######## block 1 ########
block_1/wires.png
(2 px per um) Two of the layers only.
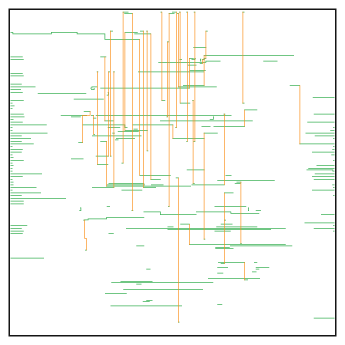
$ cat config.mk
export PLATFORM = sky130hd
export DESIGN_NAME = lane_burst_scheduler_flat
export DESIGN_NICKNAME = d
export VERILOG_FILES = /design/src/rtl/lane_burst_scheduler_if.sv /design/src/rtl/lane_burst_scheduler.sv /design/src/flat_wrapper.sv
export SDC_FILE = /design/constraint.sdc
export NUM_CORES = 1
export LEC_CHECK = 0
export CAP_MARGIN = 0
export CELL_PAD_IN_SITES_DETAIL_PLACEMENT = 1
export CELL_PAD_IN_SITES_GLOBAL_PLACEMENT = 1
export CORE_MARGIN = 5
export CORE_UTILIZATION = 43
export CTS_CLUSTER_SIZE = 10
export DETAILED_ROUTE_END_ITERATION = 16
export HOLD_SLACK_MARGIN = 0.12
export PLACE_DENSITY = 0.89
export SYNTH_ARGS = -nofsm -noshare
export SYNTH_HDL_FRONTEND = slang
export SYNTH_SLANG_ARGS = --single-unit
$ cat constraint.sdc
create_clock -name clock -period 6.05 [get_ports clock]
set_input_delay 1.21 -clock clock [delete_from_list [all_inputs] [get_ports clock]]
set_output_delay 1.21 -clock clock [all_outputs]
set_load 0.02 [all_outputs]
$ cat src/rtl/lane_burst_scheduler_if.sv
`default_nettype none
`timescale 1ns/1ps
// +----------------------------------------------------------------------------+
// | lane_burst_scheduler_if                                                    |
// | Control, wide sample input and narrow lane output bundle of the scheduler. |
// | Revision: 1.0                                                              |
// +----------------------------------------------------------------------------+
interface lane_burst_scheduler_if #(
  parameter int LANES       = 8,
  parameter int LANE_WIDTH  = 16,
  parameter int COUNT_WIDTH = 16
);
  logic                          start;
  logic [COUNT_WIDTH-1:0]        word_count;
  logic [LANES-1:0]              lane_mask;
  logic                          busy;
  logic                          done;
  logic                          cfg_error;
  logic [LANES*LANE_WIDTH-1:0]   in_data;
  logic                          in_valid;
  logic                          in_ready;
  logic [LANE_WIDTH-1:0]         out_data;
  logic [$clog2(LANES)-1:0]      out_lane;
  logic                          out_last;
  logic                          out_valid;
  logic                          out_ready;

  modport slave (
    input  start, word_count, lane_mask, in_data, in_valid, out_ready,
    output busy, done, cfg_error, in_ready, out_data, out_lane, out_last, out_valid
  );

  modport master (
    output start, word_count, lane_mask, in_data, in_valid, out_ready,
    input  busy, done, cfg_error, in_ready, out_data, out_lane, out_last, out_valid
  );
endinterface
`default_nettype wire

$ cat src/rtl/lane_burst_scheduler.sv
`default_nettype none
`timescale 1ns/1ps
// +----------------------------------------------------------------------------+
// | lane_burst_scheduler                                                       |
// | Serialises mask-selected lanes of wide sample words, lowest lane first,    |
// | for a programmed burst of words.                                           |
// | Revision: 1.0                                                              |
// +----------------------------------------------------------------------------+
module lane_burst_scheduler #(
  parameter int LANES       = 8,
  parameter int LANE_WIDTH  = 16,
  parameter int COUNT_WIDTH = 16
) (
  input  wire logic             clock,
  input  wire logic             resetn,
  lane_burst_scheduler_if.slave bus
);

  localparam int                     c_lane_idx_w = $clog2(LANES);
  localparam logic [LANES-1:0]       c_lane_one   = {{(LANES-1){1'b0}}, 1'b1};
  localparam logic [COUNT_WIDTH-1:0] c_cnt_one    = {{(COUNT_WIDTH-1){1'b0}}, 1'b1};

  typedef enum logic [0:0] {
    S_IDLE = 1'b0,
    S_RUN  = 1'b1
  } state_t;

  state_t                       r_state;
  state_t                       w_state_nxt;

  logic [COUNT_WIDTH-1:0]       r_count;
  logic [COUNT_WIDTH-1:0]       r_words_in;
  logic [COUNT_WIDTH-1:0]       r_words_out;
  logic [LANES-1:0]             r_mask;
  logic [LANES-1:0]             r_remaining;
  logic [LANES*LANE_WIDTH-1:0]  r_hold;
  logic                         r_hold_full;
  logic                         r_done;
  logic                         r_cfg_error;

  logic                         w_start_ok;
  logic                         w_start_bad;
  logic [LANES-1:0]             w_lowbit;
  logic                         w_one_left;
  logic [c_lane_idx_w-1:0]      w_lane;
  logic [LANE_WIDTH-1:0]        w_lanes [LANES];
  logic                         w_out_fire;
  logic                         w_word_drain;
  logic                         w_more_in;
  logic                         w_in_ready;
  logic                         w_in_fire;
  logic                         w_last;
  logic                         w_finish;

  assign w_start_ok  = (r_state == S_IDLE) && bus.start &&
                       (bus.word_count != '0) && (bus.lane_mask != '0);
  assign w_start_bad = (r_state == S_IDLE) && bus.start &&
                       ((bus.word_count == '0) || (bus.lane_mask == '0));

  // Two's-complement trick isolates the lowest pending lane.
  assign w_lowbit   = r_remaining & (~r_remaining + c_lane_one);
  assign w_one_left = (r_remaining != '0) && ((r_remaining & (r_remaining - c_lane_one)) == '0);

  always_comb begin
    w_lane = '0;
    for (int k = LANES - 1; k >= 0; k--) begin
      if (r_remaining[k]) begin
        w_lane = c_lane_idx_w'(k);
      end
    end
  end

  for (genvar g = 0; g < LANES; g++) begin : g_lanes
    assign w_lanes[g] = r_hold[g*LANE_WIDTH +: LANE_WIDTH];
  end

  assign w_out_fire   = r_hold_full && bus.out_ready;
  assign w_word_drain = w_out_fire && w_one_left;
  assign w_more_in    = (r_words_in < r_count);
  // A new word may land in the same cycle the held word's last lane leaves.
  assign w_in_ready   = (r_state == S_RUN) && w_more_in && (!r_hold_full || w_word_drain);
  assign w_in_fire    = w_in_ready && bus.in_valid;
  assign w_last       = r_hold_full && w_one_left && (r_words_out == (r_count - c_cnt_one));
  assign w_finish     = w_out_fire && w_last;

  always_ff @(posedge clock or negedge resetn) begin
    if (!resetn) begin
      r_state <= S_IDLE;
    end else begin
      r_state <= w_state_nxt;
    end
  end

  always_comb begin
    w_state_nxt = r_state;
    case (r_state)
      S_IDLE:  if (w_start_ok) w_state_nxt = S_RUN;
      S_RUN:   if (w_finish)   w_state_nxt = S_IDLE;
      default: w_state_nxt = S_IDLE;
    endcase
  end

  always_ff @(posedge clock or negedge resetn) begin
    if (!resetn) begin
      r_count     <= '0;
      r_words_in  <= '0;
      r_words_out <= '0;
      r_mask      <= '0;
      r_remaining <= '0;
      r_hold      <= '0;
      r_hold_full <= 1'b0;
      r_done      <= 1'b0;
      r_cfg_error <= 1'b0;
    end else begin
      r_done      <= w_finish || w_start_bad;
      r_cfg_error <= w_start_bad;
      if (w_start_ok) begin
        r_count     <= bus.word_count;
        r_mask      <= bus.lane_mask;
        r_words_in  <= '0;
        r_words_out <= '0;
        r_remaining <= '0;
        r_hold_full <= 1'b0;
      end else begin
        if (w_out_fire) begin
          r_remaining <= r_remaining & ~w_lowbit;
          if (w_one_left) begin
            r_words_out <= r_words_out + c_cnt_one;
            r_hold_full <= 1'b0;
          end
        end
        // Refill takes priority over the drain above.
        if (w_in_fire) begin
          r_hold      <= bus.in_data;
          r_remaining <= r_mask;
          r_words_in  <= r_words_in + c_cnt_one;
          r_hold_full <= 1'b1;
        end
      end
    end
  end

  assign bus.busy      = (r_state == S_RUN);
  assign bus.done      = r_done;
  assign bus.cfg_error = r_cfg_error;
  assign bus.in_ready  = w_in_ready;
  assign bus.out_valid = r_hold_full;
  assign bus.out_lane  = w_lane;
  assign bus.out_data  = w_lanes[w_lane];
  assign bus.out_last  = w_last;

endmodule
`default_nettype wire
$ cat src/flat_wrapper.sv
// flat-port wrapper written by rule: the top's interface ports become plain ports
module lane_burst_scheduler_flat 
#(
  parameter int LANES       = 8,
  parameter int LANE_WIDTH  = 16,
  parameter int COUNT_WIDTH = 16
)
  (clock, resetn, bus_start, bus_word_count, bus_lane_mask, bus_in_data, bus_in_valid, bus_out_ready, bus_busy, bus_done, bus_cfg_error, bus_in_ready, bus_out_data, bus_out_lane, bus_out_last, bus_out_valid);
  lane_burst_scheduler_if #(.LANES(LANES), .LANE_WIDTH(LANE_WIDTH), .COUNT_WIDTH(COUNT_WIDTH)) bus_i ();
  input  wire logic clock;
  input  wire logic resetn;
  input wire logic [$bits(bus_i.start)-1:0] bus_start;
  input wire logic [$bits(bus_i.word_count)-1:0] bus_word_count;
  input wire logic [$bits(bus_i.lane_mask)-1:0] bus_lane_mask;
  input wire logic [$bits(bus_i.in_data)-1:0] bus_in_data;
  input wire logic [$bits(bus_i.in_valid)-1:0] bus_in_valid;
  input wire logic [$bits(bus_i.out_ready)-1:0] bus_out_ready;
  output wire logic [$bits(bus_i.busy)-1:0] bus_busy;
  output wire logic [$bits(bus_i.done)-1:0] bus_done;
  output wire logic [$bits(bus_i.cfg_error)-1:0] bus_cfg_error;
  output wire logic [$bits(bus_i.in_ready)-1:0] bus_in_ready;
  output wire logic [$bits(bus_i.out_data)-1:0] bus_out_data;
  output wire logic [$bits(bus_i.out_lane)-1:0] bus_out_lane;
  output wire logic [$bits(bus_i.out_last)-1:0] bus_out_last;
  output wire logic [$bits(bus_i.out_valid)-1:0] bus_out_valid;
  assign bus_i.start = bus_start;
  assign bus_i.word_count = bus_word_count;
  assign bus_i.lane_mask = bus_lane_mask;
  assign bus_i.in_data = bus_in_data;
  assign bus_i.in_valid = bus_in_valid;
  assign bus_i.out_ready = bus_out_ready;
  assign bus_busy = bus_i.busy;
  assign bus_done = bus_i.done;
  assign bus_cfg_error = bus_i.cfg_error;
  assign bus_in_ready = bus_i.in_ready;
  assign bus_out_data = bus_i.out_data;
  assign bus_out_lane = bus_i.out_lane;
  assign bus_out_last = bus_i.out_last;
  assign bus_out_valid = bus_i.out_valid;
  lane_burst_scheduler #(.LANES(LANES), .LANE_WIDTH(LANE_WIDTH), .COUNT_WIDTH(COUNT_WIDTH)) u_core (.clock(clock), .resetn(resetn), .bus(bus_i));
endmodule
==> results.cfg <==
; synthesis and place-and-route metrics
[run_status]
outcome = complete, no violations

[die]
fp.dieW_um = 163
initCoreUtil_pct = 43.9

[logic_synthesis]
compound_area_share_pct = 8.53
synth_area_um2 = 10000
ys_seq_share_pct = 49.0

[pwr]
p_int_uw = 3880
peakVddDrop_uv = 354

[final_layout]
largest_reg_flops = 128
seq_area_um2 = 4900
largestClassByArea = registers
multi_input_comb_cells = 890
buffer_area_share_pct = 15.0

[routing]
first_iter_violations = 777
met1_length_um = 14900

[setup_path]
r2r_slack_ns = 2.42
slowest_delay_ns = 0.62
worstPathRequired_ns = 4.84

[placed_design]
gp_congestion = 0.884

[timing]
setup_slack_ns = 0.909
fmax_ghz = 0.195
worst_clock_skew_ns = 0.0152

[grt]
antenna_found_initial = 8
use_met3_pct = 6.07

[cts]
worstSkewPairLatency_ns = 0.45
About block_1/wires.png:
legend:
  metal 3:
    color: green
    wire_length: 2,050 um
  metal 4:
    color: orange
    wire_length: 1,680 um
Vias: 9,287
GRT Total Usage: 26.6%
DR WL/cell: 21.5 um
routed wire length: 35,600 um


######## block 2 ########
block_2/congestion.png
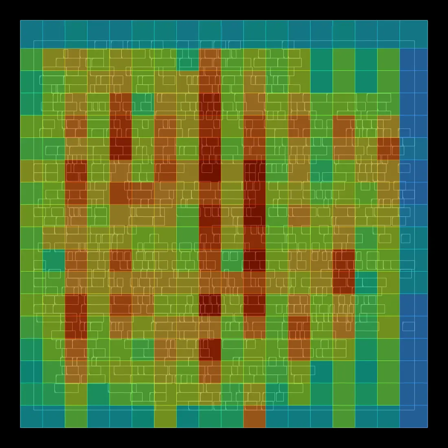
block_2/layer_met1.png
(3 px per um) Supply wires on this layer in gray.
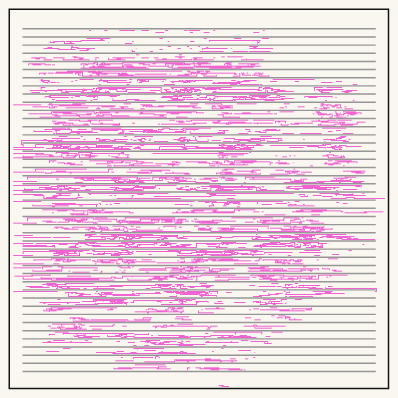
block_2/logic_types.png
(4 px per um)
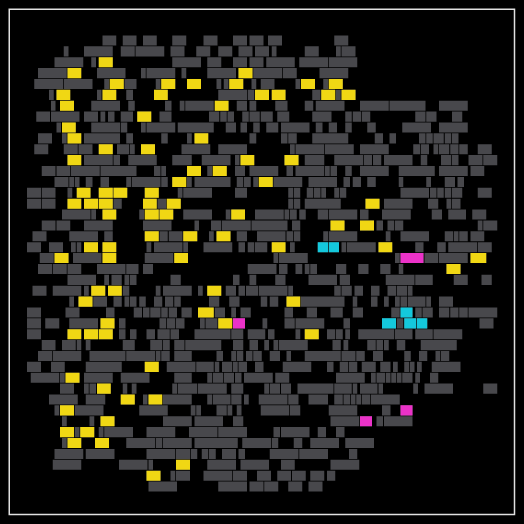
`src/rtl/spi_reg_pkg.sv`:
```
// spi_reg_pkg: shared types and sizing helpers for the SPI register bank.
// Holds the frame FSM state enum and frame/counter width functions.
package spi_reg_pkg;

  typedef enum logic [1:0] {
    IDLE,
    CMD,
    DATA,
    DONE
  } state_t;

  function automatic int frame_len(input int aw, input int dw);
    return 1 + aw + dw;
  endfunction

  function automatic int cnt_w(input int aw, input int dw);
    return $clog2(frame_len(aw, dw) + 1);
  endfunction

endpackage

```
`src/rtl/spi_reg_bank_sync.sv`:
```
// spi_sync_edge: 2-flop synchroniser for one async SPI pin.
// Edges come from the synced value and its 1-cycle-delayed copy.
module spi_sync_edge (
  input  logic clk,
  input  logic rst,
  input  logic d,
  output logic sync,
  output logic rise,
  output logic fall
);

  logic [2:0] sh_q;
  logic [2:0] sh_d;

  // shift the pin through meta, sync and delayed stages
  always_comb begin
    sh_d = {sh_q[1:0], d};
  end

  // synchroniser register
  always_ff @(posedge clk) begin
    if (rst) begin
      sh_q <= '0;
    end else begin
      sh_q <= sh_d;
    end
  end

  assign sync = sh_q[1];
  assign rise = sh_q[1] & ~sh_q[2];
  assign fall = ~sh_q[1] & sh_q[2];

endmodule

```
`src/rtl/spi_reg_bank.sv`:
```
// spi_reg_bank: SPI mode-0 register bank with readback and abort counter.
// Optional SPI_BURST_EN: extra words auto-increment the register address.
module spi_reg_bank
  import spi_reg_pkg::*;
#(
  parameter int ADDR_W = 7,
  parameter int DATA_W = 8,
  parameter int NUM_REGS = 8,
  parameter logic [DATA_W-1:0] RESET_VAL = '0,
  parameter int ERR_CNT_W = 8
) (
  input  logic                     clk,
  input  logic                     rst,
  input  logic                     sclk,
  input  logic                     ncs,
  input  logic                     copi,
  output logic                     cipo,
  output logic                     cipo_oe,
  output logic [NUM_REGS*DATA_W-1:0] reg_q,
  output logic [NUM_REGS-1:0]      wr_pulse,
  output logic [ERR_CNT_W-1:0]     err_cnt
);

  localparam int CW = cnt_w(ADDR_W, DATA_W);

  logic sclk_s, sclk_rise, sclk_fall;
  logic ncs_s, ncs_rise, ncs_fall;
  logic copi_s, copi_rise, copi_fall;
  logic unused_sync;

  spi_sync_edge u_sclk (
    .clk(clk), .rst(rst), .d(sclk),
    .sync(sclk_s), .rise(sclk_rise), .fall(sclk_fall)
  );
  spi_sync_edge u_ncs (
    .clk(clk), .rst(rst), .d(ncs),
    .sync(ncs_s), .rise(ncs_rise), .fall(ncs_fall)
  );
  spi_sync_edge u_copi (
    .clk(clk), .rst(rst), .d(copi),
    .sync(copi_s), .rise(copi_rise), .fall(copi_fall)
  );

  assign unused_sync = ^{sclk_s, ncs_s, copi_rise, copi_fall};

  state_t              state_q, state_d;
  logic [CW-1:0]       cnt_q, cnt_d;
  logic                rw_q, rw_d;
  logic [ADDR_W-1:0]   addr_q, addr_d, addr_nx, look_a;
  logic [DATA_W-1:0]   sh_q, sh_d, so_q, so_d, data_nx, look_v;
  logic                cipo_q, cipo_d, oe_q, oe_d;
  logic [DATA_W-1:0]   regs_q [NUM_REGS];
  logic [DATA_W-1:0]   regs_d [NUM_REGS];
  logic [NUM_REGS-1:0] wr_q, wr_d;
  logic [ERR_CNT_W-1:0] err_q, err_d;
  logic                in_data;

  assign addr_nx = ADDR_W'({addr_q, copi_s});
  assign data_nx = DATA_W'({sh_q, copi_s});

  // readback source: addressed register, or 0 when out of range
  always_comb begin
    look_a = (state_q == CMD) ? addr_nx : addr_q + 1'b1;
    look_v = '0;
    for (int i = 0; i < NUM_REGS; i++) begin
      if (look_a == ADDR_W'(i)) look_v = regs_q[i];
    end
  end

  // frame FSM: edges first, then ncs release / abort accounting
  always_comb begin
    state_d = state_q;
    cnt_d   = cnt_q;
    rw_d    = rw_q;
    addr_d  = addr_q;
    sh_d    = sh_q;
    so_d    = so_q;
    cipo_d  = cipo_q;
    oe_d    = oe_q;
    err_d   = err_q;
    regs_d  = regs_q;
    wr_d    = '0;
    in_data = (state_q == DATA);
`ifdef SPI_BURST_EN
    in_data = in_data || (state_q == DONE);
`endif
    unique case (1'b1)
      (state_q == IDLE): begin
        if (ncs_fall) begin
          state_d = CMD;
          cnt_d   = '0;
          rw_d    = 1'b0;
          addr_d  = '0;
          sh_d    = '0;
          cipo_d  = 1'b0;
          oe_d    = 1'b0;
        end
      end
      (state_q == CMD): begin
        if (sclk_rise) begin
          cnt_d = cnt_q + 1'b1;
          if (cnt_q == '0) rw_d = copi_s;
          else addr_d = addr_nx;
          if (cnt_q == CW'(ADDR_W)) begin
            state_d = DATA;
            cnt_d   = '0;
            if (!rw_q) so_d = look_v;
          end
        end
      end
      in_data: begin
        if (sclk_rise) begin
          sh_d  = data_nx;
          cnt_d = cnt_q + 1'b1;
          if (cnt_q == CW'(DATA_W - 1)) begin
            state_d = DONE;
            cnt_d   = '0;
            for (int i = 0; i < NUM_REGS; i++) begin
              if (rw_q && addr_q == ADDR_W'(i)) begin
                regs_d[i] = data_nx;
                wr_d[i]   = 1'b1;
              end
            end
`ifdef SPI_BURST_EN
            addr_d = addr_q + 1'b1;
            if (!rw_q) so_d = look_v;
`endif
          end
        end else if (sclk_fall && !rw_q) begin
          cipo_d = so_q[DATA_W-1];
          so_d   = so_q << 1;
          oe_d   = 1'b1;
        end
      end
      default: begin
      end
    endcase
    if (ncs_rise && state_q != IDLE) begin
      if ((state_d == CMD || state_d == DATA) && !(&err_q)) begin
        err_d = err_q + 1'b1;
      end
      state_d = IDLE;
      oe_d    = 1'b0;
      cipo_d  = 1'b0;
    end
  end

  // state and register-file flops
  always_ff @(posedge clk) begin
    if (rst) begin
      state_q <= IDLE;
      cnt_q   <= '0;
      rw_q    <= 1'b0;
      addr_q  <= '0;
      sh_q    <= '0;
      so_q    <= '0;
      cipo_q  <= 1'b0;
      oe_q    <= 1'b0;
      err_q   <= '0;
      wr_q    <= '0;
      regs_q  <= '{default: RESET_VAL};
    end else begin
      state_q <= state_d;
      cnt_q   <= cnt_d;
      rw_q    <= rw_d;
      addr_q  <= addr_d;
      sh_q    <= sh_d;
      so_q    <= so_d;
      cipo_q  <= cipo_d;
      oe_q    <= oe_d;
      err_q   <= err_d;
      wr_q    <= wr_d;
      regs_q  <= regs_d;
    end
  end

  for (genvar g = 0; g < NUM_REGS; g++) begin : g_flat
    assign reg_q[g*DATA_W +: DATA_W] = regs_q[g];
  end

  assign cipo     = cipo_q;
  assign cipo_oe  = oe_q;
  assign wr_pulse = wr_q;
  assign err_cnt  = err_q;

endmodule

```
`config.mk`:
```
export PLATFORM = sky130hd
export DESIGN_NAME = spi_reg_bank
export DESIGN_NICKNAME = d
export VERILOG_FILES = /design/src/rtl/spi_reg_pkg.sv /design/src/rtl/spi_reg_bank_sync.sv /design/src/rtl/spi_reg_bank.sv
export SDC_FILE = /design/constraint.sdc
export NUM_CORES = 1
export LEC_CHECK = 0
export CORE_MARGIN = 4
export CORE_UTILIZATION = 41
export CTS_CLUSTER_SIZE = 14
export DETAILED_ROUTE_END_ITERATION = 8
export RECOVER_POWER = 25
export SLEW_MARGIN = 20
export SYNTH_ARGS = -nofsm -noshare
export SYNTH_HDL_FRONTEND = slang
export SYNTH_SLANG_ARGS = --single-unit
export TNS_END_PERCENT = 20
```
`constraint.sdc`:
```
create_clock -name clk -period 2.88 [get_ports clk]
set_input_delay 0.288 -clock clk [delete_from_list [all_inputs] [get_ports clk]]
set_output_delay 0.288 -clock clk [all_outputs]
set_load 0.05 [all_outputs]
```
==> results.cfg <==
; synthesis and place-and-route metrics
[logic_synthesis]
adder_share_pct = 2.41
logic_family = simple AND/OR/NAND/NOR gates
ys_cells = 630

[final_layout]
nNetsFinal = 725
final_area_um2 = 7330
seq_share_pct = 32.8

[cts]
worstSkewPairLatency_ns = 0.41

[timing]
maxSlewViolCount = 38
timing.hold.ws_ns = 0.299

[run_status]
outcome = finished with violations
violations = capacitance limit, slew limit

[setup_path]
cp_num_buf_inv = 1

[grt]
grt_remaining_overflow = 0

[routing]
first_iter_violations = 318
met2RoutedLength_um = 7440

[die]
ios = 87

[placed_design]
placedInstanceArea_um2 = 6720

[run]
max-cap-violations = 1
About block_2/congestion.png:
Most Crowded Layer GR: met2
grt met3 use: 5.97%
met1 usage: 26.6%
Final Util: 54.5%

About block_2/layer_met1.png:
wire length on this layer: 7,540 um
longest straight run: 38.2 um
main direction: horizontal
share of all routed wire: 47%
nets with wire on the layer: 665
routed wire length: 16,000 um
Vias: 4,874

About block_2/logic_types.png:
legend:
  AND-OR and OR-AND gates:
    color: cyan
    cells: 6
    where: right middle
  XOR/XNOR gates:
    color: magenta
    cells: 4
  multiplexers:
    color: yellow
    cells: 84
fin cells: 897
most frequent logic cell in the layout: dfxtp_1
logic share of the area: 41.9%


######## block 3 ########
block_3/congestion.png
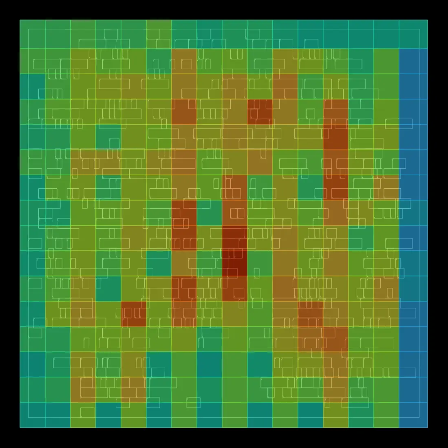
block_3/detail.png
Window x 41 to 71, y 63 to 93 um. Cells in gray, sequential cells in the stronger gray; small squares are vias.
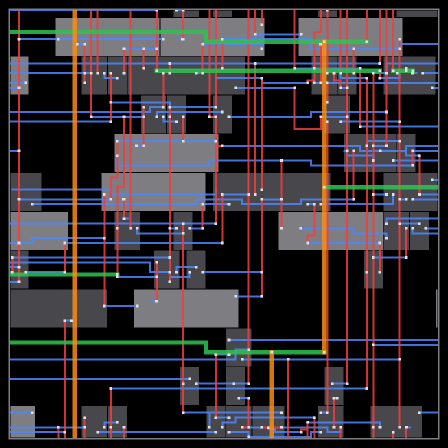
block_3/logic_types.png
(4 px per um)
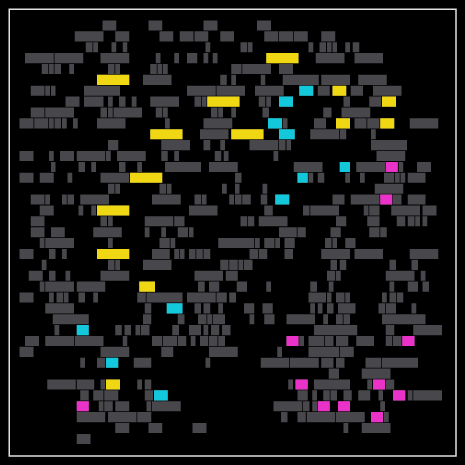
`config.mk`:
```
export PLATFORM = sky130hd
export DESIGN_NAME = reg_dump_tx
export DESIGN_NICKNAME = d
export VERILOG_FILES = /design/src/rtl/reg_dump_tx_pkg.sv /design/src/rtl/reg_dump_tx_uart_tx_byte.sv /design/src/rtl/reg_dump_tx.sv
export SDC_FILE = /design/constraint.sdc
export NUM_CORES = 1
export LEC_CHECK = 0
export CELL_PAD_IN_SITES_DETAIL_PLACEMENT = 0
export CELL_PAD_IN_SITES_GLOBAL_PLACEMENT = 2
export CORE_MARGIN = 2
export CORE_UTILIZATION = 30
export DETAILED_ROUTE_END_ITERATION = 6
export PLACE_DENSITY_LB_ADDON = 0.1
export SETUP_SLACK_MARGIN = 0.1
export SLEW_MARGIN = 25
export SYNTH_ARGS = -nofsm -noshare
export SYNTH_HDL_FRONTEND = slang
export SYNTH_SLANG_ARGS = --single-unit
```
`constraint.sdc`:
```
create_clock -name clock -period 2.6 [get_ports clock]
set_input_delay 0.52 -clock clock [delete_from_list [all_inputs] [get_ports clock]]
set_output_delay 0.52 -clock clock [all_outputs]
set_load 0.05 [all_outputs]
```
`src/rtl/reg_dump_tx_pkg.sv`:
```
`default_nettype none
// ============================================================================
// Module      : reg_dump_tx_pkg
// Description : Shared constants, FSM state encoding and byte-select helper
//               for the register-dump UART transmitter.
// Revision    : 1.0 - initial release
// ============================================================================
package reg_dump_tx_pkg;

    // Number of CPU general-purpose registers walked by one dump.
    localparam int NUM_GPR = 32;

    // First byte of every dump frame.
    localparam logic [7:0] UART_HEADER_BYTE = 8'hA5;

    // Start bit + 8 data bits + stop bit.
    localparam int UART_BITS_PER_FRAME = 10;

    typedef enum logic [2:0] {
        ST_IDLE     = 3'd0,
        ST_HALT     = 3'd1,
        ST_SEND_HDR = 3'd2,
        ST_FETCH    = 3'd3,
        ST_SEND     = 3'd4,
        ST_FINISH   = 3'd5
    } state_t;

    // Returns byte idx of a 32-bit word (idx 3 = bits [31:24]).
    function automatic logic [7:0] word_byte(input logic [31:0] word,
                                             input logic [1:0]  idx);
        return word[{idx, 3'b000} +: 8];
    endfunction

endpackage
`default_nettype wire

```
`src/rtl/reg_dump_tx_uart_tx_byte.sv`:
```
`default_nettype none
// ============================================================================
// Module      : reg_dump_tx_uart_tx_byte
// Description : UART byte serializer (8N1). Owns the bit timer and the frame
//               shifter; a new byte may be loaded while idle or in the very
//               last cycle of the previous stop bit, giving gap-free streams.
// Ports       : clock, reset   - system clock, synchronous active-high reset
//               load, data_in  - accept data_in as the next byte
//               busy           - a frame is being shifted out (registered)
//               last           - final cycle of the current stop bit
//               tx             - serial output, idle high (registered)
// Revision    : 1.0 - initial release
// ============================================================================
module reg_dump_tx_uart_tx_byte
    import reg_dump_tx_pkg::*;
#(
    parameter int CLKS_PER_BIT = 10417
) (
    input  logic       clock,
    input  logic       reset,
    input  logic       load,
    input  logic [7:0] data_in,
    output logic       busy,
    output logic       last,
    output logic       tx
);

    localparam int TIMER_W = (CLKS_PER_BIT > 1) ? $clog2(CLKS_PER_BIT) : 1;
    localparam logic [TIMER_W-1:0] c_last_tick = TIMER_W'(CLKS_PER_BIT - 1);
    localparam logic [3:0]         c_stop_bit  = 4'(UART_BITS_PER_FRAME - 1);

    logic [TIMER_W-1:0] r_timer;
    logic [3:0]         r_bit;
    // Frame bits still to be shown; bit 0 is the one currently on tx.
    logic [9:0]         r_frame;

    logic w_bit_end;

    assign w_bit_end = busy && (r_timer == c_last_tick);
    assign last      = w_bit_end && (r_bit == c_stop_bit);

    always_ff @(posedge clock) begin
        if (reset) begin
            busy    <= 1'b0;
            tx      <= 1'b1;
            r_timer <= '0;
            r_bit   <= '0;
            r_frame <= '1;
        end else if (load && (!busy || last)) begin
            // Start bit goes on the line from the next cycle.
            r_frame <= {1'b1, data_in, 1'b0};
            busy    <= 1'b1;
            r_timer <= '0;
            r_bit   <= '0;
            tx      <= 1'b0;
        end else if (busy) begin
            if (w_bit_end) begin
                r_timer <= '0;
                if (r_bit == c_stop_bit) begin
                    busy <= 1'b0;
                    tx   <= 1'b1;
                end else begin
                    r_bit   <= r_bit + 4'd1;
                    r_frame <= {1'b1, r_frame[9:1]};
                    tx      <= r_frame[1];
                end
            end else begin
                r_timer <= r_timer + TIMER_W'(1);
            end
        end
    end

endmodule
`default_nettype wire

```
`src/rtl/reg_dump_tx.sv`:
```
`default_nettype none
// ============================================================================
// Module      : reg_dump_tx
// Description : Debug readout engine. On request it halts the core, then
//               streams a header byte followed by all 32 general registers
//               (MSB first) out of a UART TX line, and pulses done.
// Ports       : clock, reset - system clock, synchronous active-high reset
//               dump_req     - level request, sampled only when idle
//               reg_addr     - register-file read address
//               reg_data     - register-file read data (combinational)
//               cpu_halt     - holds the core frozen during the dump
//               busy         - dump in progress
//               done         - one-cycle pulse when the dump completes
//               tx           - UART serial output, idle high
// Revision    : 1.0 - initial release
// ============================================================================
module reg_dump_tx
    import reg_dump_tx_pkg::*;
#(
    parameter int         CLKS_PER_BIT = 10417,
    parameter logic [7:0] HEADER_BYTE  = UART_HEADER_BYTE
) (
    input  logic        clock,
    input  logic        reset,
    input  logic        dump_req,
    output logic [4:0]  reg_addr,
    input  logic [31:0] reg_data,
    output logic        cpu_halt,
    output logic        busy,
    output logic        done,
    output logic        tx
);

    localparam logic [4:0] c_last_gpr = 5'(NUM_GPR - 1);

    state_t      r_state;
    logic [31:0] r_word;
    logic [1:0]  r_idx;

    logic        w_load;
    logic [7:0]  w_load_data;
    logic        w_byte_busy;
    logic        w_byte_last;

    // The serializer is fed combinationally so each new byte starts the
    // cycle after the previous stop bit ends. In FETCH the top byte comes
    // straight from reg_data, which is the same value latched into r_word.
    always_comb begin
        w_load      = 1'b0;
        w_load_data = 8'h00;
        case (r_state)
            ST_HALT: begin
                w_load      = !w_byte_busy;
                w_load_data = HEADER_BYTE;
            end
            ST_FETCH: begin
                w_load      = 1'b1;
                w_load_data = reg_data[31:24];
            end
            ST_SEND: begin
                w_load      = w_byte_last && (r_idx != 2'd0);
                w_load_data = word_byte(r_word, r_idx - 2'd1);
            end
            default: begin
                w_load      = 1'b0;
                w_load_data = 8'h00;
            end
        endcase
    end

    always_ff @(posedge clock) begin
        if (reset) begin
            r_state  <= ST_IDLE;
            reg_addr <= '0;
            cpu_halt <= 1'b0;
            busy     <= 1'b0;
            done     <= 1'b0;
            r_word   <= '0;
            r_idx    <= '0;
        end else begin
            done <= 1'b0;
            case (r_state)
                ST_IDLE: begin
                    if (dump_req) begin
                        r_state  <= ST_HALT;
                        busy     <= 1'b1;
                        cpu_halt <= 1'b1;
                    end
                end
                ST_HALT: begin
                    // Settle cycle: any in-flight core write lands now.
                    if (!w_byte_busy) begin
                        r_state <= ST_SEND_HDR;
                    end
                end
                ST_SEND_HDR: begin
                    if (w_byte_last) begin
                        reg_addr <= '0;
                        r_state  <= ST_FETCH;
                    end
                end
                ST_FETCH: begin
                    r_word  <= reg_data;
                    r_idx   <= 2'd3;
                    r_state <= ST_SEND;
                end
                ST_SEND: begin
                    if (w_byte_last) begin
                        if (r_idx != 2'd0) begin
                            r_idx <= r_idx - 2'd1;
                        end else if (reg_addr != c_last_gpr) begin
                            reg_addr <= reg_addr + 5'd1;
                            r_state  <= ST_FETCH;
                        end else begin
                            r_state <= ST_FINISH;
                        end
                    end
                end
                ST_FINISH: begin
                    done     <= 1'b1;
                    busy     <= 1'b0;
                    cpu_halt <= 1'b0;
                    reg_addr <= '0;
                    r_state  <= ST_IDLE;
                end
                default: begin
                    r_state <= ST_IDLE;
                end
            endcase
        end
    end

    reg_dump_tx_uart_tx_byte #(
        .CLKS_PER_BIT (CLKS_PER_BIT)
    ) u_uart (
        .clock   (clock),
        .reset   (reset),
        .load    (w_load),
        .data_in (w_load_data),
        .busy    (w_byte_busy),
        .last    (w_byte_last),
        .tx      (tx)
    );

endmodule
`default_nettype wire

```
==> results.cfg <==
; synthesis and place-and-route metrics
[logic_synthesis]
area_leaders = dfxtp_1 42%, nand2_1 8.6%, a21oi_1 7.7%, mux4_2 5.2%, nor2_1 3.4%
synth_cells = 408
ys_sh_xor_pct = 2.79
synth_cell_type_count = 56

[setup_path]
slowest_delay_ns = 0.52
worstSetupEndpointType = register
arrival_ns = 2.48

[die]
ios = 44
coreArea_um2 = 11300

[run_status]
outcome = complete, no violations

[pwr]
powerDensity_nw_per_um2 = 830
power_clock_uw = 1340
power_leader = clock

[timing]
timing.hold.ws_ns = 0.450
rsz0062_at_grt = no

[grt]
grt_usage_pct = 15.9

[hold_path]
min-delay-path-class = reg2reg

[final_layout]
logic_area_um2 = 1840
seq_cell_count = 72

[cts]
cts_resized = 0
## Picture notes: block_3/congestion.png
grt met3 use: 5.80%
met1 usage: 21.9%
Most Crowded Layer GR: met2

## Picture notes: block_3/detail.png
legend:
  metal 1:
    color: blue
  metal 4:
    color: orange
  metal 3:
    color: green
  metal 2:
    color: red
cells with their middle in the window: 42
sequential cells in the window: 8
netlist names of flops here include: r_word (8)
most frequent: nand2_1 (12), a21oi_1 (11), dfxtp_1 (8)

## Picture notes: block_3/logic_types.png
legend:
  multiplexers:
    color: yellow
    cells: 14
  AND-OR and OR-AND gates:
    color: cyan
    cells: 11
  XOR/XNOR gates:
    color: magenta
    cells: 11
most frequent logic cell in the layout: nand2_1
fin cells: 595


######## block 4 ########
block_4/congestion.png
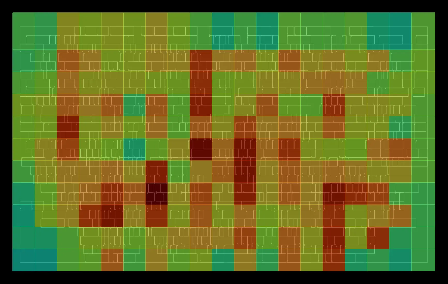
block_4/detail.png
Window x 51 to 81, y 41 to 71 um. Cells in gray, sequential cells in the stronger gray; small squares are vias.
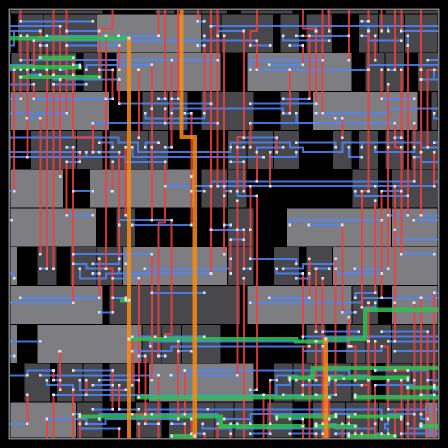
`src/rtl/config_bitstream_loader.sv`:
```
// Serial configuration loader: hunts a sync word on a 1-bit valid/ready stream, deserialises
// addressed frames into parallel config writes and verifies a trailing ones-count checksum.
//
// state   | meaning
// HUNT    | sliding 16-bit window searches for the sync word
// COUNT   | receiving 8-bit frame count
// FRAME   | receiving type + addr + payload; write issued after last bit
// CHECK   | receiving 8-bit expected checksum
// DONE    | load complete, checksum matched; waits for start
// ERROR   | checksum mismatch; waits for start
module config_bitstream_loader #(
  parameter logic [15:0] SYNC_WORD = 16'hA5C3,
  parameter int          ADDR_W    = 7,
  parameter int          DATA_W    = 33
) (
  input  logic              clock,
  input  logic              reset_n,
  input  logic              start,
  input  logic              cfg_valid,
  input  logic              cfg_data,
  output logic              cfg_ready,
  output logic              wr_en,
  output logic              wr_type,
  output logic [ADDR_W-1:0] wr_addr,
  output logic [DATA_W-1:0] wr_data,
  output logic              done,
  output logic              error
);

  localparam int FRAME_W = 1 + ADDR_W + DATA_W;
  localparam int BCNT_W  = $clog2(FRAME_W + 1);
  localparam logic [BCNT_W-1:0] FRAME_LAST = BCNT_W'(FRAME_W - 1);
  localparam logic [BCNT_W-1:0] BYTE_LAST  = BCNT_W'(7);

  typedef enum logic [2:0] {
    S_HUNT,
    S_COUNT,
    S_FRAME,
    S_CHECK,
    S_DONE,
    S_ERROR
  } state_t;

  state_t              state;
  logic [14:0]         window;
  logic [4:0]          hunt_cnt;
  logic [FRAME_W-2:0]  shreg;
  logic [BCNT_W-1:0]   bit_cnt;
  logic [7:0]          frames_left;
  logic [7:0]          cksum;

  logic                xfer;
  logic [15:0]         window_nxt;
  logic [FRAME_W-1:0]  shreg_nxt;

  assign xfer       = cfg_valid & cfg_ready;
  assign window_nxt = {window, cfg_data};
  assign shreg_nxt  = {shreg, cfg_data};

  always_ff @(posedge clock) begin
    if (!reset_n) begin
      state       <= S_HUNT;
      window      <= '0;
      hunt_cnt    <= '0;
      shreg       <= '0;
      bit_cnt     <= '0;
      frames_left <= '0;
      cksum       <= '0;
      cfg_ready   <= 1'b0;
      wr_en       <= 1'b0;
      wr_type     <= 1'b0;
      wr_addr     <= '0;
      wr_data     <= '0;
      done        <= 1'b0;
      error       <= 1'b0;
    end else begin
      wr_en <= 1'b0;
      case (state)
        S_HUNT: begin
          cfg_ready <= 1'b1;
          if (xfer) begin
            window <= window_nxt[14:0];
            if (hunt_cnt != 5'd16) hunt_cnt <= hunt_cnt + 5'd1;
            // hunt_cnt counts earlier bits, so 15 means this bit completes a full window
            if (window_nxt == SYNC_WORD && hunt_cnt >= 5'd15) begin
              state   <= S_COUNT;
              bit_cnt <= '0;
            end
          end
        end

        S_COUNT: begin
          cfg_ready <= 1'b1;
          if (xfer) begin
            shreg <= shreg_nxt[FRAME_W-2:0];
            if (bit_cnt == BYTE_LAST) begin
              bit_cnt     <= '0;
              frames_left <= shreg_nxt[7:0];
              state       <= (shreg_nxt[7:0] == 8'd0) ? S_CHECK : S_FRAME;
            end else begin
              bit_cnt <= bit_cnt + BCNT_W'(1);
            end
          end
        end

        S_FRAME: begin
          cfg_ready <= 1'b1;
          if (xfer) begin
            shreg <= shreg_nxt[FRAME_W-2:0];
            cksum <= cksum + {7'd0, cfg_data};
            if (bit_cnt == FRAME_LAST) begin
              bit_cnt     <= '0;
              wr_en       <= 1'b1;
              wr_type     <= shreg_nxt[FRAME_W-1];
              wr_addr     <= shreg_nxt[DATA_W +: ADDR_W];
              wr_data     <= shreg_nxt[DATA_W-1:0];
              frames_left <= frames_left - 8'd1;
              if (frames_left == 8'd1) state <= S_CHECK;
            end else begin
              bit_cnt <= bit_cnt + BCNT_W'(1);
            end
          end
        end

        S_CHECK: begin
          cfg_ready <= 1'b1;
          if (xfer) begin
            shreg <= shreg_nxt[FRAME_W-2:0];
            if (bit_cnt == BYTE_LAST) begin
              bit_cnt   <= '0;
              cfg_ready <= 1'b0;
              if (shreg_nxt[7:0] == cksum) begin
                state <= S_DONE;
                done  <= 1'b1;
              end else begin
                state <= S_ERROR;
                error <= 1'b1;
              end
            end else begin
              bit_cnt <= bit_cnt + BCNT_W'(1);
            end
          end
        end

        S_DONE, S_ERROR: begin
          cfg_ready <= start;
          if (start) begin
            state    <= S_HUNT;
            done     <= 1'b0;
            error    <= 1'b0;
            cksum    <= '0;
            window   <= '0;
            hunt_cnt <= '0;
            bit_cnt  <= '0;
          end
        end

        default: begin
          state     <= S_HUNT;
          cfg_ready <= 1'b0;
        end
      endcase
    end
  end

endmodule

```
`config.mk`:
```
export PLATFORM = sky130hd
export DESIGN_NAME = config_bitstream_loader
export DESIGN_NICKNAME = d
export VERILOG_FILES = /design/src/rtl/config_bitstream_loader.sv
export SDC_FILE = /design/constraint.sdc
export NUM_CORES = 1
export LEC_CHECK = 0
export ABC_AREA = 1
export CORE_ASPECT_RATIO = 0.6
export CORE_MARGIN = 2
export CORE_UTILIZATION = 57
export CTS_CLUSTER_SIZE = 8
export DETAILED_ROUTE_END_ITERATION = 8
export GPL_TIMING_DRIVEN = 1
export PLACE_DENSITY = 0.79
export RECOVER_POWER = 25
export SKIP_CTS_REPAIR_TIMING = 1
export SYNTH_ARGS = -nofsm -noshare
export SYNTH_HDL_FRONTEND = slang
export SYNTH_SLANG_ARGS = --single-unit
```
`constraint.sdc`:
```
create_clock -name clock -period 2.1 [get_ports clock]
set_input_delay 0.315 -clock clock [delete_from_list [all_inputs] [get_ports clock]]
set_output_delay 0.315 -clock clock [all_outputs]
set_load 0.02 [all_outputs]
```
==> results.cfg <==
; synthesis and place-and-route metrics
[logic_synthesis]
compound_area_share_pct = 15.9
syn-num-nets = 799

[final_layout]
seq_cell_count = 130
seq_area_um2 = 2600
clkbuf_count = 18
fin_cells = 972
lay_top_cells = 211 x nor2_1, 130 x dfxtp_1, 106 x o21ai_0, 88 x nand2_1, 83 x inv_1
largestRegisters = shreg: 40 flops, wr_data: 33 flops, window: 15 flops
largest_reg_flops = 40
antenna_cells = 0

[routing]
avgRoutedWirePerCell_um = 14.2
vias_per_cell = 5.44

[run]
warnings = 29

[setup_path]
endpoint = shreg[7]
slowest_delay_ns = 0.38
r2r_slack_ns = 0.21

[pwr]
power_uw = 8400
seqPwrFrac_pct = 36.2
combPwrFrac_pct = 27.5
power_leader = clock

[timing]
setup_viol = 0

[grt]
met2_usage_pct = 42.5
grt_remaining_overflow = 0
grt_pass1_wl_um = 23300

[cts]
clkTransAtPathRegs_ns = 0.06
clock_sinks = 130

[die]
tap-cell-count = 130

[run_status]
outcome = complete, no violations

[hold_path]
whs_endpoint = error
## Picture notes: block_4/congestion.png
Final Util: 72.5%
grt met3 use: 6.25%

## Picture notes: block_4/detail.png
legend:
  metal 2:
    color: red
  metal 4:
    color: orange
  metal 1:
    color: blue
  metal 3:
    color: green
netlist names of flops here include: shreg (7), wr_data (6), frames_left (3)
cells with their middle in the window: 89
sequential cells in the window: 16
most frequent: nor2_1 (25), o21ai_0 (20), dfxtp_1 (16)


######## block 5 ########
block_5/detail.png
Window x 10 to 40, y 20 to 50 um. Cells in gray, sequential cells in the stronger gray; small squares are vias.
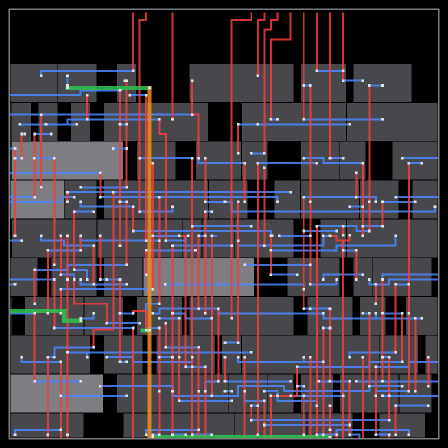
block_5/logic_types.png
(10 px per um)
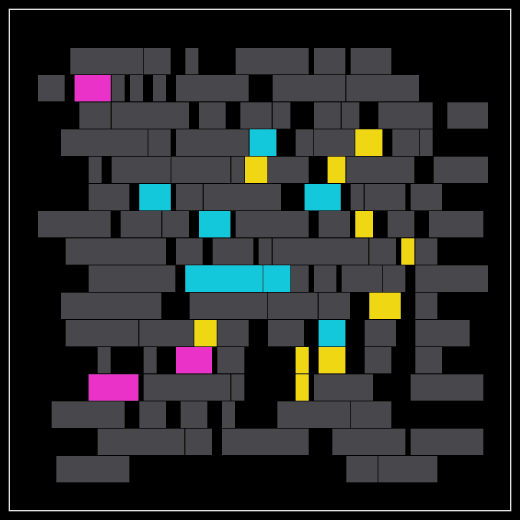
block_5/congestion.png
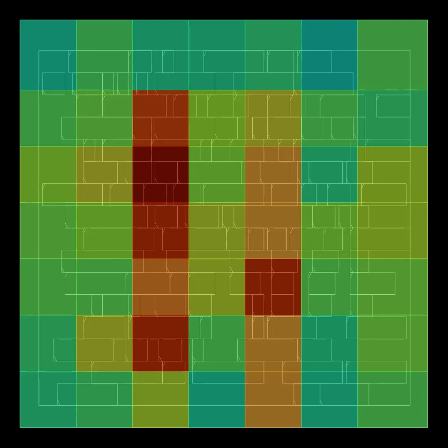
==> src/rtl/sap_control_seq.sv <==
// rtl/sap_control_seq.sv - SAP-1 control sequencer: one-hot T-state ring, opcode decode, halt
// All state moves on the falling edge; controls decode combinationally from ring and opcode.
module sap_control_seq #(
   parameter int STEPS = 6,
   parameter int OPW   = 4
) (
   input  logic             clk,
   input  logic             clear,
   input  logic             run,
   input  logic [OPW-1:0]   opcode,
   output logic [STEPS-1:0] t_state,
   output logic             pc_inc,
   output logic             pc_out,
   output logic             pc_load,
   output logic             mar_load,
   output logic             ram_out,
   output logic             ram_we,
   output logic             ir_load,
   output logic             ir_out,
   output logic             a_load,
   output logic             a_out,
   output logic             b_load,
   output logic             alu_out,
   output logic             alu_sub,
   output logic             out_load,
   output logic             halted
);

   localparam logic [OPW-1:0]   OP_LDA = OPW'(1);
   localparam logic [OPW-1:0]   OP_ADD = OPW'(2);
   localparam logic [OPW-1:0]   OP_SUB = OPW'(3);
   localparam logic [OPW-1:0]   OP_STA = OPW'(4);
   localparam logic [OPW-1:0]   OP_LDI = OPW'(5);
   localparam logic [OPW-1:0]   OP_JMP = OPW'(6);
   localparam logic [OPW-1:0]   OP_OUT = OPW'(14);
   localparam logic [OPW-1:0]   OP_HLT = OPW'(15);
   localparam logic [STEPS-1:0] T1     = {1'b1, {(STEPS-1){1'b0}}};

   logic [STEPS-1:0] t_state_q, t_state_d;
   logic             halted_q, halted_d;
   logic [2:0]       last_step;
   logic [STEPS-1:0] last_mask;
   logic             t1, t2, t3, t4, t5, en;

   assign t1 = t_state_q[STEPS-1];
   assign t2 = t_state_q[STEPS-2];
   assign t3 = t_state_q[STEPS-3];
   assign t4 = t_state_q[STEPS-4];
   assign t5 = t_state_q[STEPS-5];
   assign en = run & ~halted_q & ~clear;

   always_comb begin
      last_step = 3'd3;
      case (opcode)
         OP_LDA, OP_STA: last_step = 3'd4;
         OP_ADD, OP_SUB: last_step = 3'd5;
         default:        last_step = 3'd3;
      endcase
      last_mask = T1 >> (last_step - 3'd1);
   end

   // bit 0 wrap is a safety net for rings longer than the longest instruction
   always_comb begin
      t_state_d = t_state_q;
      halted_d  = halted_q;
      if (clear) begin
         t_state_d = T1;
         halted_d  = 1'b0;
      end else if (run && !halted_q) begin
         if (t_state_q[0] || (t_state_q & last_mask) != '0) t_state_d = T1;
         else                                               t_state_d = t_state_q >> 1;
         if (t3 && opcode == OP_HLT) halted_d = 1'b1;
      end
   end

   always_ff @(negedge clk) begin
      t_state_q <= t_state_d;
      halted_q  <= halted_d;
   end

   always_comb begin
      pc_inc = 1'b0; pc_out = 1'b0; pc_load = 1'b0; mar_load = 1'b0;
      ram_out = 1'b0; ram_we = 1'b0; ir_load = 1'b0; ir_out = 1'b0;
      a_load = 1'b0; a_out = 1'b0; b_load = 1'b0; alu_out = 1'b0;
      alu_sub = 1'b0; out_load = 1'b0;
      if (en) begin
         if (t1) begin
            pc_out = 1'b1; mar_load = 1'b1;
         end
         if (t2) begin
            ram_out = 1'b1; ir_load = 1'b1; pc_inc = 1'b1;
         end
         if (t3) begin
            case (opcode)
               OP_LDA, OP_ADD, OP_SUB, OP_STA: begin ir_out = 1'b1; mar_load = 1'b1; end
               OP_LDI: begin ir_out = 1'b1; a_load = 1'b1; end
               OP_JMP: begin ir_out = 1'b1; pc_load = 1'b1; end
               OP_OUT: begin a_out = 1'b1; out_load = 1'b1; end
               default: ;
            endcase
         end
         if (t4) begin
            case (opcode)
               OP_LDA:         begin ram_out = 1'b1; a_load = 1'b1; end
               OP_ADD, OP_SUB: begin ram_out = 1'b1; b_load = 1'b1; end
               OP_STA:         begin a_out = 1'b1; ram_we = 1'b1; end
               default: ;
            endcase
         end
         if (t5 && (opcode == OP_ADD || opcode == OP_SUB)) begin
            alu_out = 1'b1; a_load = 1'b1; alu_sub = (opcode == OP_SUB);
         end
      end
   end

   assign t_state = t_state_q;
   assign halted  = halted_q;

endmodule

==> config.mk <==
export PLATFORM = sky130hd
export DESIGN_NAME = sap_control_seq
export DESIGN_NICKNAME = d
export VERILOG_FILES = /design/src/rtl/sap_control_seq.sv
export SDC_FILE = /design/constraint.sdc
export NUM_CORES = 1
export LEC_CHECK = 0
export CORE_MARGIN = 2
export CORE_UTILIZATION = 30
export CTS_CLUSTER_DIAMETER = 100
export DETAILED_ROUTE_END_ITERATION = 7
export GPL_TIMING_DRIVEN = 0
export REMOVE_ABC_BUFFERS = 1
export SLEW_MARGIN = 10
export SYNTH_ARGS = -nofsm -noshare
export SYNTH_HDL_FRONTEND = slang
export SYNTH_SLANG_ARGS = --single-unit
==> constraint.sdc <==
create_clock -name clk -period 2 [get_ports clk]
set_input_delay 0.4 -clock clk [delete_from_list [all_inputs] [get_ports clk]]
set_output_delay 0.4 -clock clk [all_outputs]
set_load 0.1 [all_outputs]
==> results.cfg <==
; synthesis and place-and-route metrics
[run_status]
outcome = finished with violations
violations = setup timing

[grt]
antenna_found_initial = 0

[timing]
setup_viol = 27
setup_slack_ns = -1.02

[logic_synthesis]
yosysTopAreaCell = dfxtp_1
postSynthAreaPerCell_um2 = 9.19
ys_top_cells_by_count = 7 x dfxtp_1, 6 x nor2_1

[setup_path]
cp_slowest_cell = or3b_4
crit_cells = 4
worstPathRequired_ns = 1.60
endpoint = b_load

[routing]
route.met3.wl_um = 91
dr.max_layer_used = met4

[pwr]
power_leader = combinational logic
p_seq_uw = 150

[run]
max-cap-violations = 0

[final_layout]
seq_share_pct = 11.7
drive_gt1_share_pct = 68.1

[die]
initCoreUtil_pct = 32.0

[placed_design]
dp.cells = 117
## Picture notes: block_5/detail.png
legend:
  metal 2:
    color: red
  metal 1:
    color: blue
  metal 4:
    color: orange
  metal 3:
    color: green
netlist names of flops here include: t_state (2), halted (1)
sequential cells in the window: 3
most frequent: buf_4 (7), buf_12 (6), inv_1 (5)
cells with their middle in the window: 64

## Picture notes: block_5/logic_types.png
legend:
  multiplexers:
    color: magenta
    cells: 3
  AND-OR and OR-AND gates:
    color: cyan
    cells: 7
    where: middle
  NAND gates:
    color: yellow
    cells: 10
logic share of the area: 40.0%
fin cells: 143

## Picture notes: block_5/congestion.png
Most Crowded Layer GR: met2
M2 GR Usage: 31.1%


######## block 6 ########
block_6/congestion.png
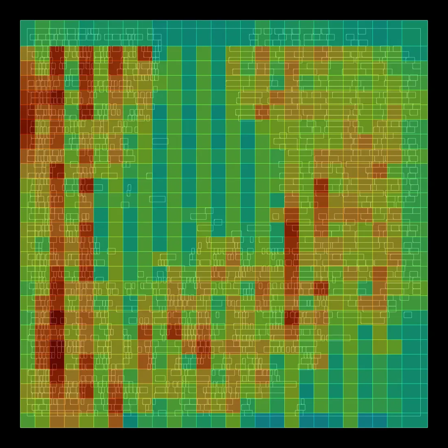
block_6/layer_met1.png
(2 px per um) Supply wires on this layer in gray.
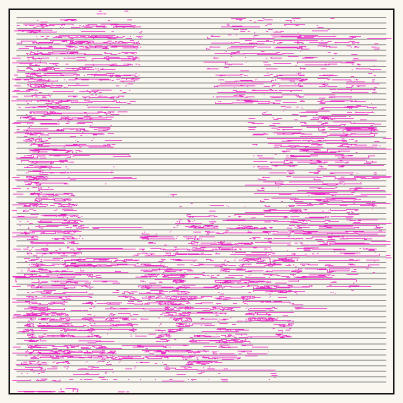
### src/rtl/fpu_issue_arb.sv
// Round-robin issue of NREQ requesters into one shared FP16 FMA pipeline. A tag pipe
// steers each result into its owner's response FIFO, and per-requester credits prevent overflow.

module fpu_issue_arb_chk #(
  parameter int NREQ = 4
) (
  input  logic            i_clk,
  input  logic            i_rst,
  input  logic [NREQ-1:0] i_push,
  input  logic [NREQ-1:0] i_full
);
  a_no_push_full: assert property (@(posedge i_clk) disable iff (i_rst) (i_push & i_full) == '0);
endmodule

module fpu_issue_arb #(
  parameter int NREQ   = 4,
  parameter int LAT    = 2,
  parameter int RDEPTH = 2
) (
  input  logic                 ACLK,
  input  logic                 RST,
  input  logic [NREQ-1:0]      req_valid,
  output logic [NREQ-1:0]      req_ready,
  input  logic [2*NREQ-1:0]    req_op,
  input  logic [16*NREQ-1:0]   req_ex1,
  input  logic [16*NREQ-1:0]   req_ex2,
  input  logic [16*NREQ-1:0]   req_ex3,
  output logic [1:0]           fpu_op,
  output logic [15:0]          fpu_ex1,
  output logic [15:0]          fpu_ex2,
  output logic [15:0]          fpu_ex3,
  output logic                 fpu_force0,
  input  logic [15:0]          fpu_exd,
  output logic [NREQ-1:0]      rsp_valid,
  input  logic [NREQ-1:0]      rsp_ready,
  output logic [16*NREQ-1:0]   rsp_data,
  output logic [3:0]           inflight
);
  localparam int              PW       = (RDEPTH > 1) ? $clog2(RDEPTH) : 1;
  localparam logic [2:0]      DEPTH3   = 3'(RDEPTH);
  localparam logic [2:0]      LAST_ID  = 3'(NREQ - 1);
  localparam logic [PW-1:0]   LAST_PTR = PW'(RDEPTH - 1);

  logic [2:0]      r_ptr;
  logic            r_rst_d;
  logic [LAT-1:0]  r_tag_v;
  logic [2:0]      r_tag_id [LAT];
  logic [3:0]      r_inflight;
  logic [2:0]      r_credit [NREQ];
  logic [2:0]      r_count  [NREQ];
  logic [PW-1:0]   r_wptr   [NREQ];
  logic [PW-1:0]   r_rptr   [NREQ];
  logic [15:0]     r_mem    [NREQ][RDEPTH];

  logic            w_block;
  logic [NREQ-1:0] w_elig;
  logic            w_grant_any;
  logic [2:0]      w_gid;
  logic [NREQ-1:0] w_grant;
  logic [NREQ-1:0] w_push;
  logic [NREQ-1:0] w_pop;
  logic [NREQ-1:0] w_full;
  logic [3:0]      w_infl_nxt;

  // Grants are suppressed during reset and the cycle after it.
  assign w_block   = RST | r_rst_d;
  assign req_ready = w_grant;
  assign inflight  = r_inflight;

  // Eligibility: pending op and at least one free response slot
  always_comb begin
    w_elig = '0;
    for (int i = 0; i < NREQ; i++) begin
      w_elig[i] = req_valid[i] & (r_credit[i] != 3'd0) & ~w_block;
    end
  end

  // Round-robin pick: first eligible index starting at r_ptr
  always_comb begin
    int idx;
    idx         = 0;
    w_grant_any = 1'b0;
    w_gid       = 3'd0;
    for (int k = 0; k < NREQ; k++) begin
      idx         = (int'(r_ptr) + k >= NREQ) ? int'(r_ptr) + k - NREQ : int'(r_ptr) + k;
      w_gid       = (!w_grant_any && w_elig[idx]) ? 3'(idx) : w_gid;
      w_grant_any = w_grant_any | w_elig[idx];
    end
    w_grant = w_grant_any ? (NREQ'(1) << w_gid) : '0;
  end

  // FPU operand mux; idle cycles force the pipeline to zero
  always_comb begin
    fpu_op     = 2'd0;
    fpu_ex1    = 16'h0000;
    fpu_ex2    = 16'h0000;
    fpu_ex3    = 16'h0000;
    fpu_force0 = 1'b1;
    if (w_grant_any) begin
      fpu_op     = req_op[{w_gid, 1'b0} +: 2];
      fpu_ex1    = req_ex1[{w_gid, 4'h0} +: 16];
      fpu_ex2    = req_ex2[{w_gid, 4'h0} +: 16];
      fpu_ex3    = req_ex3[{w_gid, 4'h0} +: 16];
      fpu_force0 = 1'b0;
    end else begin
      fpu_force0 = 1'b1;
    end
  end

  // Response-side decode and next in-flight count
  always_comb begin
    rsp_valid  = '0;
    rsp_data   = '0;
    w_push     = '0;
    w_pop      = '0;
    w_full     = '0;
    w_infl_nxt = {3'b000, w_grant_any};
    for (int k = 0; k < LAT - 1; k++) begin
      w_infl_nxt = w_infl_nxt + {3'b000, r_tag_v[k]};
    end
    for (int i = 0; i < NREQ; i++) begin
      w_push[i]            = r_tag_v[LAT-1] & (r_tag_id[LAT-1] == 3'(i));
      w_full[i]            = (r_count[i] == DEPTH3);
      rsp_valid[i]         = (r_count[i] != 3'd0) & ~w_block;
      w_pop[i]             = rsp_valid[i] & rsp_ready[i];
      rsp_data[16*i +: 16] = r_mem[i][r_rptr[i]];
    end
  end

  // Arbiter pointer, tag pipe and in-flight counter
  always_ff @(posedge ACLK) begin
    r_rst_d <= RST;
    if (RST) begin
      r_ptr      <= 3'd0;
      r_tag_v    <= '0;
      r_inflight <= 4'd0;
      for (int k = 0; k < LAT; k++) begin
        r_tag_id[k] <= 3'd0;
      end
    end else begin
      if (w_grant_any) begin
        r_ptr <= (w_gid == LAST_ID) ? 3'd0 : w_gid + 3'd1;
      end else begin
        r_ptr <= r_ptr;
      end
      r_tag_v[0]  <= w_grant_any;
      r_tag_id[0] <= w_gid;
      for (int k = 1; k < LAT; k++) begin
        r_tag_v[k]  <= r_tag_v[k-1];
        r_tag_id[k] <= r_tag_id[k-1];
      end
      r_inflight <= w_infl_nxt;
    end
  end

  // Credits and FIFO occupancy/pointers per requester
  always_ff @(posedge ACLK) begin
    for (int i = 0; i < NREQ; i++) begin
      if (RST) begin
        r_credit[i] <= DEPTH3;
        r_count[i]  <= 3'd0;
        r_wptr[i]   <= '0;
        r_rptr[i]   <= '0;
      end else begin
        case ({w_grant[i], w_pop[i]})
          2'b10:   r_credit[i] <= r_credit[i] - 3'd1;
          2'b01:   r_credit[i] <= r_credit[i] + 3'd1;
          default: r_credit[i] <= r_credit[i];
        endcase
        case ({w_push[i], w_pop[i]})
          2'b10:   r_count[i] <= r_count[i] + 3'd1;
          2'b01:   r_count[i] <= r_count[i] - 3'd1;
          default: r_count[i] <= r_count[i];
        endcase
        if (w_push[i]) begin
          r_wptr[i] <= (r_wptr[i] == LAST_PTR) ? '0 : r_wptr[i] + PW'(1);
        end else begin
          r_wptr[i] <= r_wptr[i];
        end
        if (w_pop[i]) begin
          r_rptr[i] <= (r_rptr[i] == LAST_PTR) ? '0 : r_rptr[i] + PW'(1);
        end else begin
          r_rptr[i] <= r_rptr[i];
        end
      end
    end
  end

  // FIFO storage; stale entries are harmless since occupancy resets
  always_ff @(posedge ACLK) begin
    for (int i = 0; i < NREQ; i++) begin
      if (w_push[i]) begin
        r_mem[i][r_wptr[i]] <= fpu_exd;
      end
    end
  end

  fpu_issue_arb_chk #(.NREQ(NREQ)) u_chk (
    .i_clk  (ACLK),
    .i_rst  (RST),
    .i_push (w_push),
    .i_full (w_full)
  );
endmodule
### config.mk
export PLATFORM = sky130hd
export DESIGN_NAME = fpu_issue_arb
export DESIGN_NICKNAME = d
export VERILOG_FILES = /design/src/rtl/fpu_issue_arb.sv
export SDC_FILE = /design/constraint.sdc
export NUM_CORES = 1
export LEC_CHECK = 0
export ABC_AREA = 1
export CAP_MARGIN = 20
export CORE_MARGIN = 3
export CORE_UTILIZATION = 30
export CTS_BUF_LIST = sky130_fd_sc_hd__clkbuf_4
export DETAILED_ROUTE_END_ITERATION = 7
export GPL_ROUTABILITY_DRIVEN = 0
export SLEW_MARGIN = 10
export SYNTH_ARGS = -nofsm -noshare
export SYNTH_HDL_FRONTEND = slang
export SYNTH_SLANG_ARGS = --single-unit
### constraint.sdc
create_clock -name ACLK -period 7.2 [get_ports ACLK]
set_clock_uncertainty 0.15 [all_clocks]
set_input_delay 1.44 -clock ACLK [delete_from_list [all_inputs] [get_ports ACLK]]
set_output_delay 1.44 -clock ACLK [all_outputs]
set_load 0.03 [all_outputs]
==> results.cfg <==
; synthesis and place-and-route metrics
[logic_synthesis]
logic_family = simple AND/OR/NAND/NOR gates
yosys_warnings = 0

[pwr]
power_clock_uw = 624
seqPwrFrac_pct = 21.4

[final_layout]
layout_top_cell = clkdlybuf4s50_1
fillerInstances = 3314

[cts]
cts_tree = yes
postCtsSetupBuffers = 0
numCtsBuffers = 17

[die]
fp-row-count = 67
tap-cell-count = 448
chipArea_um2 = 36700

[placed_design]
placedInstanceArea_um2 = 14400
io_buffer_count = 350

[setup_path]
cpMostUsedCell = nand2_1

[timing]
timing.hold.ws_ns = 0.268
maxSlewViolCount = 0

[run_status]
outcome = complete, no violations
About block_6/congestion.png:
M2 GR Usage: 31.2%
Final Util: 43.7%

About block_6/layer_met1.png:
wire length on this layer: 12,600 um
share of all routed wire: 37%
met1 usage: 18.9%
Vias: 8,918
routed wire length: 33,600 um


######## block 7 ########
block_7/wires.png
(8 px per um) Two of the layers only.
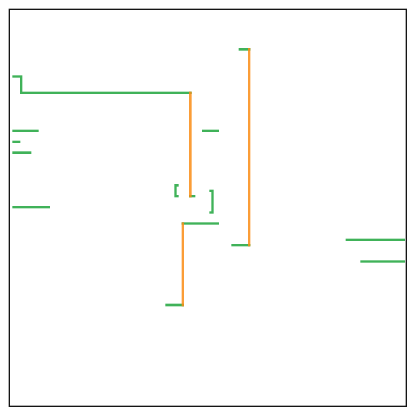
--- src/rtl/seq_scan_ctrl.sv ---
// Serial-scan controller: shifts a parallel word MSB-first through an embedded Moore 10110 detector.
// Define SEQ_SCAN_CHAIN_EN to keep detector state across words; by default each word scans independently.
module seq_scan_ctrl #(
    parameter int W  = 8,
    parameter int CW = 4
) (
    input  logic          clk,
    input  logic          rst,
    input  logic          start,
    input  logic [W-1:0]  din,
    output logic          busy,
    output logic          done,
    output logic          ser_bit,
    output logic          hit,
    output logic [CW-1:0] count
);

    // state | meaning
    // IDLE  | waiting for start; detector holds
    // SHIFT | presenting shreg MSB to the detector, W cycles
    // DONE  | one-cycle result pulse, count valid
    localparam logic [1:0] ST_IDLE  = 2'd0;
    localparam logic [1:0] ST_SHIFT = 2'd1;
    localparam logic [1:0] ST_DONE  = 2'd2;

    localparam logic [2:0] DET_A = 3'd0;
    localparam logic [2:0] DET_B = 3'd1;
    localparam logic [2:0] DET_C = 3'd2;
    localparam logic [2:0] DET_D = 3'd3;
    localparam logic [2:0] DET_E = 3'd4;
    localparam logic [2:0] DET_F = 3'd5;

    localparam int            BW      = $clog2(W);
    localparam logic [BW-1:0] BIT_LAST = BW'(W - 1);
    localparam logic [CW-1:0] CNT_MAX  = '1;

    logic [1:0]    state_q,  state_d;
    logic [2:0]    det_q,    det_d;
    logic [W-1:0]  shreg_q,  shreg_d;
    logic [BW-1:0] bitcnt_q, bitcnt_d;
    logic [CW-1:0] count_q,  count_d;

    function automatic logic [2:0] det_step(input logic [2:0] s, input logic b);
        logic [2:0] n;
        case (s)
            DET_A:   n = b ? DET_B : DET_A;
            DET_B:   n = b ? DET_B : DET_C;
            DET_C:   n = b ? DET_D : DET_A;
            DET_D:   n = b ? DET_E : DET_C;
            DET_E:   n = b ? DET_B : DET_F;
            DET_F:   n = b ? DET_D : DET_A;
            default: n = DET_A;
        endcase
        return n;
    endfunction

    always_comb begin
        state_d  = state_q;
        det_d    = det_q;
        shreg_d  = shreg_q;
        bitcnt_d = bitcnt_q;
        count_d  = count_q;
        case (state_q)
            ST_IDLE: begin
                if (start) begin
                    state_d  = ST_SHIFT;
                    shreg_d  = din;
                    bitcnt_d = '0;
                    count_d  = '0;
`ifdef SEQ_SCAN_CHAIN_EN
                    det_d    = det_q;
`else
                    det_d    = DET_A;
`endif
                end
            end
            ST_SHIFT: begin
                det_d    = det_step(det_q, shreg_q[W-1]);
                shreg_d  = {shreg_q[W-2:0], 1'b0};
                bitcnt_d = bitcnt_q + 1'b1;
                // every entry into F counts once, even when the previous scan ended in F
                if (det_d == DET_F && count_q != CNT_MAX) begin
                    count_d = count_q + 1'b1;
                end
                if (bitcnt_q == BIT_LAST) begin
                    state_d = ST_DONE;
                end
            end
            ST_DONE: begin
                state_d = ST_IDLE;
            end
            default: begin
                state_d = ST_IDLE;
            end
        endcase
    end

    always_ff @(posedge clk) begin
        if (rst) begin
            state_q  <= ST_IDLE;
            det_q    <= DET_A;
            shreg_q  <= '0;
            bitcnt_q <= '0;
            count_q  <= '0;
        end else begin
            state_q  <= state_d;
            det_q    <= det_d;
            shreg_q  <= shreg_d;
            bitcnt_q <= bitcnt_d;
            count_q  <= count_d;
        end
    end

    assign busy    = (state_q == ST_SHIFT);
    assign done    = (state_q == ST_DONE);
    assign hit     = (det_q == DET_F);
    assign ser_bit = busy & shreg_q[W-1];
    assign count   = count_q;

endmodule

--- config.mk ---
export PLATFORM = sky130hd
export DESIGN_NAME = seq_scan_ctrl
export DESIGN_NICKNAME = d
export VERILOG_FILES = /design/src/rtl/seq_scan_ctrl.sv
export SDC_FILE = /design/constraint.sdc
export NUM_CORES = 1
export LEC_CHECK = 0
export CORE_UTILIZATION = 45
export CTS_CLUSTER_SIZE = 8
export DETAILED_ROUTE_END_ITERATION = 10
export GPL_TIMING_DRIVEN = 0
export PLACE_DENSITY = 0.81
export SETUP_SLACK_MARGIN = 0.1
export SLEW_MARGIN = 25
export SYNTH_ARGS = -nofsm -noshare
export SYNTH_HDL_FRONTEND = slang
export SYNTH_SLANG_ARGS = --single-unit
--- constraint.sdc ---
create_clock -name clk -period 2.05 [get_ports clk]
set_input_delay 0.41 -clock clk [delete_from_list [all_inputs] [get_ports clk]]
set_output_delay 0.41 -clock clk [all_outputs]
set_load 0.05 [all_outputs]
==> results.cfg <==
; synthesis and place-and-route metrics
[run_status]
outcome = complete, no violations

[routing]
met2RoutedLength_um = 1120
firstDrtPassIters = 4
route.met3.wl_um = 63

[grt]
met1_usage_pct = 25.2

[final_layout]
logic_area_um2 = 544
final_area_um2 = 1240
seq_share_pct = 32.4
signal_buffers = 25

[setup_path]
start_kind = register
crit_chain = nand2b_4 > buf_6 > inv_2 > and2_1 > buf_2

[placed_design]
place_ws_ns = -0.0298
gp_congestion = 0.803

[timing]
tightest_slew_ns = 0.543

[cts]
numCtsBuffers = 3
clock_sinks = 20
Notes on block_7/wires.png above:
legend:
  metal 3:
    color: green
    wire_length: 63.4 um
  metal 4:
    color: orange
    wire_length: 47.6 um
routed wire length: 2300 um
GRT Total Usage: 21.1%
DR WL/cell: 13.3 um
Vias: 962


######## block 8 ########
File: src/rtl/rf_writeback_queue.sv
// In-order writeback queue that merges the WB stage and mul/div unit onto the single
// regfile write port, with snoop forwarding of queued data to the two read addresses.
module rf_writeback_queue #(
    parameter int DEPTH = 4,
    parameter int AW    = 5,
    parameter int DW    = 32
) (
    input  logic                         clk,
    input  logic                         resetn,
    input  logic                         in0_valid,
    output logic                         in0_ready,
    input  logic [AW-1:0]                in0_addr,
    input  logic [DW-1:0]                in0_data,
    input  logic                         in1_valid,
    output logic                         in1_ready,
    input  logic [AW-1:0]                in1_addr,
    input  logic [DW-1:0]                in1_data,
    output logic                         rf_wen,
    output logic [AW-1:0]                rf_addr,
    output logic [DW-1:0]                rf_wd,
    input  logic [AW-1:0]                ra1,
    input  logic [AW-1:0]                ra2,
    output logic                         hit1,
    output logic                         hit2,
    output logic [DW-1:0]                fwd1,
    output logic [DW-1:0]                fwd2,
    output logic [$clog2(DEPTH+1)-1:0]   count
);
    localparam int PW = $clog2(DEPTH);
    localparam int CW = $clog2(DEPTH+1);

    logic [AW-1:0]    q_addr [DEPTH];
    logic [DW-1:0]    q_data [DEPTH];
    logic [DEPTH-1:0] q_valid;
    logic [PW-1:0]    head;
    logic [PW-1:0]    tail;
    logic [PW-1:0]    tail1;
    logic             store0;
    logic             store1;
    logic             pop;

    // Readiness looks only at the registered count, so it never depends on this cycle's pop.
    always_comb begin
        in0_ready = (count <= CW'(DEPTH-1));
        in1_ready = (count <= CW'(DEPTH-2)) || (!in0_valid && (count <= CW'(DEPTH-1)));
        store0    = in0_valid && in0_ready && (in0_addr != '0);
        store1    = in1_valid && in1_ready && (in1_addr != '0);
        pop       = (count != '0);
        tail1     = tail + PW'(store0);
        rf_wen    = pop;
        rf_addr   = pop ? q_addr[head] : '0;
        rf_wd     = pop ? q_data[head] : '0;
    end

    // Walk from oldest to newest so the last match seen is the newest queued value.
    function automatic logic [DW:0] lookup(input logic [AW-1:0] ra);
        logic          hit;
        logic [DW-1:0] d;
        logic [PW-1:0] idx;
        hit = 1'b0;
        d   = '0;
        for (int k = 0; k < DEPTH; k++) begin
            idx = head + PW'(k);
            if (q_valid[idx] && (q_addr[idx] == ra) && (ra != '0)) begin
                hit = 1'b1;
                d   = q_data[idx];
            end
        end
        return {hit, d};
    endfunction

    always_comb begin
        {hit1, fwd1} = lookup(ra1);
        {hit2, fwd2} = lookup(ra2);
    end

    always_ff @(posedge clk or negedge resetn) begin
        if (!resetn) begin
            head    <= '0;
            tail    <= '0;
            count   <= '0;
            q_valid <= '0;
            for (int i = 0; i < DEPTH; i++) begin
                q_addr[i] <= '0;
                q_data[i] <= '0;
            end
        end else begin
            if (pop) begin
                q_valid[head] <= 1'b0;
                head          <= head + 1'b1;
            end
            if (store0) begin
                q_addr[tail]  <= in0_addr;
                q_data[tail]  <= in0_data;
                q_valid[tail] <= 1'b1;
            end
            if (store1) begin
                q_addr[tail1]  <= in1_addr;
                q_data[tail1]  <= in1_data;
                q_valid[tail1] <= 1'b1;
            end
            tail  <= tail + PW'(store0) + PW'(store1);
            count <= count + CW'(store0) + CW'(store1) - CW'(pop);
        end
    end

    assert property (@(posedge clk) disable iff (!resetn) count <= CW'(DEPTH));
    assert property (@(posedge clk) disable iff (!resetn) !(rf_wen && (rf_addr == '0)));

endmodule

File: config.mk
export PLATFORM = sky130hd
export DESIGN_NAME = rf_writeback_queue
export DESIGN_NICKNAME = d
export VERILOG_FILES = /design/src/rtl/rf_writeback_queue.sv
export SDC_FILE = /design/constraint.sdc
export NUM_CORES = 1
export LEC_CHECK = 0
export ABC_AREA = 1
export ABC_CLOCK_PERIOD_IN_PS = 5000
export CAP_MARGIN = 20
export CELL_PAD_IN_SITES_DETAIL_PLACEMENT = 1
export CELL_PAD_IN_SITES_GLOBAL_PLACEMENT = 1
export CORE_MARGIN = 8
export CORE_UTILIZATION = 39
export CTS_BUF_LIST = sky130_fd_sc_hd__clkbuf_4
export DETAILED_ROUTE_END_ITERATION = 10
export GPL_TIMING_DRIVEN = 0
export PLACE_DENSITY_LB_ADDON = 0.1
export SETUP_SLACK_MARGIN = 0.3
export SLEW_MARGIN = 0
export SYNTH_ARGS = -nofsm -noshare
export SYNTH_HDL_FRONTEND = slang
export SYNTH_SLANG_ARGS = --single-unit
File: constraint.sdc
create_clock -name clk -period 5 [get_ports clk]
set_clock_uncertainty 0.1 [all_clocks]
set_input_delay 1 -clock clk [delete_from_list [all_inputs] [get_ports clk]]
set_output_delay 1 -clock clk [all_outputs]
set_load 0.005 [all_outputs]
==> results.cfg <==
; synthesis and place-and-route metrics
[run_status]
outcome = complete, no violations

[final_layout]
clkbuf_count = 18

[logic_synthesis]
mux_area_share_pct = 0
yosysMostFrequentCell = nand2_1

[cts]
cts_resized = 254
cts_tree = yes
clkTransAtPathRegs_ns = 0.15

[setup_path]
cp_num_buf_inv = 7

[hold_path]
min-delay-path-class = in2async

[timing]
setup_viol = 0
rsz0062_at_grt = yes
tns_ns = 0
block_8/logic_types.png
(2 px per um)
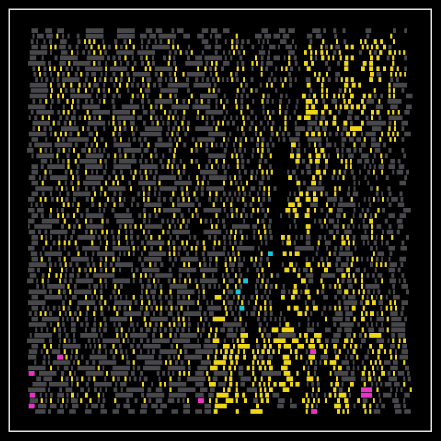
legend:
  NAND gates:
    color: yellow
    cells: 1,083
    where: spread over the die
  XOR/XNOR gates:
    color: magenta
    cells: 9
  AND-OR and OR-AND gates:
    color: cyan
    cells: 4
fin cells: 3,383
most frequent logic cell in the layout: nand2_1
logic share of the area: 48.6%

block_8/wires.png
(2 px per um) Two of the layers only.
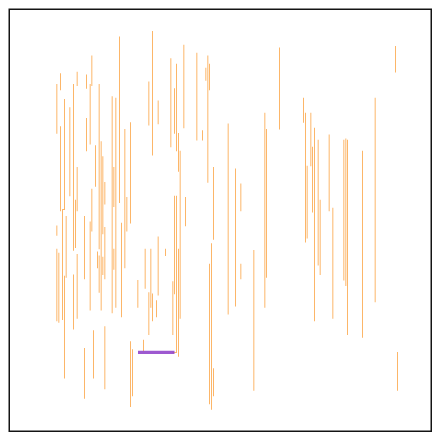
legend:
  metal 4:
    color: orange
    wire_length: 4,140 um
  metal 5:
    color: purple
    wire_length: 16.6 um
routed wire length: 87,100 um
GRT Total Usage: 38.0%
DR WL/cell: 25.7 um
Vias: 20,100


######## block 9 ########
block_9/detail.png
Window x 24 to 54, y 47 to 77 um. Cells in gray, sequential cells in the stronger gray; small squares are vias.
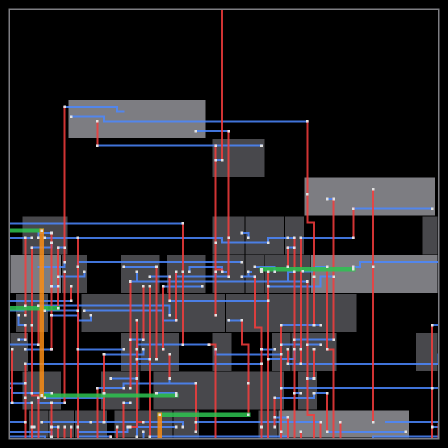
<file path="src/rtl/spi_deserializer.sv">
// SPI receive stage: edge-detects sclk on clk, rebuilds MSB-first words and strobes them into the RX FIFO.
// Optional feature macro: SPI_DESER_RX_COUNT_EN adds the rx_count accepted-word counter output.
module spi_deserializer #(
    parameter  int unsigned DATA_WIDTH = 8,
    localparam int unsigned CNT_WIDTH  = $clog2(DATA_WIDTH + 1)
) (
    input  logic                  clk,
    input  logic                  rst,
    input  logic                  sclk,
    input  logic                  mosi,
    input  logic                  done,
    input  logic                  full,
    input  logic                  clr_status,
    output logic                  write_en,
    output logic [DATA_WIDTH-1:0] write_data,
    output logic                  busy,
    output logic                  overflow,
    output logic                  frame_err
`ifdef SPI_DESER_RX_COUNT_EN
    ,
    output logic [15:0]           rx_count
`endif
);

    typedef enum logic [1:0] {
        S_IDLE  = 2'd0,
        S_SHIFT = 2'd1,
        S_WRITE = 2'd2
    } state_t;

    state_t                  r_state;
    state_t                  w_state_nxt;
    logic                    r_sclk_q;
    logic                    w_rise;
    logic [CNT_WIDTH-1:0]    r_cnt;
    logic [CNT_WIDTH-1:0]    w_cnt_nxt;
    logic [DATA_WIDTH-1:0]   r_shift;
    logic [DATA_WIDTH-1:0]   w_shift_nxt;
    logic [DATA_WIDTH-1:0]   w_shifted;
    logic                    w_last;
    logic                    w_enter_write;

    logic                    r_write_en;
    logic [DATA_WIDTH-1:0]   r_write_data;
    logic                    r_busy;
    logic                    r_overflow;
    logic                    r_frame_err;
    logic                    w_write_en_nxt;
    logic [DATA_WIDTH-1:0]   w_write_data_nxt;
    logic                    w_drop;
    logic                    w_frame_err_nxt;

    assign w_rise        = sclk & ~r_sclk_q;
    assign w_shifted     = DATA_WIDTH'({r_shift, mosi});
    assign w_last        = (r_cnt == CNT_WIDTH'(DATA_WIDTH - 1));
    assign w_enter_write = (w_state_nxt == S_WRITE);

    // State register
    always_ff @(posedge clk or negedge rst) begin
        if (!rst) begin
            r_state <= S_IDLE;
        end else begin
            r_state <= w_state_nxt;
        end
    end

    // Next-state logic
    always_comb begin
        w_state_nxt = r_state;
        unique case (r_state)
            S_IDLE: begin
                if (w_rise) begin
                    w_state_nxt = (DATA_WIDTH == 1) ? S_WRITE : S_SHIFT;
                end
            end
            S_SHIFT: begin
                if (w_rise && w_last) begin
                    w_state_nxt = S_WRITE;
                end else if (done) begin
                    w_state_nxt = S_IDLE;
                end
            end
            S_WRITE: w_state_nxt = S_IDLE;
            default: w_state_nxt = S_IDLE;
        endcase
    end

    // Datapath and output next values; the accept/drop decision is taken on entry to WRITE
    always_comb begin
        w_cnt_nxt        = r_cnt;
        w_shift_nxt      = r_shift;
        w_write_en_nxt   = 1'b0;
        w_write_data_nxt = r_write_data;
        w_drop           = 1'b0;
        w_frame_err_nxt  = 1'b0;
        unique case (r_state)
            S_IDLE: begin
                if (w_rise) begin
                    w_shift_nxt = w_shifted;
                    w_cnt_nxt   = CNT_WIDTH'(1);
                end
            end
            S_SHIFT: begin
                if (done && !(w_rise && w_last)) begin
                    w_shift_nxt     = '0;
                    w_cnt_nxt       = '0;
                    w_frame_err_nxt = 1'b1;
                end else if (w_rise) begin
                    w_shift_nxt = w_shifted;
                    w_cnt_nxt   = CNT_WIDTH'(r_cnt + CNT_WIDTH'(1));
                end
            end
            S_WRITE: begin
                w_shift_nxt = '0;
                w_cnt_nxt   = '0;
            end
            default: begin
                w_shift_nxt = '0;
                w_cnt_nxt   = '0;
            end
        endcase
        if (w_enter_write) begin
            w_shift_nxt = '0;
            w_cnt_nxt   = '0;
            if (full) begin
                w_drop = 1'b1;
            end else begin
                w_write_en_nxt   = 1'b1;
                w_write_data_nxt = w_shifted;
            end
        end
    end

    // Registered datapath and outputs
    always_ff @(posedge clk or negedge rst) begin
        if (!rst) begin
            r_sclk_q     <= 1'b1;
            r_cnt        <= '0;
            r_shift      <= '0;
            r_write_en   <= 1'b0;
            r_write_data <= '0;
            r_busy       <= 1'b0;
            r_overflow   <= 1'b0;
            r_frame_err  <= 1'b0;
        end else begin
            r_sclk_q     <= sclk;
            r_cnt        <= w_cnt_nxt;
            r_shift      <= w_shift_nxt;
            r_write_en   <= w_write_en_nxt;
            r_write_data <= w_write_data_nxt;
            r_busy       <= (w_state_nxt != S_IDLE);
            r_frame_err  <= w_frame_err_nxt;
            if (w_drop) begin
                r_overflow <= 1'b1;
            end else if (clr_status) begin
                r_overflow <= 1'b0;
            end
        end
    end

    assign write_en   = r_write_en;
    assign write_data = r_write_data;
    assign busy       = r_busy;
    assign overflow   = r_overflow;
    assign frame_err  = r_frame_err;

`ifdef SPI_DESER_RX_COUNT_EN
    logic [15:0] r_rx_count;

    // Accepted-word counter, wraps naturally at 16 bits
    always_ff @(posedge clk or negedge rst) begin
        if (!rst) begin
            r_rx_count <= '0;
        end else if (r_write_en) begin
            r_rx_count <= r_rx_count + 16'd1;
        end
    end

    assign rx_count = r_rx_count;
`endif

endmodule

</file>
<file path="config.mk">
export PLATFORM = sky130hd
export DESIGN_NAME = spi_deserializer
export DESIGN_NICKNAME = d
export VERILOG_FILES = /design/src/rtl/spi_deserializer.sv
export SDC_FILE = /design/constraint.sdc
export NUM_CORES = 1
export LEC_CHECK = 0
export CAP_MARGIN = 10
export CORE_ASPECT_RATIO = 1.2
export CORE_MARGIN = 10
export CORE_UTILIZATION = 30
export CTS_BUF_LIST = sky130_fd_sc_hd__clkbuf_16
export DETAILED_ROUTE_END_ITERATION = 7
export SLEW_MARGIN = 25
export SYNTH_ARGS = -nofsm -noshare
export SYNTH_HDL_FRONTEND = slang
export SYNTH_SLANG_ARGS = --single-unit
</file>
<file path="constraint.sdc">
create_clock -name clk -period 2.9 [get_ports clk]
set_clock_uncertainty 0.15 [all_clocks]
set_input_delay 0.725 -clock clk [delete_from_list [all_inputs] [get_ports clk]]
set_output_delay 0.725 -clock clk [all_outputs]
set_load 0.03 [all_outputs]
</file>
==> results.cfg <==
; synthesis and place-and-route metrics
[run_status]
outcome = complete, no violations

[setup_path]
endpoint = write_data[5]
arrival_ns = 2.42
cp_slowest_cell = or4_4
r2r_slack_ns = 0.93

[timing]
timing.final.crit_share_pct = 83.9
maxSlewViolCount = 0
hold_viol = 0

[grt]
first_global_vias = 851
busiest_layer = met2

[routing]
avgRoutedWirePerCell_um = 13.9
firstDrtPassIters = 4

[pwr]
p_comb_uw = 75.4
peakVddDrop_uv = 199
combPwrFrac_pct = 9.7

[cts]
numCtsBuffers = 3
cts_resized = 0
postCtsSetupBuffers = 0

[final_layout]
logic_area_um2 = 483
largestClassByArea = registers
drive_gt1_share_pct = 15.1
lay_top_cells = 25 x dfrtp_1, 18 x clkdlybuf4s50_1, 14 x nand2_1, 8 x mux2_4, 7 x a221oi_1
antenna_cells = 0

[placed_design]
place_ws_ns = 0.190

[logic_synthesis]
yosys_warnings = 0

[run]
max-cap-violations = 0
About block_9/detail.png:
legend:
  metal 2:
    color: red
  metal 4:
    color: orange
  metal 3:
    color: green
  metal 1:
    color: blue
most frequent: nand2_1 (5), dfrtp_1 (3)
cells with their middle in the window: 34
sequential cells in the window: 4
netlist names of flops here include: r_shift (3), r_sclk_q (1)


######## block 10 ########
**src/rtl/digit_scan_mux.sv**
```systemverilog
// N-digit multiplexed seven-segment scanner: four slots per digit (off, off, on, off),
// double-buffered digit data. Define DIGSCAN_LZB_EN for leading-zero blanking.
module digit_scan_mux #(
  parameter int NUM_DIGITS = 4,
  parameter int DIG_W      = 4,
  parameter int PRESCALE   = 50000
) (
  input  logic                        clk,
  input  logic                        reset_n,
  input  logic                        enable,
  input  logic [NUM_DIGITS*DIG_W-1:0] data_in,
  input  logic                        load,
  output logic [NUM_DIGITS-1:0]       an,
  output logic [DIG_W-1:0]            char,
  output logic                        pending,
  output logic                        frame_done
);

  localparam int PC_W = (PRESCALE > 1) ? $clog2(PRESCALE) : 1;
  localparam int DG_W = (NUM_DIGITS > 1) ? $clog2(NUM_DIGITS) : 1;
  localparam logic [PC_W-1:0] PC_MAX = PC_W'(PRESCALE - 1);
  localparam logic [DG_W-1:0] DG_MAX = DG_W'(NUM_DIGITS - 1);
  localparam logic [1:0]      PH_ON  = 2'd2;
  localparam logic [1:0]      PH_END = 2'd3;

  logic [PC_W-1:0] pre_cnt_q, pre_cnt_d;
  logic [1:0]      phase_q, phase_d;
  logic [DG_W-1:0] dig_q, dig_d;
  logic [NUM_DIGITS-1:0][DIG_W-1:0] pend_reg_q, pend_reg_d, shadow_q, shadow_d;
  logic            pend_q, pend_d;
  logic            tick, boundary, commit;
  logic [NUM_DIGITS-1:0] blank;

  assign tick       = (pre_cnt_q == PC_MAX);
  assign boundary   = tick & (phase_q == PH_END) & (dig_q == DG_MAX);
  assign frame_done = boundary;
  assign pending    = pend_q;
  // Disabling flushes pending data straight into the display buffer.
  assign commit     = pend_q & (boundary | ~enable);

  always_comb begin
    pre_cnt_d = pre_cnt_q;
    phase_d   = phase_q;
    dig_d     = dig_q;
    if (!enable) begin
      pre_cnt_d = '0;
      phase_d   = '0;
      dig_d     = '0;
    end else if (tick) begin
      pre_cnt_d = '0;
      phase_d   = phase_q + 2'd1;
      if (phase_q == PH_END)
        dig_d = (dig_q == DG_MAX) ? '0 : dig_q + 1'b1;
    end else begin
      pre_cnt_d = pre_cnt_q + 1'b1;
    end
  end

  // Commit reads the old pend_reg, so a same-cycle load stays pending.
  always_comb begin
    pend_reg_d = load ? data_in : pend_reg_q;
    shadow_d   = commit ? pend_reg_q : shadow_q;
    pend_d     = load | (pend_q & ~commit);
  end

  always_ff @(posedge clk or negedge reset_n) begin
    if (!reset_n) begin
      pre_cnt_q  <= '0;
      phase_q    <= '0;
      dig_q      <= '0;
      pend_reg_q <= '0;
      shadow_q   <= '0;
      pend_q     <= 1'b0;
    end else begin
      pre_cnt_q  <= pre_cnt_d;
      phase_q    <= phase_d;
      dig_q      <= dig_d;
      pend_reg_q <= pend_reg_d;
      shadow_q   <= shadow_d;
      pend_q     <= pend_d;
    end
  end

`ifdef DIGSCAN_LZB_EN
  // hz[i]: digit i and every higher digit are zero.
  logic [NUM_DIGITS:0] hz;
  assign hz[NUM_DIGITS] = 1'b1;
  for (genvar i = 0; i < NUM_DIGITS; i++) begin : g_hz
    assign hz[i] = (shadow_q[i] == '0) & hz[i+1];
  end
  assign blank = {hz[NUM_DIGITS-1:1], 1'b0};
`else
  assign blank = '0;
`endif

  for (genvar i = 0; i < NUM_DIGITS; i++) begin : g_an
    assign an[i] = ~(enable & (dig_q == DG_W'(i)) & (phase_q == PH_ON) & ~blank[i]);
  end

  always_comb begin
    char = '0;
    for (int i = 0; i < NUM_DIGITS; i++)
      if (dig_q == DG_W'(i)) char = shadow_q[i];
  end

endmodule

```
**config.mk**
```make
export PLATFORM = sky130hd
export DESIGN_NAME = digit_scan_mux
export DESIGN_NICKNAME = d
export VERILOG_FILES = /design/src/rtl/digit_scan_mux.sv
export SDC_FILE = /design/constraint.sdc
export NUM_CORES = 1
export LEC_CHECK = 0
export CORE_ASPECT_RATIO = 0.8
export CORE_MARGIN = 5
export CORE_UTILIZATION = 50
export DETAILED_ROUTE_END_ITERATION = 8
export PLACE_DENSITY = 0.77
export SLEW_MARGIN = 10
export SYNTH_ARGS = -nofsm -noshare
export SYNTH_HDL_FRONTEND = slang
export SYNTH_SLANG_ARGS = --single-unit
export TNS_END_PERCENT = 20
```
**constraint.sdc**
```tcl
create_clock -name clk -period 1.75 [get_ports clk]
set_clock_uncertainty 0.05 [all_clocks]
set_input_delay 0.2625 -clock clk [delete_from_list [all_inputs] [get_ports clk]]
set_output_delay 0.2625 -clock clk [all_outputs]
set_load 0.01 [all_outputs]
```
block_10/wires.png
(4 px per um) Two of the layers only.
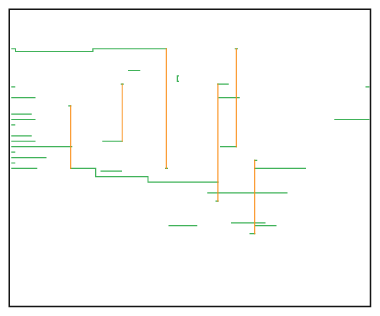
legend:
  metal 4:
    color: orange
    wire_length: 132 um
  metal 3:
    color: green
    wire_length: 230 um
GRT Total Usage: 18.5%
Vias: 1,845
DR WL/cell: 16.3 um

block_10/congestion.png
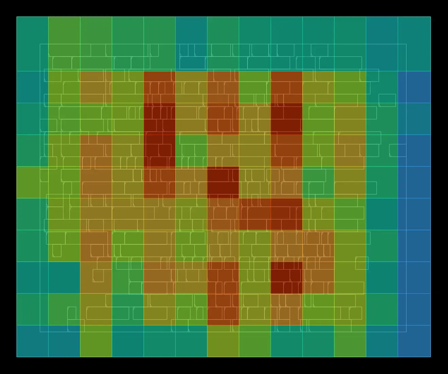
Final Util: 69.4%
met1 usage: 23.0%
Most Crowded Layer GR: met2
M2 GR Usage: 32.1%

==> results.cfg <==
; synthesis and place-and-route metrics
[run_status]
outcome = finished with violations
violations = setup timing

[pwr]
p_int_uw = 2070
p_comb_uw = 411
combPwrFrac_pct = 15.3
power_clock_uw = 861
seqPwrFrac_pct = 52.7

[timing]
setup_slack_ns = -0.263
timing.final.crit_share_pct = 115
setup_viol = 23

[setup_path]
path_class = reg2out
rr_endpoint = dig_q[0]
r2r_slack_ns = -0.11

[final_layout]
sh_comb_area_pct = 36.7
signal_buffers = 73

[placed_design]
dp_hpwl_um = 3850
placedInstanceArea_um2 = 3200

[cts]
cts_max_level = 2
cts_root_buf = clkbuf_8
numCtsBuffers = 5

[logic_synthesis]
ff_type = dfrtp_1
ys_ff = 53

[routing]
vias_per_cell = 5.30
first_iter_violations = 119

[grt]
grt_pass1_wl_um = 9740

######## block 11 ########
block_11/congestion.png
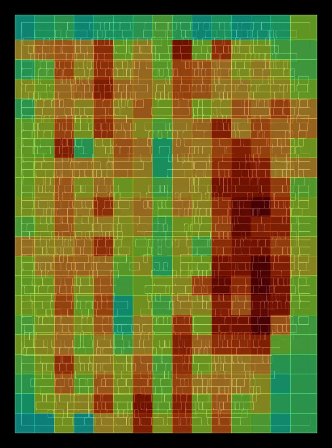
==> config.mk <==
export PLATFORM = sky130hd
export DESIGN_NAME = wb_stage
export DESIGN_NICKNAME = d
export VERILOG_FILES = /design/src/rtl/wb_stage_pkg.sv /design/src/rtl/wb_stage_load_ext.sv /design/src/rtl/wb_stage.sv
export SDC_FILE = /design/constraint.sdc
export NUM_CORES = 1
export LEC_CHECK = 0
export CAP_MARGIN = 15
export CORE_ASPECT_RATIO = 1.4
export CORE_MARGIN = 2
export CORE_UTILIZATION = 48
export CTS_BUF_LIST = sky130_fd_sc_hd__clkbuf_4
export DETAILED_ROUTE_END_ITERATION = 10
export HOLD_SLACK_MARGIN = 0.06
export MAX_ROUTING_LAYER = met4
export PLACE_DENSITY = 0.82
export SLEW_MARGIN = 15
export SYNTH_ARGS = -nofsm -noshare
export SYNTH_HDL_FRONTEND = slang
export SYNTH_HIERARCHICAL = 1
export SYNTH_SLANG_ARGS = --single-unit
==> constraint.sdc <==
create_clock -name clk -period 3 [get_ports clk]
set_clock_uncertainty 0.1 [all_clocks]
set_input_delay 0.6 -clock clk [delete_from_list [all_inputs] [get_ports clk]]
set_output_delay 0.6 -clock clk [all_outputs]
set_load 0.02 [all_outputs]
==> src/rtl/wb_stage_pkg.sv <==
// Shared definitions for the writeback stage: MEM/WB bundle layout and load-type encodings.
package wb_stage_pkg;

  localparam int MEM_DATA_W   = 74;

  // Bundle is {RegWrite, MemtoReg[3:0], rd[4:0], result[31:0], data_sram_rdata[31:0]}, MSB first
  localparam int RDATA_LSB    = 0;
  localparam int RESULT_LSB   = 32;
  localparam int RD_LSB       = 64;
  localparam int MEMTOREG_LSB = 69;
  localparam int REGWRITE_BIT = 73;

  typedef enum logic [3:0] {
    LD_NONE = 4'd0,
    LD_B    = 4'd1,
    LD_H    = 4'd2,
    LD_W    = 4'd3,
    LD_BU   = 4'd4,
    LD_HU   = 4'd5
  } ld_type_e;

endpackage

==> src/rtl/wb_stage_load_ext.sv <==
// Load-data lane selection and sign/zero extension; codes 6..15 fall back to the ALU result.
module wb_stage_load_ext
  import wb_stage_pkg::*;
(
  input  logic [3:0]  mem_to_reg,
  input  logic [1:0]  off,
  input  logic [31:0] rdata,
  input  logic [31:0] result,
  output logic [31:0] wdata
);

  logic [7:0]  byte_sel;
  logic [15:0] half_sel;

  always_comb begin
    byte_sel = rdata[7:0];
    case (off)
      2'd0: byte_sel = rdata[7:0];
      2'd1: byte_sel = rdata[15:8];
      2'd2: byte_sel = rdata[23:16];
      2'd3: byte_sel = rdata[31:24];
      default: byte_sel = rdata[7:0];
    endcase
    // Misaligned halfwords just pick the half addressed by off[1]
    half_sel = off[1] ? rdata[31:16] : rdata[15:0];
  end

  always_comb begin
    wdata = result;
    case (mem_to_reg)
      LD_NONE: wdata = result;
      LD_B:    wdata = {{24{byte_sel[7]}}, byte_sel};
      LD_H:    wdata = {{16{half_sel[15]}}, half_sel};
      LD_W:    wdata = rdata;
      LD_BU:   wdata = {24'd0, byte_sel};
      LD_HU:   wdata = {16'd0, half_sel};
      default: wdata = result;
    endcase
  end

endmodule

==> src/rtl/wb_stage.sv <==
// RV32 writeback stage: MEM/WB register with valid/allowin handshake, load extension,
// register-file write port, WB forwarding outputs and retired-instruction counter.
module wb_stage
  import wb_stage_pkg::*;
#(
  parameter int XLEN  = 32,
  parameter int CNT_W = 64
) (
  input  logic                  clk,
  input  logic                  rst,
  input  logic [MEM_DATA_W-1:0] mem_stage_data,
  input  logic                  ms_to_ws_valid,
  output logic                  ws_allowin,
  input  logic                  stall,
  input  logic                  flush,
  output logic                  rf_we,
  output logic [4:0]            rf_waddr,
  output logic [XLEN-1:0]       rf_wdata,
  output logic [4:0]            ws_rd,
  output logic [XLEN-1:0]       ws_fd_data,
  output logic [CNT_W-1:0]      instret
);

  logic                  ws_valid_q, ws_valid_d;
  logic [MEM_DATA_W-1:0] bundle_q, bundle_d;
  logic [CNT_W-1:0]      instret_q, instret_d;

  logic                  reg_write;
  logic [3:0]            mem_to_reg;
  logic [4:0]            rd;
  logic [31:0]           result;
  logic [31:0]           rdata;
  logic [31:0]           ext_data;
  logic                  retire;

  assign reg_write  = bundle_q[REGWRITE_BIT];
  assign mem_to_reg = bundle_q[MEMTOREG_LSB +: 4];
  assign rd         = bundle_q[RD_LSB +: 5];
  assign result     = bundle_q[RESULT_LSB +: 32];
  assign rdata      = bundle_q[RDATA_LSB +: 32];

  assign ws_allowin = !ws_valid_q || !stall;
  assign retire     = ws_valid_q && !stall;

  always_comb begin
    ws_valid_d = ws_valid_q;
    bundle_d   = bundle_q;
    instret_d  = instret_q;
    // The resident instruction retires even when the incoming one is flushed
    if (retire) instret_d = instret_q + CNT_W'(1);
    if (flush) begin
      ws_valid_d = 1'b0;
    end else if (ws_allowin) begin
      ws_valid_d = ms_to_ws_valid;
      if (ms_to_ws_valid) bundle_d = mem_stage_data;
    end
  end

  // MEM/WB pipeline register
  always_ff @(posedge clk) begin
    if (rst) begin
      ws_valid_q <= 1'b0;
      bundle_q   <= '0;
      instret_q  <= '0;
    end else begin
      ws_valid_q <= ws_valid_d;
      bundle_q   <= bundle_d;
      instret_q  <= instret_d;
    end
  end

  wb_stage_load_ext u_load_ext (
    .mem_to_reg (mem_to_reg),
    .off        (result[1:0]),
    .rdata      (rdata),
    .result     (result),
    .wdata      (ext_data)
  );

  assign rf_we      = retire && reg_write && (rd != 5'd0);
  assign rf_waddr   = rd;
  assign rf_wdata   = ext_data;
  assign ws_fd_data = ext_data;
  // Forwarding stays visible through a stall so dependents keep bypassing
  assign ws_rd      = (ws_valid_q && reg_write) ? rd : 5'd0;
  assign instret    = instret_q;

endmodule

==> results.cfg <==
; synthesis and place-and-route metrics
[setup_path]
r2r_cells = 6
r2r-start = instret[24]

[logic_synthesis]
synth_cells = 898
yosysTopAreaCell = dfxtp_1
adder_share_pct = 0.179
synth_top_area_share_pct = 39.9
compound_area_share_pct = 15.3

[placed_design]
gp_congestion = 0.995
placedInstanceArea_um2 = 9340
io_buffer_count = 218

[run_status]
violations = setup timing
outcome = finished with violations

[routing]
vias = 7418
first_iter_violations = 321

[grt]
antenna_found_initial = 1

[timing]
setup_viol = 48
setup_slack_ns = -0.0833

[pwr]
combPwrFrac_pct = 23.5

[final_layout]
seq_share_pct = 27.4

[cts]
clock_sinks = 139
postCtsSetupBuffers = 7
Notes on block_11/congestion.png above:
Most Crowded Layer GR: met2
met1 usage: 31.0%


######## block 12 ########
block_12/congestion.png
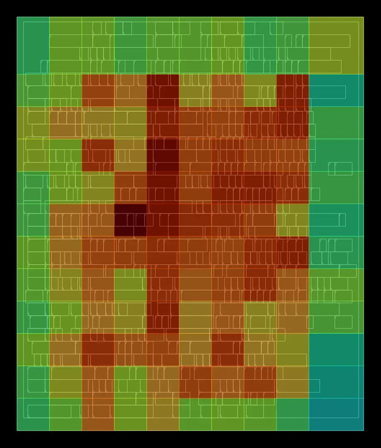
block_12/detail.png
Window x 22 to 52, y 47 to 77 um. Cells in gray, sequential cells in the stronger gray; small squares are vias.
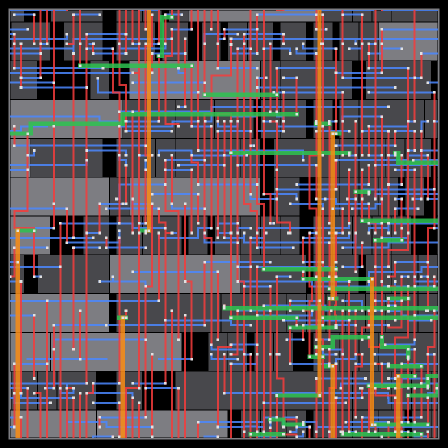
block_12/wires.png
(4 px per um) Two of the layers only.
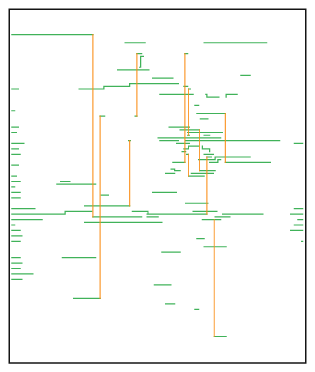
===== src/rtl/lc3_pkg.sv =====
// Shared LC-3 datapath definitions.
//   mul_state_t : control states of the iterative multiplier
//   reg_idx_t   : register-file index (8 registers)
//   NZP_*       : one-hot {N,Z,P} condition-code encodings
package lc3_pkg;

    typedef enum logic [1:0] {
        MUL_IDLE,
        MUL_RUN,
        MUL_WB
    } mul_state_t;

    typedef logic [2:0] reg_idx_t;

    localparam logic [2:0] NZP_N = 3'b100;
    localparam logic [2:0] NZP_Z = 3'b010;
    localparam logic [2:0] NZP_P = 3'b001;

endpackage


===== src/rtl/regfile_mul_unit.sv =====
// Iterative shift-add multiplier placed between the register-file read ports
// and its write port. It returns the low WIDTH bits of sr1*sr2 through a
// one-cycle writeback strobe, together with the matching N/Z/P codes.
//
// Ports
//   clk      in   single clock, posedge
//   reset    in   asynchronous, active-low; shared with the register file
//   start    in   request a multiply; only looked at in IDLE
//   sr1_in   in   multiplicand (register-file SR1_OUT)
//   sr2_in   in   multiplier   (register-file SR2_OUT)
//   dr_in    in   destination register index
//   busy     out  high in RUN and WB; holds off other register-file writes
//   wb_data  out  result to register-file D_In, zero outside WB
//   wb_dr    out  latched destination to register-file DR
//   ld_reg   out  one-cycle write strobe to register-file LD_REG
//   nzp      out  {N,Z,P} of wb_data, zero outside WB
module regfile_mul_unit
    import lc3_pkg::*;
#(
    parameter int WIDTH = 16
) (
    input  logic             clk,
    input  logic             reset,
    input  logic             start,
    input  logic [WIDTH-1:0] sr1_in,
    input  logic [WIDTH-1:0] sr2_in,
    input  reg_idx_t         dr_in,
    output logic             busy,
    output logic [WIDTH-1:0] wb_data,
    output reg_idx_t         wb_dr,
    output logic             ld_reg,
    output logic [2:0]       nzp
);

    localparam int CNT_W = $clog2(WIDTH + 1);

    mul_state_t       state_q, state_d;
    logic [WIDTH-1:0] acc_q;
    logic [WIDTH-1:0] a_q;
    logic [WIDTH-1:0] b_q;
    logic [CNT_W-1:0] cnt_q;

    // NOTE: every process that holds state uses non-blocking assignments so all
    // registers sample their inputs from the same pre-edge values.
    always_ff @(posedge clk or negedge reset) begin
        if (!reset) begin
            state_q <= MUL_IDLE;
        end else begin
            state_q <= state_d;
        end
    end

    // NOTE: each output of this block gets a default first, so no path leaves
    // it unassigned and no latch is inferred.
    always_comb begin
        state_d = state_q;
        unique case (state_q)
            MUL_IDLE: if (start) state_d = MUL_RUN;
            // The counter was loaded with WIDTH, so the last iteration is the
            // one where it reads 1: RUN lasts exactly WIDTH cycles.
            MUL_RUN:  if (cnt_q == CNT_W'(1)) state_d = MUL_WB;
            MUL_WB:   state_d = MUL_IDLE;
            default:  state_d = MUL_IDLE;
        endcase
    end

    // Datapath. The low WIDTH bits of the product do not depend on operand
    // signedness, so the accumulator simply wraps.
    always_ff @(posedge clk or negedge reset) begin
        if (!reset) begin
            acc_q <= '0;
            a_q   <= '0;
            b_q   <= '0;
            cnt_q <= '0;
            wb_dr <= '0;
        end else begin
            unique case (state_q)
                MUL_IDLE: begin
                    if (start) begin
                        acc_q <= '0;
                        a_q   <= sr1_in;
                        b_q   <= sr2_in;
                        cnt_q <= CNT_W'(WIDTH);
                        wb_dr <= dr_in;
                    end
                end
                MUL_RUN: begin
                    if (b_q[0]) acc_q <= acc_q + a_q;
                    a_q   <= a_q << 1;
                    b_q   <= b_q >> 1;
                    cnt_q <= cnt_q - CNT_W'(1);
                end
                default: ;
            endcase
        end
    end

    // Outputs decode straight from the state register, so an asynchronous
    // reset drops busy/ld_reg immediately and aborts any pending write.
    always_comb begin
        busy    = (state_q != MUL_IDLE);
        ld_reg  = (state_q == MUL_WB);
        wb_data = '0;
        nzp     = 3'b000;
        if (state_q == MUL_WB) begin
            wb_data = acc_q;
            if (acc_q[WIDTH-1])   nzp = NZP_N;
            else if (acc_q == '0) nzp = NZP_Z;
            else                  nzp = NZP_P;
        end
    end

endmodule


===== config.mk =====
export PLATFORM = sky130hd
export DESIGN_NAME = regfile_mul_unit
export DESIGN_NICKNAME = d
export VERILOG_FILES = /design/src/rtl/lc3_pkg.sv /design/src/rtl/regfile_mul_unit.sv
export SDC_FILE = /design/constraint.sdc
export NUM_CORES = 1
export LEC_CHECK = 0
export ABC_AREA = 1
export CAP_MARGIN = 20
export CORE_ASPECT_RATIO = 1.2
export CORE_MARGIN = 1
export CORE_UTILIZATION = 58
export CTS_CLUSTER_DIAMETER = 80
export CTS_CLUSTER_SIZE = 28
export DETAILED_ROUTE_END_ITERATION = 12
export GPL_ROUTABILITY_DRIVEN = 0
export GPL_TIMING_DRIVEN = 0
export MAX_ROUTING_LAYER = met4
export PLACE_DENSITY = 0.89
export SETUP_SLACK_MARGIN = 0.5
export SLEW_MARGIN = 30
export SYNTH_ARGS = -nofsm -noshare
export SYNTH_HDL_FRONTEND = slang
export SYNTH_SLANG_ARGS = --single-unit

===== constraint.sdc =====
create_clock -name clk -period 4.1 [get_ports clk]
set_clock_uncertainty 0.05 [all_clocks]
set_input_delay 1.23 -clock clk [delete_from_list [all_inputs] [get_ports clk]]
set_output_delay 1.23 -clock clk [all_outputs]
set_load 0.005 [all_outputs]

==> results.cfg <==
; synthesis and place-and-route metrics
[run_status]
outcome = complete, no violations

[logic_synthesis]
yosysMostFrequentCell = nand2_1
synth_cell_type_count = 34
synth_top_area_share_pct = 40.5
edf_count = 0
synth_cells = 483
mux_area_share_pct = 0.279

[timing]
fmax_ghz = 0.294
timing.hold.ws_ns = 0.436

[die]
coreArea_um2 = 6010

[final_layout]
clock_area_share_pct = 4.82
multi_input_comb_cells = 337

[pwr]
p_int_uw = 1880
switchingPower_uw = 1560

[setup_path]
endpoint = wb_data[9]

[placed_design]
placedInstanceArea_um2 = 4320
Notes on block_12/congestion.png above:
Final Util: 75.5%
grt met3 use: 7.02%
DR WL/cell: 14.5 um
Most Crowded Layer GR: met2
GRT Total Usage: 33.5%

Notes on block_12/detail.png above:
legend:
  metal 2:
    color: red
  metal 1:
    color: blue
  metal 4:
    color: orange
  metal 3:
    color: green
most frequent: nand2_1 (33), inv_1 (18)
netlist names of flops here include: a_q (6), acc_q (2)
sequential cells in the window: 9
cells with their middle in the window: 107

Notes on block_12/wires.png above:
legend:
  metal 3:
    color: green
    wire_length: 488 um
  metal 4:
    color: orange
    wire_length: 233 um
routed wire length: 9330 um
Vias: 3,577


######## block 13 ########
block_13/congestion.png
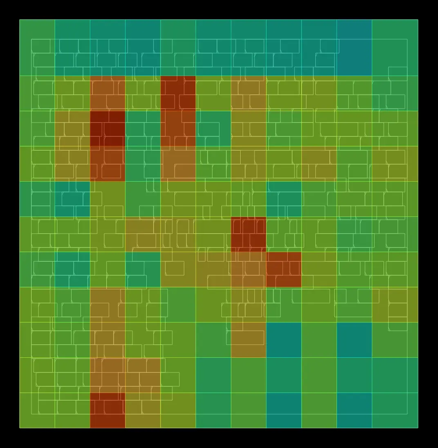
`config.mk`:
```
export PLATFORM = sky130hd
export DESIGN_NAME = mem_arbiter
export DESIGN_NICKNAME = d
export VERILOG_FILES = /design/src/rtl/mem_arbiter.sv
export SDC_FILE = /design/constraint.sdc
export NUM_CORES = 1
export LEC_CHECK = 0
export CAP_MARGIN = 30
export CORE_AREA = 2 2 76 78
export DETAILED_ROUTE_END_ITERATION = 12
export DIE_AREA = 0 0 78 80
export PLACE_DENSITY = 0.8
export SLEW_MARGIN = 20
export SYNTH_ARGS = -nofsm -noshare
export SYNTH_HDL_FRONTEND = slang
export SYNTH_SLANG_ARGS = --single-unit
```
`constraint.sdc`:
```
create_clock -name clk -period 4.05 [get_ports clk]
set_input_delay 0.81 -clock clk [delete_from_list [all_inputs] [get_ports clk]]
set_output_delay 0.81 -clock clk [all_outputs]
set_load 0.005 [all_outputs]
```
`src/rtl/mem_arbiter.sv`:
```
// Single-port memory arbiter: CPU has absolute priority, DMA gets idle cycles; grant is combinational,
// read data returns 1 cycle after mem_re. DMA backpressure is dma_gnt=0; the DMA holds its request until granted.
module mem_arbiter #(
  parameter int ADDR_W       = 16,
  parameter int DATA_W       = 16,
  parameter int STARVE_LIMIT = 64
) (
  input  logic              clk,
  input  logic              rst,
  input  logic              cpu_rd,
  input  logic              cpu_wr,
  input  logic              cpu_byt,
  input  logic [ADDR_W-1:0] cpu_addr,
  input  logic [DATA_W-1:0] cpu_wdata,
  output logic [DATA_W-1:0] cpu_rdata,
  input  logic              dma_en,
  input  logic              dma_req,
  input  logic              dma_we,
  input  logic              dma_byt,
  input  logic [ADDR_W-1:0] dma_addr,
  input  logic [DATA_W-1:0] dma_wdata,
  output logic              dma_gnt,
  output logic              dma_rvalid,
  output logic [DATA_W-1:0] dma_rdata,
  output logic              dma_starved,
  output logic              mem_re,
  output logic              mem_we,
  output logic              mem_byt,
  output logic [ADDR_W-1:0] mem_addr,
  output logic [DATA_W-1:0] mem_wdata,
  input  logic [DATA_W-1:0] mem_rdata
);

  localparam int CNT_W = $clog2(STARVE_LIMIT + 1);
  localparam logic [CNT_W-1:0] CNT_MAX = CNT_W'(STARVE_LIMIT);

  localparam logic OWNER_CPU = 1'b0;

  logic              cpu_act;
  logic              rd_pend_q;
  logic              rd_owner_q;
  logic [DATA_W-1:0] rdata_q;
  logic [CNT_W-1:0]  wait_cnt;
  logic [CNT_W-1:0]  wait_nxt;
  logic              starved_q;

  assign cpu_act = cpu_rd | cpu_wr;
  assign dma_gnt = dma_en & dma_req & ~cpu_act & ~rst;

  // CPU fields also drive the bus when idle, so addr/data only toggle on DMA grants.
  always_comb begin
    mem_re    = cpu_rd;
    mem_we    = cpu_wr;
    mem_byt   = cpu_byt;
    mem_addr  = cpu_addr;
    mem_wdata = cpu_wdata;
    if (!cpu_act && dma_gnt) begin
      mem_re    = ~dma_we;
      mem_we    = dma_we;
      mem_byt   = dma_byt;
      mem_addr  = dma_addr;
      mem_wdata = dma_wdata;
    end
  end

  // A read in flight across reset must not surface as a DMA return.
  assign dma_rvalid = rd_pend_q & rd_owner_q & ~rst;
  assign dma_rdata  = dma_rvalid ? mem_rdata : rdata_q;
  assign cpu_rdata  = mem_rdata;

  always_comb begin
    wait_nxt = wait_cnt;
    if (dma_gnt || !dma_req || !dma_en) begin
      wait_nxt = '0;
    end else if (wait_cnt != CNT_MAX) begin
      wait_nxt = wait_cnt + CNT_W'(1);
    end
  end

  always_ff @(posedge clk) begin
    if (rst) begin
      rd_pend_q  <= 1'b0;
      rd_owner_q <= OWNER_CPU;
      rdata_q    <= '0;
      wait_cnt   <= '0;
      starved_q  <= 1'b0;
    end else begin
      rd_pend_q  <= mem_re;
      rd_owner_q <= dma_gnt;
      if (dma_rvalid) begin
        rdata_q <= mem_rdata;
      end
      wait_cnt  <= wait_nxt;
      starved_q <= (wait_nxt == CNT_MAX);
    end
  end

  assign dma_starved = starved_q;

endmodule

```
==> results.cfg <==
; synthesis and place-and-route metrics
[final_layout]
fillerInstances = 470
layout_top_cell = clkdlybuf4s50_1
largest_reg_flops = 16
inv_count = 6
clkbuf_count = 3
seq_cell_count = 26

[placed_design]
dp_hpwl_um = 4560
io_buffer_count = 158
placedInstanceArea_um2 = 3250

[run_status]
outcome = complete, no violations

[pwr]
p_leak_uw = 0.00127
p_seq_uw = 258
pwr-share-clk_pct = 31.8
power_leader = sequential cells

[logic_synthesis]
logic_family = multiplexers
yosys_warnings = 0

[setup_path]
worstPathRequired_ns = 3.24
slowest_delay_ns = 0.52
rr_endpoint = dma_starved
cp_num_buf_inv = 3

[grt]
met2_usage_pct = 33.0

[die]
fp-row-count = 27
die_h_um = 80

[cts]
postCtsSetupBuffers = 0
clkTransAtPathRegs_ns = 0.09

[timing]
timing.final.crit_share_pct = 88.8
Notes on block_13/congestion.png above:
GRT Total Usage: 17.1%
met1 usage: 17.3%


######## block 14 ########
<file path="config.mk">
export PLATFORM = sky130hd
export DESIGN_NAME = mem_lsu
export DESIGN_NICKNAME = d
export VERILOG_FILES = /design/src/rtl/mem_lsu_pkg.sv /design/src/rtl/mem_lsu_store_align.sv /design/src/rtl/mem_lsu.sv
export SDC_FILE = /design/constraint.sdc
export NUM_CORES = 1
export LEC_CHECK = 0
export CAP_MARGIN = 10
export CORE_AREA = 4 4 101 103
export DETAILED_ROUTE_END_ITERATION = 10
export DIE_AREA = 0 0 105 107
export HOLD_SLACK_MARGIN = 0.02
export MAX_ROUTING_LAYER = met4
export PLACE_DENSITY_LB_ADDON = 0.08
export SLEW_MARGIN = 10
export SYNTH_ARGS = -nofsm -noshare
export SYNTH_HDL_FRONTEND = slang
export SYNTH_SLANG_ARGS = --single-unit
</file>
<file path="constraint.sdc">
create_clock -name clk -period 1.5 [get_ports clk]
set_input_delay 0.15 -clock clk [delete_from_list [all_inputs] [get_ports clk]]
set_output_delay 0.15 -clock clk [all_outputs]
set_load 0.01 [all_outputs]
</file>
<file path="src/rtl/mem_lsu_pkg.sv">
// ----------------------------------------------------------------------------
// mem_lsu_pkg
// Shared encodings for the MEM-stage load/store unit:
//   - mem_sel byte-enable patterns coming from the EX/MEM register
//   - data_size encodings driven onto the split-transaction data bus
//   - FSM state type used by mem_lsu
// ----------------------------------------------------------------------------
package mem_lsu_pkg;

    // Right-aligned byte-enable patterns describing the access width
    localparam logic [3:0] SEL_BYTE = 4'b0001;
    localparam logic [3:0] SEL_HALF = 4'b0011;
    localparam logic [3:0] SEL_WORD = 4'b1111;

    // Bus transfer size encodings
    localparam logic [1:0] SIZE_BYTE = 2'd0;
    localparam logic [1:0] SIZE_HALF = 2'd1;
    localparam logic [1:0] SIZE_WORD = 2'd2;

    // Access sequencing: request phase, wait for data, one-cycle release,
    // and a drain state that retires a transaction orphaned by a flush
    typedef enum logic [2:0] {
        ST_IDLE,
        ST_REQ,
        ST_WAIT,
        ST_DONE,
        ST_DRAIN
    } lsu_state_e;

endpackage

</file>
<file path="src/rtl/mem_lsu_store_align.sv">
// ----------------------------------------------------------------------------
// store_align
// Purely combinational mapping from the access width and low address bits to
// the bus-side transfer description.
// Ports:
//   sel_i       in   4   access width as byte-enable pattern (byte/half/word)
//   addr_lo_i   in   2   effective address bits [1:0]
//   wdata_i     in  32   right-aligned store data
//   size_o      out  2   bus transfer size
//   wstrb_o     out  4   byte lanes touched by the access
//   wdata_o     out 32   store data replicated across all lanes
//   misalign_o  out  1   access not naturally aligned
// ----------------------------------------------------------------------------
module store_align
    import mem_lsu_pkg::*;
(
    input  logic [3:0]  sel_i,
    input  logic [1:0]  addr_lo_i,
    input  logic [31:0] wdata_i,
    output logic [1:0]  size_o,
    output logic [3:0]  wstrb_o,
    output logic [31:0] wdata_o,
    output logic        misalign_o
);

    // Replicating the data into every lane lets the slave pick whichever
    // lane the strobe selects without needing a shifter of its own.
    // Any unrecognised sel pattern is treated as a full word.
    always_comb begin
        size_o     = SIZE_WORD;
        wstrb_o    = 4'b1111;
        wdata_o    = wdata_i;
        misalign_o = (addr_lo_i != 2'b00);
        case (sel_i)
            SEL_BYTE: begin
                size_o     = SIZE_BYTE;
                wstrb_o    = 4'b0001 << addr_lo_i;
                wdata_o    = {4{wdata_i[7:0]}};
                misalign_o = 1'b0;
            end
            SEL_HALF: begin
                size_o     = SIZE_HALF;
                wstrb_o    = 4'b0011 << addr_lo_i;
                wdata_o    = {2{wdata_i[15:0]}};
                misalign_o = addr_lo_i[0];
            end
            default: ;
        endcase
    end

endmodule

</file>
<file path="src/rtl/mem_lsu.sv">
// ----------------------------------------------------------------------------
// mem_lsu
// MEM-stage load/store unit. Runs one load or store per instruction on a
// split-transaction data bus (request / address accept / data return),
// stalls the pipeline until the access retires and hands the raw read word
// to write-back. Misaligned accesses raise an address error instead of
// touching the bus.
// Ports:
//   clk, rst                 clock and synchronous active-high reset
//   flush_i                  exception/eret flush, kills the current op
//   mem_read_flag_i          load in MEM
//   mem_write_flag_i         store in MEM
//   mem_sel_i                access width (0001 byte, 0011 half, 1111 word)
//   addr_i                   effective address
//   mem_write_data_i         right-aligned store data
//   data_req .. data_wdata   bus request phase outputs
//   data_addr_ok             bus accepted the request
//   data_data_ok             read data valid / write complete
//   data_rdata               read word from the bus
//   stall_req_o              hold IF..MEM while the access is in flight
//   ram_read_data_o          latched raw read word for WB
//   adel_o, ades_o           load / store address error
//   bad_vaddr_o              faulting address when an error flag is set
// ----------------------------------------------------------------------------
module mem_lsu
    import mem_lsu_pkg::*;
#(
    parameter int DATA_W = 32
) (
    input  logic              clk,
    input  logic              rst,
    input  logic              flush_i,
    input  logic              mem_read_flag_i,
    input  logic              mem_write_flag_i,
    input  logic [3:0]        mem_sel_i,
    input  logic [DATA_W-1:0] addr_i,
    input  logic [DATA_W-1:0] mem_write_data_i,
    output logic              data_req,
    output logic              data_wr,
    output logic [1:0]        data_size,
    output logic [DATA_W-1:0] data_addr,
    output logic [3:0]        data_wstrb,
    output logic [DATA_W-1:0] data_wdata,
    input  logic              data_addr_ok,
    input  logic              data_data_ok,
    input  logic [DATA_W-1:0] data_rdata,
    output logic              stall_req_o,
    output logic [DATA_W-1:0] ram_read_data_o,
    output logic              adel_o,
    output logic              ades_o,
    output logic [DATA_W-1:0] bad_vaddr_o
);

    lsu_state_e        state_q, state_d;
    logic              is_read_q, is_read_d;
    logic [DATA_W-1:0] rdata_q, rdata_d;

    logic              op;
    logic              misalign;
    logic [1:0]        al_size;
    logic [3:0]        al_wstrb;
    logic [DATA_W-1:0] al_wdata;

    assign op = mem_read_flag_i | mem_write_flag_i;

    store_align u_store_align (
        .sel_i      (mem_sel_i),
        .addr_lo_i  (addr_i[1:0]),
        .wdata_i    (mem_write_data_i),
        .size_o     (al_size),
        .wstrb_o    (al_wstrb),
        .wdata_o    (al_wdata),
        .misalign_o (misalign)
    );

    // Address errors come straight from the inputs so the exception is seen
    // in the same cycle as the offending instruction; a flush means the
    // instruction is already dead and must not raise anything.
    always_comb begin
        adel_o      = !rst && !flush_i && mem_read_flag_i  && misalign;
        ades_o      = !rst && !flush_i && mem_write_flag_i && misalign;
        bad_vaddr_o = (adel_o || ades_o) ? addr_i : '0;
    end

    // Next-state and bus outputs. The stall is raised already in IDLE when a
    // valid access shows up so the instruction is frozen in MEM from its
    // first cycle; DONE drops it for exactly one cycle to let it advance.
    // The read/write kind is captured while the request is presented because
    // a flush may change the inputs before the data returns.
    always_comb begin
        state_d     = state_q;
        is_read_d   = is_read_q;
        rdata_d     = rdata_q;
        data_req    = 1'b0;
        data_wr     = 1'b0;
        data_size   = SIZE_BYTE;
        data_addr   = '0;
        data_wstrb  = 4'b0000;
        data_wdata  = '0;
        stall_req_o = 1'b0;

        case (state_q)
            ST_IDLE: begin
                if (op && !misalign && !flush_i) begin
                    stall_req_o = 1'b1;
                    state_d     = ST_REQ;
                end
            end
            ST_REQ: begin
                stall_req_o = 1'b1;
                data_req    = 1'b1;
                data_wr     = mem_write_flag_i;
                data_size   = al_size;
                data_addr   = addr_i;
                data_wstrb  = mem_write_flag_i ? al_wstrb : 4'b0000;
                data_wdata  = al_wdata;
                is_read_d   = mem_read_flag_i;
                if (data_addr_ok) begin
                    state_d = flush_i ? ST_DRAIN : ST_WAIT;
                end else if (flush_i) begin
                    state_d = ST_IDLE;
                end
            end
            ST_WAIT: begin
                stall_req_o = 1'b1;
                if (data_data_ok) begin
                    if (flush_i) begin
                        state_d = ST_IDLE;
                    end else begin
                        if (is_read_q) begin
                            rdata_d = data_rdata;
                        end
                        state_d = ST_DONE;
                    end
                end else if (flush_i) begin
                    state_d = ST_DRAIN;
                end
            end
            ST_DONE: begin
                state_d = ST_IDLE;
            end
            ST_DRAIN: begin
                stall_req_o = 1'b1;
                if (data_data_ok) begin
                    state_d = ST_IDLE;
                end
            end
            default: begin
                state_d = ST_IDLE;
            end
        endcase

        // While reset is held every output reads as zero, even though the
        // state register only clears on the next edge.
        if (rst) begin
            data_req    = 1'b0;
            data_wr     = 1'b0;
            data_size   = SIZE_BYTE;
            data_addr   = '0;
            data_wstrb  = 4'b0000;
            data_wdata  = '0;
            stall_req_o = 1'b0;
        end
    end

    assign ram_read_data_o = rdata_q;

    // State, captured access kind and the read latch
    always_ff @(posedge clk) begin
        if (rst) begin
            state_q   <= ST_IDLE;
            is_read_q <= 1'b0;
            rdata_q   <= '0;
        end else begin
            state_q   <= state_d;
            is_read_q <= is_read_d;
            rdata_q   <= rdata_d;
        end
    end

endmodule

</file>
block_14/congestion.png
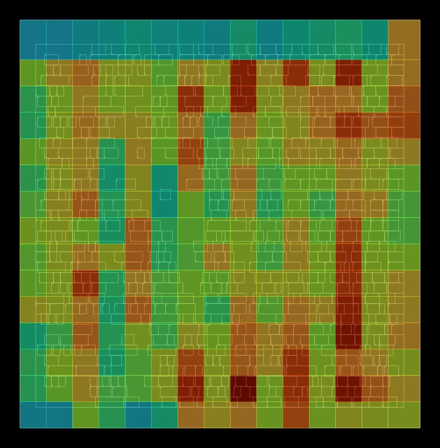
M2 GR Usage: 40.3%
Final Util: 66.7%
Most Crowded Layer GR: met2

==> results.cfg <==
; synthesis and place-and-route metrics
[pwr]
pwr-share-clk_pct = 27.0
p_int_uw = 1960
p_leak_uw = 0.00255

[cts]
cts_root_buf = clkbuf_8
postCtsSetupBuffers = 21
cts_tree = yes
ctsHoldBuffers = 0

[logic_synthesis]
ff_type = dfxtp_1
adder_share_pct = 0
synth_cells = 356

[setup_path]
cp_num_buf_inv = 5
slowest_delay_ns = 0.61

[final_layout]
fillerInstances = 774
logic_area_um2 = 2030

[run_status]
violations = setup timing
outcome = finished with violations

[timing]
slew_headroom_pct = 69.1
setup_viol = 101
setup_slack_ns = -0.538

######## block 15 ########
### src/rtl/rx_fifo_pkg.sv
// Shared UART receive-path constants, entry layout and helpers used by the
// Rx FIFO and its sub-blocks.
package rx_fifo_pkg;

  localparam int unsigned MAX_UART_DATA_W = 8;
  localparam int unsigned RX_FIFO_ADDR_W  = 4;
  localparam int unsigned ENTRY_W         = MAX_UART_DATA_W + 2;

  // Bit positions of the fields inside one stored entry
  localparam int unsigned DATA_LSB = 0;
  localparam int unsigned PERR_BIT = MAX_UART_DATA_W;
  localparam int unsigned SERR_BIT = MAX_UART_DATA_W + 1;

  typedef struct packed {
    logic                       stop_err;
    logic                       parity_err;
    logic [MAX_UART_DATA_W-1:0] data;
  } rx_entry_t;

  function automatic rx_entry_t pack_entry(input logic                       stop_err,
                                           input logic                       parity_err,
                                           input logic [MAX_UART_DATA_W-1:0] data);
    rx_entry_t e;
    e.stop_err   = stop_err;
    e.parity_err = parity_err;
    e.data       = data;
    return e;
  endfunction

endpackage

### src/rtl/rx_fifo_if.sv
// Rx-side push, bus-side pop and status signals of the receive FIFO.
// The slave modport is the FIFO itself; master is whoever drives it.
interface rx_fifo_if #(
  parameter int unsigned FIFO_ADDR_W = rx_fifo_pkg::RX_FIFO_ADDR_W
);
  import rx_fifo_pkg::*;

  logic                       rx_done_i;
  logic [MAX_UART_DATA_W-1:0] rx_data_i;
  logic                       rx_parity_err_i;
  logic                       rx_stop_err_i;
  logic                       rd_en_i;
  logic                       flush_i;
  logic                       ovr_clr_i;
  logic [FIFO_ADDR_W:0]       threshold_i;

  logic [MAX_UART_DATA_W-1:0] rd_data_o;
  logic                       rd_parity_err_o;
  logic                       rd_stop_err_o;
  logic                       empty_o;
  logic                       full_o;
  logic [FIFO_ADDR_W:0]       count_o;
  logic                       level_irq_o;
  logic                       overrun_o;

  modport slave (
    input  rx_done_i, rx_data_i, rx_parity_err_i, rx_stop_err_i,
    input  rd_en_i, flush_i, ovr_clr_i, threshold_i,
    output rd_data_o, rd_parity_err_o, rd_stop_err_o,
    output empty_o, full_o, count_o, level_irq_o, overrun_o
  );

  modport master (
    output rx_done_i, rx_data_i, rx_parity_err_i, rx_stop_err_i,
    output rd_en_i, flush_i, ovr_clr_i, threshold_i,
    input  rd_data_o, rd_parity_err_o, rd_stop_err_o,
    input  empty_o, full_o, count_o, level_irq_o, overrun_o
  );

endinterface

### src/rtl/rx_fifo_ram.sv
// Simple dual-port storage array: one synchronous write port, one
// asynchronous read port. Contents are intentionally not reset.
module rx_fifo_ram #(
  parameter int unsigned ENTRY_W     = 10,
  parameter int unsigned FIFO_ADDR_W = 4
) (
  input  logic                   clk_i,
  input  logic                   we_i,
  input  logic [FIFO_ADDR_W-1:0] waddr_i,
  input  logic [ENTRY_W-1:0]     wdata_i,
  input  logic [FIFO_ADDR_W-1:0] raddr_i,
  output logic [ENTRY_W-1:0]     rdata_o
);

  localparam int unsigned DEPTH = 2 ** FIFO_ADDR_W;

  logic [ENTRY_W-1:0] mem_q [DEPTH];

  always_ff @(posedge clk_i) begin
    if (we_i) begin
      mem_q[waddr_i] <= wdata_i;
    end
  end

  assign rdata_o = mem_q[raddr_i];

endmodule

### src/rtl/rx_fifo.sv
// First-word-fall-through receive buffer behind the UART Rx block, with
// level/threshold interrupt and sticky overrun status.
module rx_fifo
  import rx_fifo_pkg::*;
#(
  parameter int unsigned FIFO_ADDR_W = RX_FIFO_ADDR_W
) (
  input  logic       clk_i,
  input  logic       rst_i,
  rx_fifo_if.slave   bus
);

  localparam int unsigned PTR_W = FIFO_ADDR_W + 1;

  logic [PTR_W-1:0] wr_ptr_q, wr_ptr_d;
  logic [PTR_W-1:0] rd_ptr_q, rd_ptr_d;
  logic [PTR_W-1:0] count_q, count_d;
  logic             ovr_q, ovr_d;
  logic             irq_q, irq_d;

  logic             empty_c, full_c;
  logic             push_c, pop_c, drop_c, we_c;
  rx_entry_t        wr_entry;
  logic [ENTRY_W-1:0] rd_raw;

  // Pointer MSB is the wrap bit: equal pointers = empty, only MSB differs = full
  assign empty_c = (wr_ptr_q == rd_ptr_q);
  assign full_c  = (wr_ptr_q[FIFO_ADDR_W-1:0] == rd_ptr_q[FIFO_ADDR_W-1:0]) &&
                   (wr_ptr_q[FIFO_ADDR_W] != rd_ptr_q[FIFO_ADDR_W]);

  // A pop in the same cycle frees the slot a push into a full FIFO needs
  assign pop_c  = bus.rd_en_i && !empty_c;
  assign push_c = bus.rx_done_i && (!full_c || pop_c);
  assign drop_c = bus.rx_done_i && full_c && !pop_c;

  assign wr_entry = pack_entry(bus.rx_stop_err_i, bus.rx_parity_err_i, bus.rx_data_i);

  rx_fifo_ram #(
    .ENTRY_W     (ENTRY_W),
    .FIFO_ADDR_W (FIFO_ADDR_W)
  ) u_ram (
    .clk_i   (clk_i),
    .we_i    (we_c),
    .waddr_i (wr_ptr_q[FIFO_ADDR_W-1:0]),
    .wdata_i (wr_entry),
    .raddr_i (rd_ptr_q[FIFO_ADDR_W-1:0]),
    .rdata_o (rd_raw)
  );

  // Next-state: flush overrides push, pop and overrun updates
  always_comb begin
    wr_ptr_d = wr_ptr_q;
    rd_ptr_d = rd_ptr_q;
    count_d  = count_q;
    ovr_d    = ovr_q;
    we_c     = 1'b0;

    if (bus.flush_i) begin
      wr_ptr_d = '0;
      rd_ptr_d = '0;
      count_d  = '0;
      ovr_d    = 1'b0;
    end else begin
      if (push_c) begin
        we_c     = 1'b1;
        wr_ptr_d = wr_ptr_q + PTR_W'(1);
      end
      if (pop_c) begin
        rd_ptr_d = rd_ptr_q + PTR_W'(1);
      end
      case ({push_c, pop_c})
        2'b10:   count_d = count_q + PTR_W'(1);
        2'b01:   count_d = count_q - PTR_W'(1);
        default: count_d = count_q;
      endcase
      if (drop_c) begin
        ovr_d = 1'b1;
      end else if (bus.ovr_clr_i) begin
        ovr_d = 1'b0;
      end
    end

    irq_d = (bus.threshold_i != '0) && (count_d >= bus.threshold_i);
  end

  always_ff @(posedge clk_i or posedge rst_i) begin
    if (rst_i) begin
      wr_ptr_q <= '0;
      rd_ptr_q <= '0;
      count_q  <= '0;
      ovr_q    <= 1'b0;
      irq_q    <= 1'b0;
    end else begin
      wr_ptr_q <= wr_ptr_d;
      rd_ptr_q <= rd_ptr_d;
      count_q  <= count_d;
      ovr_q    <= ovr_d;
      irq_q    <= irq_d;
    end
  end

  // Head entry falls through; an empty FIFO presents zeros
  assign bus.rd_data_o       = empty_c ? '0   : rd_raw[DATA_LSB +: MAX_UART_DATA_W];
  assign bus.rd_parity_err_o = empty_c ? 1'b0 : rd_raw[PERR_BIT];
  assign bus.rd_stop_err_o   = empty_c ? 1'b0 : rd_raw[SERR_BIT];
  assign bus.empty_o         = empty_c;
  assign bus.full_o          = full_c;
  assign bus.count_o         = count_q;
  assign bus.level_irq_o     = irq_q;
  assign bus.overrun_o       = ovr_q;

endmodule
### src/flat_wrapper.sv
// flat-port wrapper written by rule: the top's interface ports become plain ports
module rx_fifo_flat import rx_fifo_pkg::*;
#(
  parameter int unsigned FIFO_ADDR_W = RX_FIFO_ADDR_W
)
  (clk_i, rst_i, bus_rx_done_i, bus_rx_data_i, bus_rx_parity_err_i, bus_rx_stop_err_i, bus_rd_en_i, bus_flush_i, bus_ovr_clr_i, bus_threshold_i, bus_rd_data_o, bus_rd_parity_err_o, bus_rd_stop_err_o, bus_empty_o, bus_full_o, bus_count_o, bus_level_irq_o, bus_overrun_o);
  rx_fifo_if #(.FIFO_ADDR_W(FIFO_ADDR_W)) bus_i ();
  input  logic clk_i;
  input  logic rst_i;
  input wire logic [$bits(bus_i.rx_done_i)-1:0] bus_rx_done_i;
  input wire logic [$bits(bus_i.rx_data_i)-1:0] bus_rx_data_i;
  input wire logic [$bits(bus_i.rx_parity_err_i)-1:0] bus_rx_parity_err_i;
  input wire logic [$bits(bus_i.rx_stop_err_i)-1:0] bus_rx_stop_err_i;
  input wire logic [$bits(bus_i.rd_en_i)-1:0] bus_rd_en_i;
  input wire logic [$bits(bus_i.flush_i)-1:0] bus_flush_i;
  input wire logic [$bits(bus_i.ovr_clr_i)-1:0] bus_ovr_clr_i;
  input wire logic [$bits(bus_i.threshold_i)-1:0] bus_threshold_i;
  output wire logic [$bits(bus_i.rd_data_o)-1:0] bus_rd_data_o;
  output wire logic [$bits(bus_i.rd_parity_err_o)-1:0] bus_rd_parity_err_o;
  output wire logic [$bits(bus_i.rd_stop_err_o)-1:0] bus_rd_stop_err_o;
  output wire logic [$bits(bus_i.empty_o)-1:0] bus_empty_o;
  output wire logic [$bits(bus_i.full_o)-1:0] bus_full_o;
  output wire logic [$bits(bus_i.count_o)-1:0] bus_count_o;
  output wire logic [$bits(bus_i.level_irq_o)-1:0] bus_level_irq_o;
  output wire logic [$bits(bus_i.overrun_o)-1:0] bus_overrun_o;
  assign bus_i.rx_done_i = bus_rx_done_i;
  assign bus_i.rx_data_i = bus_rx_data_i;
  assign bus_i.rx_parity_err_i = bus_rx_parity_err_i;
  assign bus_i.rx_stop_err_i = bus_rx_stop_err_i;
  assign bus_i.rd_en_i = bus_rd_en_i;
  assign bus_i.flush_i = bus_flush_i;
  assign bus_i.ovr_clr_i = bus_ovr_clr_i;
  assign bus_i.threshold_i = bus_threshold_i;
  assign bus_rd_data_o = bus_i.rd_data_o;
  assign bus_rd_parity_err_o = bus_i.rd_parity_err_o;
  assign bus_rd_stop_err_o = bus_i.rd_stop_err_o;
  assign bus_empty_o = bus_i.empty_o;
  assign bus_full_o = bus_i.full_o;
  assign bus_count_o = bus_i.count_o;
  assign bus_level_irq_o = bus_i.level_irq_o;
  assign bus_overrun_o = bus_i.overrun_o;
  rx_fifo #(.FIFO_ADDR_W(FIFO_ADDR_W)) u_core (.clk_i(clk_i), .rst_i(rst_i), .bus(bus_i));
endmodule
### config.mk
export PLATFORM = sky130hd
export DESIGN_NAME = rx_fifo_flat
export DESIGN_NICKNAME = d
export VERILOG_FILES = /design/src/rtl/rx_fifo_pkg.sv /design/src/rtl/rx_fifo_if.sv /design/src/rtl/rx_fifo_ram.sv /design/src/rtl/rx_fifo.sv /design/src/flat_wrapper.sv
export SDC_FILE = /design/constraint.sdc
export NUM_CORES = 1
export LEC_CHECK = 0
export CAP_MARGIN = 20
export CORE_UTILIZATION = 35
export DETAILED_ROUTE_END_ITERATION = 8
export GPL_TIMING_DRIVEN = 0
export PLACE_DENSITY = 0.56
export SLEW_MARGIN = 20
export SYNTH_ARGS = -nofsm -noshare
export SYNTH_HDL_FRONTEND = slang
export SYNTH_HIERARCHICAL = 1
export SYNTH_SLANG_ARGS = --single-unit
### constraint.sdc
create_clock -name clk_i -period 3.7 [get_ports clk_i]
set_input_delay 0.74 -clock clk_i [delete_from_list [all_inputs] [get_ports clk_i]]
set_output_delay 0.74 -clock clk_i [all_outputs]
set_load 0.01 [all_outputs]
block_15/logic_types.png
(3 px per um)
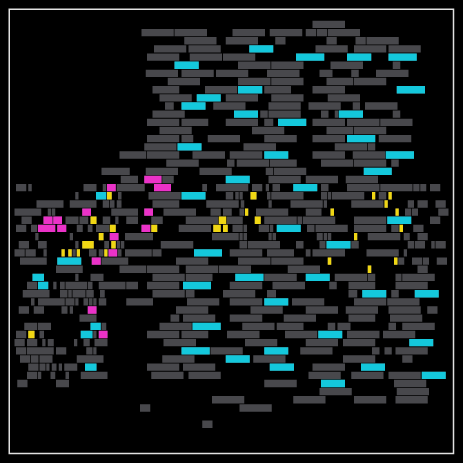
legend:
  NAND gates:
    color: yellow
    cells: 28
  XOR/XNOR gates:
    color: magenta
    cells: 15
    where: left middle
  multiplexers:
    color: cyan
    cells: 47
    where: spread over the die
logic share of the area: 23.5%
fin cells: 753
most frequent logic cell in the layout: edfxtp_1

block_15/congestion.png
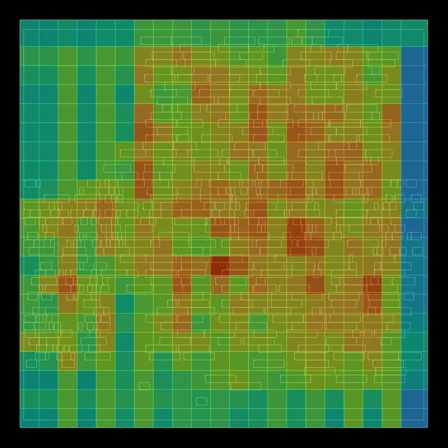
GRT Total Usage: 15.5%
Most Crowded Layer GR: met2
Final Util: 43.2%
M2 GR Usage: 24.1%

==> results.cfg <==
; synthesis and place-and-route metrics
[final_layout]
fillerInstances = 1808
seq_share_pct = 59.1
largestClassByArea = registers
nNetsFinal = 502
final_area_um2 = 8860
antenna_cells = 0
logic_area_um2 = 2080
drive_gt1_share_pct = 19.3
seq_area_um2 = 5230

[timing]
setup_slack_ns = 0.142
tightest_slew_ns = 1.15

[cts]
clkTransAtPathRegs_ns = 0.06

[logic_synthesis]
synth-simple-area-share_pct = 5.78
yosysChipArea_um2 = 7420
mux_area_share_pct = 13.9
synth_cell_type_count = 48

[pwr]
combPwrFrac_pct = 17.5
power_uw = 4970

[placed_design]
io_buffer_count = 39

[run_status]
outcome = complete, no violations

[routing]
met2RoutedLength_um = 7480

[die]
coreArea_um2 = 20500
initCoreUtil_pct = 36.2

[grt]
grt_max_degree = 19

######## block 16 ########
## src/rtl/spi_reg_pkg.sv

```systemverilog
// Shared types and constants for the SPI register controller.
package spi_reg_pkg;

    localparam int NUM_REGS_DEF = 16;
    localparam int RW_BIT       = 7;

    typedef enum logic [2:0] {
        IDLE,
        CMD,
        WR,
        RD_REQ,
        RD_WAIT,
        RD_LOAD,
        RD_HOLD,
        ERR
    } state_e;

endpackage

```

## src/rtl/spi_reg_addr_ctr.sv

```systemverilog
// Register address counter: loads the frame start address, increments with wrap at NUM_REGS-1.
module spi_reg_addr_ctr
    import spi_reg_pkg::*;
#(
    parameter int NUM_REGS = NUM_REGS_DEF,
    parameter int ADDR_W   = $clog2(NUM_REGS)
) (
    input  logic              clk,
    input  logic              rst,
    input  logic              load_i,
    input  logic [ADDR_W-1:0] load_val_i,
    input  logic              inc_i,
    output logic [ADDR_W-1:0] addr_o
);

    logic [ADDR_W-1:0] addr_q;
    logic [ADDR_W-1:0] addr_d;

    // NOTE: addr_d gets a default before any branch so no latch is inferred.
    always_comb begin
        addr_d = addr_q;
        if (load_i) begin
            addr_d = load_val_i;
        end else if (inc_i) begin
            addr_d = (addr_q == ADDR_W'(NUM_REGS - 1)) ? '0 : addr_q + ADDR_W'(1);
        end
    end

    always_ff @(posedge clk) begin
        if (rst) begin
            addr_q <= '0;
        end else begin
            addr_q <= addr_d;
        end
    end

    assign addr_o = addr_q;

endmodule

```

## src/rtl/spi_reg_ctrl.sv

```systemverilog
// SPI command decoder driving a register bank; reads return through tx_data/tx_valid.
// Define SPI_REG_AUTOINC_EN to advance the address after every data byte (wraps to 0).
module spi_reg_ctrl
    import spi_reg_pkg::*;
#(
    parameter int NUM_REGS = NUM_REGS_DEF,
    parameter int ADDR_W   = $clog2(NUM_REGS)
) (
    input  logic              clk,
    input  logic              rst,
    input  logic              cs_n,
    input  logic [7:0]        rx_data,
    input  logic              rx_valid,
    output logic [7:0]        tx_data,
    output logic              tx_valid,
    output logic [ADDR_W-1:0] reg_addr,
    output logic [7:0]        reg_wdata,
    output logic              reg_we,
    output logic              reg_re,
    input  logic [7:0]        reg_rdata,
    output logic              err
);

    state_e     state_q;
    logic [7:0] tx_data_q;
    logic [7:0] reg_wdata_q;
    logic       tx_valid_q;
    logic       reg_we_q;
    logic       reg_re_q;
    logic       err_q;

    logic       cmd_bad;
    logic       addr_load;
    logic       addr_inc;

    assign cmd_bad   = ({25'b0, rx_data[6:0]} >= 32'(NUM_REGS));
    assign addr_load = (state_q == CMD) && rx_valid && !cs_n;

`ifdef SPI_REG_AUTOINC_EN
    // Writes advance one cycle after the strobe so reg_addr still shows the written address.
    assign addr_inc = reg_we_q || ((state_q == RD_HOLD) && rx_valid && !cs_n);
`else
    assign addr_inc = 1'b0;
`endif

    spi_reg_addr_ctr #(
        .NUM_REGS (NUM_REGS),
        .ADDR_W   (ADDR_W)
    ) u_addr_ctr (
        .clk        (clk),
        .rst        (rst),
        .load_i     (addr_load),
        .load_val_i (rx_data[ADDR_W-1:0]),
        .inc_i      (addr_inc),
        .addr_o     (reg_addr)
    );

    // NOTE: sequential state uses non-blocking assignments; strobes default low every cycle.
    always_ff @(posedge clk) begin
        if (rst) begin
            state_q     <= IDLE;
            tx_data_q   <= '0;
            reg_wdata_q <= '0;
            tx_valid_q  <= 1'b0;
            reg_we_q    <= 1'b0;
            reg_re_q    <= 1'b0;
            err_q       <= 1'b0;
        end else begin
            tx_valid_q <= 1'b0;
            reg_we_q   <= 1'b0;
            reg_re_q   <= 1'b0;
            if (cs_n) begin
                state_q <= IDLE;
            end else begin
                case (state_q)
                    IDLE: begin
                        state_q <= CMD;
                        err_q   <= 1'b0;
                    end
                    CMD: begin
                        if (rx_valid) begin
                            if (cmd_bad) begin
                                state_q <= ERR;
                                err_q   <= 1'b1;
                            end else if (rx_data[RW_BIT]) begin
                                state_q  <= RD_REQ;
                                reg_re_q <= 1'b1;
                            end else begin
                                state_q <= WR;
                            end
                        end
                    end
                    WR: begin
                        if (rx_valid) begin
                            reg_we_q    <= 1'b1;
                            reg_wdata_q <= rx_data;
                        end
                    end
                    RD_REQ:  state_q <= RD_WAIT;
                    RD_WAIT: begin
                        tx_data_q  <= reg_rdata;
                        tx_valid_q <= 1'b1;
                        state_q    <= RD_LOAD;
                    end
                    RD_LOAD: state_q <= RD_HOLD;
                    RD_HOLD: begin
                        if (rx_valid) begin
                            state_q  <= RD_REQ;
                            reg_re_q <= 1'b1;
                        end
                    end
                    ERR:     state_q <= ERR;
                    default: state_q <= IDLE;
                endcase
            end
        end
    end

    assign tx_data   = tx_data_q;
    assign tx_valid  = tx_valid_q;
    assign reg_wdata = reg_wdata_q;
    assign reg_we    = reg_we_q;
    assign reg_re    = reg_re_q;
    assign err       = err_q;

endmodule

```

## config.mk

```make
export PLATFORM = sky130hd
export DESIGN_NAME = spi_reg_ctrl
export DESIGN_NICKNAME = d
export VERILOG_FILES = /design/src/rtl/spi_reg_pkg.sv /design/src/rtl/spi_reg_addr_ctr.sv /design/src/rtl/spi_reg_ctrl.sv
export SDC_FILE = /design/constraint.sdc
export NUM_CORES = 1
export LEC_CHECK = 0
export CORE_MARGIN = 10
export CORE_UTILIZATION = 44
export CTS_BUF_LIST = sky130_fd_sc_hd__clkbuf_16
export DETAILED_ROUTE_END_ITERATION = 8
export GPL_TIMING_DRIVEN = 1
export PLACE_DENSITY = 0.81
export SETUP_SLACK_MARGIN = 0.2
export SYNTH_ARGS = -nofsm -noshare
export SYNTH_HDL_FRONTEND = slang
export SYNTH_HIERARCHICAL = 1
export SYNTH_SLANG_ARGS = --single-unit
```

## constraint.sdc

```tcl
create_clock -name clk -period 1.9 [get_ports clk]
set_input_delay 0.285 -clock clk [delete_from_list [all_inputs] [get_ports clk]]
set_output_delay 0.285 -clock clk [all_outputs]
set_load 0.005 [all_outputs]
```

block_16/detail.png
Window x 21 to 51, y 36 to 66 um. Cells in gray, sequential cells in the stronger gray; small squares are vias.
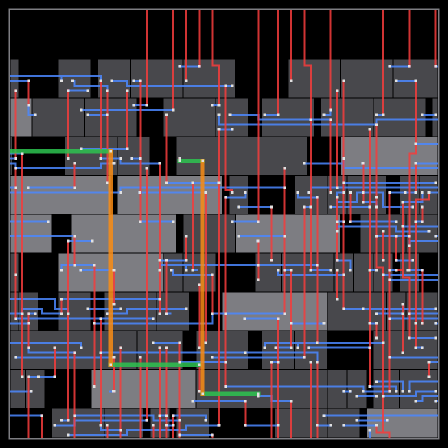
legend:
  metal 1:
    color: blue
  metal 3:
    color: green
  metal 2:
    color: red
  metal 4:
    color: orange
netlist names of flops here include: reg_wdata (5), u_addr_ctr/addr_o (2)
most frequent: clkdlybuf4s50_1 (14), nand2b_1 (10), dfxtp_1 (9)
cells with their middle in the window: 68
sequential cells in the window: 9

block_16/wires.png
(4 px per um) Two of the layers only.
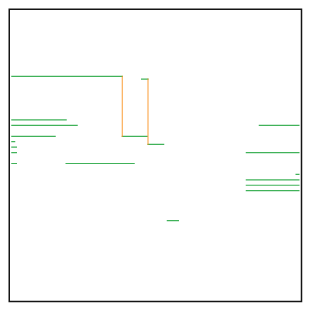
legend:
  metal 3:
    color: green
    wire_length: 167 um
  metal 4:
    color: orange
    wire_length: 31.3 um
Vias: 1,141
GRT Total Usage: 12.7%

==> results.cfg <==
; synthesis and place-and-route metrics
[timing]
period_minus_slack_ns = 1.69
timing.hold.ws_ns = 0.458

[final_layout]
clock_area_share_pct = 4.27
nNetsFinal = 213
sh_comb_area_pct = 35.5

[logic_synthesis]
ys_cells = 140
compound_area_share_pct = 15.5

[cts]
cts_tree = yes
postCtsSetupBuffers = 1
worstSkewPairLatency_ns = 0.26

[grt]
use_met3_pct = 3.40
grt_pass1_wl_um = 5450

[routing]
avgRoutedWirePerCell_um = 14.8

[setup_path]
r2r-start = state_q[0]
crit_chain = or4b_4 > or4b_4 > a2111oi_4

[run_status]
outcome = complete, no violations

[pwr]
power_uw = 1210
p_int_uw = 951

######## block 17 ########
block_17/detail.png
Window x 10 to 40, y 20 to 50 um. Cells in gray, sequential cells in the stronger gray; small squares are vias.
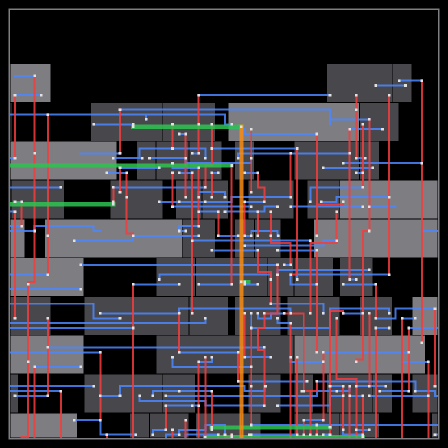
<file path="config.mk">
export PLATFORM = sky130hd
export DESIGN_NAME = load_scheduler
export DESIGN_NICKNAME = d
export VERILOG_FILES = /design/src/rtl/load_scheduler_pkg.sv /design/src/rtl/load_scheduler_sync_2ff.sv /design/src/rtl/load_scheduler.sv
export SDC_FILE = /design/constraint.sdc
export NUM_CORES = 1
export LEC_CHECK = 0
export ABC_CLOCK_PERIOD_IN_PS = 1700
export CELL_PAD_IN_SITES_DETAIL_PLACEMENT = 0
export CELL_PAD_IN_SITES_GLOBAL_PLACEMENT = 1
export CORE_UTILIZATION = 42
export CTS_BUF_LIST = sky130_fd_sc_hd__clkbuf_8
export CTS_CLUSTER_DIAMETER = 100
export DETAILED_ROUTE_END_ITERATION = 12
export PLACE_DENSITY_LB_ADDON = 0.1
export SYNTH_ARGS = -nofsm -noshare
export SYNTH_HDL_FRONTEND = slang
export SYNTH_SLANG_ARGS = --single-unit
</file>
<file path="constraint.sdc">
create_clock -name clk -period 1.7 [get_ports clk]
set_clock_uncertainty 0.05 [all_clocks]
set_input_delay 0.34 -clock clk [delete_from_list [all_inputs] [get_ports clk]]
set_output_delay 0.34 -clock clk [all_outputs]
set_load 0.02 [all_outputs]
</file>
<file path="src/rtl/load_scheduler_pkg.sv">
// Shared definitions for the SPI shadow-to-active load scheduler.
package load_scheduler_pkg;

    // Default width of the frames-since-load counter.
    localparam int unsigned LS_FCW_DEFAULT = 8;

    // Edge flags derived from a registered previous level and the current level.
    typedef struct packed {
        logic fall;
        logic rise;
    } edge_t;

    // Detect falling and rising transitions between two consecutive samples.
    function automatic edge_t detect_edges(input logic prev, input logic cur);
        edge_t e;
        e.fall = prev & ~cur;
        e.rise = ~prev & cur;
        return e;
    endfunction

endpackage

</file>
<file path="src/rtl/load_scheduler_sync_2ff.sv">
// Generic two-flop synchronizer for asynchronous pin inputs.
// RESET_VAL sets the level both flops take during reset, so an idle-high
// pin (such as an active-low chip select) does not look like an edge.
module sync_2ff #(
    parameter logic RESET_VAL = 1'b0
) (
    input  logic clk,
    input  logic rst_n,
    input  logic d_i,
    output logic q_o
);

    logic s1_q;
    logic s2_q;

    // Two-stage metastability filter on the asynchronous input.
    always_ff @(posedge clk or negedge rst_n) begin
        if (!rst_n) begin
            s1_q <= RESET_VAL;
            s2_q <= RESET_VAL;
        end else begin
            s1_q <= d_i;
            s2_q <= s1_q;
        end
    end

    assign q_o = s2_q;

endmodule

</file>
<file path="src/rtl/load_scheduler.sv">
// Holds a completed SPI transaction until vertical blanking, then issues a
// single-cycle en_load commit pulse so shadow registers never change
// mid-frame. Also counts vblank edges since the last commit.
module load_scheduler
    import load_scheduler_pkg::*;
#(
    parameter int unsigned FCW = LS_FCW_DEFAULT
) (
    input  logic           clk,
    input  logic           rst_n,
    input  logic           cs_in,
    input  logic           vblank_in,
    output logic           en_load,
    output logic           spi_busy_out,
    output logic           load_pending_out,
    output logic           overrun_out,
    output logic [FCW-1:0] frames_since_load_out
);

    // State encodings stay local to this block.
    typedef enum logic [1:0] {
        ST_IDLE    = 2'd0,
        ST_XFER    = 2'd1,
        ST_PENDING = 2'd2,
        ST_LOAD    = 2'd3
    } state_e;

    localparam logic [FCW-1:0] CNT_MAX = {FCW{1'b1}};
    localparam logic [FCW-1:0] CNT_ONE = FCW'(1'b1);

    state_e         state_q;
    state_e         state_d;
    logic           cs_s2;
    logic           cs_prev_q;
    logic           vblank_prev_q;
    edge_t          cs_edge_s;
    logic           vb_rise_s;
    logic           en_load_q;
    logic           busy_q;
    logic           pending_q;
    logic           overrun_q;
    logic           overrun_d;
    logic [FCW-1:0] cnt_q;
    logic [FCW-1:0] cnt_d;

    // Chip select idles high, so the synchronizer resets to 1.
    sync_2ff #(
        .RESET_VAL (1'b1)
    ) u_cs_sync (
        .clk   (clk),
        .rst_n (rst_n),
        .d_i   (cs_in),
        .q_o   (cs_s2)
    );

    // Previous-level registers for chip-select and vblank edge detection.
    always_ff @(posedge clk or negedge rst_n) begin
        if (!rst_n) begin
            cs_prev_q     <= 1'b1;
            vblank_prev_q <= 1'b0;
        end else begin
            cs_prev_q     <= cs_s2;
            vblank_prev_q <= vblank_in;
        end
    end

    // Edge strobes for the FSM and frame counter.
    always_comb begin
        cs_edge_s = detect_edges(cs_prev_q, cs_s2);
        vb_rise_s = vblank_in & ~vblank_prev_q;
    end

    // Transaction tracking: a new cs fall always wins over a pending commit,
    // but once LOAD is entered the commit is never cancelled.
    always_comb begin
        state_d   = state_q;
        overrun_d = overrun_q;
        case (state_q)
            ST_IDLE: begin
                if (cs_edge_s.fall) begin
                    state_d = ST_XFER;
                end else begin
                    state_d = ST_IDLE;
                end
            end
            ST_XFER: begin
                if (cs_edge_s.rise) begin
                    state_d = ST_PENDING;
                end else begin
                    state_d = ST_XFER;
                end
            end
            ST_PENDING: begin
                if (cs_edge_s.fall) begin
                    state_d   = ST_XFER;
                    overrun_d = 1'b1;
                end else if (vblank_in) begin
                    state_d = ST_LOAD;
                end else begin
                    state_d = ST_PENDING;
                end
            end
            ST_LOAD: begin
                if (cs_edge_s.fall) begin
                    state_d = ST_XFER;
                end else begin
                    state_d = ST_IDLE;
                end
            end
            default: begin
                state_d = ST_IDLE;
            end
        endcase
    end

    // Frame counter: cleared on the edge that raises en_load (clear beats a
    // simultaneous vblank rise), otherwise counts vblank rises and saturates.
    always_comb begin
        if (state_d == ST_LOAD) begin
            cnt_d = {FCW{1'b0}};
        end else if (vb_rise_s && (cnt_q != CNT_MAX)) begin
            cnt_d = cnt_q + CNT_ONE;
        end else begin
            cnt_d = cnt_q;
        end
    end

    // State, registered state-decoded outputs, counter and sticky overrun.
    always_ff @(posedge clk or negedge rst_n) begin
        if (!rst_n) begin
            state_q   <= ST_IDLE;
            en_load_q <= 1'b0;
            busy_q    <= 1'b0;
            pending_q <= 1'b0;
            overrun_q <= 1'b0;
            cnt_q     <= {FCW{1'b0}};
        end else begin
            state_q   <= state_d;
            en_load_q <= (state_d == ST_LOAD);
            busy_q    <= (state_d == ST_XFER);
            pending_q <= (state_d == ST_PENDING);
            overrun_q <= overrun_d;
            cnt_q     <= cnt_d;
        end
    end

    assign en_load               = en_load_q;
    assign spi_busy_out          = busy_q;
    assign load_pending_out      = pending_q;
    assign overrun_out           = overrun_q;
    assign frames_since_load_out = cnt_q;

endmodule

</file>
==> results.cfg <==
; synthesis and place-and-route metrics
[grt]
met1_usage_pct = 28.3
busiest_layer = met1
grt_pass1_wl_um = 3610

[logic_synthesis]
logic_family = AND-OR/OR-AND gates
synth_top_area_share_pct = 39.5
synth-simple-area-share_pct = 14.5
ys_ff = 18
synth_cell_type_count = 32
adder_share_pct = 3.95
compound_area_share_pct = 20.8
synth_cells = 86

[die]
fp-row-count = 16

[routing]
vias = 738
route.met3.wl_um = 105
ant_nets = 0

[pwr]
combPwrFrac_pct = 45.0
p_seq_uw = 650

[placed_design]
gp_congestion = 0.757

[cts]
cts_resized = 6

[run]
max-cap-violations = 0

[run_status]
outcome = complete, no violations

[final_layout]
logic_area_um2 = 445
sh_comb_area_pct = 36.0
seq_cell_count = 18
buffer_area_share_pct = 18.0
largestClassByArea = registers

[timing]
fmax_ghz = 0.607
tns_ns = 0
## Picture notes: block_17/detail.png
legend:
  metal 4:
    color: orange
  metal 3:
    color: green
  metal 2:
    color: red
  metal 1:
    color: blue
most frequent: inv_1 (7), dfrtp_1 (7), buf_4 (5)
cells with their middle in the window: 54
netlist names of flops here include: frames_since_load_out (3), state_q (2)
sequential cells in the window: 9


######## block 18 ########
### src/rtl/circuit_sequencer.sv
// Quantum circuit sequencer: walks a gate memory and feeds an external
// state-vector multiplier one gate at a time, capturing each result.
module circuit_sequencer #(
    parameter int SIZE         = 8,
    parameter int N            = 3,
    parameter int MAX_GATES    = 16,
    parameter int MULT_LATENCY = 1,
    localparam int DIM = 2 ** N,
    localparam int AW  = (MAX_GATES > 1) ? $clog2(MAX_GATES) : 1,
    localparam int CW  = AW + 1
) (
    input  logic                      clk,
    input  logic                      reset,
    input  logic                      start,
    input  logic                      abort,
    input  logic [CW-1:0]             num_gates,
    input  logic [DIM-1:0][SIZE-1:0]  init_state,
    output logic [AW-1:0]             gate_addr,
    output logic [DIM-1:0][SIZE-1:0]  mult_state,
    input  logic [DIM-1:0][SIZE-1:0]  mult_result,
    input  logic                      mult_ovf,
    output logic                      busy,
    output logic                      done,
    output logic                      aborted,
    output logic [CW-1:0]             gate_count,
    output logic                      ovf_err
);

    localparam int SW = (MULT_LATENCY > 1) ? $clog2(MULT_LATENCY) : 1;

    typedef enum logic [2:0] {
        IDLE,
        FETCH,
        SETTLE,
        CAPTURE,
        DONE
    } state_t;

    state_t                   state;
    logic [DIM-1:0][SIZE-1:0] vec;
    logic [CW-1:0]            glim;
    logic [CW-1:0]            gsel;
    logic [SW-1:0]            scnt;
    logic                     last;
    logic                     running;

    assign gsel = (num_gates > CW'(MAX_GATES)) ? CW'(MAX_GATES) : num_gates;
    assign last = ({1'b0, gate_addr} == (glim - CW'(1)));
    assign running = (state == FETCH) || (state == SETTLE) || (state == CAPTURE);
    assign mult_state = vec;

    always_ff @(posedge clk) begin
        if (reset) begin
            state      <= IDLE;
            vec        <= '0;
            gate_addr  <= '0;
            gate_count <= '0;
            glim       <= '0;
            scnt       <= '0;
            busy       <= 1'b0;
            done       <= 1'b0;
            aborted    <= 1'b0;
            ovf_err    <= 1'b0;
        end else begin
            done    <= 1'b0;
            aborted <= 1'b0;
            if (abort && running) begin
                // Abort drops the in-flight gate; vec keeps the last capture.
                state   <= IDLE;
                busy    <= 1'b0;
                aborted <= 1'b1;
            end else begin
                unique case (state)
                    IDLE: begin
                        if (start) begin
                            vec        <= init_state;
                            gate_addr  <= '0;
                            gate_count <= '0;
                            ovf_err    <= 1'b0;
                            glim       <= gsel;
                            busy       <= 1'b1;
                            if (gsel == '0) begin
                                state <= DONE;
                                done  <= 1'b1;
                            end else begin
                                state <= FETCH;
                            end
                        end
                    end
                    FETCH: begin
                        state <= SETTLE;
                        scnt  <= '0;
                    end
                    SETTLE: begin
                        if (scnt == SW'(MULT_LATENCY - 1)) begin
                            state <= CAPTURE;
                        end else begin
                            scnt <= scnt + SW'(1);
                        end
                    end
                    CAPTURE: begin
                        vec        <= mult_result;
                        gate_count <= gate_count + CW'(1);
                        ovf_err    <= ovf_err | mult_ovf;
                        if (last) begin
                            state <= DONE;
                            done  <= 1'b1;
                        end else begin
                            gate_addr <= gate_addr + AW'(1);
                            state     <= FETCH;
                        end
                    end
                    DONE: begin
                        state <= IDLE;
                        busy  <= 1'b0;
                    end
                    default: begin
                        state <= IDLE;
                        busy  <= 1'b0;
                    end
                endcase
            end
        end
    end

endmodule

### config.mk
export PLATFORM = sky130hd
export DESIGN_NAME = circuit_sequencer
export DESIGN_NICKNAME = d
export VERILOG_FILES = /design/src/rtl/circuit_sequencer.sv
export SDC_FILE = /design/constraint.sdc
export NUM_CORES = 1
export LEC_CHECK = 0
export CAP_MARGIN = 20
export CELL_PAD_IN_SITES_DETAIL_PLACEMENT = 1
export CELL_PAD_IN_SITES_GLOBAL_PLACEMENT = 1
export CORE_MARGIN = 3
export CORE_UTILIZATION = 28
export DETAILED_ROUTE_END_ITERATION = 10
export PLACE_DENSITY = 0.95
export SLEW_MARGIN = 20
export SYNTH_ARGS = -nofsm -noshare
export SYNTH_HDL_FRONTEND = slang
export SYNTH_SLANG_ARGS = --single-unit
### constraint.sdc
create_clock -name clk -period 4.3 [get_ports clk]
set_clock_uncertainty 0.1 [all_clocks]
set_input_delay 1.29 -clock clk [delete_from_list [all_inputs] [get_ports clk]]
set_output_delay 1.29 -clock clk [all_outputs]
set_load 0.01 [all_outputs]
block_18/detail.png
Window x 46 to 76, y 70 to 100 um. Cells in gray, sequential cells in the stronger gray; small squares are vias.
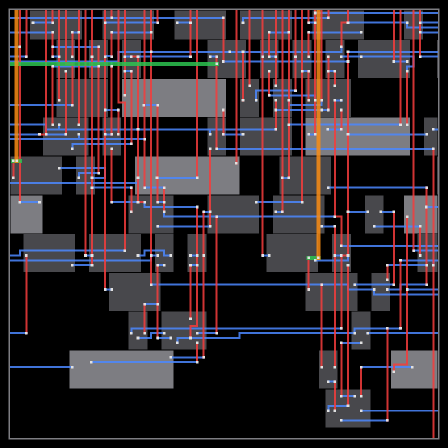
legend:
  metal 1:
    color: blue
  metal 2:
    color: red
  metal 3:
    color: green
  metal 4:
    color: orange
cells with their middle in the window: 48
sequential cells in the window: 4
most frequent: clkdlybuf4s50_1 (17), nand2_1 (15), nor2_1 (6)
netlist names of flops here include: mult_state (4)

block_18/layer_met1.png
(3 px per um) Supply wires on this layer in gray.
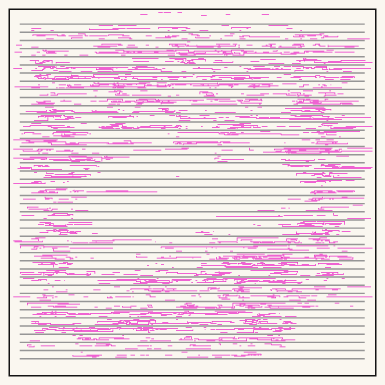
wire length on this layer: 5,570 um
longest straight run: 32.2 um
nets with wire on the layer: 707
Vias: 4,282
met1 usage: 20.6%
routed wire length: 15,000 um

==> results.cfg <==
; synthesis and place-and-route metrics
[run_status]
outcome = complete, no violations

[timing]
period_minus_slack_ns = 3.36
tightest_slew_ns = 0.850

[final_layout]
largestClassByArea = buffers
final_area_um2 = 6260
sh_comb_area_pct = 29.7
multi_input_comb_cells = 348
seq_cell_count = 85
drive_gt1_share_pct = 3.42

[placed_design]
io_buffer_count = 214

[cts]
cts_max_path_buffers = 2
numCtsBuffers = 9
cts_max_level = 3
cts_resized = 0

[pwr]
p_int_uw = 1650
power_uw = 2290
p_leak_uw = 0.00233
power_clock_uw = 737

[die]
tap-cell-count = 172
die_h_um = 122
ios = 215

[setup_path]
cp_max_fo = 70
path_class = in2reg
endpoint = mult_state[4]
rr_endpoint = mult_state[4]

[hold_path]
min-delay-path-class = reg2reg

[logic_synthesis]
synth-simple-area-share_pct = 26.3

[routing]
dr.max_layer_used = met4

######## block 19 ########
### src/rtl/cmp_share_arbiter.sv
// Round-robin shared magnitude comparator: N requesters time-share one W-bit eq/lt/gt unit.
// Optional build macro COMPARE_SIGNED_EN selects two's-complement lt/gt (default: unsigned).
module cmp_share_arbiter #(
  parameter int N = 4,
  parameter int W = 4
) (
  input  logic           clk,
  input  logic           rst_n,
  input  logic [N-1:0]   req,
  input  logic [N*W-1:0] a_bus,
  input  logic [N*W-1:0] b_bus,
  output logic [N-1:0]   ack,
  output logic           eq,
  output logic           lt,
  output logic           gt,
  output logic           busy
);

  localparam int GW = (N > 1) ? $clog2(N) : 1;

  typedef enum logic [1:0] {S_IDLE, S_CMP, S_RESP} state_t;

  state_t         r_state;
  state_t         w_state_next;
  logic [GW-1:0]  r_ptr;
  logic [GW-1:0]  r_gid;
  logic [W-1:0]   r_op_a;
  logic [W-1:0]   r_op_b;
  logic [N-1:0]   r_ack;
  logic           r_eq;
  logic           r_lt;
  logic           r_gt;

  logic [GW-1:0]  w_win;
  logic           w_found;
  logic [W-1:0]   w_sel_a;
  logic [W-1:0]   w_sel_b;
  logic           w_eq;
  logic           w_lt;
  logic           w_gt;

  // Search starts just past the last winner and wraps, so the last winner has lowest priority.
  always_comb begin
    logic [GW-1:0] v_idx;
    w_found = 1'b0;
    w_win   = '0;
    v_idx   = r_ptr;
    for (int k = 0; k < N; k++) begin
      if (v_idx == GW'(N - 1)) v_idx = '0;
      else                     v_idx = v_idx + GW'(1);
      if (!w_found && req[v_idx]) begin
        w_found = 1'b1;
        w_win   = v_idx;
      end
    end
  end

  always_comb begin
    w_sel_a = '0;
    w_sel_b = '0;
    for (int i = 0; i < N; i++) begin
      if (w_win == GW'(i)) begin
        w_sel_a = a_bus[i*W +: W];
        w_sel_b = b_bus[i*W +: W];
      end
    end
  end

  assign w_eq = (r_op_a == r_op_b);
`ifdef COMPARE_SIGNED_EN
  assign w_lt = ($signed(r_op_a) < $signed(r_op_b));
  assign w_gt = ($signed(r_op_a) > $signed(r_op_b));
`else
  assign w_lt = (r_op_a < r_op_b);
  assign w_gt = (r_op_a > r_op_b);
`endif

  always_comb begin
    w_state_next = r_state;
    case (r_state)
      S_IDLE:  if (w_found) w_state_next = S_CMP;
      S_CMP:   w_state_next = S_RESP;
      S_RESP:  w_state_next = S_IDLE;
      default: w_state_next = S_IDLE;
    endcase
  end

  always_ff @(posedge clk or negedge rst_n) begin
    if (!rst_n) r_state <= S_IDLE;
    else        r_state <= w_state_next;
  end

  always_ff @(posedge clk or negedge rst_n) begin
    if (!rst_n) begin
      r_ptr  <= GW'(N - 1);
      r_gid  <= '0;
      r_op_a <= '0;
      r_op_b <= '0;
      r_ack  <= '0;
      r_eq   <= 1'b0;
      r_lt   <= 1'b0;
      r_gt   <= 1'b0;
    end else begin
      case (r_state)
        S_IDLE: begin
          if (w_found) begin
            r_op_a <= w_sel_a;
            r_op_b <= w_sel_b;
            r_gid  <= w_win;
            r_ptr  <= w_win;
          end
        end
        S_CMP: begin
          r_eq  <= w_eq;
          r_lt  <= w_lt;
          r_gt  <= w_gt;
          r_ack <= N'(1) << r_gid;
        end
        default: r_ack <= '0;
      endcase
    end
  end

  assign ack  = r_ack;
  assign eq   = r_eq;
  assign lt   = r_lt;
  assign gt   = r_gt;
  assign busy = (r_state != S_IDLE);

endmodule
### config.mk
export PLATFORM = sky130hd
export DESIGN_NAME = cmp_share_arbiter
export DESIGN_NICKNAME = d
export VERILOG_FILES = /design/src/rtl/cmp_share_arbiter.sv
export SDC_FILE = /design/constraint.sdc
export NUM_CORES = 1
export LEC_CHECK = 0
export CAP_MARGIN = 20
export CORE_MARGIN = 3
export CORE_UTILIZATION = 30
export DETAILED_ROUTE_END_ITERATION = 8
export SYNTH_ARGS = -nofsm -noshare
export SYNTH_HDL_FRONTEND = slang
export SYNTH_SLANG_ARGS = --single-unit
### constraint.sdc
create_clock -name clk -period 2.2 [get_ports clk]
set_input_delay 0.44 -clock clk [delete_from_list [all_inputs] [get_ports clk]]
set_output_delay 0.44 -clock clk [all_outputs]
set_load 0.02 [all_outputs]
block_19/congestion.png
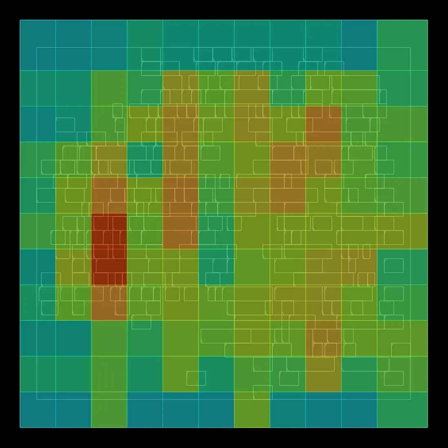
Most Crowded Layer GR: met2
Final Util: 50.0%
met1 usage: 19.3%
grt met3 use: 1.59%

block_19/detail.png
Window x 24 to 54, y 40 to 70 um. Cells in gray, sequential cells in the stronger gray; small squares are vias.
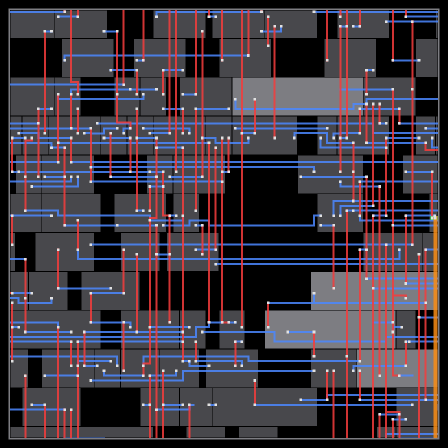
legend:
  metal 3:
    color: green
  metal 2:
    color: red
  metal 1:
    color: blue
  metal 4:
    color: orange
cells with their middle in the window: 62
netlist names of flops here include: r_op_b (3), r_op_a (1)
most frequent: clkdlybuf4s50_1 (12), o21ai_0 (8), a21bo_1 (7)
sequential cells in the window: 4

==> results.cfg <==
; synthesis and place-and-route metrics
[hold_path]
min-delay-path-class = reg2reg
hp-start = gt

[grt]
grt_usage_pct = 14.0
antenna_found_initial = 0

[pwr]
p_int_uw = 2160

[final_layout]
sh_comb_area_pct = 43.4
logic_area_um2 = 1060
final_area_um2 = 2450
lay_top_cells = 44 x clkdlybuf4s50_1, 23 x buf_4, 19 x dfrtp_1, 14 x nor2_1, 12 x o21ai_0

[timing]
period_minus_slack_ns = 2.26
setup_slack_ns = -0.0603
rsz0062_at_grt = yes
setup_viol = 8
timing.final.crit_share_pct = 103

[placed_design]
dp.cells = 297

[run_status]
outcome = finished with violations
violations = setup timing

[logic_synthesis]
ys_top_cells_by_count = 19 x dfrtp_1, 14 x nor2_1, 12 x o21ai_0
edf_count = 0

[cts]
cts_resized = 11

[setup_path]
cp_num_buf_inv = 1

[routing]
met1_length_um = 2060

[die]
die_h_um = 78.8

######## block 20 ########
block_20/congestion.png
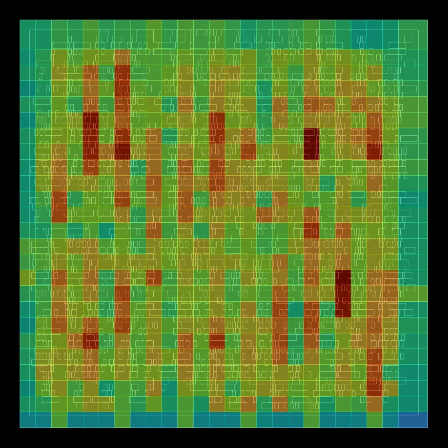
### src/rtl/responder_pkg.sv
// Shared definitions for the responder front end: debounce state encoding and
// the stable-time-to-cycles conversion used to size the debounce counters.
package responder_pkg;

  typedef enum logic [1:0] {
    REL   = 2'd0,
    CHK_P = 2'd1,
    PRS   = 2'd2,
    CHK_R = 2'd3
  } db_state_e;

  function automatic int db_cycles_calc(input int clk_freq_hz, input int debounce_ms);
    return clk_freq_hz / 1000 * debounce_ms;
  endfunction

endpackage

### src/rtl/key_debounce_if.sv
// Button bundle between the pins and the responder: raw pins in, clean
// levels and one-cycle press/release pulses out.
interface key_debounce_if #(
  parameter int NUM_KEYS = 6
);

  logic [NUM_KEYS-1:0] Key_Raw;
  logic [NUM_KEYS-1:0] Key_Level;
  logic [NUM_KEYS-1:0] Key_Press;
  logic [NUM_KEYS-1:0] Key_Release;

  modport master (
    output Key_Raw,
    input  Key_Level,
    input  Key_Press,
    input  Key_Release
  );

  modport slave (
    input  Key_Raw,
    output Key_Level,
    output Key_Press,
    output Key_Release
  );

endinterface

### src/rtl/key_debounce_channel.sv
// One button channel: 2-flop synchroniser, REL/CHK_P/PRS/CHK_R FSM and a
// saturating stability counter. Input is already normalised (1 = pressed).
module key_debounce_channel
  import responder_pkg::*;
#(
  parameter int DB_CYCLES = 4,
  parameter int CW        = 3
) (
  input  logic clk,
  input  logic rst,
  input  logic raw_pressed,
  output logic level_o,
  output logic press_o,
  output logic rel_o
);

  localparam logic [CW-1:0] CNT_ONE = CW'(1);
  localparam logic [CW-1:0] CNT_MAX = CW'(DB_CYCLES);

  logic          sync1_q, sync2_q;
  logic          p;
  db_state_e     state_q, state_d;
  logic [CW-1:0] cnt_q, cnt_d;
  logic          level_q, level_d;
  logic          press_q, press_d;
  logic          rel_q, rel_d;

  // Reset value 0 is the released level, i.e. the inactive pin after normalisation
  always_ff @(posedge clk) begin
    if (rst) begin
      sync1_q <= 1'b0;
      sync2_q <= 1'b0;
    end else begin
      sync1_q <= raw_pressed;
      sync2_q <= sync1_q;
    end
  end

  assign p = sync2_q;

  always_ff @(posedge clk) begin
    if (rst) begin
      state_q <= REL;
      cnt_q   <= '0;
      level_q <= 1'b0;
      press_q <= 1'b0;
      rel_q   <= 1'b0;
    end else begin
      state_q <= state_d;
      cnt_q   <= cnt_d;
      level_q <= level_d;
      press_q <= press_d;
      rel_q   <= rel_d;
    end
  end

  // Any reversal while checking drops back to the stable state with no credit kept
  always_comb begin
    state_d = state_q;
    cnt_d   = cnt_q;
    case (state_q)
      REL: begin
        if (p) begin
          state_d = CHK_P;
          cnt_d   = CNT_ONE;
        end
      end
      CHK_P: begin
        if (!p) begin
          state_d = REL;
          cnt_d   = '0;
        end else if (cnt_q == CNT_MAX) begin
          state_d = PRS;
          cnt_d   = '0;
        end else begin
          cnt_d = cnt_q + CNT_ONE;
        end
      end
      PRS: begin
        if (!p) begin
          state_d = CHK_R;
          cnt_d   = CNT_ONE;
        end
      end
      CHK_R: begin
        if (p) begin
          state_d = PRS;
          cnt_d   = '0;
        end else if (cnt_q == CNT_MAX) begin
          state_d = REL;
          cnt_d   = '0;
        end else begin
          cnt_d = cnt_q + CNT_ONE;
        end
      end
    endcase
  end

  always_comb begin
    press_d = (state_q == CHK_P) &&  p && (cnt_q == CNT_MAX);
    rel_d   = (state_q == CHK_R) && !p && (cnt_q == CNT_MAX);
    level_d = level_q;
    if (press_d) level_d = 1'b1;
    if (rel_d)   level_d = 1'b0;
  end

  assign level_o = level_q;
  assign press_o = press_q;
  assign rel_o   = rel_q;

endmodule

### src/rtl/key_debounce.sv
// Debounces NUM_KEYS independent push buttons into CLK; bit map at the
// responder is [3:0] = K1..K4, [4] = Start, [5] = Answer.
module key_debounce
  import responder_pkg::*;
#(
  parameter int NUM_KEYS    = 6,
  parameter int CLK_FREQ_HZ = 50_000_000,
  parameter int DEBOUNCE_MS = 20,
  parameter int ACTIVE_LOW  = 1
) (
  input  logic           CLK,
  input  logic           RST,
  key_debounce_if.slave  kb
);

  localparam int DB_CYCLES = db_cycles_calc(CLK_FREQ_HZ, DEBOUNCE_MS);
  localparam int CW        = (DB_CYCLES < 1) ? 1 : $clog2(DB_CYCLES + 1);

  if (DB_CYCLES < 1) begin : g_param_err
    $error("key_debounce: DB_CYCLES must be >= 1");
  end

  logic [NUM_KEYS-1:0] raw_norm;
  logic [NUM_KEYS-1:0] level_w;
  logic [NUM_KEYS-1:0] press_w;
  logic [NUM_KEYS-1:0] rel_w;

  assign raw_norm = (ACTIVE_LOW != 0) ? ~kb.Key_Raw : kb.Key_Raw;

  for (genvar i = 0; i < NUM_KEYS; i++) begin : g_ch
    key_debounce_channel #(
      .DB_CYCLES (DB_CYCLES),
      .CW        (CW)
    ) u_ch (
      .clk         (CLK),
      .rst         (RST),
      .raw_pressed (raw_norm[i]),
      .level_o     (level_w[i]),
      .press_o     (press_w[i]),
      .rel_o       (rel_w[i])
    );
  end

  assign kb.Key_Level   = level_w;
  assign kb.Key_Press   = press_w;
  assign kb.Key_Release = rel_w;

endmodule

### src/flat_wrapper.sv
// flat-port wrapper written by rule: the top's interface ports become plain ports
module key_debounce_flat import responder_pkg::*;
#(
  parameter int NUM_KEYS    = 6,
  parameter int CLK_FREQ_HZ = 50_000_000,
  parameter int DEBOUNCE_MS = 20,
  parameter int ACTIVE_LOW  = 1
)
  (CLK, RST, kb_Key_Raw, kb_Key_Level, kb_Key_Press, kb_Key_Release);
  key_debounce_if #(.NUM_KEYS(NUM_KEYS)) kb_i ();
  input  logic CLK;
  input  logic RST;
  input wire logic [$bits(kb_i.Key_Raw)-1:0] kb_Key_Raw;
  output wire logic [$bits(kb_i.Key_Level)-1:0] kb_Key_Level;
  output wire logic [$bits(kb_i.Key_Press)-1:0] kb_Key_Press;
  output wire logic [$bits(kb_i.Key_Release)-1:0] kb_Key_Release;
  assign kb_i.Key_Raw = kb_Key_Raw;
  assign kb_Key_Level = kb_i.Key_Level;
  assign kb_Key_Press = kb_i.Key_Press;
  assign kb_Key_Release = kb_i.Key_Release;
  key_debounce #(.NUM_KEYS(NUM_KEYS), .CLK_FREQ_HZ(CLK_FREQ_HZ), .DEBOUNCE_MS(DEBOUNCE_MS), .ACTIVE_LOW(ACTIVE_LOW)) u_core (.CLK(CLK), .RST(RST), .kb(kb_i));
endmodule
### config.mk
export PLATFORM = sky130hd
export DESIGN_NAME = key_debounce_flat
export DESIGN_NICKNAME = d
export VERILOG_FILES = /design/src/rtl/responder_pkg.sv /design/src/rtl/key_debounce_if.sv /design/src/rtl/key_debounce_channel.sv /design/src/rtl/key_debounce.sv /design/src/flat_wrapper.sv
export SDC_FILE = /design/constraint.sdc
export NUM_CORES = 1
export LEC_CHECK = 0
export ABC_AREA = 1
export CAP_MARGIN = 10
export CELL_PAD_IN_SITES_DETAIL_PLACEMENT = 1
export CELL_PAD_IN_SITES_GLOBAL_PLACEMENT = 2
export CORE_MARGIN = 4
export CORE_UTILIZATION = 35
export CTS_BUF_LIST = sky130_fd_sc_hd__clkbuf_4
export DETAILED_ROUTE_END_ITERATION = 10
export PLACE_DENSITY_LB_ADDON = 0.1
export SETUP_SLACK_MARGIN = 0.15
export SLEW_MARGIN = 20
export SYNTH_ARGS = -nofsm -noshare
export SYNTH_HDL_FRONTEND = slang
export SYNTH_HIERARCHICAL = 1
export SYNTH_SLANG_ARGS = --single-unit
### constraint.sdc
create_clock -name CLK -period 2.2 [get_ports CLK]
set_clock_uncertainty 0.05 [all_clocks]
set_input_delay 0.44 -clock CLK [delete_from_list [all_inputs] [get_ports CLK]]
set_output_delay 0.44 -clock CLK [all_outputs]
set_load 0.01 [all_outputs]
==> results.cfg <==
; synthesis and place-and-route metrics
[run_status]
outcome = complete, no violations

[cts]
clkTransAtPathRegs_ns = 0.15
cts_root_buf = clkbuf_4

[setup_path]
path_class = reg2out
arrival_ns = 1.46

[placed_design]
place_ws_ns = 0.395

[timing]
hold_viol = 0

[pwr]
power_leader = sequential cells
pwr-share-clk_pct = 31.4

[final_layout]
buffer_area_share_pct = 3.43
seq_cell_count = 162

[logic_synthesis]
synth_area_um2 = 10200
yosysTopAreaCell = dfxtp_1

[routing]
vias_per_cell = 4.85
drc_errors = 0
Notes on block_20/congestion.png above:
Final Util: 38.7%
GRT Total Usage: 19.5%
met1 usage: 25.3%
DR WL/cell: 14.5 um


######## block 21 ########
==> src/rtl/mmio_output_fifo.sv <==
// Memory-mapped output FIFO: CPU pushes bytes by writing the data-port address,
// a downstream consumer drains them with a valid/ready handshake, and a status
// register reports empty/full/overflow. The overflow flag is cleared by writing
// the status address.
module mmio_output_fifo #(
  parameter int unsigned DATA_WIDTH = 8,
  parameter int unsigned ADDR_WIDTH = 8,
  parameter int unsigned DEPTH = 4,
  parameter logic [ADDR_WIDTH-1:0] OUT_ADDR = '1,
  parameter logic [ADDR_WIDTH-1:0] STATUS_ADDR = ADDR_WIDTH'(OUT_ADDR - 1'b1)
) (
  input  logic                         clk,
  input  logic                         rst,
  input  logic [ADDR_WIDTH-1:0]        memAddress,
  input  logic [DATA_WIDTH-1:0]        memIn,
  input  logic                         memWrEnable,
  output logic [DATA_WIDTH-1:0]        statusOut,
  output logic [DATA_WIDTH-1:0]        outData,
  output logic                         outValid,
  input  logic                         outReady,
  output logic [$clog2(DEPTH+1)-1:0]   count,
  output logic                         overflow
);

  localparam int unsigned PTR_W = $clog2(DEPTH);
  localparam int unsigned CNT_W = $clog2(DEPTH + 1);

  logic [DATA_WIDTH-1:0] mem [DEPTH];
  logic [PTR_W-1:0]      wrPtr;
  logic [PTR_W-1:0]      rdPtr;
  logic                  push;
  logic                  pop;
  logic                  accept;
  logic                  clearOvf;
  logic                  isFull;
  logic                  isEmpty;

  // Decode CPU writes and the consumer handshake; a push into a full FIFO is
  // only accepted when a pop frees a slot on the same edge.
  always_comb begin
    isEmpty  = (count == '0);
    isFull   = (count == CNT_W'(DEPTH));
    push     = memWrEnable && (memAddress == OUT_ADDR);
    clearOvf = memWrEnable && (memAddress == STATUS_ADDR);
    pop      = outValid && outReady;
    accept   = push && (!isFull || pop);
  end

  // Head of FIFO is presented straight from storage at the read pointer.
  assign outValid = !isEmpty;
  assign outData  = mem[rdPtr];

  // Entry storage; contents need no reset since validity is tracked by count.
  always_ff @(posedge clk) begin
    if (accept) begin
      mem[wrPtr] <= memIn;
    end
  end

  // Pointers, occupancy and the sticky overflow flag; reset wins over everything.
  always_ff @(posedge clk) begin
    if (rst) begin
      wrPtr    <= '0;
      rdPtr    <= '0;
      count    <= '0;
      overflow <= 1'b0;
    end else begin
      if (accept) begin
        wrPtr <= wrPtr + PTR_W'(1);
      end
      if (pop) begin
        rdPtr <= rdPtr + PTR_W'(1);
      end
      if (accept && !pop) begin
        count <= count + CNT_W'(1);
      end else if (pop && !accept) begin
        count <= count - CNT_W'(1);
      end
      if (push && !accept) begin
        overflow <= 1'b1;
      end else if (clearOvf) begin
        overflow <= 1'b0;
      end
    end
  end

  // Status register read path, combinational on the address bus.
  always_comb begin
    statusOut = '0;
    if (memAddress == STATUS_ADDR) begin
      statusOut[0] = isEmpty;
      statusOut[1] = isFull;
      statusOut[2] = overflow;
    end
  end

endmodule

==> config.mk <==
export PLATFORM = sky130hd
export DESIGN_NAME = mmio_output_fifo
export DESIGN_NICKNAME = d
export VERILOG_FILES = /design/src/rtl/mmio_output_fifo.sv
export SDC_FILE = /design/constraint.sdc
export NUM_CORES = 1
export LEC_CHECK = 0
export ABC_AREA = 1
export CAP_MARGIN = 15
export CORE_ASPECT_RATIO = 0.5
export CORE_MARGIN = 2
export CORE_UTILIZATION = 50
export DETAILED_ROUTE_END_ITERATION = 10
export PLACE_DENSITY_LB_ADDON = 0.15
export SYNTH_ARGS = -nofsm -noshare
export SYNTH_HDL_FRONTEND = slang
export SYNTH_SLANG_ARGS = --single-unit
==> constraint.sdc <==
create_clock -name clk -period 2.3 [get_ports clk]
set_input_delay 0.46 -clock clk [delete_from_list [all_inputs] [get_ports clk]]
set_output_delay 0.46 -clock clk [all_outputs]
set_load 0.1 [all_outputs]
block_21/detail.png
Window x 30 to 60, y 17 to 47 um. Cells in gray, sequential cells in the stronger gray; small squares are vias.
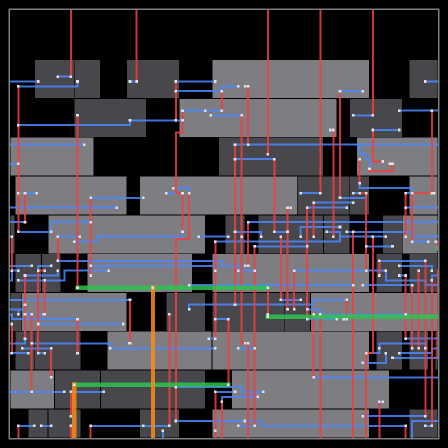
legend:
  metal 1:
    color: blue
  metal 2:
    color: red
  metal 4:
    color: orange
  metal 3:
    color: green
cells with their middle in the window: 42
sequential cells in the window: 15
most frequent: edfxtp_1 (10), o21ai_0 (4)
netlist names of flops here include: mem (10), count (2)

block_21/logic_types.png
(6 px per um)
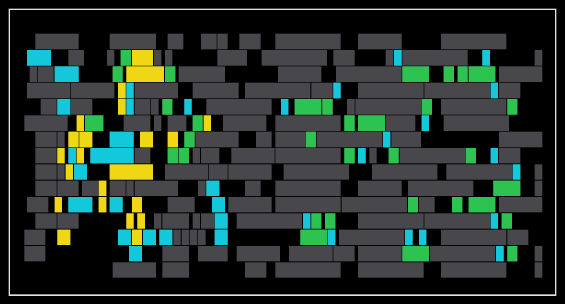
legend:
  NAND gates:
    color: yellow
    cells: 22
  inverting AOI/OAI gates:
    color: green
    cells: 33
  NOR gates:
    color: cyan
    cells: 36
logic share of the area: 26.1%
most frequent logic cell in the layout: edfxtp_1
fin cells: 270

block_21/congestion.png
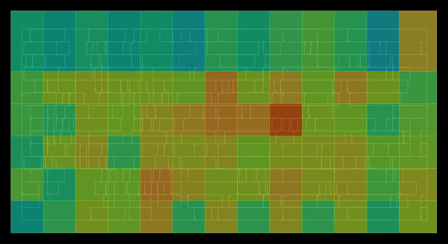
met1 usage: 21.5%
Most Crowded Layer GR: met2
DR WL/cell: 12.3 um
GRT Total Usage: 17.1%

==> results.cfg <==
; synthesis and place-and-route metrics
[die]
fp.dieW_um = 90.8
die_h_um = 47.4
ios = 41

[final_layout]
post-route-util_pct = 74.9
largest_reg_flops = 32
largestRegisters = mem: 32 flops, count: 3 flops
drive_gt1_share_pct = 33.3
seq_share_pct = 44.1
area_growth_pct = 40.2
largestClassByArea = registers

[logic_synthesis]
edf_count = 32
synth_cells = 169
synth-simple-area-share_pct = 16.6

[run_status]
outcome = complete, no violations

[setup_path]
setup.worst_path.start = memAddress[6]
cp_slowest_cell = clkdlybuf4s50_1
arrival_ns = 1.74
slowest_delay_ns = 0.47

[cts]
clock_sinks = 42
cts_max_level = 2
cts_root_buf = clkbuf_8

[routing]
drc_errors = 0

[timing]
period_minus_slack_ns = 2.20

[grt]
met2_usage_pct = 29.1

[run]
warnings = 29

######## block 22 ########
## src/rtl/hcsr04_scan_scheduler.sv

```systemverilog
// hcsr04_scan_scheduler
// Round-robin scheduler for up to four HC-SR04 ultrasonic rangers. Each
// enabled sensor is triggered in turn, its echo pulse width is measured in
// clock ticks, and one result strobe is issued per trigger. A guard gap
// follows every measurement so that late echoes die out before the next ping.
//
// Ports
//   Clock          system clock, all logic on the rising edge
//   Reset          synchronous active-high reset
//   run            1 = keep scanning, 0 = halt after the current measurement
//   en_mask[3:0]   per-sensor enable for the rotation
//   echo_in[3:0]   raw asynchronous echo lines
//   trig_out[3:0]  trigger lines, at most one high
//   result_valid   one-cycle strobe qualifying the result_* fields
//   result_timeout 1 = no echo rise seen or echo width saturated
//   result_id      sensor index of the result
//   result_ticks   echo width in clock ticks
//   busy           high whenever the scheduler is not idle
module hcsr04_scan_scheduler #(
   parameter int unsigned TRIG_CYCLES  = 500,
   parameter int unsigned RISE_TIMEOUT = 100000,
   parameter int unsigned ECHO_MAX     = 1900000,
   parameter int unsigned GUARD_CYCLES = 3000000
) (
   input  logic        Clock,
   input  logic        Reset,
   input  logic        run,
   input  logic [3:0]  en_mask,
   input  logic [3:0]  echo_in,
   output logic [3:0]  trig_out,
   output logic        result_valid,
   output logic        result_timeout,
   output logic [1:0]  result_id,
   output logic [20:0] result_ticks,
   output logic        busy
);

   localparam int unsigned CW = 22;

   typedef enum logic [2:0] {IDLE, TRIG, WAIT_RISE, MEASURE, GUARD} state_t;

   state_t         state, state_next;
   logic [3:0]     echo_m, echo_s, echo_d;
   logic [CW-1:0]  cnt, cnt_next;
   logic [1:0]     sel, sel_next;
   logic [1:0]     last_id, last_id_next;
   logic [1:0]     pick, idx;
   logic           found;
   logic           echo_cur, echo_rise;
   logic           res_valid_next, res_timeout_next;
   logic [1:0]     res_id_next;
   logic [20:0]    res_ticks_next;

   // echo_d holds the previous synchronized sample of every line, so a line
   // that is already high when WAIT_RISE is entered never looks like a rise.
   assign echo_cur  = echo_s[sel];
   assign echo_rise = echo_s[sel] & ~echo_d[sel];

   // Next enabled index strictly after last_id; k=4 wraps back to last_id
   // itself, which covers a mask with a single enabled sensor.
   always_comb begin
      pick  = last_id;
      found = 1'b0;
      idx   = '0;
      for (int unsigned k = 1; k <= 4; k++) begin
         idx = last_id + 2'(k);
         if (!found && en_mask[idx]) begin
            found = 1'b1;
            pick  = idx;
         end
      end
   end

   always_comb begin
      state_next       = state;
      cnt_next         = cnt;
      sel_next         = sel;
      last_id_next     = last_id;
      res_valid_next   = 1'b0;
      res_timeout_next = result_timeout;
      res_id_next      = result_id;
      res_ticks_next   = result_ticks;
      case (state)
         IDLE: begin
            if (run && (en_mask != 4'b0000)) begin
               sel_next   = pick;
               cnt_next   = '0;
               state_next = TRIG;
            end
         end
         TRIG: begin
            if (cnt == CW'(TRIG_CYCLES - 1)) begin
               cnt_next   = '0;
               state_next = WAIT_RISE;
            end else begin
               cnt_next = cnt + 1'b1;
            end
         end
         WAIT_RISE: begin
            if (echo_rise) begin
               cnt_next   = CW'(1);
               state_next = MEASURE;
            end else if (cnt == CW'(RISE_TIMEOUT - 1)) begin
               res_valid_next   = 1'b1;
               res_timeout_next = 1'b1;
               res_id_next      = sel;
               res_ticks_next   = '0;
               cnt_next         = '0;
               state_next       = GUARD;
            end else begin
               cnt_next = cnt + 1'b1;
            end
         end
         MEASURE: begin
            if (!echo_cur) begin
               res_valid_next   = 1'b1;
               res_timeout_next = 1'b0;
               res_id_next      = sel;
               res_ticks_next   = cnt[20:0];
               cnt_next         = '0;
               state_next       = GUARD;
            end else if (cnt == CW'(ECHO_MAX)) begin
               res_valid_next   = 1'b1;
               res_timeout_next = 1'b1;
               res_id_next      = sel;
               res_ticks_next   = cnt[20:0];
               cnt_next         = '0;
               state_next       = GUARD;
            end else begin
               cnt_next = cnt + 1'b1;
            end
         end
         GUARD: begin
            if (cnt == CW'(GUARD_CYCLES - 1)) begin
               last_id_next = sel;
               cnt_next     = '0;
               state_next   = IDLE;
            end else begin
               cnt_next = cnt + 1'b1;
            end
         end
         default: begin
            cnt_next   = '0;
            state_next = IDLE;
         end
      endcase
   end

   always_ff @(posedge Clock) begin
      if (Reset) begin
         state          <= IDLE;
         cnt            <= '0;
         sel            <= '0;
         last_id        <= 2'd3;
         echo_m         <= '0;
         echo_s         <= '0;
         echo_d         <= '0;
         result_valid   <= 1'b0;
         result_timeout <= 1'b0;
         result_id      <= '0;
         result_ticks   <= '0;
      end else begin
         state          <= state_next;
         cnt            <= cnt_next;
         sel            <= sel_next;
         last_id        <= last_id_next;
         echo_m         <= echo_in;
         echo_s         <= echo_m;
         echo_d         <= echo_s;
         result_valid   <= res_valid_next;
         result_timeout <= res_timeout_next;
         result_id      <= res_id_next;
         result_ticks   <= res_ticks_next;
      end
   end

   always_comb begin
      trig_out = '0;
      if (state == TRIG) trig_out[sel] = 1'b1;
   end

   assign busy = (state != IDLE);

endmodule

```

## config.mk

```make
export PLATFORM = sky130hd
export DESIGN_NAME = hcsr04_scan_scheduler
export DESIGN_NICKNAME = d
export VERILOG_FILES = /design/src/rtl/hcsr04_scan_scheduler.sv
export SDC_FILE = /design/constraint.sdc
export NUM_CORES = 1
export LEC_CHECK = 0
export CELL_PAD_IN_SITES_DETAIL_PLACEMENT = 1
export CELL_PAD_IN_SITES_GLOBAL_PLACEMENT = 2
export CORE_AREA = 2 2 106 108
export CTS_CLUSTER_SIZE = 24
export DETAILED_ROUTE_END_ITERATION = 8
export DIE_AREA = 0 0 108 110
export GPL_TIMING_DRIVEN = 0
export PLACE_DENSITY = 0.77
export SLEW_MARGIN = 20
export SYNTH_ARGS = -nofsm -noshare
export SYNTH_HDL_FRONTEND = slang
export SYNTH_SLANG_ARGS = --single-unit
```

## constraint.sdc

```tcl
create_clock -name Clock -period 2.1 [get_ports Clock]
set_clock_uncertainty 0.1 [all_clocks]
set_input_delay 0.42 -clock Clock [delete_from_list [all_inputs] [get_ports Clock]]
set_output_delay 0.42 -clock Clock [all_outputs]
set_load 0.02 [all_outputs]
```

block_22/detail.png
Window x 39 to 69, y 62 to 92 um. Cells in gray, sequential cells in the stronger gray; small squares are vias.
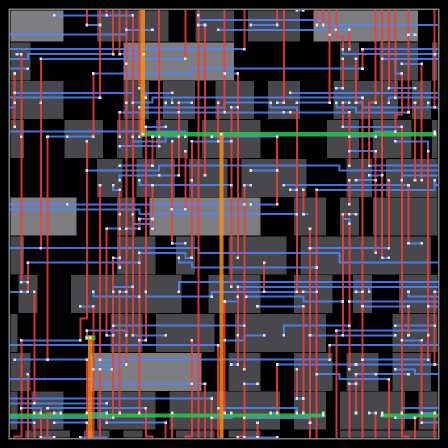
legend:
  metal 1:
    color: blue
  metal 4:
    color: orange
  metal 2:
    color: red
  metal 3:
    color: green
most frequent: buf_4 (11), nand4_1 (5)
sequential cells in the window: 5
netlist names of flops here include: cnt (4), result_ticks (1)
cells with their middle in the window: 57

block_22/wires.png
(3 px per um) Two of the layers only.
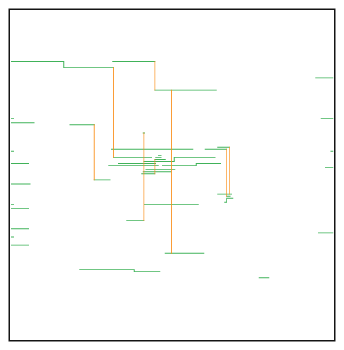
legend:
  metal 3:
    color: green
    wire_length: 373 um
  metal 4:
    color: orange
    wire_length: 178 um
GRT Total Usage: 18.7%
Vias: 3,077
DR WL/cell: 18.6 um
routed wire length: 11,100 um

block_22/logic_types.png
(4 px per um)
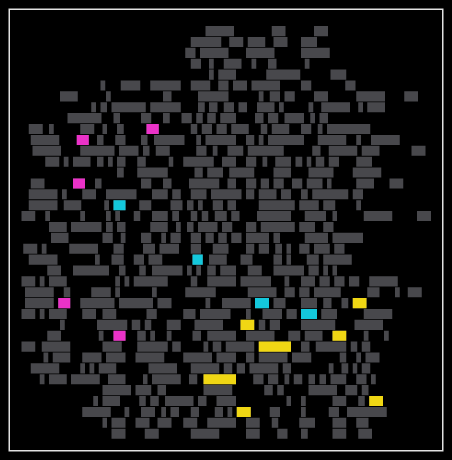
legend:
  AND-OR and OR-AND gates:
    color: cyan
    cells: 4
  XOR/XNOR gates:
    color: magenta
    cells: 5
  multiplexers:
    color: yellow
    cells: 7
fin cells: 594
logic share of the area: 41.1%

==> results.cfg <==
; synthesis and place-and-route metrics
[run_status]
outcome = finished with violations
violations = setup timing

[logic_synthesis]
area_leaders = dfxtp_1 42%, a22oi_1 5.0%, nor2_1 5.0%, nand2_1 3.5%, nor2b_1 3.2%
yosysTopAreaCell = dfxtp_1
yosysChipArea_um2 = 3140

[routing]
met1_length_um = 4900
ant_nets = 0

[setup_path]
crit_cells = 10
start_kind = register
arrival_ns = 2.27

[timing]
slew_headroom_pct = 39.4
setup_viol = 21
timing.hold.ws_ns = 0.341
setup_slack_ns = -0.0687

[final_layout]
signal_buffers = 113
clkbuf_count = 13
post-route-util_pct = 45.3

[placed_design]
gp_congestion = 0.836

[grt]
use_met3_pct = 4.12
grt_remaining_overflow = 0

[die]
coreArea_um2 = 10700
fp.dieW_um = 108

[hold_path]
hold_path_depth = 1

[cts]
clkTransAtPathRegs_ns = 0.07

######## block 23 ########
block_23/layer_met1.png
(3 px per um) Supply wires on this layer in gray.
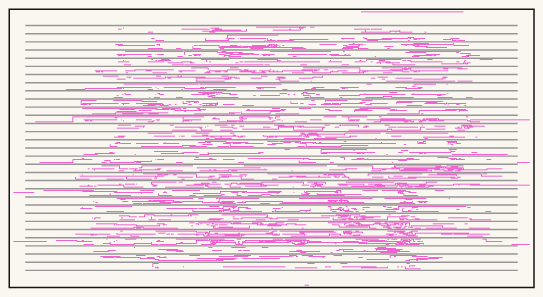
[src/rtl/prg_fetch_if.sv]
// prg_fetch_if: handshake/bus bundle between the program loader / control unit
// (master) and the program-fetch unit (slave).
//   ld_en/ld_addr/ld_data : instruction-store write port
//   start                 : begin execution at address 0
//   br_en/br_target       : fetch redirect
//   ready                 : consumer accepts the presented instruction
//   pc/instr/op/valid     : presented instruction
//   busy/halted           : controller status
interface prg_fetch_if #(
    parameter int INSTR_W = 16,
    parameter int DEPTH   = 8,
    parameter int OP_W    = 4
);
    localparam int AW = $clog2(DEPTH);

    logic               ld_en;
    logic [AW-1:0]      ld_addr;
    logic [INSTR_W-1:0] ld_data;
    logic               start;
    logic               br_en;
    logic [AW-1:0]      br_target;
    logic               ready;
    logic [AW-1:0]      pc;
    logic [INSTR_W-1:0] instr;
    logic [OP_W-1:0]    op;
    logic               valid;
    logic               busy;
    logic               halted;

    modport master (
        output ld_en, ld_addr, ld_data, start, br_en, br_target, ready,
        input  pc, instr, op, valid, busy, halted
    );

    modport slave (
        input  ld_en, ld_addr, ld_data, start, br_en, br_target, ready,
        output pc, instr, op, valid, busy, halted
    );
endinterface

[src/rtl/prg_fetch.sv]
// prg_fetch: writable DEPTH-entry instruction store, wrapping fetch pointer and
// a registered output stage with valid/ready toward the control unit.
//   clk  : rising-edge clock
//   rst  : asynchronous active-low reset
//   bus  : prg_fetch_if slave (load port, start, branch, ready in;
//          pc/instr/op/valid/busy/halted out)
// Controller: IDLE -> (start) -> RUN -> (HALT_OP accepted) -> HALTED -> (start) -> RUN.
module prg_fetch #(
    parameter int              INSTR_W = 16,
    parameter int              DEPTH   = 8,
    parameter int              OP_W    = 4,
    parameter logic [OP_W-1:0] HALT_OP = 4'hF
) (
    input  logic        clk,
    input  logic        rst,
    prg_fetch_if.slave  bus
);
    localparam int AW = $clog2(DEPTH);

    typedef enum logic [1:0] {
        S_IDLE,
        S_RUN,
        S_HALTED
    } state_e;

    state_e             state_q, state_d;
    logic [AW-1:0]      fpc_q, fpc_d;
    logic [AW-1:0]      pc_q, pc_d;
    logic [INSTR_W-1:0] instr_q, instr_d;
    logic               valid_q, valid_d;
    logic               busy_q, busy_d;
    logic               halted_q, halted_d;

    logic [INSTR_W-1:0] store_q [DEPTH];
    logic [OP_W-1:0]    op;
    logic               halt_presented;

    assign op             = instr_q[INSTR_W-1 -: OP_W];
    assign halt_presented = valid_q && (op == HALT_OP);

    // Store is not reset. Loading is locked out while running so the program
    // cannot change under the fetch pointer; a write in the start cycle lands
    // before the first fetch one edge later.
    always_ff @(posedge clk) begin
        if (bus.ld_en && (state_q != S_RUN)) begin
            store_q[bus.ld_addr] <= bus.ld_data;
        end
    end

    always_comb begin
        state_d = state_q;
        fpc_d   = fpc_q;
        pc_d    = pc_q;
        instr_d = instr_q;
        valid_d = valid_q;
        case (state_q)
            S_IDLE, S_HALTED: begin
                if (bus.start) begin
                    state_d = S_RUN;
                    fpc_d   = '0;
                end
            end
            S_RUN: begin
                if (bus.br_en) begin
                    // Branch beats everything, including a presented halt;
                    // the presented instruction is dropped (one bubble).
                    valid_d = 1'b0;
                    fpc_d   = bus.br_target;
                end else if (halt_presented) begin
                    if (bus.ready) begin
                        valid_d = 1'b0;
                        state_d = S_HALTED;
                    end
                end else if (!valid_q || bus.ready) begin
                    instr_d = store_q[fpc_q];
                    pc_d    = fpc_q;
                    valid_d = 1'b1;
                    fpc_d   = fpc_q + 1'b1;   // DEPTH is a power of two: wraps
                end
            end
            default: state_d = S_IDLE;
        endcase
        busy_d   = (state_d == S_RUN);
        halted_d = (state_d == S_HALTED);
    end

    always_ff @(posedge clk or negedge rst) begin
        if (!rst) begin
            state_q  <= S_IDLE;
            fpc_q    <= '0;
            pc_q     <= '0;
            instr_q  <= '0;
            valid_q  <= 1'b0;
            busy_q   <= 1'b0;
            halted_q <= 1'b0;
        end else begin
            state_q  <= state_d;
            fpc_q    <= fpc_d;
            pc_q     <= pc_d;
            instr_q  <= instr_d;
            valid_q  <= valid_d;
            busy_q   <= busy_d;
            halted_q <= halted_d;
        end
    end

    assign bus.pc     = pc_q;
    assign bus.instr  = instr_q;
    assign bus.op     = op;
    assign bus.valid  = valid_q;
    assign bus.busy   = busy_q;
    assign bus.halted = halted_q;
endmodule

[src/flat_wrapper.sv]
// flat-port wrapper written by rule: the top's interface ports become plain ports
module prg_fetch_flat 
#(
    parameter int              INSTR_W = 16,
    parameter int              DEPTH   = 8,
    parameter int              OP_W    = 4,
    parameter logic [OP_W-1:0] HALT_OP = 4'hF
)
  (clk, rst, bus_ld_en, bus_ld_addr, bus_ld_data, bus_start, bus_br_en, bus_br_target, bus_ready, bus_pc, bus_instr, bus_op, bus_valid, bus_busy, bus_halted);
  prg_fetch_if #(.INSTR_W(INSTR_W), .DEPTH(DEPTH), .OP_W(OP_W)) bus_i ();
  input  logic clk;
  input  logic rst;
  input wire logic [$bits(bus_i.ld_en)-1:0] bus_ld_en;
  input wire logic [$bits(bus_i.ld_addr)-1:0] bus_ld_addr;
  input wire logic [$bits(bus_i.ld_data)-1:0] bus_ld_data;
  input wire logic [$bits(bus_i.start)-1:0] bus_start;
  input wire logic [$bits(bus_i.br_en)-1:0] bus_br_en;
  input wire logic [$bits(bus_i.br_target)-1:0] bus_br_target;
  input wire logic [$bits(bus_i.ready)-1:0] bus_ready;
  output wire logic [$bits(bus_i.pc)-1:0] bus_pc;
  output wire logic [$bits(bus_i.instr)-1:0] bus_instr;
  output wire logic [$bits(bus_i.op)-1:0] bus_op;
  output wire logic [$bits(bus_i.valid)-1:0] bus_valid;
  output wire logic [$bits(bus_i.busy)-1:0] bus_busy;
  output wire logic [$bits(bus_i.halted)-1:0] bus_halted;
  assign bus_i.ld_en = bus_ld_en;
  assign bus_i.ld_addr = bus_ld_addr;
  assign bus_i.ld_data = bus_ld_data;
  assign bus_i.start = bus_start;
  assign bus_i.br_en = bus_br_en;
  assign bus_i.br_target = bus_br_target;
  assign bus_i.ready = bus_ready;
  assign bus_pc = bus_i.pc;
  assign bus_instr = bus_i.instr;
  assign bus_op = bus_i.op;
  assign bus_valid = bus_i.valid;
  assign bus_busy = bus_i.busy;
  assign bus_halted = bus_i.halted;
  prg_fetch #(.INSTR_W(INSTR_W), .DEPTH(DEPTH), .OP_W(OP_W), .HALT_OP(HALT_OP)) u_core (.clk(clk), .rst(rst), .bus(bus_i));
endmodule
[config.mk]
export PLATFORM = sky130hd
export DESIGN_NAME = prg_fetch_flat
export DESIGN_NICKNAME = d
export VERILOG_FILES = /design/src/rtl/prg_fetch_if.sv /design/src/rtl/prg_fetch.sv /design/src/flat_wrapper.sv
export SDC_FILE = /design/constraint.sdc
export NUM_CORES = 1
export LEC_CHECK = 0
export CAP_MARGIN = 20
export CORE_ASPECT_RATIO = 0.5
export CORE_MARGIN = 5
export CORE_UTILIZATION = 45
export CTS_CLUSTER_SIZE = 10
export DETAILED_ROUTE_END_ITERATION = 6
export PLACE_DENSITY = 0.63
export SYNTH_ARGS = -nofsm -noshare
export SYNTH_HDL_FRONTEND = slang
export SYNTH_SLANG_ARGS = --single-unit
[constraint.sdc]
create_clock -name clk -period 2.8 [get_ports clk]
set_input_delay 0.28 -clock clk [delete_from_list [all_inputs] [get_ports clk]]
set_output_delay 0.28 -clock clk [all_outputs]
set_load 0.05 [all_outputs]
==> results.cfg <==
; synthesis and place-and-route metrics
[final_layout]
layout_top_cell = edfxtp_1
largestClassByArea = registers
post-route-util_pct = 55.4

[timing]
period_minus_slack_ns = 2.31
timing.hold.ws_ns = 0.269
worst_clock_skew_ns = 0.00848
setup_slack_ns = 0.489

[setup_path]
cp_max_fo = 28
cp_num_buf_inv = 1

[logic_synthesis]
synth_cell_type_count = 38
ys_top_cells_by_count = 128 x edfxtp_1, 28 x mux4_2, 27 x dfrtp_1
ys_sh_xor_pct = 0
synth_cells = 306

[cts]
worstSkewPairLatency_ns = 0.42

[run_status]
outcome = complete, no violations

[placed_design]
io_buffer_count = 53

[pwr]
switchingPower_uw = 2690
power_leader = sequential cells
powerDensity_nw_per_um2 = 1050
pwr-share-clk_pct = 29.7

[routing]
dr.max_layer_used = met4
## Picture notes: block_23/layer_met1.png
main direction: horizontal
nets with wire on the layer: 376
met1 usage: 24.4%
Vias: 3,159
routed wire length: 12,900 um


######## block 24 ########
## src/rtl/store_seq_pkg.sv

```systemverilog
// Shared encodings for the store read-modify-write sequencer: store sizes, FSM states
// and the alignment rule.
package store_seq_pkg;

  typedef enum logic [1:0] {
    SZ_WORD = 2'd0,
    SZ_HALF = 2'd1,
    SZ_BYTE = 2'd2,
    SZ_ILL  = 2'd3
  } size_e;

  typedef enum logic [2:0] {
    ST_IDLE,
    ST_READ,
    ST_MERGE,
    ST_WRITE,
    ST_DONE
  } state_e;

  // Illegal size, or a half/word store not aligned to its own width.
  function automatic logic is_illegal(input size_e sz, input logic [1:0] off);
    case (sz)
      SZ_WORD: is_illegal = (off != 2'b00);
      SZ_HALF: is_illegal = off[0];
      SZ_BYTE: is_illegal = 1'b0;
      default: is_illegal = 1'b1;
    endcase
  endfunction

endpackage

```

## src/rtl/store_lane_merge.sv

```systemverilog
// Combinational little-endian lane merge: replaces the byte or half selected by the
// offset inside the old memory word with the new store data.
module store_lane_merge
  import store_seq_pkg::*;
(
  input  logic [31:0] old_word,
  input  logic [15:0] new_data,
  input  size_e       size,
  input  logic [1:0]  offset,
  output logic [31:0] word
);

  always_comb begin
    word = old_word;
    case (size)
      SZ_BYTE: word[{offset, 3'b000} +: 8] = new_data[7:0];
      SZ_HALF: begin
        if (offset[1]) word[31:16] = new_data;
        else           word[15:0]  = new_data;
      end
      default: word = old_word;
    endcase
  end

endmodule

```

## src/rtl/store_rmw_sequencer.sv

```systemverilog
// Multicycle SW/SH/SB store sequencer; half and byte stores read-modify-write the aligned
// word. Optional mem_ready timeout enabled by defining STORE_SEQ_TIMEOUT_EN.
module store_rmw_sequencer
  import store_seq_pkg::*;
#(
  parameter int unsigned ADDR_W         = 32,
  parameter int unsigned TIMEOUT_CYCLES = 16
) (
  input  logic              clk,
  input  logic              reset_n,
  input  logic              start,
  input  logic [1:0]        size,
  input  logic [ADDR_W-1:0] addr,
  input  logic [31:0]       wdata,
  output logic              busy,
  output logic              done,
  output logic              err,
  output logic [ADDR_W-1:0] mem_addr,
  output logic              mem_rd,
  output logic              mem_wr,
  output logic [31:0]       mem_wdata,
  input  logic [31:0]       mem_rdata,
  input  logic              mem_ready
);

  state_e      state, state_nxt;
  logic        err_nxt;
  size_e       size_in, size_q;
  logic [1:0]  off_q;
  logic [15:0] wdata_q;
  logic [31:0] rdata_q;
  logic [31:0] merged;
  logic        timed_out;

  assign size_in = size_e'(size);

`ifdef STORE_SEQ_TIMEOUT_EN
  localparam int unsigned CNT_W = $clog2(TIMEOUT_CYCLES + 1);
  logic [CNT_W-1:0] wait_cnt;

  // Counts cycles already spent in the current request state; restarts on every entry.
  always_ff @(posedge clk or negedge reset_n) begin
    if (!reset_n) begin
      wait_cnt <= '0;
    end else if ((state_nxt == state) && (state == ST_READ || state == ST_WRITE)) begin
      wait_cnt <= wait_cnt + CNT_W'(1);
    end else begin
      wait_cnt <= '0;
    end
  end

  assign timed_out = !mem_ready && (wait_cnt == CNT_W'(TIMEOUT_CYCLES - 1));
`else
  assign timed_out = 1'b0;
`endif

  always_ff @(posedge clk or negedge reset_n) begin
    if (!reset_n) state <= ST_IDLE;
    else          state <= state_nxt;
  end

  always_comb begin
    state_nxt = state;
    err_nxt   = 1'b0;
    case (state)
      ST_IDLE: begin
        if (start) begin
          if (is_illegal(size_in, addr[1:0])) begin
            state_nxt = ST_DONE;
            err_nxt   = 1'b1;
          end else if (size_in == SZ_WORD) begin
            state_nxt = ST_WRITE;
          end else begin
            state_nxt = ST_READ;
          end
        end
      end
      ST_READ: begin
        if (mem_ready) begin
          state_nxt = ST_MERGE;
        end else if (timed_out) begin
          state_nxt = ST_DONE;
          err_nxt   = 1'b1;
        end
      end
      ST_MERGE: state_nxt = ST_WRITE;
      ST_WRITE: begin
        if (mem_ready) begin
          state_nxt = ST_DONE;
        end else if (timed_out) begin
          state_nxt = ST_DONE;
          err_nxt   = 1'b1;
        end
      end
      ST_DONE: state_nxt = ST_IDLE;
      default: state_nxt = ST_IDLE;
    endcase
  end

  // Outputs are registered from the next state so requests drop the cycle after mem_ready.
  always_ff @(posedge clk or negedge reset_n) begin
    if (!reset_n) begin
      busy   <= 1'b0;
      done   <= 1'b0;
      err    <= 1'b0;
      mem_rd <= 1'b0;
      mem_wr <= 1'b0;
    end else begin
      busy   <= (state_nxt != ST_IDLE);
      done   <= (state_nxt == ST_DONE);
      err    <= err_nxt;
      mem_rd <= (state_nxt == ST_READ);
      mem_wr <= (state_nxt == ST_WRITE);
    end
  end

  always_ff @(posedge clk or negedge reset_n) begin
    if (!reset_n) begin
      mem_addr  <= '0;
      mem_wdata <= '0;
      size_q    <= SZ_WORD;
      off_q     <= '0;
      wdata_q   <= '0;
      rdata_q   <= '0;
    end else begin
      if (state == ST_IDLE && start) begin
        mem_addr <= {addr[ADDR_W-1:2], 2'b00};
        size_q   <= size_in;
        off_q    <= addr[1:0];
        wdata_q  <= wdata[15:0];
        if (size_in == SZ_WORD) mem_wdata <= wdata;
      end
      if (state == ST_READ && mem_ready) rdata_q <= mem_rdata;
      if (state == ST_MERGE) mem_wdata <= merged;
    end
  end

  store_lane_merge u_merge (
    .old_word (rdata_q),
    .new_data (wdata_q),
    .size     (size_q),
    .offset   (off_q),
    .word     (merged)
  );

endmodule

```

## config.mk

```make
export PLATFORM = sky130hd
export DESIGN_NAME = store_rmw_sequencer
export DESIGN_NICKNAME = d
export VERILOG_FILES = /design/src/rtl/store_seq_pkg.sv /design/src/rtl/store_lane_merge.sv /design/src/rtl/store_rmw_sequencer.sv
export SDC_FILE = /design/constraint.sdc
export NUM_CORES = 1
export LEC_CHECK = 0
export CORE_MARGIN = 4
export CORE_UTILIZATION = 50
export CTS_BUF_LIST = sky130_fd_sc_hd__clkbuf_16
export DETAILED_ROUTE_END_ITERATION = 8
export PLACE_DENSITY = 0.89
export SETUP_SLACK_MARGIN = 0.4
export SLEW_MARGIN = 20
export SYNTH_ARGS = -nofsm -noshare
export SYNTH_HDL_FRONTEND = slang
export SYNTH_SLANG_ARGS = --single-unit
```

## constraint.sdc

```tcl
create_clock -name clk -period 3.4 [get_ports clk]
set_input_delay 0.68 -clock clk [delete_from_list [all_inputs] [get_ports clk]]
set_output_delay 0.68 -clock clk [all_outputs]
set_load 0.005 [all_outputs]
```

block_24/detail.png
Window x 41 to 71, y 63 to 93 um. Cells in gray, sequential cells in the stronger gray; small squares are vias.
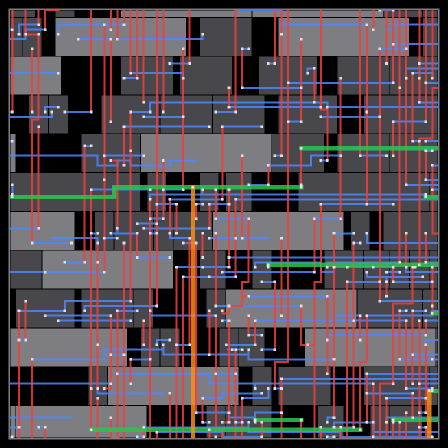
legend:
  metal 2:
    color: red
  metal 3:
    color: green
  metal 4:
    color: orange
  metal 1:
    color: blue
most frequent: nand2_1 (16), clkdlybuf4s50_1 (10), dfrtp_1 (10)
sequential cells in the window: 10
netlist names of flops here include: rdata_q (4), mem_wdata (2), wdata_q (2)
cells with their middle in the window: 65

block_24/logic_types.png
(4 px per um)
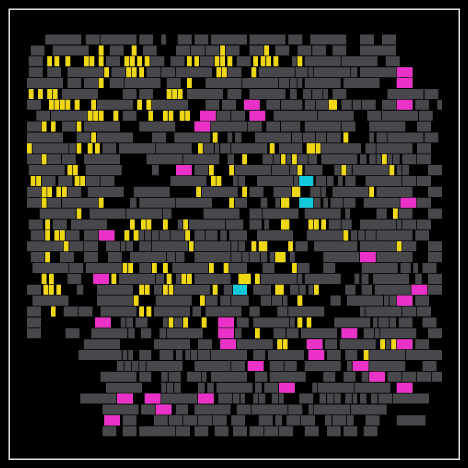
legend:
  AND-OR and OR-AND gates:
    color: cyan
    cells: 3
  NAND gates:
    color: yellow
    cells: 171
  multiplexers:
    color: magenta
    cells: 32
    where: spread over the die
logic share of the area: 28.5%
most frequent logic cell in the layout: clkdlybuf4s50_1
fin cells: 863

==> results.cfg <==
; synthesis and place-and-route metrics
[pwr]
power_leader = combinational logic
power_clock_uw = 1740
p_leak_uw = 0.00346
p_comb_uw = 3220
power_uw = 7620

[die]
coreArea_um2 = 10500
fp-row-count = 37

[setup_path]
crit_cells = 6
worstPathRequired_ns = 3.73
setup.worst_path.start = start
cp_num_buf_inv = 2
cp_max_fo = 33
crit_chain = clkdlybuf4s50_1 > or4b_4 > or3_1 > buf_4 > o32ai_4 > nor2b_1

[routing]
firstDrtPassIters = 4
first_iter_violations = 382
vias = 4894
avgRoutedWirePerCell_um = 19.2

[run]
warnings = 31

[timing]
setup_viol = 0

[logic_synthesis]
yosysTopAreaCell = dfrtp_1
ys_async_sr_fraction_pct = 100

[run_status]
outcome = complete, no violations

[grt]
antenna_found_initial = 0
met2_usage_pct = 45.8

[cts]
clkTransAtPathRegs_ns = 0.06
worstSkewPairLatency_ns = 0.41
cts_max_level = 4

[final_layout]
clock_area_share_pct = 7.18
fillerInstances = 737
nNetsFinal = 825

######## block 25 ########
block_25/congestion.png
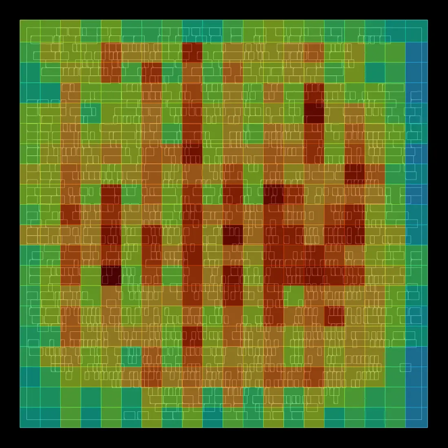
block_25/detail.png
Window x 54 to 84, y 82 to 112 um. Cells in gray, sequential cells in the stronger gray; small squares are vias.
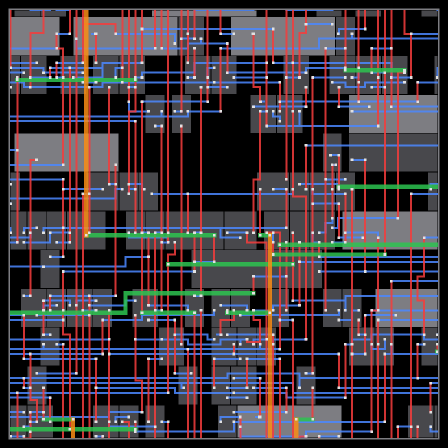
<file path="src/rtl/pc_gen_pkg.sv">
// Shared constants for the program-counter generator: FSM state encoding,
// sequential fetch step and instruction alignment helpers.
package pc_gen_pkg;

   // FSM state encoding, kept as plain constants for compatibility with
   // older blocks that compare against raw state values.
   localparam logic [1:0] ST_BOOT       = 2'd0;
   localparam logic [1:0] ST_RUN        = 2'd1;
   localparam logic [1:0] ST_TRAP_ENTRY = 2'd2;

   // Byte distance between consecutive sequential fetches.
   localparam int PC_STEP = 4;

   // Low address bits that must be zero for a legal instruction address.
   localparam logic [1:0] ALIGN_MASK = 2'b11;

   // True when the two low address bits describe a 4-byte aligned address.
   function automatic logic is_aligned(input logic [1:0] low_bits);
      return (low_bits & ALIGN_MASK) == 2'b00;
   endfunction

endpackage : pc_gen_pkg

</file>
<file path="src/rtl/pc_next_sel.sv">
// Next-PC selection: combinational priority mux over trap, jump, branch,
// stall and fetch acceptance, plus the alignment check on redirect targets.
// Only meaningful while the FSM is in RUN; the parent ignores it otherwise.
module pc_next_sel
   import pc_gen_pkg::*;
#(
   parameter int                  PC_WIDTH    = 32,
   parameter logic [PC_WIDTH-1:0] TRAP_VECTOR = PC_WIDTH'(32'h0000_0100)
) (
   input  logic [PC_WIDTH-1:0] pc,
   input  logic                stall,
   input  logic                fetch_ready,
   input  logic                br_taken,
   input  logic [PC_WIDTH-1:0] br_offset,
   input  logic                jump,
   input  logic [PC_WIDTH-1:0] jump_target,
   input  logic                trap,
   output logic [PC_WIDTH-1:0] next_pc,
   output logic                enter_trap,
   output logic                misalign,
   output logic [PC_WIDTH-1:0] bad_target,
   output logic                accept
);

   logic [PC_WIDTH-1:0] br_target;

   // Branch target wraps naturally modulo 2^PC_WIDTH; a negative offset is
   // just its two's-complement pattern.
   assign br_target = pc + br_offset;

   // Priority: trap > jump > branch > stall > accept > hold.
   always_comb begin
      // NOTE: every output gets a default first so no path leaves one
      // unassigned, which would otherwise infer a latch.
      next_pc    = pc;
      enter_trap = 1'b0;
      misalign   = 1'b0;
      bad_target = '0;
      accept     = 1'b0;

      if (trap) begin
         next_pc    = TRAP_VECTOR;
         enter_trap = 1'b1;
      end else if (jump) begin
         if (is_aligned(jump_target[1:0])) begin
            next_pc = jump_target;
         end else begin
            next_pc    = TRAP_VECTOR;
            enter_trap = 1'b1;
            misalign   = 1'b1;
            bad_target = jump_target;
         end
      end else if (br_taken) begin
         if (is_aligned(br_target[1:0])) begin
            next_pc = br_target;
         end else begin
            next_pc    = TRAP_VECTOR;
            enter_trap = 1'b1;
            misalign   = 1'b1;
            bad_target = br_target;
         end
      end else if (!stall && fetch_ready) begin
         next_pc = pc + PC_WIDTH'(PC_STEP);
         accept  = 1'b1;
      end
   end

endmodule : pc_next_sel

</file>
<file path="src/rtl/pc_gen.sv">
// Program-counter generator: holds the PC, the boot/run/trap-entry FSM, the
// misalignment report registers and the accepted-fetch counter.
module pc_gen
   import pc_gen_pkg::*;
#(
   parameter int                  PC_WIDTH     = 32,
   parameter logic [PC_WIDTH-1:0] RESET_VECTOR = '0,
   parameter logic [PC_WIDTH-1:0] TRAP_VECTOR  = PC_WIDTH'(32'h0000_0100),
   parameter int                  CNT_WIDTH    = 16
) (
   input  logic                 clk,
   input  logic                 reset,
   input  logic                 stall,
   input  logic                 fetch_ready,
   input  logic                 br_taken,
   input  logic [PC_WIDTH-1:0]  br_offset,
   input  logic                 jump,
   input  logic [PC_WIDTH-1:0]  jump_target,
   input  logic                 trap,
   output logic [PC_WIDTH-1:0]  pc,
   output logic                 pc_valid,
   output logic                 misalign_err,
   output logic [PC_WIDTH-1:0]  bad_addr,
   output logic [CNT_WIDTH-1:0] fetch_cnt
);

   logic [1:0]          state;
   logic [PC_WIDTH-1:0] next_pc;
   logic                enter_trap;
   logic                misalign;
   logic [PC_WIDTH-1:0] bad_target;
   logic                accept;

   pc_next_sel #(
      .PC_WIDTH    (PC_WIDTH),
      .TRAP_VECTOR (TRAP_VECTOR)
   ) u_next_sel (
      .pc          (pc),
      .stall       (stall),
      .fetch_ready (fetch_ready),
      .br_taken    (br_taken),
      .br_offset   (br_offset),
      .jump        (jump),
      .jump_target (jump_target),
      .trap        (trap),
      .next_pc     (next_pc),
      .enter_trap  (enter_trap),
      .misalign    (misalign),
      .bad_target  (bad_target),
      .accept      (accept)
   );

   // Only RUN presents a fetch request; BOOT and the trap bubble do not.
   assign pc_valid = (state == ST_RUN);

   // FSM, PC, misalignment report and fetch counter; reset wins over all.
   always_ff @(posedge clk) begin
      // NOTE: sequential state uses non-blocking assignments so every
      // register samples the pre-edge values regardless of statement order.
      if (reset) begin
         state        <= ST_BOOT;
         pc           <= RESET_VECTOR;
         misalign_err <= 1'b0;
         bad_addr     <= '0;
         fetch_cnt    <= '0;
      end else begin
         // The error flag is a single-cycle pulse unless re-raised below.
         misalign_err <= 1'b0;
         case (state)
            ST_BOOT: begin
               state <= ST_RUN;
               pc    <= RESET_VECTOR;
            end
            ST_RUN: begin
               pc <= next_pc;
               if (enter_trap) begin
                  state <= ST_TRAP_ENTRY;
               end
               if (misalign) begin
                  misalign_err <= 1'b1;
                  bad_addr     <= bad_target;
               end
               if (accept) begin
                  fetch_cnt <= fetch_cnt + CNT_WIDTH'(1);
               end
            end
            ST_TRAP_ENTRY: begin
               // One-cycle bubble at the trap vector; redirects ignored.
               state <= ST_RUN;
            end
            default: begin
               state <= ST_BOOT;
               pc    <= RESET_VECTOR;
            end
         endcase
      end
   end

endmodule : pc_gen

</file>
<file path="config.mk">
export PLATFORM = sky130hd
export DESIGN_NAME = pc_gen
export DESIGN_NICKNAME = d
export VERILOG_FILES = /design/src/rtl/pc_gen_pkg.sv /design/src/rtl/pc_next_sel.sv /design/src/rtl/pc_gen.sv
export SDC_FILE = /design/constraint.sdc
export NUM_CORES = 1
export LEC_CHECK = 0
export ABC_AREA = 1
export ABC_CLOCK_PERIOD_IN_PS = 5200
export CAP_MARGIN = 20
export CORE_MARGIN = 2
export CORE_UTILIZATION = 40
export DETAILED_ROUTE_END_ITERATION = 12
export PLACE_DENSITY = 0.62
export SYNTH_ARGS = -nofsm -noshare
export SYNTH_HDL_FRONTEND = slang
export SYNTH_SLANG_ARGS = --single-unit
</file>
<file path="constraint.sdc">
create_clock -name clk -period 5.2 [get_ports clk]
set_input_delay 1.04 -clock clk [delete_from_list [all_inputs] [get_ports clk]]
set_output_delay 1.04 -clock clk [all_outputs]
set_load 0.005 [all_outputs]
</file>
==> results.cfg <==
; synthesis and place-and-route metrics
[final_layout]
multi_input_comb_cells = 957
drive_gt1_share_pct = 5.02
sh_comb_area_pct = 50.9
inv_count = 179

[hold_path]
hold_path_depth = 2
hp-start = fetch_cnt[15]
whs_endpoint = fetch_cnt[15]

[pwr]
combPwrFrac_pct = 21.5
p_leak_uw = 0.00416

[timing]
slew_headroom_pct = 46.8
hold_viol = 0
setup_viol = 0
timing.final.crit_share_pct = 74.4

[placed_design]
dp_hpwl_um = 21100
place_ws_ns = 1.03

[setup_path]
rr_endpoint = bad_addr[8]
crit_family = buffers and inverters
cp_max_fo = 36

[run_status]
outcome = complete, no violations

[cts]
numCtsBuffers = 9
ctsHoldBuffers = 0
cts_max_path_buffers = 2
clock_sinks = 83

[logic_synthesis]
ys_async_sr_fraction_pct = 0

[run]
warnings = 26
## Picture notes: block_25/congestion.png
GRT Total Usage: 27.3%
Final Util: 51.8%
DR WL/cell: 16.5 um
Most Crowded Layer GR: met2

## Picture notes: block_25/detail.png
legend:
  metal 3:
    color: green
  metal 4:
    color: orange
  metal 1:
    color: blue
  metal 2:
    color: red
sequential cells in the window: 7
netlist names of flops here include: pc (4), bad_addr (3)
cells with their middle in the window: 78
most frequent: nand2_1 (23), a21oi_1 (17), o21ai_0 (8)


######## block 26 ########
block_26/layer_met1.png
(3 px per um) Supply wires on this layer in gray.
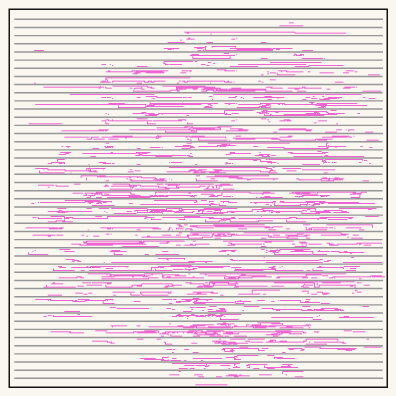
block_26/wires.png
(3 px per um) Two of the layers only.
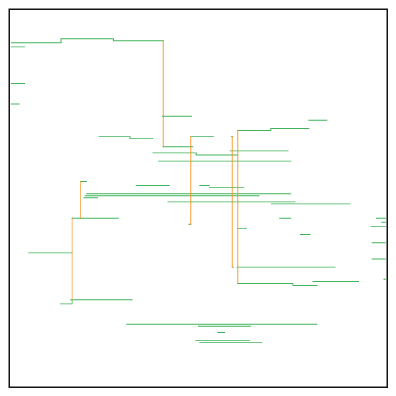
<file path="src/rtl/uart_tx_fifo.sv">
// Byte FIFO feeding a UART transmitter: one tx_start pulse per stored byte, paced by tx_done.
// Optional almost_full output and AF_THRESH parameter: define UART_TX_FIFO_ALMOST_FULL_EN.
module uart_tx_fifo #(
  parameter int DATA_WIDTH = 8,
  parameter int DEPTH      = 16
`ifdef UART_TX_FIFO_ALMOST_FULL_EN
  ,
  parameter int AF_THRESH  = DEPTH - 2
`endif
) (
  input  logic                       clk,
  input  logic                       rst,
  input  logic                       wr_en,
  input  logic [DATA_WIDTH-1:0]      wr_data,
  output logic                       full,
  output logic                       empty,
  output logic [$clog2(DEPTH+1)-1:0] count,
  output logic                       overflow,
  output logic [DATA_WIDTH-1:0]      din,
  output logic                       tx_start,
  input  logic                       tx_done,
  output logic                       busy
`ifdef UART_TX_FIFO_ALMOST_FULL_EN
  ,
  output logic                       almost_full
`endif
);
  localparam int AW = $clog2(DEPTH);
  localparam int CW = $clog2(DEPTH+1);

  typedef enum logic [1:0] {IDLE, START, WAIT_DONE} state_t;

  // Handshake: wr_en is a fire-and-forget strobe, accepted only when full=0;
  // tx_start is a one-cycle launch and tx_done a one-cycle completion pulse.
  state_t                state;
  logic [DATA_WIDTH-1:0] mem [DEPTH];
  logic [AW-1:0]         wr_ptr;
  logic [AW-1:0]         rd_ptr;
  logic                  push;
  logic                  pop;
  logic [CW-1:0]         count_next;

  assign full     = (count == CW'(DEPTH));
  assign empty    = (count == '0);
  assign push     = wr_en && !full;
  assign pop      = (state == IDLE) && !empty;
  assign tx_start = (state == START);
  assign busy     = (state != IDLE);

  always_comb begin
    count_next = count;
    if (push && !pop)
      count_next = count + CW'(1);
    else if (pop && !push)
      count_next = count - CW'(1);
  end

  always_ff @(posedge clk) begin
    if (push)
      mem[wr_ptr] <= wr_data;
  end

  always_ff @(posedge clk) begin
    if (rst) begin
      state    <= IDLE;
      wr_ptr   <= '0;
      rd_ptr   <= '0;
      count    <= '0;
      overflow <= 1'b0;
      din      <= '0;
    end else begin
      count <= count_next;
      if (push)
        wr_ptr <= wr_ptr + AW'(1);
      if (wr_en && full)
        overflow <= 1'b1;
      case (state)
        IDLE: begin
          if (pop) begin
            din    <= mem[rd_ptr];
            rd_ptr <= rd_ptr + AW'(1);
            state  <= START;
          end
        end
        // An early tx_done during START still counts as completion.
        START:     state <= tx_done ? IDLE : WAIT_DONE;
        WAIT_DONE: if (tx_done) state <= IDLE;
        default:   state <= IDLE;
      endcase
    end
  end

`ifdef UART_TX_FIFO_ALMOST_FULL_EN
  always_ff @(posedge clk) begin
    if (rst)
      almost_full <= 1'b0;
    else
      almost_full <= (count_next >= CW'(AF_THRESH));
  end
`endif

endmodule

</file>
<file path="config.mk">
export PLATFORM = sky130hd
export DESIGN_NAME = uart_tx_fifo
export DESIGN_NICKNAME = d
export VERILOG_FILES = /design/src/rtl/uart_tx_fifo.sv
export SDC_FILE = /design/constraint.sdc
export NUM_CORES = 1
export LEC_CHECK = 0
export CAP_MARGIN = 20
export CORE_UTILIZATION = 40
export DETAILED_ROUTE_END_ITERATION = 6
export GPL_TIMING_DRIVEN = 1
export SETUP_SLACK_MARGIN = 0.1
export SLEW_MARGIN = 25
export SYNTH_ARGS = -nofsm -noshare
export SYNTH_HDL_FRONTEND = slang
export SYNTH_SLANG_ARGS = --single-unit
</file>
<file path="constraint.sdc">
create_clock -name clk -period 5.1 [get_ports clk]
set_input_delay 0.765 -clock clk [delete_from_list [all_inputs] [get_ports clk]]
set_output_delay 0.765 -clock clk [all_outputs]
set_load 0.02 [all_outputs]
</file>
==> results.cfg <==
; synthesis and place-and-route metrics
[final_layout]
seq_cell_count = 152
final_area_um2 = 7130
post-route-util_pct = 48.5

[hold_path]
whs_endpoint = overflow
hp-start = overflow
hold_path_depth = 2

[placed_design]
placedInstanceArea_um2 = 6540

[logic_synthesis]
area_leaders = edfxtp_1 63%, mux2i_1 11%, dfxtp_1 7.9%, o22ai_1 3.3%, nor2_1 2.5%
yosysMostFrequentCell = edfxtp_1
postSynthAreaPerCell_um2 = 15.4
ys_ff = 152

[run_status]
violations = DRC
outcome = finished with violations

[setup_path]
r2r-start = count[4]
slowest_delay_ns = 0.74
r2r_slack_ns = 1.83

[pwr]
seqPwrFrac_pct = 43.0
power_leader = sequential cells

[die]
tap-cell-count = 184
die_h_um = 126

[timing]
setup_slack_ns = 1.83
slew_headroom_pct = 33.4
worst_clock_skew_ns = 0.0104

[cts]
clock_sinks = 152

[grt]
grt_remaining_overflow = 0

[routing]
drc_errors = 1
## Picture notes: block_26/layer_met1.png
longest straight run: 48.8 um
share of all routed wire: 44%
routed wire length: 12,600 um
Vias: 3,276
met1 usage: 22.6%

## Picture notes: block_26/wires.png
legend:
  metal 4:
    color: orange
    wire_length: 199 um
  metal 3:
    color: green
    wire_length: 741 um
DR WL/cell: 20.3 um
GRT Total Usage: 17.2%


######## block 27 ########
<file path="config.mk">
export PLATFORM = sky130hd
export DESIGN_NAME = wb_tag_reg_bridge
export DESIGN_NICKNAME = d
export VERILOG_FILES = /design/src/rtl/wb_tag_reg_bridge.sv
export SDC_FILE = /design/constraint.sdc
export NUM_CORES = 1
export LEC_CHECK = 0
export CAP_MARGIN = 20
export CORE_UTILIZATION = 36
export CTS_CLUSTER_SIZE = 28
export DETAILED_ROUTE_END_ITERATION = 10
export PLACE_DENSITY = 0.8
export REMOVE_ABC_BUFFERS = 1
export SYNTH_ARGS = -nofsm -noshare
export SYNTH_HDL_FRONTEND = slang
export SYNTH_SLANG_ARGS = --single-unit
export TNS_END_PERCENT = 30
</file>
<file path="constraint.sdc">
create_clock -name clock -period 1.4 [get_ports clock]
set_input_delay 0.14 -clock clock [delete_from_list [all_inputs] [get_ports clock]]
set_output_delay 0.14 -clock clock [all_outputs]
set_load 0.02 [all_outputs]
</file>
<file path="src/rtl/wb_tag_reg_bridge.sv">
// Registered Wishbone bridge with address/data/cycle tags: one outstanding transfer,
// IDLE -> FWD -> RSP, downstream timeout and upstream abort handling.
module wb_tag_reg_bridge #(
   parameter int ADR_WIDTH = 32,
   parameter int DAT_WIDTH = 32,
   parameter int TGA_WIDTH = 4,
   parameter int TGD_WIDTH = 4,
   parameter int TGC_WIDTH = 4,
   parameter int TIMEOUT   = 255
) (
   input  logic                   clock,
   input  logic                   reset,
   // upstream request
   input  logic [ADR_WIDTH-1:0]   t_adr,
   input  logic [DAT_WIDTH-1:0]   t_dat_w,
   input  logic [DAT_WIDTH/8-1:0] t_sel,
   input  logic                   t_we,
   input  logic                   t_cyc,
   input  logic                   t_stb,
   input  logic [TGA_WIDTH-1:0]   t_tga,
   input  logic [TGD_WIDTH-1:0]   t_tgd_w,
   input  logic [TGC_WIDTH-1:0]   t_tgc,
   // upstream response
   output logic [DAT_WIDTH-1:0]   t_dat_r,
   output logic [TGD_WIDTH-1:0]   t_tgd_r,
   output logic                   t_ack,
   output logic                   t_err,
   // downstream request
   output logic [ADR_WIDTH-1:0]   i_adr,
   output logic [DAT_WIDTH-1:0]   i_dat_w,
   output logic [DAT_WIDTH/8-1:0] i_sel,
   output logic                   i_we,
   output logic                   i_cyc,
   output logic                   i_stb,
   output logic [TGA_WIDTH-1:0]   i_tga,
   output logic [TGD_WIDTH-1:0]   i_tgd_w,
   output logic [TGC_WIDTH-1:0]   i_tgc,
   // downstream response
   input  logic [DAT_WIDTH-1:0]   i_dat_r,
   input  logic [TGD_WIDTH-1:0]   i_tgd_r,
   input  logic                   i_ack,
   input  logic                   i_err,
   output logic                   timeout
);

   localparam int SEL_WIDTH = DAT_WIDTH / 8;
   // Keep the counter at least one bit wide so TIMEOUT = 0 still elaborates.
   localparam int CNT_WIDTH = (TIMEOUT > 0) ? $clog2(TIMEOUT + 1) : 1;
   localparam logic [CNT_WIDTH-1:0] CNT_LIMIT = CNT_WIDTH'(TIMEOUT);
   localparam logic [CNT_WIDTH-1:0] CNT_SAT   = '1;

   typedef enum logic [1:0] {IDLE, FWD, RSP} state_t;

   typedef struct packed {
      logic [ADR_WIDTH-1:0] adr;
      logic [DAT_WIDTH-1:0] dat;
      logic [SEL_WIDTH-1:0] sel;
      logic                 we;
      logic [TGA_WIDTH-1:0] tga;
      logic [TGD_WIDTH-1:0] tgd;
      logic [TGC_WIDTH-1:0] tgc;
   } req_t;

   typedef struct packed {
      logic [DAT_WIDTH-1:0] dat;
      logic [TGD_WIDTH-1:0] tgd;
   } rsp_t;

   state_t               state_q, state_d;
   req_t                 req_q, req_d;
   rsp_t                 rsp_q, rsp_d;
   logic [CNT_WIDTH-1:0] cnt_q, cnt_d;
   logic                 err_q, err_d;
   logic                 abort_q, abort_d;
   logic                 timeout_q, timeout_d;

   always_ff @(posedge clock) begin
      if (!reset) begin
         state_q   <= IDLE;
         req_q     <= '0;
         rsp_q     <= '0;
         cnt_q     <= '0;
         err_q     <= 1'b0;
         abort_q   <= 1'b0;
         timeout_q <= 1'b0;
      end else begin
         state_q   <= state_d;
         req_q     <= req_d;
         rsp_q     <= rsp_d;
         cnt_q     <= cnt_d;
         err_q     <= err_d;
         abort_q   <= abort_d;
         timeout_q <= timeout_d;
      end
   end

   always_comb begin
      state_d   = state_q;
      req_d     = req_q;
      rsp_d     = rsp_q;
      cnt_d     = cnt_q;
      err_d     = err_q;
      abort_d   = abort_q;
      timeout_d = 1'b0;
      unique case (state_q)
         IDLE: begin
            if (t_cyc && t_stb) begin
               req_d.adr = t_adr;
               req_d.dat = t_dat_w;
               req_d.sel = t_sel;
               req_d.we  = t_we;
               req_d.tga = t_tga;
               req_d.tgd = t_tgd_w;
               req_d.tgc = t_tgc;
               cnt_d     = '0;
               err_d     = 1'b0;
               abort_d   = 1'b0;
               state_d   = FWD;
            end
         end
         FWD: begin
            // A dropped upstream cycle only suppresses the response; the
            // downstream transfer is still run to completion.
            if (!t_cyc) abort_d = 1'b1;
            if (i_ack || i_err) begin
               rsp_d.dat = i_dat_r;
               rsp_d.tgd = i_tgd_r;
               err_d     = i_err;
               state_d   = RSP;
            end else if (TIMEOUT != 0 && cnt_q == CNT_LIMIT) begin
               rsp_d     = '0;
               err_d     = 1'b1;
               timeout_d = 1'b1;
               state_d   = RSP;
            end else if (cnt_q != CNT_SAT) begin
               cnt_d = cnt_q + 1'b1;
            end
         end
         RSP:     state_d = IDLE;
         default: state_d = IDLE;
      endcase
   end

   assign i_adr   = req_q.adr;
   assign i_dat_w = req_q.dat;
   assign i_sel   = req_q.sel;
   assign i_we    = req_q.we;
   assign i_tga   = req_q.tga;
   assign i_tgd_w = req_q.tgd;
   assign i_tgc   = req_q.tgc;
   assign i_cyc   = (state_q == FWD);
   assign i_stb   = (state_q == FWD);

   assign t_dat_r = rsp_q.dat;
   assign t_tgd_r = rsp_q.tgd;
   assign t_ack   = (state_q == RSP) && !err_q && !abort_q;
   assign t_err   = (state_q == RSP) &&  err_q && !abort_q;
   assign timeout = timeout_q;

endmodule

</file>
block_27/detail.png
Window x 44 to 74, y 68 to 98 um. Cells in gray, sequential cells in the stronger gray; small squares are vias.
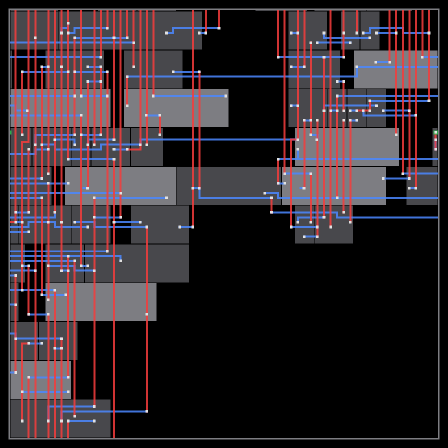
legend:
  metal 3:
    color: green
  metal 2:
    color: red
  metal 1:
    color: blue
cells with their middle in the window: 38
most frequent: nand2_1 (6), dfxtp_1 (6), buf_4 (6)
sequential cells in the window: 8
netlist names of flops here include: cnt_q (3), i_adr (2)

==> results.cfg <==
; synthesis and place-and-route metrics
[placed_design]
io_buffer_count = 244
gp_congestion = 0.830

[timing]
setup_viol = 44
setup_slack_ns = -0.0742
tns_ns = -1.83
tightest_slew_ns = 0.332

[routing]
ant_nets = 0

[final_layout]
fillerInstances = 1050
clkbuf_count = 20

[logic_synthesis]
ys_seq_share_pct = 53.1
ys_cells = 516

[pwr]
p_int_uw = 7580
switchingPower_uw = 2320

[grt]
use_met3_pct = 6.32
met2_usage_pct = 40.9

[cts]
worstSkewPairLatency_ns = 0.41

[run_status]
outcome = finished with violations
violations = setup timing

[setup_path]
r2r-start = state_q[0]
worstSetupEndpointType = register
crit_family = simple AND/OR/NAND/NOR gates
block_27/logic_types.png
(4 px per um)
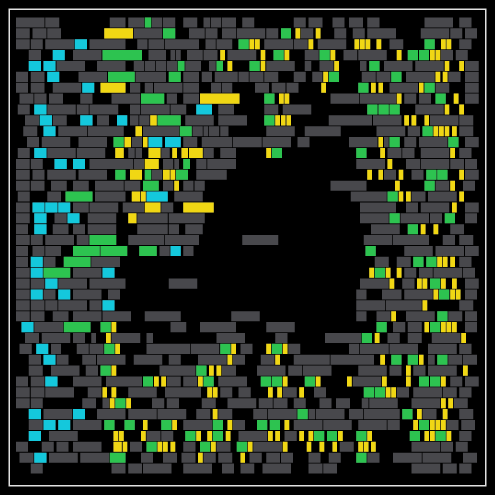
legend:
  inverting AOI/OAI gates:
    color: green
    cells: 105
    where: spread over the die
  AND-OR and OR-AND gates:
    color: cyan
    cells: 42
    where: a column on the left
  NAND gates:
    color: yellow
    cells: 186
    where: spread over the die
fin cells: 996
most frequent logic cell in the layout: nand2_1
logic share of the area: 27.2%


######## block 28 ########
block_28/layer_met1.png
(8 px per um) Supply wires on this layer in gray.
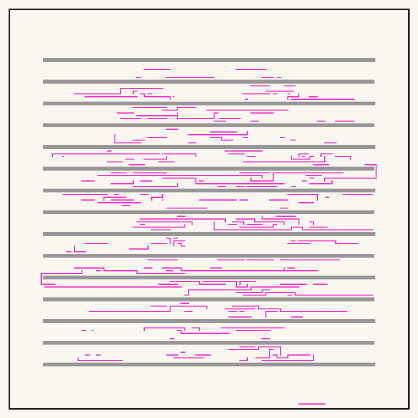
block_28/logic_types.png
(10 px per um)
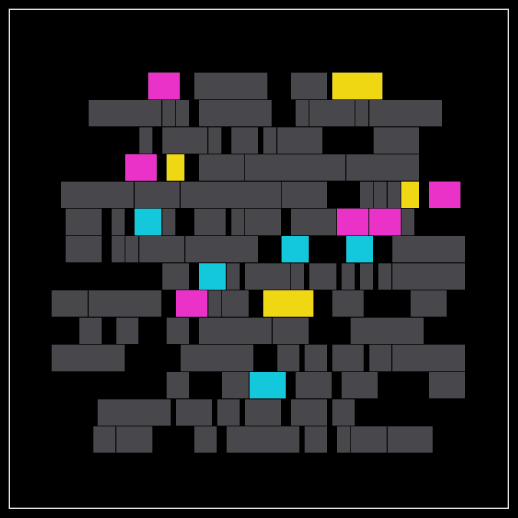
block_28/wires.png
(8 px per um) Two of the layers only.
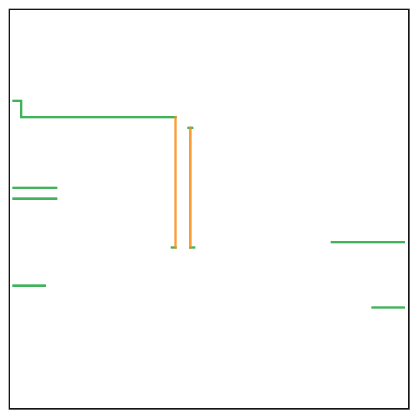
[config.mk]
export PLATFORM = sky130hd
export DESIGN_NAME = udma_i2c_pad_filter
export DESIGN_NICKNAME = d
export VERILOG_FILES = /design/src/rtl/udma_i2c_pad_filter.sv
export SDC_FILE = /design/constraint.sdc
export NUM_CORES = 1
export LEC_CHECK = 0
export ABC_AREA = 0
export CAP_MARGIN = 20
export CORE_MARGIN = 4
export CORE_UTILIZATION = 49
export DETAILED_ROUTE_END_ITERATION = 16
export GPL_TIMING_DRIVEN = 1
export PLACE_DENSITY_LB_ADDON = 0.25
export SETUP_SLACK_MARGIN = 0.2
export SYNTH_ARGS = -nofsm -noshare
export SYNTH_HDL_FRONTEND = slang
export SYNTH_SLANG_ARGS = --single-unit
[constraint.sdc]
create_clock -name periph_clk_i -period 2.2 [get_ports periph_clk_i]
set_input_delay 0.22 -clock periph_clk_i [delete_from_list [all_inputs] [get_ports periph_clk_i]]
set_output_delay 0.22 -clock periph_clk_i [all_outputs]
set_load 0.03 [all_outputs]
[src/rtl/udma_i2c_pad_filter.sv]
// udma_i2c_pad_filter: synchronizes and glitch-filters the I2C pads and derives SCL edge, START/STOP, busy and arbitration events
module udma_i2c_pad_filter #(
  parameter int SYNC_STAGES = 2,
  parameter int FILT_W      = 4
) (
  input  logic              periph_clk_i,
  input  logic              rst_i,
  input  logic [FILT_W-1:0] cfg_filt_len_i,
  input  logic              pad_scl_i,
  input  logic              pad_sda_i,
  input  logic              core_sda_drive_low_i,
  output logic              scl_o,
  output logic              sda_o,
  output logic              scl_rise_o,
  output logic              scl_fall_o,
  output logic              start_o,
  output logic              stop_o,
  output logic              bus_busy_o,
  output logic              arb_lost_o
);
  // Line index 0 is SCL, 1 is SDA.
  logic [SYNC_STAGES-1:0] sync_q [2];
  logic [SYNC_STAGES-1:0] sync_d [2];
  logic [FILT_W-1:0]      cnt_q  [2];
  logic [FILT_W-1:0]      cnt_d  [2];
  logic [1:0]             pad, s, f_q, f_d, prev_q, prev_d;
  logic                   busy_q, busy_d;
  assign pad = {pad_sda_i, pad_scl_i};
  assign s   = {sync_q[1][SYNC_STAGES-1], sync_q[0][SYNC_STAGES-1]};
  // cnt >= L rather than == L so that shrinking L below a live count cannot lock the filter.
  always_comb begin
    for (int i = 0; i < 2; i++) begin
      sync_d[i] = {sync_q[i][SYNC_STAGES-2:0], pad[i]};
      cnt_d[i]  = (s[i] == f_q[i] || cnt_q[i] >= cfg_filt_len_i) ? '0 : cnt_q[i] + 1'b1;
      f_d[i]    = (s[i] != f_q[i] && cnt_q[i] >= cfg_filt_len_i) ? s[i] : f_q[i];
    end
    prev_d = f_q;
    busy_d = start_o ? 1'b1 : stop_o ? 1'b0 : busy_q;
  end
  always_ff @(posedge periph_clk_i) begin
    if (rst_i) begin
      for (int i = 0; i < 2; i++) begin
        sync_q[i] <= '1;
        cnt_q[i]  <= '0;
      end
      f_q    <= '1;
      prev_q <= '1;
      busy_q <= 1'b0;
    end else begin
      for (int i = 0; i < 2; i++) begin
        sync_q[i] <= sync_d[i];
        cnt_q[i]  <= cnt_d[i];
      end
      f_q    <= f_d;
      prev_q <= prev_d;
      busy_q <= busy_d;
    end
  end
  assign scl_o      = f_q[0];
  assign sda_o      = f_q[1];
  assign scl_rise_o = f_q[0] & ~prev_q[0];
  assign scl_fall_o = ~f_q[0] & prev_q[0];
  assign start_o    = f_q[0] & prev_q[0] & prev_q[1] & ~f_q[1];
  assign stop_o     = f_q[0] & prev_q[0] & ~prev_q[1] & f_q[1];
  assign bus_busy_o = busy_q;
  assign arb_lost_o = scl_rise_o & busy_q & ~core_sda_drive_low_i & ~f_q[1];
endmodule
==> results.cfg <==
; synthesis and place-and-route metrics
[timing]
tns_ns = 0
maxSlewViolCount = 0
slew_headroom_pct = 76.8
rsz0062_at_grt = no

[pwr]
p_int_uw = 422

[logic_synthesis]
yosysMostFrequentCell = dfxtp_1
postSynthAreaPerCell_um2 = 10.2
yosysChipArea_um2 = 855
yosys_warnings = 0

[setup_path]
r2r_cells = 6
setup.worst_path.start = f_q[0]
slowest_delay_ns = 0.68
cp_num_buf_inv = 1
r2r-start = cnt_q[0][4]

[run]
max-cap-violations = 0

[run_status]
outcome = complete, no violations

[routing]
met1_length_um = 694
drc_errors = 0
firstDrtPassIters = 4

[grt]
busiest_layer = met2
use_met3_pct = 3.01

[placed_design]
io_buffer_count = 16

[final_layout]
logic_area_um2 = 484
largest_reg_flops = 8

[cts]
clkTransAtPathRegs_ns = 0.10
numCtsBuffers = 3
About block_28/layer_met1.png:
main direction: horizontal
nets with wire on the layer: 112
wire length on this layer: 695 um
met1 usage: 16.6%
routed wire length: 1470 um
Vias: 597

About block_28/logic_types.png:
legend:
  XOR/XNOR gates:
    color: magenta
    cells: 6
  NAND gates:
    color: yellow
    cells: 4
  AND-OR and OR-AND gates:
    color: cyan
    cells: 5
    where: middle
most frequent logic cell in the layout: dfxtp_1
fin cells: 119
logic share of the area: 45.7%

About block_28/wires.png:
legend:
  metal 3:
    color: green
    wire_length: 50.3 um
  metal 4:
    color: orange
    wire_length: 31.3 um
GRT Total Usage: 14.2%
DR WL/cell: 12.4 um


######## block 29 ########
block_29/detail.png
Window x 66 to 96, y 98 to 128 um. Cells in gray, sequential cells in the stronger gray; small squares are vias.
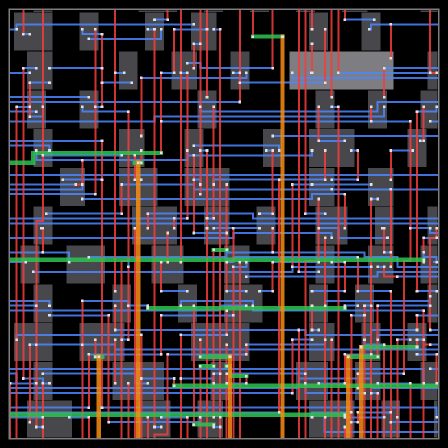
$ cat src/rtl/shift_arbiter.sv
// Two-port round-robin front end for one shared barrel shifter.
// The result is held in an output register, tagged with the requester ID, until it is consumed.

module shifter (
    input  logic [31:0] a,
    input  logic [4:0]  amt,
    input  logic [2:0]  op,
    output logic [31:0] y,
    output logic        err
);

    // Active-low one-hot op decode; any other code yields zero data and an error flag
    always_comb begin
        y   = 32'd0;
        err = 1'b0;
        case (op)
            3'b011:  y = a << amt;
            3'b101:  y = a >> amt;
            3'b110:  y = $signed(a) >>> amt;
            default: err = 1'b1;
        endcase
    end

endmodule

module shift_arbiter #(
    parameter bit REG_IN  = 1'b0,
    parameter bit RR_INIT = 1'b0
) (
    input  logic        clk,
    input  logic        rst,
    input  logic        req0_valid,
    output logic        req0_ready,
    input  logic [31:0] req0_a,
    input  logic [31:0] req0_b,
    input  logic [2:0]  req0_op,
    input  logic        req1_valid,
    output logic        req1_ready,
    input  logic [31:0] req1_a,
    input  logic [31:0] req1_b,
    input  logic [2:0]  req1_op,
    output logic        resp_valid,
    input  logic        resp_ready,
    output logic        resp_id,
    output logic [31:0] resp_data,
    output logic        resp_err
);

    typedef enum logic [1:0] {
        ST_IDLE = 2'd0,
        ST_EXEC = 2'd1,
        ST_HOLD = 2'd2
    } state_t;

    localparam state_t ST_AFTER_GRANT = REG_IN ? ST_EXEC : ST_HOLD;

    state_t      state_r;
    state_t      state_next_s;
    logic        ptr_r;
    logic        can_accept_s;
    logic        grant0_s;
    logic        grant1_s;
    logic        grant_s;
    logic        capture_s;
    logic        cap_id_s;
    logic [31:0] sel_a_s;
    logic [4:0]  sel_amt_s;
    logic [2:0]  sel_op_s;
    logic [31:0] opnd_a_r;
    logic [4:0]  opnd_amt_r;
    logic [2:0]  opnd_op_r;
    logic        opnd_id_r;
    logic [31:0] sh_a_s;
    logic [4:0]  sh_amt_s;
    logic [2:0]  sh_op_s;
    logic [31:0] sh_y_s;
    logic        sh_err_s;
    logic        resp_valid_r;
    logic        resp_id_r;
    logic [31:0] resp_data_r;
    logic        resp_err_r;
    logic        unused_s;

    // Upper shift-amount bits are ignored by design
    assign unused_s = ^{req0_b[31:5], req1_b[31:5]};

    // State register
    always_ff @(posedge clk) begin
        if (rst) begin
            state_r <= ST_IDLE;
        end else begin
            state_r <= state_next_s;
        end
    end

    // Next-state logic
    always_comb begin
        state_next_s = state_r;
        case (state_r)
            ST_IDLE: begin
                if (grant_s) begin
                    state_next_s = ST_AFTER_GRANT;
                end else begin
                    state_next_s = ST_IDLE;
                end
            end
            ST_EXEC: state_next_s = ST_HOLD;
            ST_HOLD: begin
                if (resp_ready) begin
                    if (grant_s) begin
                        state_next_s = ST_AFTER_GRANT;
                    end else begin
                        state_next_s = ST_IDLE;
                    end
                end else begin
                    state_next_s = ST_HOLD;
                end
            end
            default: state_next_s = ST_IDLE;
        endcase
    end

    // Grant/ready decode; EXEC never accepts, HOLD accepts only while the result drains
    always_comb begin
        can_accept_s = 1'b0;
        if (!rst) begin
            can_accept_s = (state_r == ST_IDLE) || ((state_r == ST_HOLD) && resp_ready);
        end else begin
            can_accept_s = 1'b0;
        end
        grant0_s   = can_accept_s && req0_valid && (!req1_valid || (ptr_r == 1'b0));
        grant1_s   = can_accept_s && req1_valid && (!req0_valid || (ptr_r == 1'b1));
        req0_ready = grant0_s;
        req1_ready = grant1_s;
    end

    assign grant_s   = grant0_s | grant1_s;
    assign sel_a_s   = grant1_s ? req1_a      : req0_a;
    assign sel_amt_s = grant1_s ? req1_b[4:0] : req0_b[4:0];
    assign sel_op_s  = grant1_s ? req1_op     : req0_op;

    assign sh_a_s    = REG_IN ? opnd_a_r   : sel_a_s;
    assign sh_amt_s  = REG_IN ? opnd_amt_r : sel_amt_s;
    assign sh_op_s   = REG_IN ? opnd_op_r  : sel_op_s;
    assign capture_s = REG_IN ? (state_r == ST_EXEC) : grant_s;
    assign cap_id_s  = REG_IN ? opnd_id_r : grant1_s;

    shifter u_shifter (
        .a   (sh_a_s),
        .amt (sh_amt_s),
        .op  (sh_op_s),
        .y   (sh_y_s),
        .err (sh_err_s)
    );

    // Round-robin pointer: after a grant the other requester gets priority
    always_ff @(posedge clk) begin
        if (rst) begin
            ptr_r <= RR_INIT;
        end else if (grant_s) begin
            ptr_r <= ~grant1_s;
        end else begin
            ptr_r <= ptr_r;
        end
    end

    // Operand register, only observed when REG_IN is set
    always_ff @(posedge clk) begin
        if (rst) begin
            opnd_a_r   <= 32'd0;
            opnd_amt_r <= 5'd0;
            opnd_op_r  <= 3'b000;
            opnd_id_r  <= 1'b0;
        end else if (grant_s) begin
            opnd_a_r   <= sel_a_s;
            opnd_amt_r <= sel_amt_s;
            opnd_op_r  <= sel_op_s;
            opnd_id_r  <= grant1_s;
        end else begin
            opnd_a_r   <= opnd_a_r;
            opnd_amt_r <= opnd_amt_r;
            opnd_op_r  <= opnd_op_r;
            opnd_id_r  <= opnd_id_r;
        end
    end

    // Response register; contents stay frozen while HOLD waits for the consumer
    always_ff @(posedge clk) begin
        if (rst) begin
            resp_valid_r <= 1'b0;
            resp_id_r    <= 1'b0;
            resp_data_r  <= 32'd0;
            resp_err_r   <= 1'b0;
        end else begin
            resp_valid_r <= (state_next_s == ST_HOLD);
            if (capture_s) begin
                resp_id_r   <= cap_id_s;
                resp_data_r <= sh_y_s;
                resp_err_r  <= sh_err_s;
            end else begin
                resp_id_r   <= resp_id_r;
                resp_data_r <= resp_data_r;
                resp_err_r  <= resp_err_r;
            end
        end
    end

    assign resp_valid = resp_valid_r;
    assign resp_id    = resp_id_r;
    assign resp_data  = resp_data_r;
    assign resp_err   = resp_err_r;

endmodule

$ cat config.mk
export PLATFORM = sky130hd
export DESIGN_NAME = shift_arbiter
export DESIGN_NICKNAME = d
export VERILOG_FILES = /design/src/rtl/shift_arbiter.sv
export SDC_FILE = /design/constraint.sdc
export NUM_CORES = 1
export LEC_CHECK = 0
export ABC_AREA = 1
export CAP_MARGIN = 15
export CELL_PAD_IN_SITES_DETAIL_PLACEMENT = 2
export CELL_PAD_IN_SITES_GLOBAL_PLACEMENT = 2
export CORE_MARGIN = 1.5
export CORE_UTILIZATION = 23
export DETAILED_ROUTE_END_ITERATION = 12
export HOLD_SLACK_MARGIN = 0.08
export PLACE_DENSITY_LB_ADDON = 0.1
export SLEW_MARGIN = 40
export SYNTH_ARGS = -nofsm -noshare
export SYNTH_HDL_FRONTEND = slang
export SYNTH_HIERARCHICAL = 1
export SYNTH_SLANG_ARGS = --single-unit
$ cat constraint.sdc
create_clock -name clk -period 2.8 [get_ports clk]
set_clock_uncertainty 0.15 [all_clocks]
set_input_delay 0.42 -clock clk [delete_from_list [all_inputs] [get_ports clk]]
set_output_delay 0.42 -clock clk [all_outputs]
set_load 0.005 [all_outputs]
==> results.cfg <==
; synthesis and place-and-route metrics
[run_status]
outcome = complete, no violations

[grt]
grt_pass1_wl_um = 56300
first_global_vias = 9798
antenna_found_initial = 0

[die]
tap-cell-count = 324

[placed_design]
dp_hpwl_um = 28100

[setup_path]
r2r_cells = 19
arrival_ns = 2.76
start_kind = input port
cp_slowest_cell = dlygate4sd2_1
crit_chain = dlygate4sd2_1 > nand2_2 > nand2_4 > inv_2 > nand2_4 > buf_12 > buf_12 > nand2_1 > nand2_1 > buf_4 > nand2_1 > buf_4 > nand3_1 > nand3_2 > nand3_1 > nand3_2 > nand3_2 > nand2_1 > nand2_1 > nor2_2 > nor2_1

[timing]
setup_slack_ns = 0.0683
setup_viol = 0
timing.hold.ws_ns = 0.217
maxSlewViolCount = 0

[cts]
clkTransAtPathRegs_ns = 0.06
cts_max_level = 2
cts_root_buf = clkbuf_16

[logic_synthesis]
ys_seq_share_pct = 12.5
logic_family = simple AND/OR/NAND/NOR gates

[final_layout]
seq_cell_count = 36
lay_top_cells = 348 x nand2_1, 216 x nand3_1, 202 x buf_4, 117 x clkdlybuf4s50_1, 95 x nand2_2

[pwr]
p_leak_uw = 0.00500
power_clock_uw = 573
switchingPower_uw = 1760

[routing]
ant_nets = 0
## Picture notes: block_29/detail.png
legend:
  metal 3:
    color: green
  metal 2:
    color: red
  metal 1:
    color: blue
  metal 4:
    color: orange
most frequent: nand2_1 (20), nor2_1 (9)
netlist names of flops here include: resp_data (1)
cells with their middle in the window: 66
sequential cells in the window: 1


######## block 30 ########
block_30/clk_routes.png
(1 px per um)
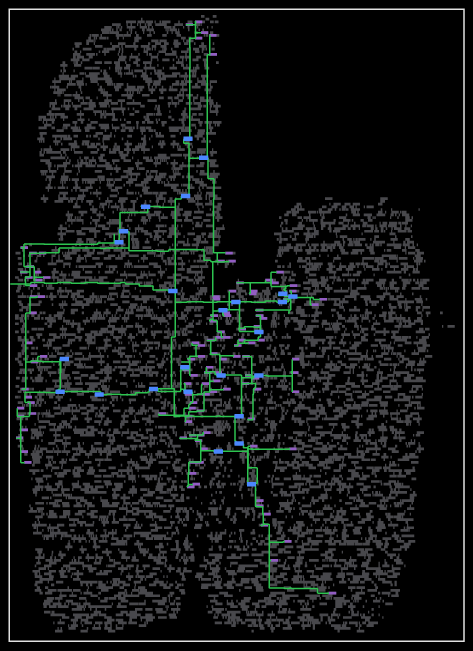
block_30/congestion.png
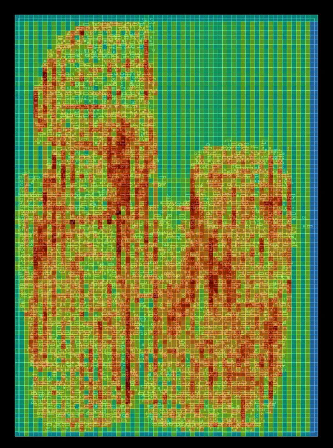
[config.mk]
export PLATFORM = sky130hd
export DESIGN_NAME = exp_horner
export DESIGN_NICKNAME = d
export VERILOG_FILES = /design/src/rtl/exp_horner.sv
export SDC_FILE = /design/constraint.sdc
export NUM_CORES = 2
export LEC_CHECK = 0
export CAP_MARGIN = 25
export CORE_ASPECT_RATIO = 1.4
export CORE_MARGIN = 5
export CORE_UTILIZATION = 25
export DETAILED_ROUTE_END_ITERATION = 10
export PLACE_DENSITY = 0.37
export SETUP_SLACK_MARGIN = 0.1
export SLEW_MARGIN = 20
export SYNTH_ARGS = -nofsm -noshare
export SYNTH_HDL_FRONTEND = slang
export SYNTH_SLANG_ARGS = --single-unit
[constraint.sdc]
create_clock -name clk -period 28.7 [get_ports clk]
set_input_delay 2.87 -clock clk [delete_from_list [all_inputs] [get_ports clk]]
set_output_delay 2.87 -clock clk [all_outputs]
set_load 0.01 [all_outputs]
[src/rtl/exp_horner.sv]
// Iterative fixed-point e^x using Horner's rule over a truncated Taylor series.
// One multiplier pair per step, two cycles per Taylor term, single-operand in flight.
module exp_horner #(
   parameter int DATA_WIDTH = 32,
   parameter int FRACTION   = 24,
   parameter int ORDER      = 6
) (
   input  logic                  clk,
   input  logic                  rst,
   input  logic                  in_valid,
   output logic                  in_ready,
   input  logic [DATA_WIDTH-1:0] in_data,
   output logic                  out_valid,
   input  logic                  out_ready,
   output logic [DATA_WIDTH-1:0] out_data,
   output logic                  out_sat,
   output logic                  busy
);

   localparam int W2 = 2 * DATA_WIDTH;
   localparam logic [63:0] ONE64 = 64'd1 << FRACTION;
   localparam logic signed [DATA_WIDTH-1:0] ONE = DATA_WIDTH'(ONE64);
   localparam logic signed [W2-1:0] MAX_W = $signed({{(DATA_WIDTH+1){1'b0}}, {(DATA_WIDTH-1){1'b1}}});
   localparam logic signed [W2-1:0] MIN_W = ~MAX_W;

   typedef enum logic [1:0] {IDLE, CALC, DONE} state_t;

   state_t state_r, state_nxt;

   logic signed [DATA_WIDTH-1:0] x_r;
   logic signed [DATA_WIDTH-1:0] acc_r;
   logic signed [DATA_WIDTH-1:0] p_r;
   logic [3:0]                   k_r;
   logic                         phase_r;
   logic                         sat_r;

   function automatic logic signed [W2-1:0] sext(input logic signed [DATA_WIDTH-1:0] v);
      return $signed({{DATA_WIDTH{v[DATA_WIDTH-1]}}, v});
   endfunction

   // Full-width signed product, then arithmetic shift (floor) back to FRACTION bits.
   function automatic logic signed [W2-1:0] mul_shift(input logic signed [DATA_WIDTH-1:0] a,
                                                      input logic signed [DATA_WIDTH-1:0] b);
      logic signed [W2-1:0] prod;
      prod = sext(a) * sext(b);
      return prod >>> FRACTION;
   endfunction

   function automatic logic ovf_w(input logic signed [W2-1:0] v);
      return (v > MAX_W) || (v < MIN_W);
   endfunction

   function automatic logic signed [DATA_WIDTH-1:0] sat_w(input logic signed [W2-1:0] v);
      logic signed [W2-1:0] c;
      if (v > MAX_W)
         c = MAX_W;
      else if (v < MIN_W)
         c = MIN_W;
      else
         c = v;
      return c[DATA_WIDTH-1:0];
   endfunction

   // Reciprocal table floor(2^FRACTION/k); all divisions fold to constants.
   function automatic logic signed [DATA_WIDTH-1:0] recip(input logic [3:0] k);
      logic [63:0] r;
      case (k)
         4'd1:    r = ONE64;
         4'd2:    r = ONE64 / 64'd2;
         4'd3:    r = ONE64 / 64'd3;
         4'd4:    r = ONE64 / 64'd4;
         4'd5:    r = ONE64 / 64'd5;
         4'd6:    r = ONE64 / 64'd6;
         4'd7:    r = ONE64 / 64'd7;
         4'd8:    r = ONE64 / 64'd8;
         4'd9:    r = ONE64 / 64'd9;
         4'd10:   r = ONE64 / 64'd10;
         default: r = 64'd0;
      endcase
      return $signed(r[DATA_WIDTH-1:0]);
   endfunction

   logic signed [W2-1:0]         px_wide, pr_wide, sum_wide;
   logic signed [DATA_WIDTH-1:0] p_nxt, m_nxt, acc_nxt;
   logic                         p_ovf, m_ovf, a_ovf;
   logic                         last_step;

   always_comb begin
      px_wide   = mul_shift(x_r, acc_r);
      p_nxt     = sat_w(px_wide);
      p_ovf     = ovf_w(px_wide);
      pr_wide   = mul_shift(p_r, recip(k_r));
      m_nxt     = sat_w(pr_wide);
      m_ovf     = ovf_w(pr_wide);
      sum_wide  = sext(ONE) + sext(m_nxt);
      acc_nxt   = sat_w(sum_wide);
      a_ovf     = ovf_w(sum_wide);
      last_step = phase_r && (k_r == 4'd1);
   end

   always_ff @(posedge clk) begin
      if (rst)
         state_r <= IDLE;
      else
         state_r <= state_nxt;
   end

   always_comb begin
      state_nxt = state_r;
      in_ready  = 1'b0;
      out_valid = 1'b0;
      out_data  = '0;
      out_sat   = 1'b0;
      busy      = (state_r != IDLE);
      case (state_r)
         IDLE: begin
            in_ready = !rst;
            if (in_valid)
               state_nxt = CALC;
         end
         CALC: begin
            if (last_step)
               state_nxt = DONE;
         end
         DONE: begin
            out_valid = !rst;
            out_data  = rst ? '0 : acc_r;
            out_sat   = rst ? 1'b0 : sat_r;
            if (out_ready)
               state_nxt = IDLE;
         end
         default: state_nxt = IDLE;
      endcase
   end

   // Datapath: phase 0 forms x*acc, phase 1 scales by 1/k and adds 1.0.
   always_ff @(posedge clk) begin
      if (rst) begin
         x_r     <= '0;
         acc_r   <= '0;
         p_r     <= '0;
         k_r     <= '0;
         phase_r <= 1'b0;
         sat_r   <= 1'b0;
      end else begin
         case (state_r)
            IDLE: begin
               if (in_valid) begin
                  x_r     <= $signed(in_data);
                  acc_r   <= ONE;
                  k_r     <= 4'(ORDER);
                  phase_r <= 1'b0;
                  sat_r   <= 1'b0;
               end
            end
            CALC: begin
               if (!phase_r) begin
                  p_r     <= p_nxt;
                  phase_r <= 1'b1;
                  sat_r   <= sat_r | p_ovf;
               end else begin
                  phase_r <= 1'b0;
                  k_r     <= k_r - 4'd1;
                  if (last_step && acc_nxt[DATA_WIDTH-1]) begin
                     acc_r <= '0;
                     sat_r <= 1'b1;
                  end else begin
                     acc_r <= acc_nxt;
                     sat_r <= sat_r | m_ovf | a_ovf;
                  end
               end
            end
            default: ;
         endcase
      end
   end

endmodule
==> results.cfg <==
; synthesis and place-and-route metrics
[placed_design]
gp_congestion = 0.868

[pwr]
switchingPower_uw = 708
combPwrFrac_pct = 62.3

[run_status]
outcome = complete, no violations

[cts]
clkTransAtPathRegs_ns = 0.09
clock_sinks = 120

[setup_path]
rr_endpoint = acc_r[1]
path_class = reg2reg
setup.worst_path.start = p_r[31]

[final_layout]
buffer_area_share_pct = 2.41
layout_top_cell = inv_1
antenna_cells = 6
seq_area_um2 = 2410

[die]
initCoreUtil_pct = 25.0

[logic_synthesis]
synth_cells = 7649
## Picture notes: block_30/clk_routes.png
legend:
  flip-flops:
    color: purple
    count: 120
  clock wires:
    color: green
    length: 3,810 um
  clock drivers:
    color: blue
    count: 25
routed clock nets: 26
Insertion Delay late pin: 0.55 ns
clock power share: 21.1%
P_clk: 278 uW

## Picture notes: block_30/congestion.png
GRT Total Usage: 18.8%
DR WL/cell: 23.7 um
grt met3 use: 1.38%
Final Util: 27.1%



==> notes/layouts.md <==
Pictures saved along the way, in no particular order.

Gate-type map.
image #1
(6 px per um)
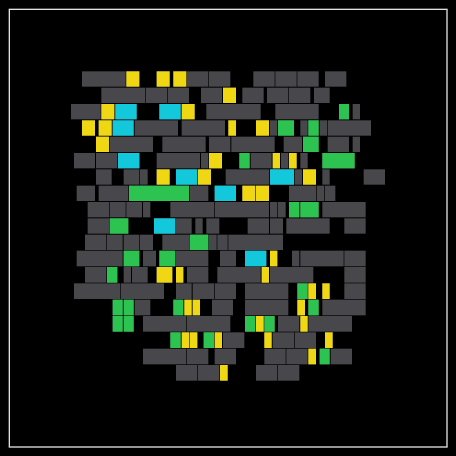
image #2
(4 px per um)
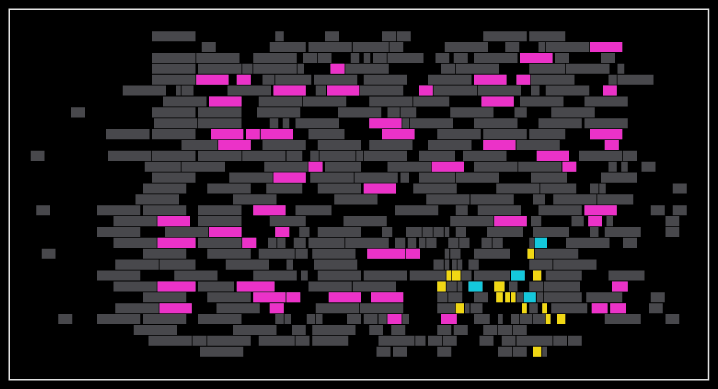
image #3
(2 px per um)
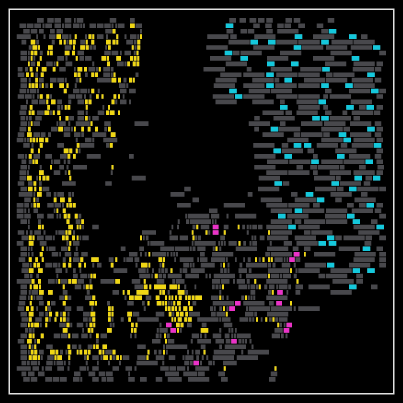
image #4
(3 px per um)
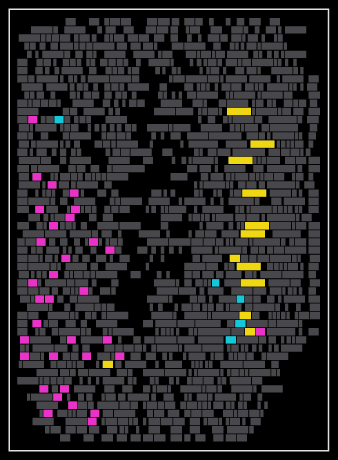
image #5
(4 px per um)
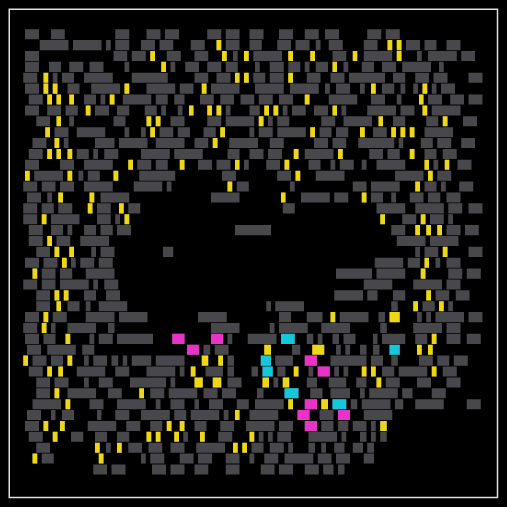
image #6
(3 px per um)
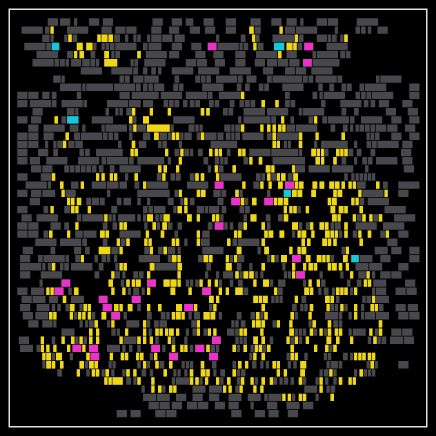
Block 16 is image #1.
Block 11 is image #4.
Block 25 is image #6.
Block 23 is image #2.
Block 6 is image #3.
Block 18 is image #5.
The one with the most cells is image #3.
The one with the fewest cells is image #1.


==> gallery <==
Routed metal, one color a layer.
shot_01.png
(2 px per um) Two of the layers only.
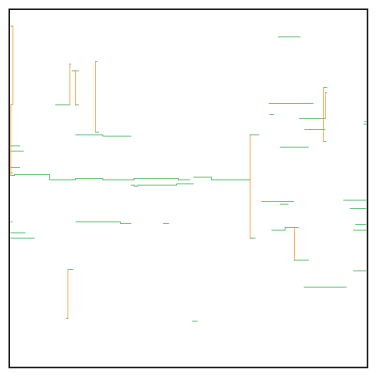
shot_02.png
(6 px per um) Two of the layers only.
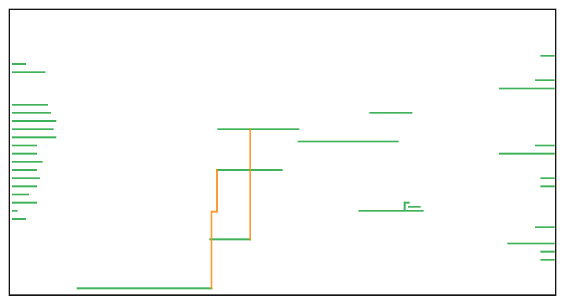
shot_03.png
(4 px per um) Two of the layers only.
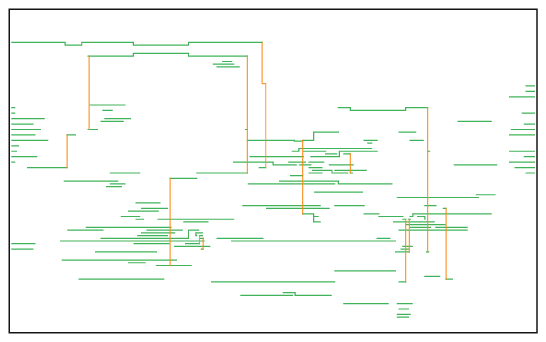
shot_04.png
(4 px per um) Two of the layers only.
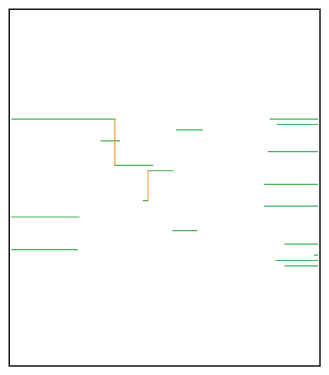
shot_05.png
(3 px per um) Two of the layers only.
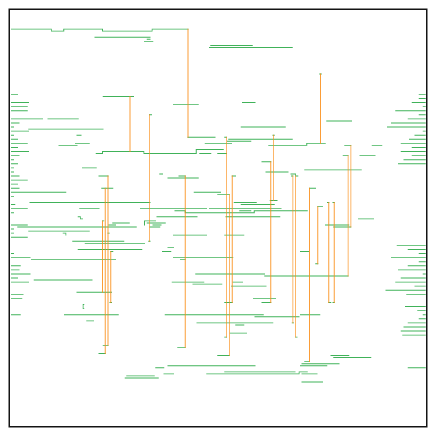
shot_06.png
(2 px per um) Two of the layers only.
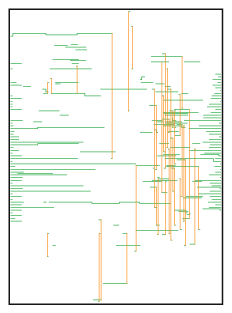
- shot_03.png = block 4
- shot_05.png = block 25
- shot_01.png = block 20
- shot_02.png = block 21
- shot_04.png = block 9
- shot_06.png = block 11
Of these, largest die: shot_01.png

Key to shot_03.png:
legend:
  metal 4:
    color: orange
    wire_length: 215 um
  metal 3:
    color: green
    wire_length: 1,170 um

Power is estimated from default activity; no workload was simulated.
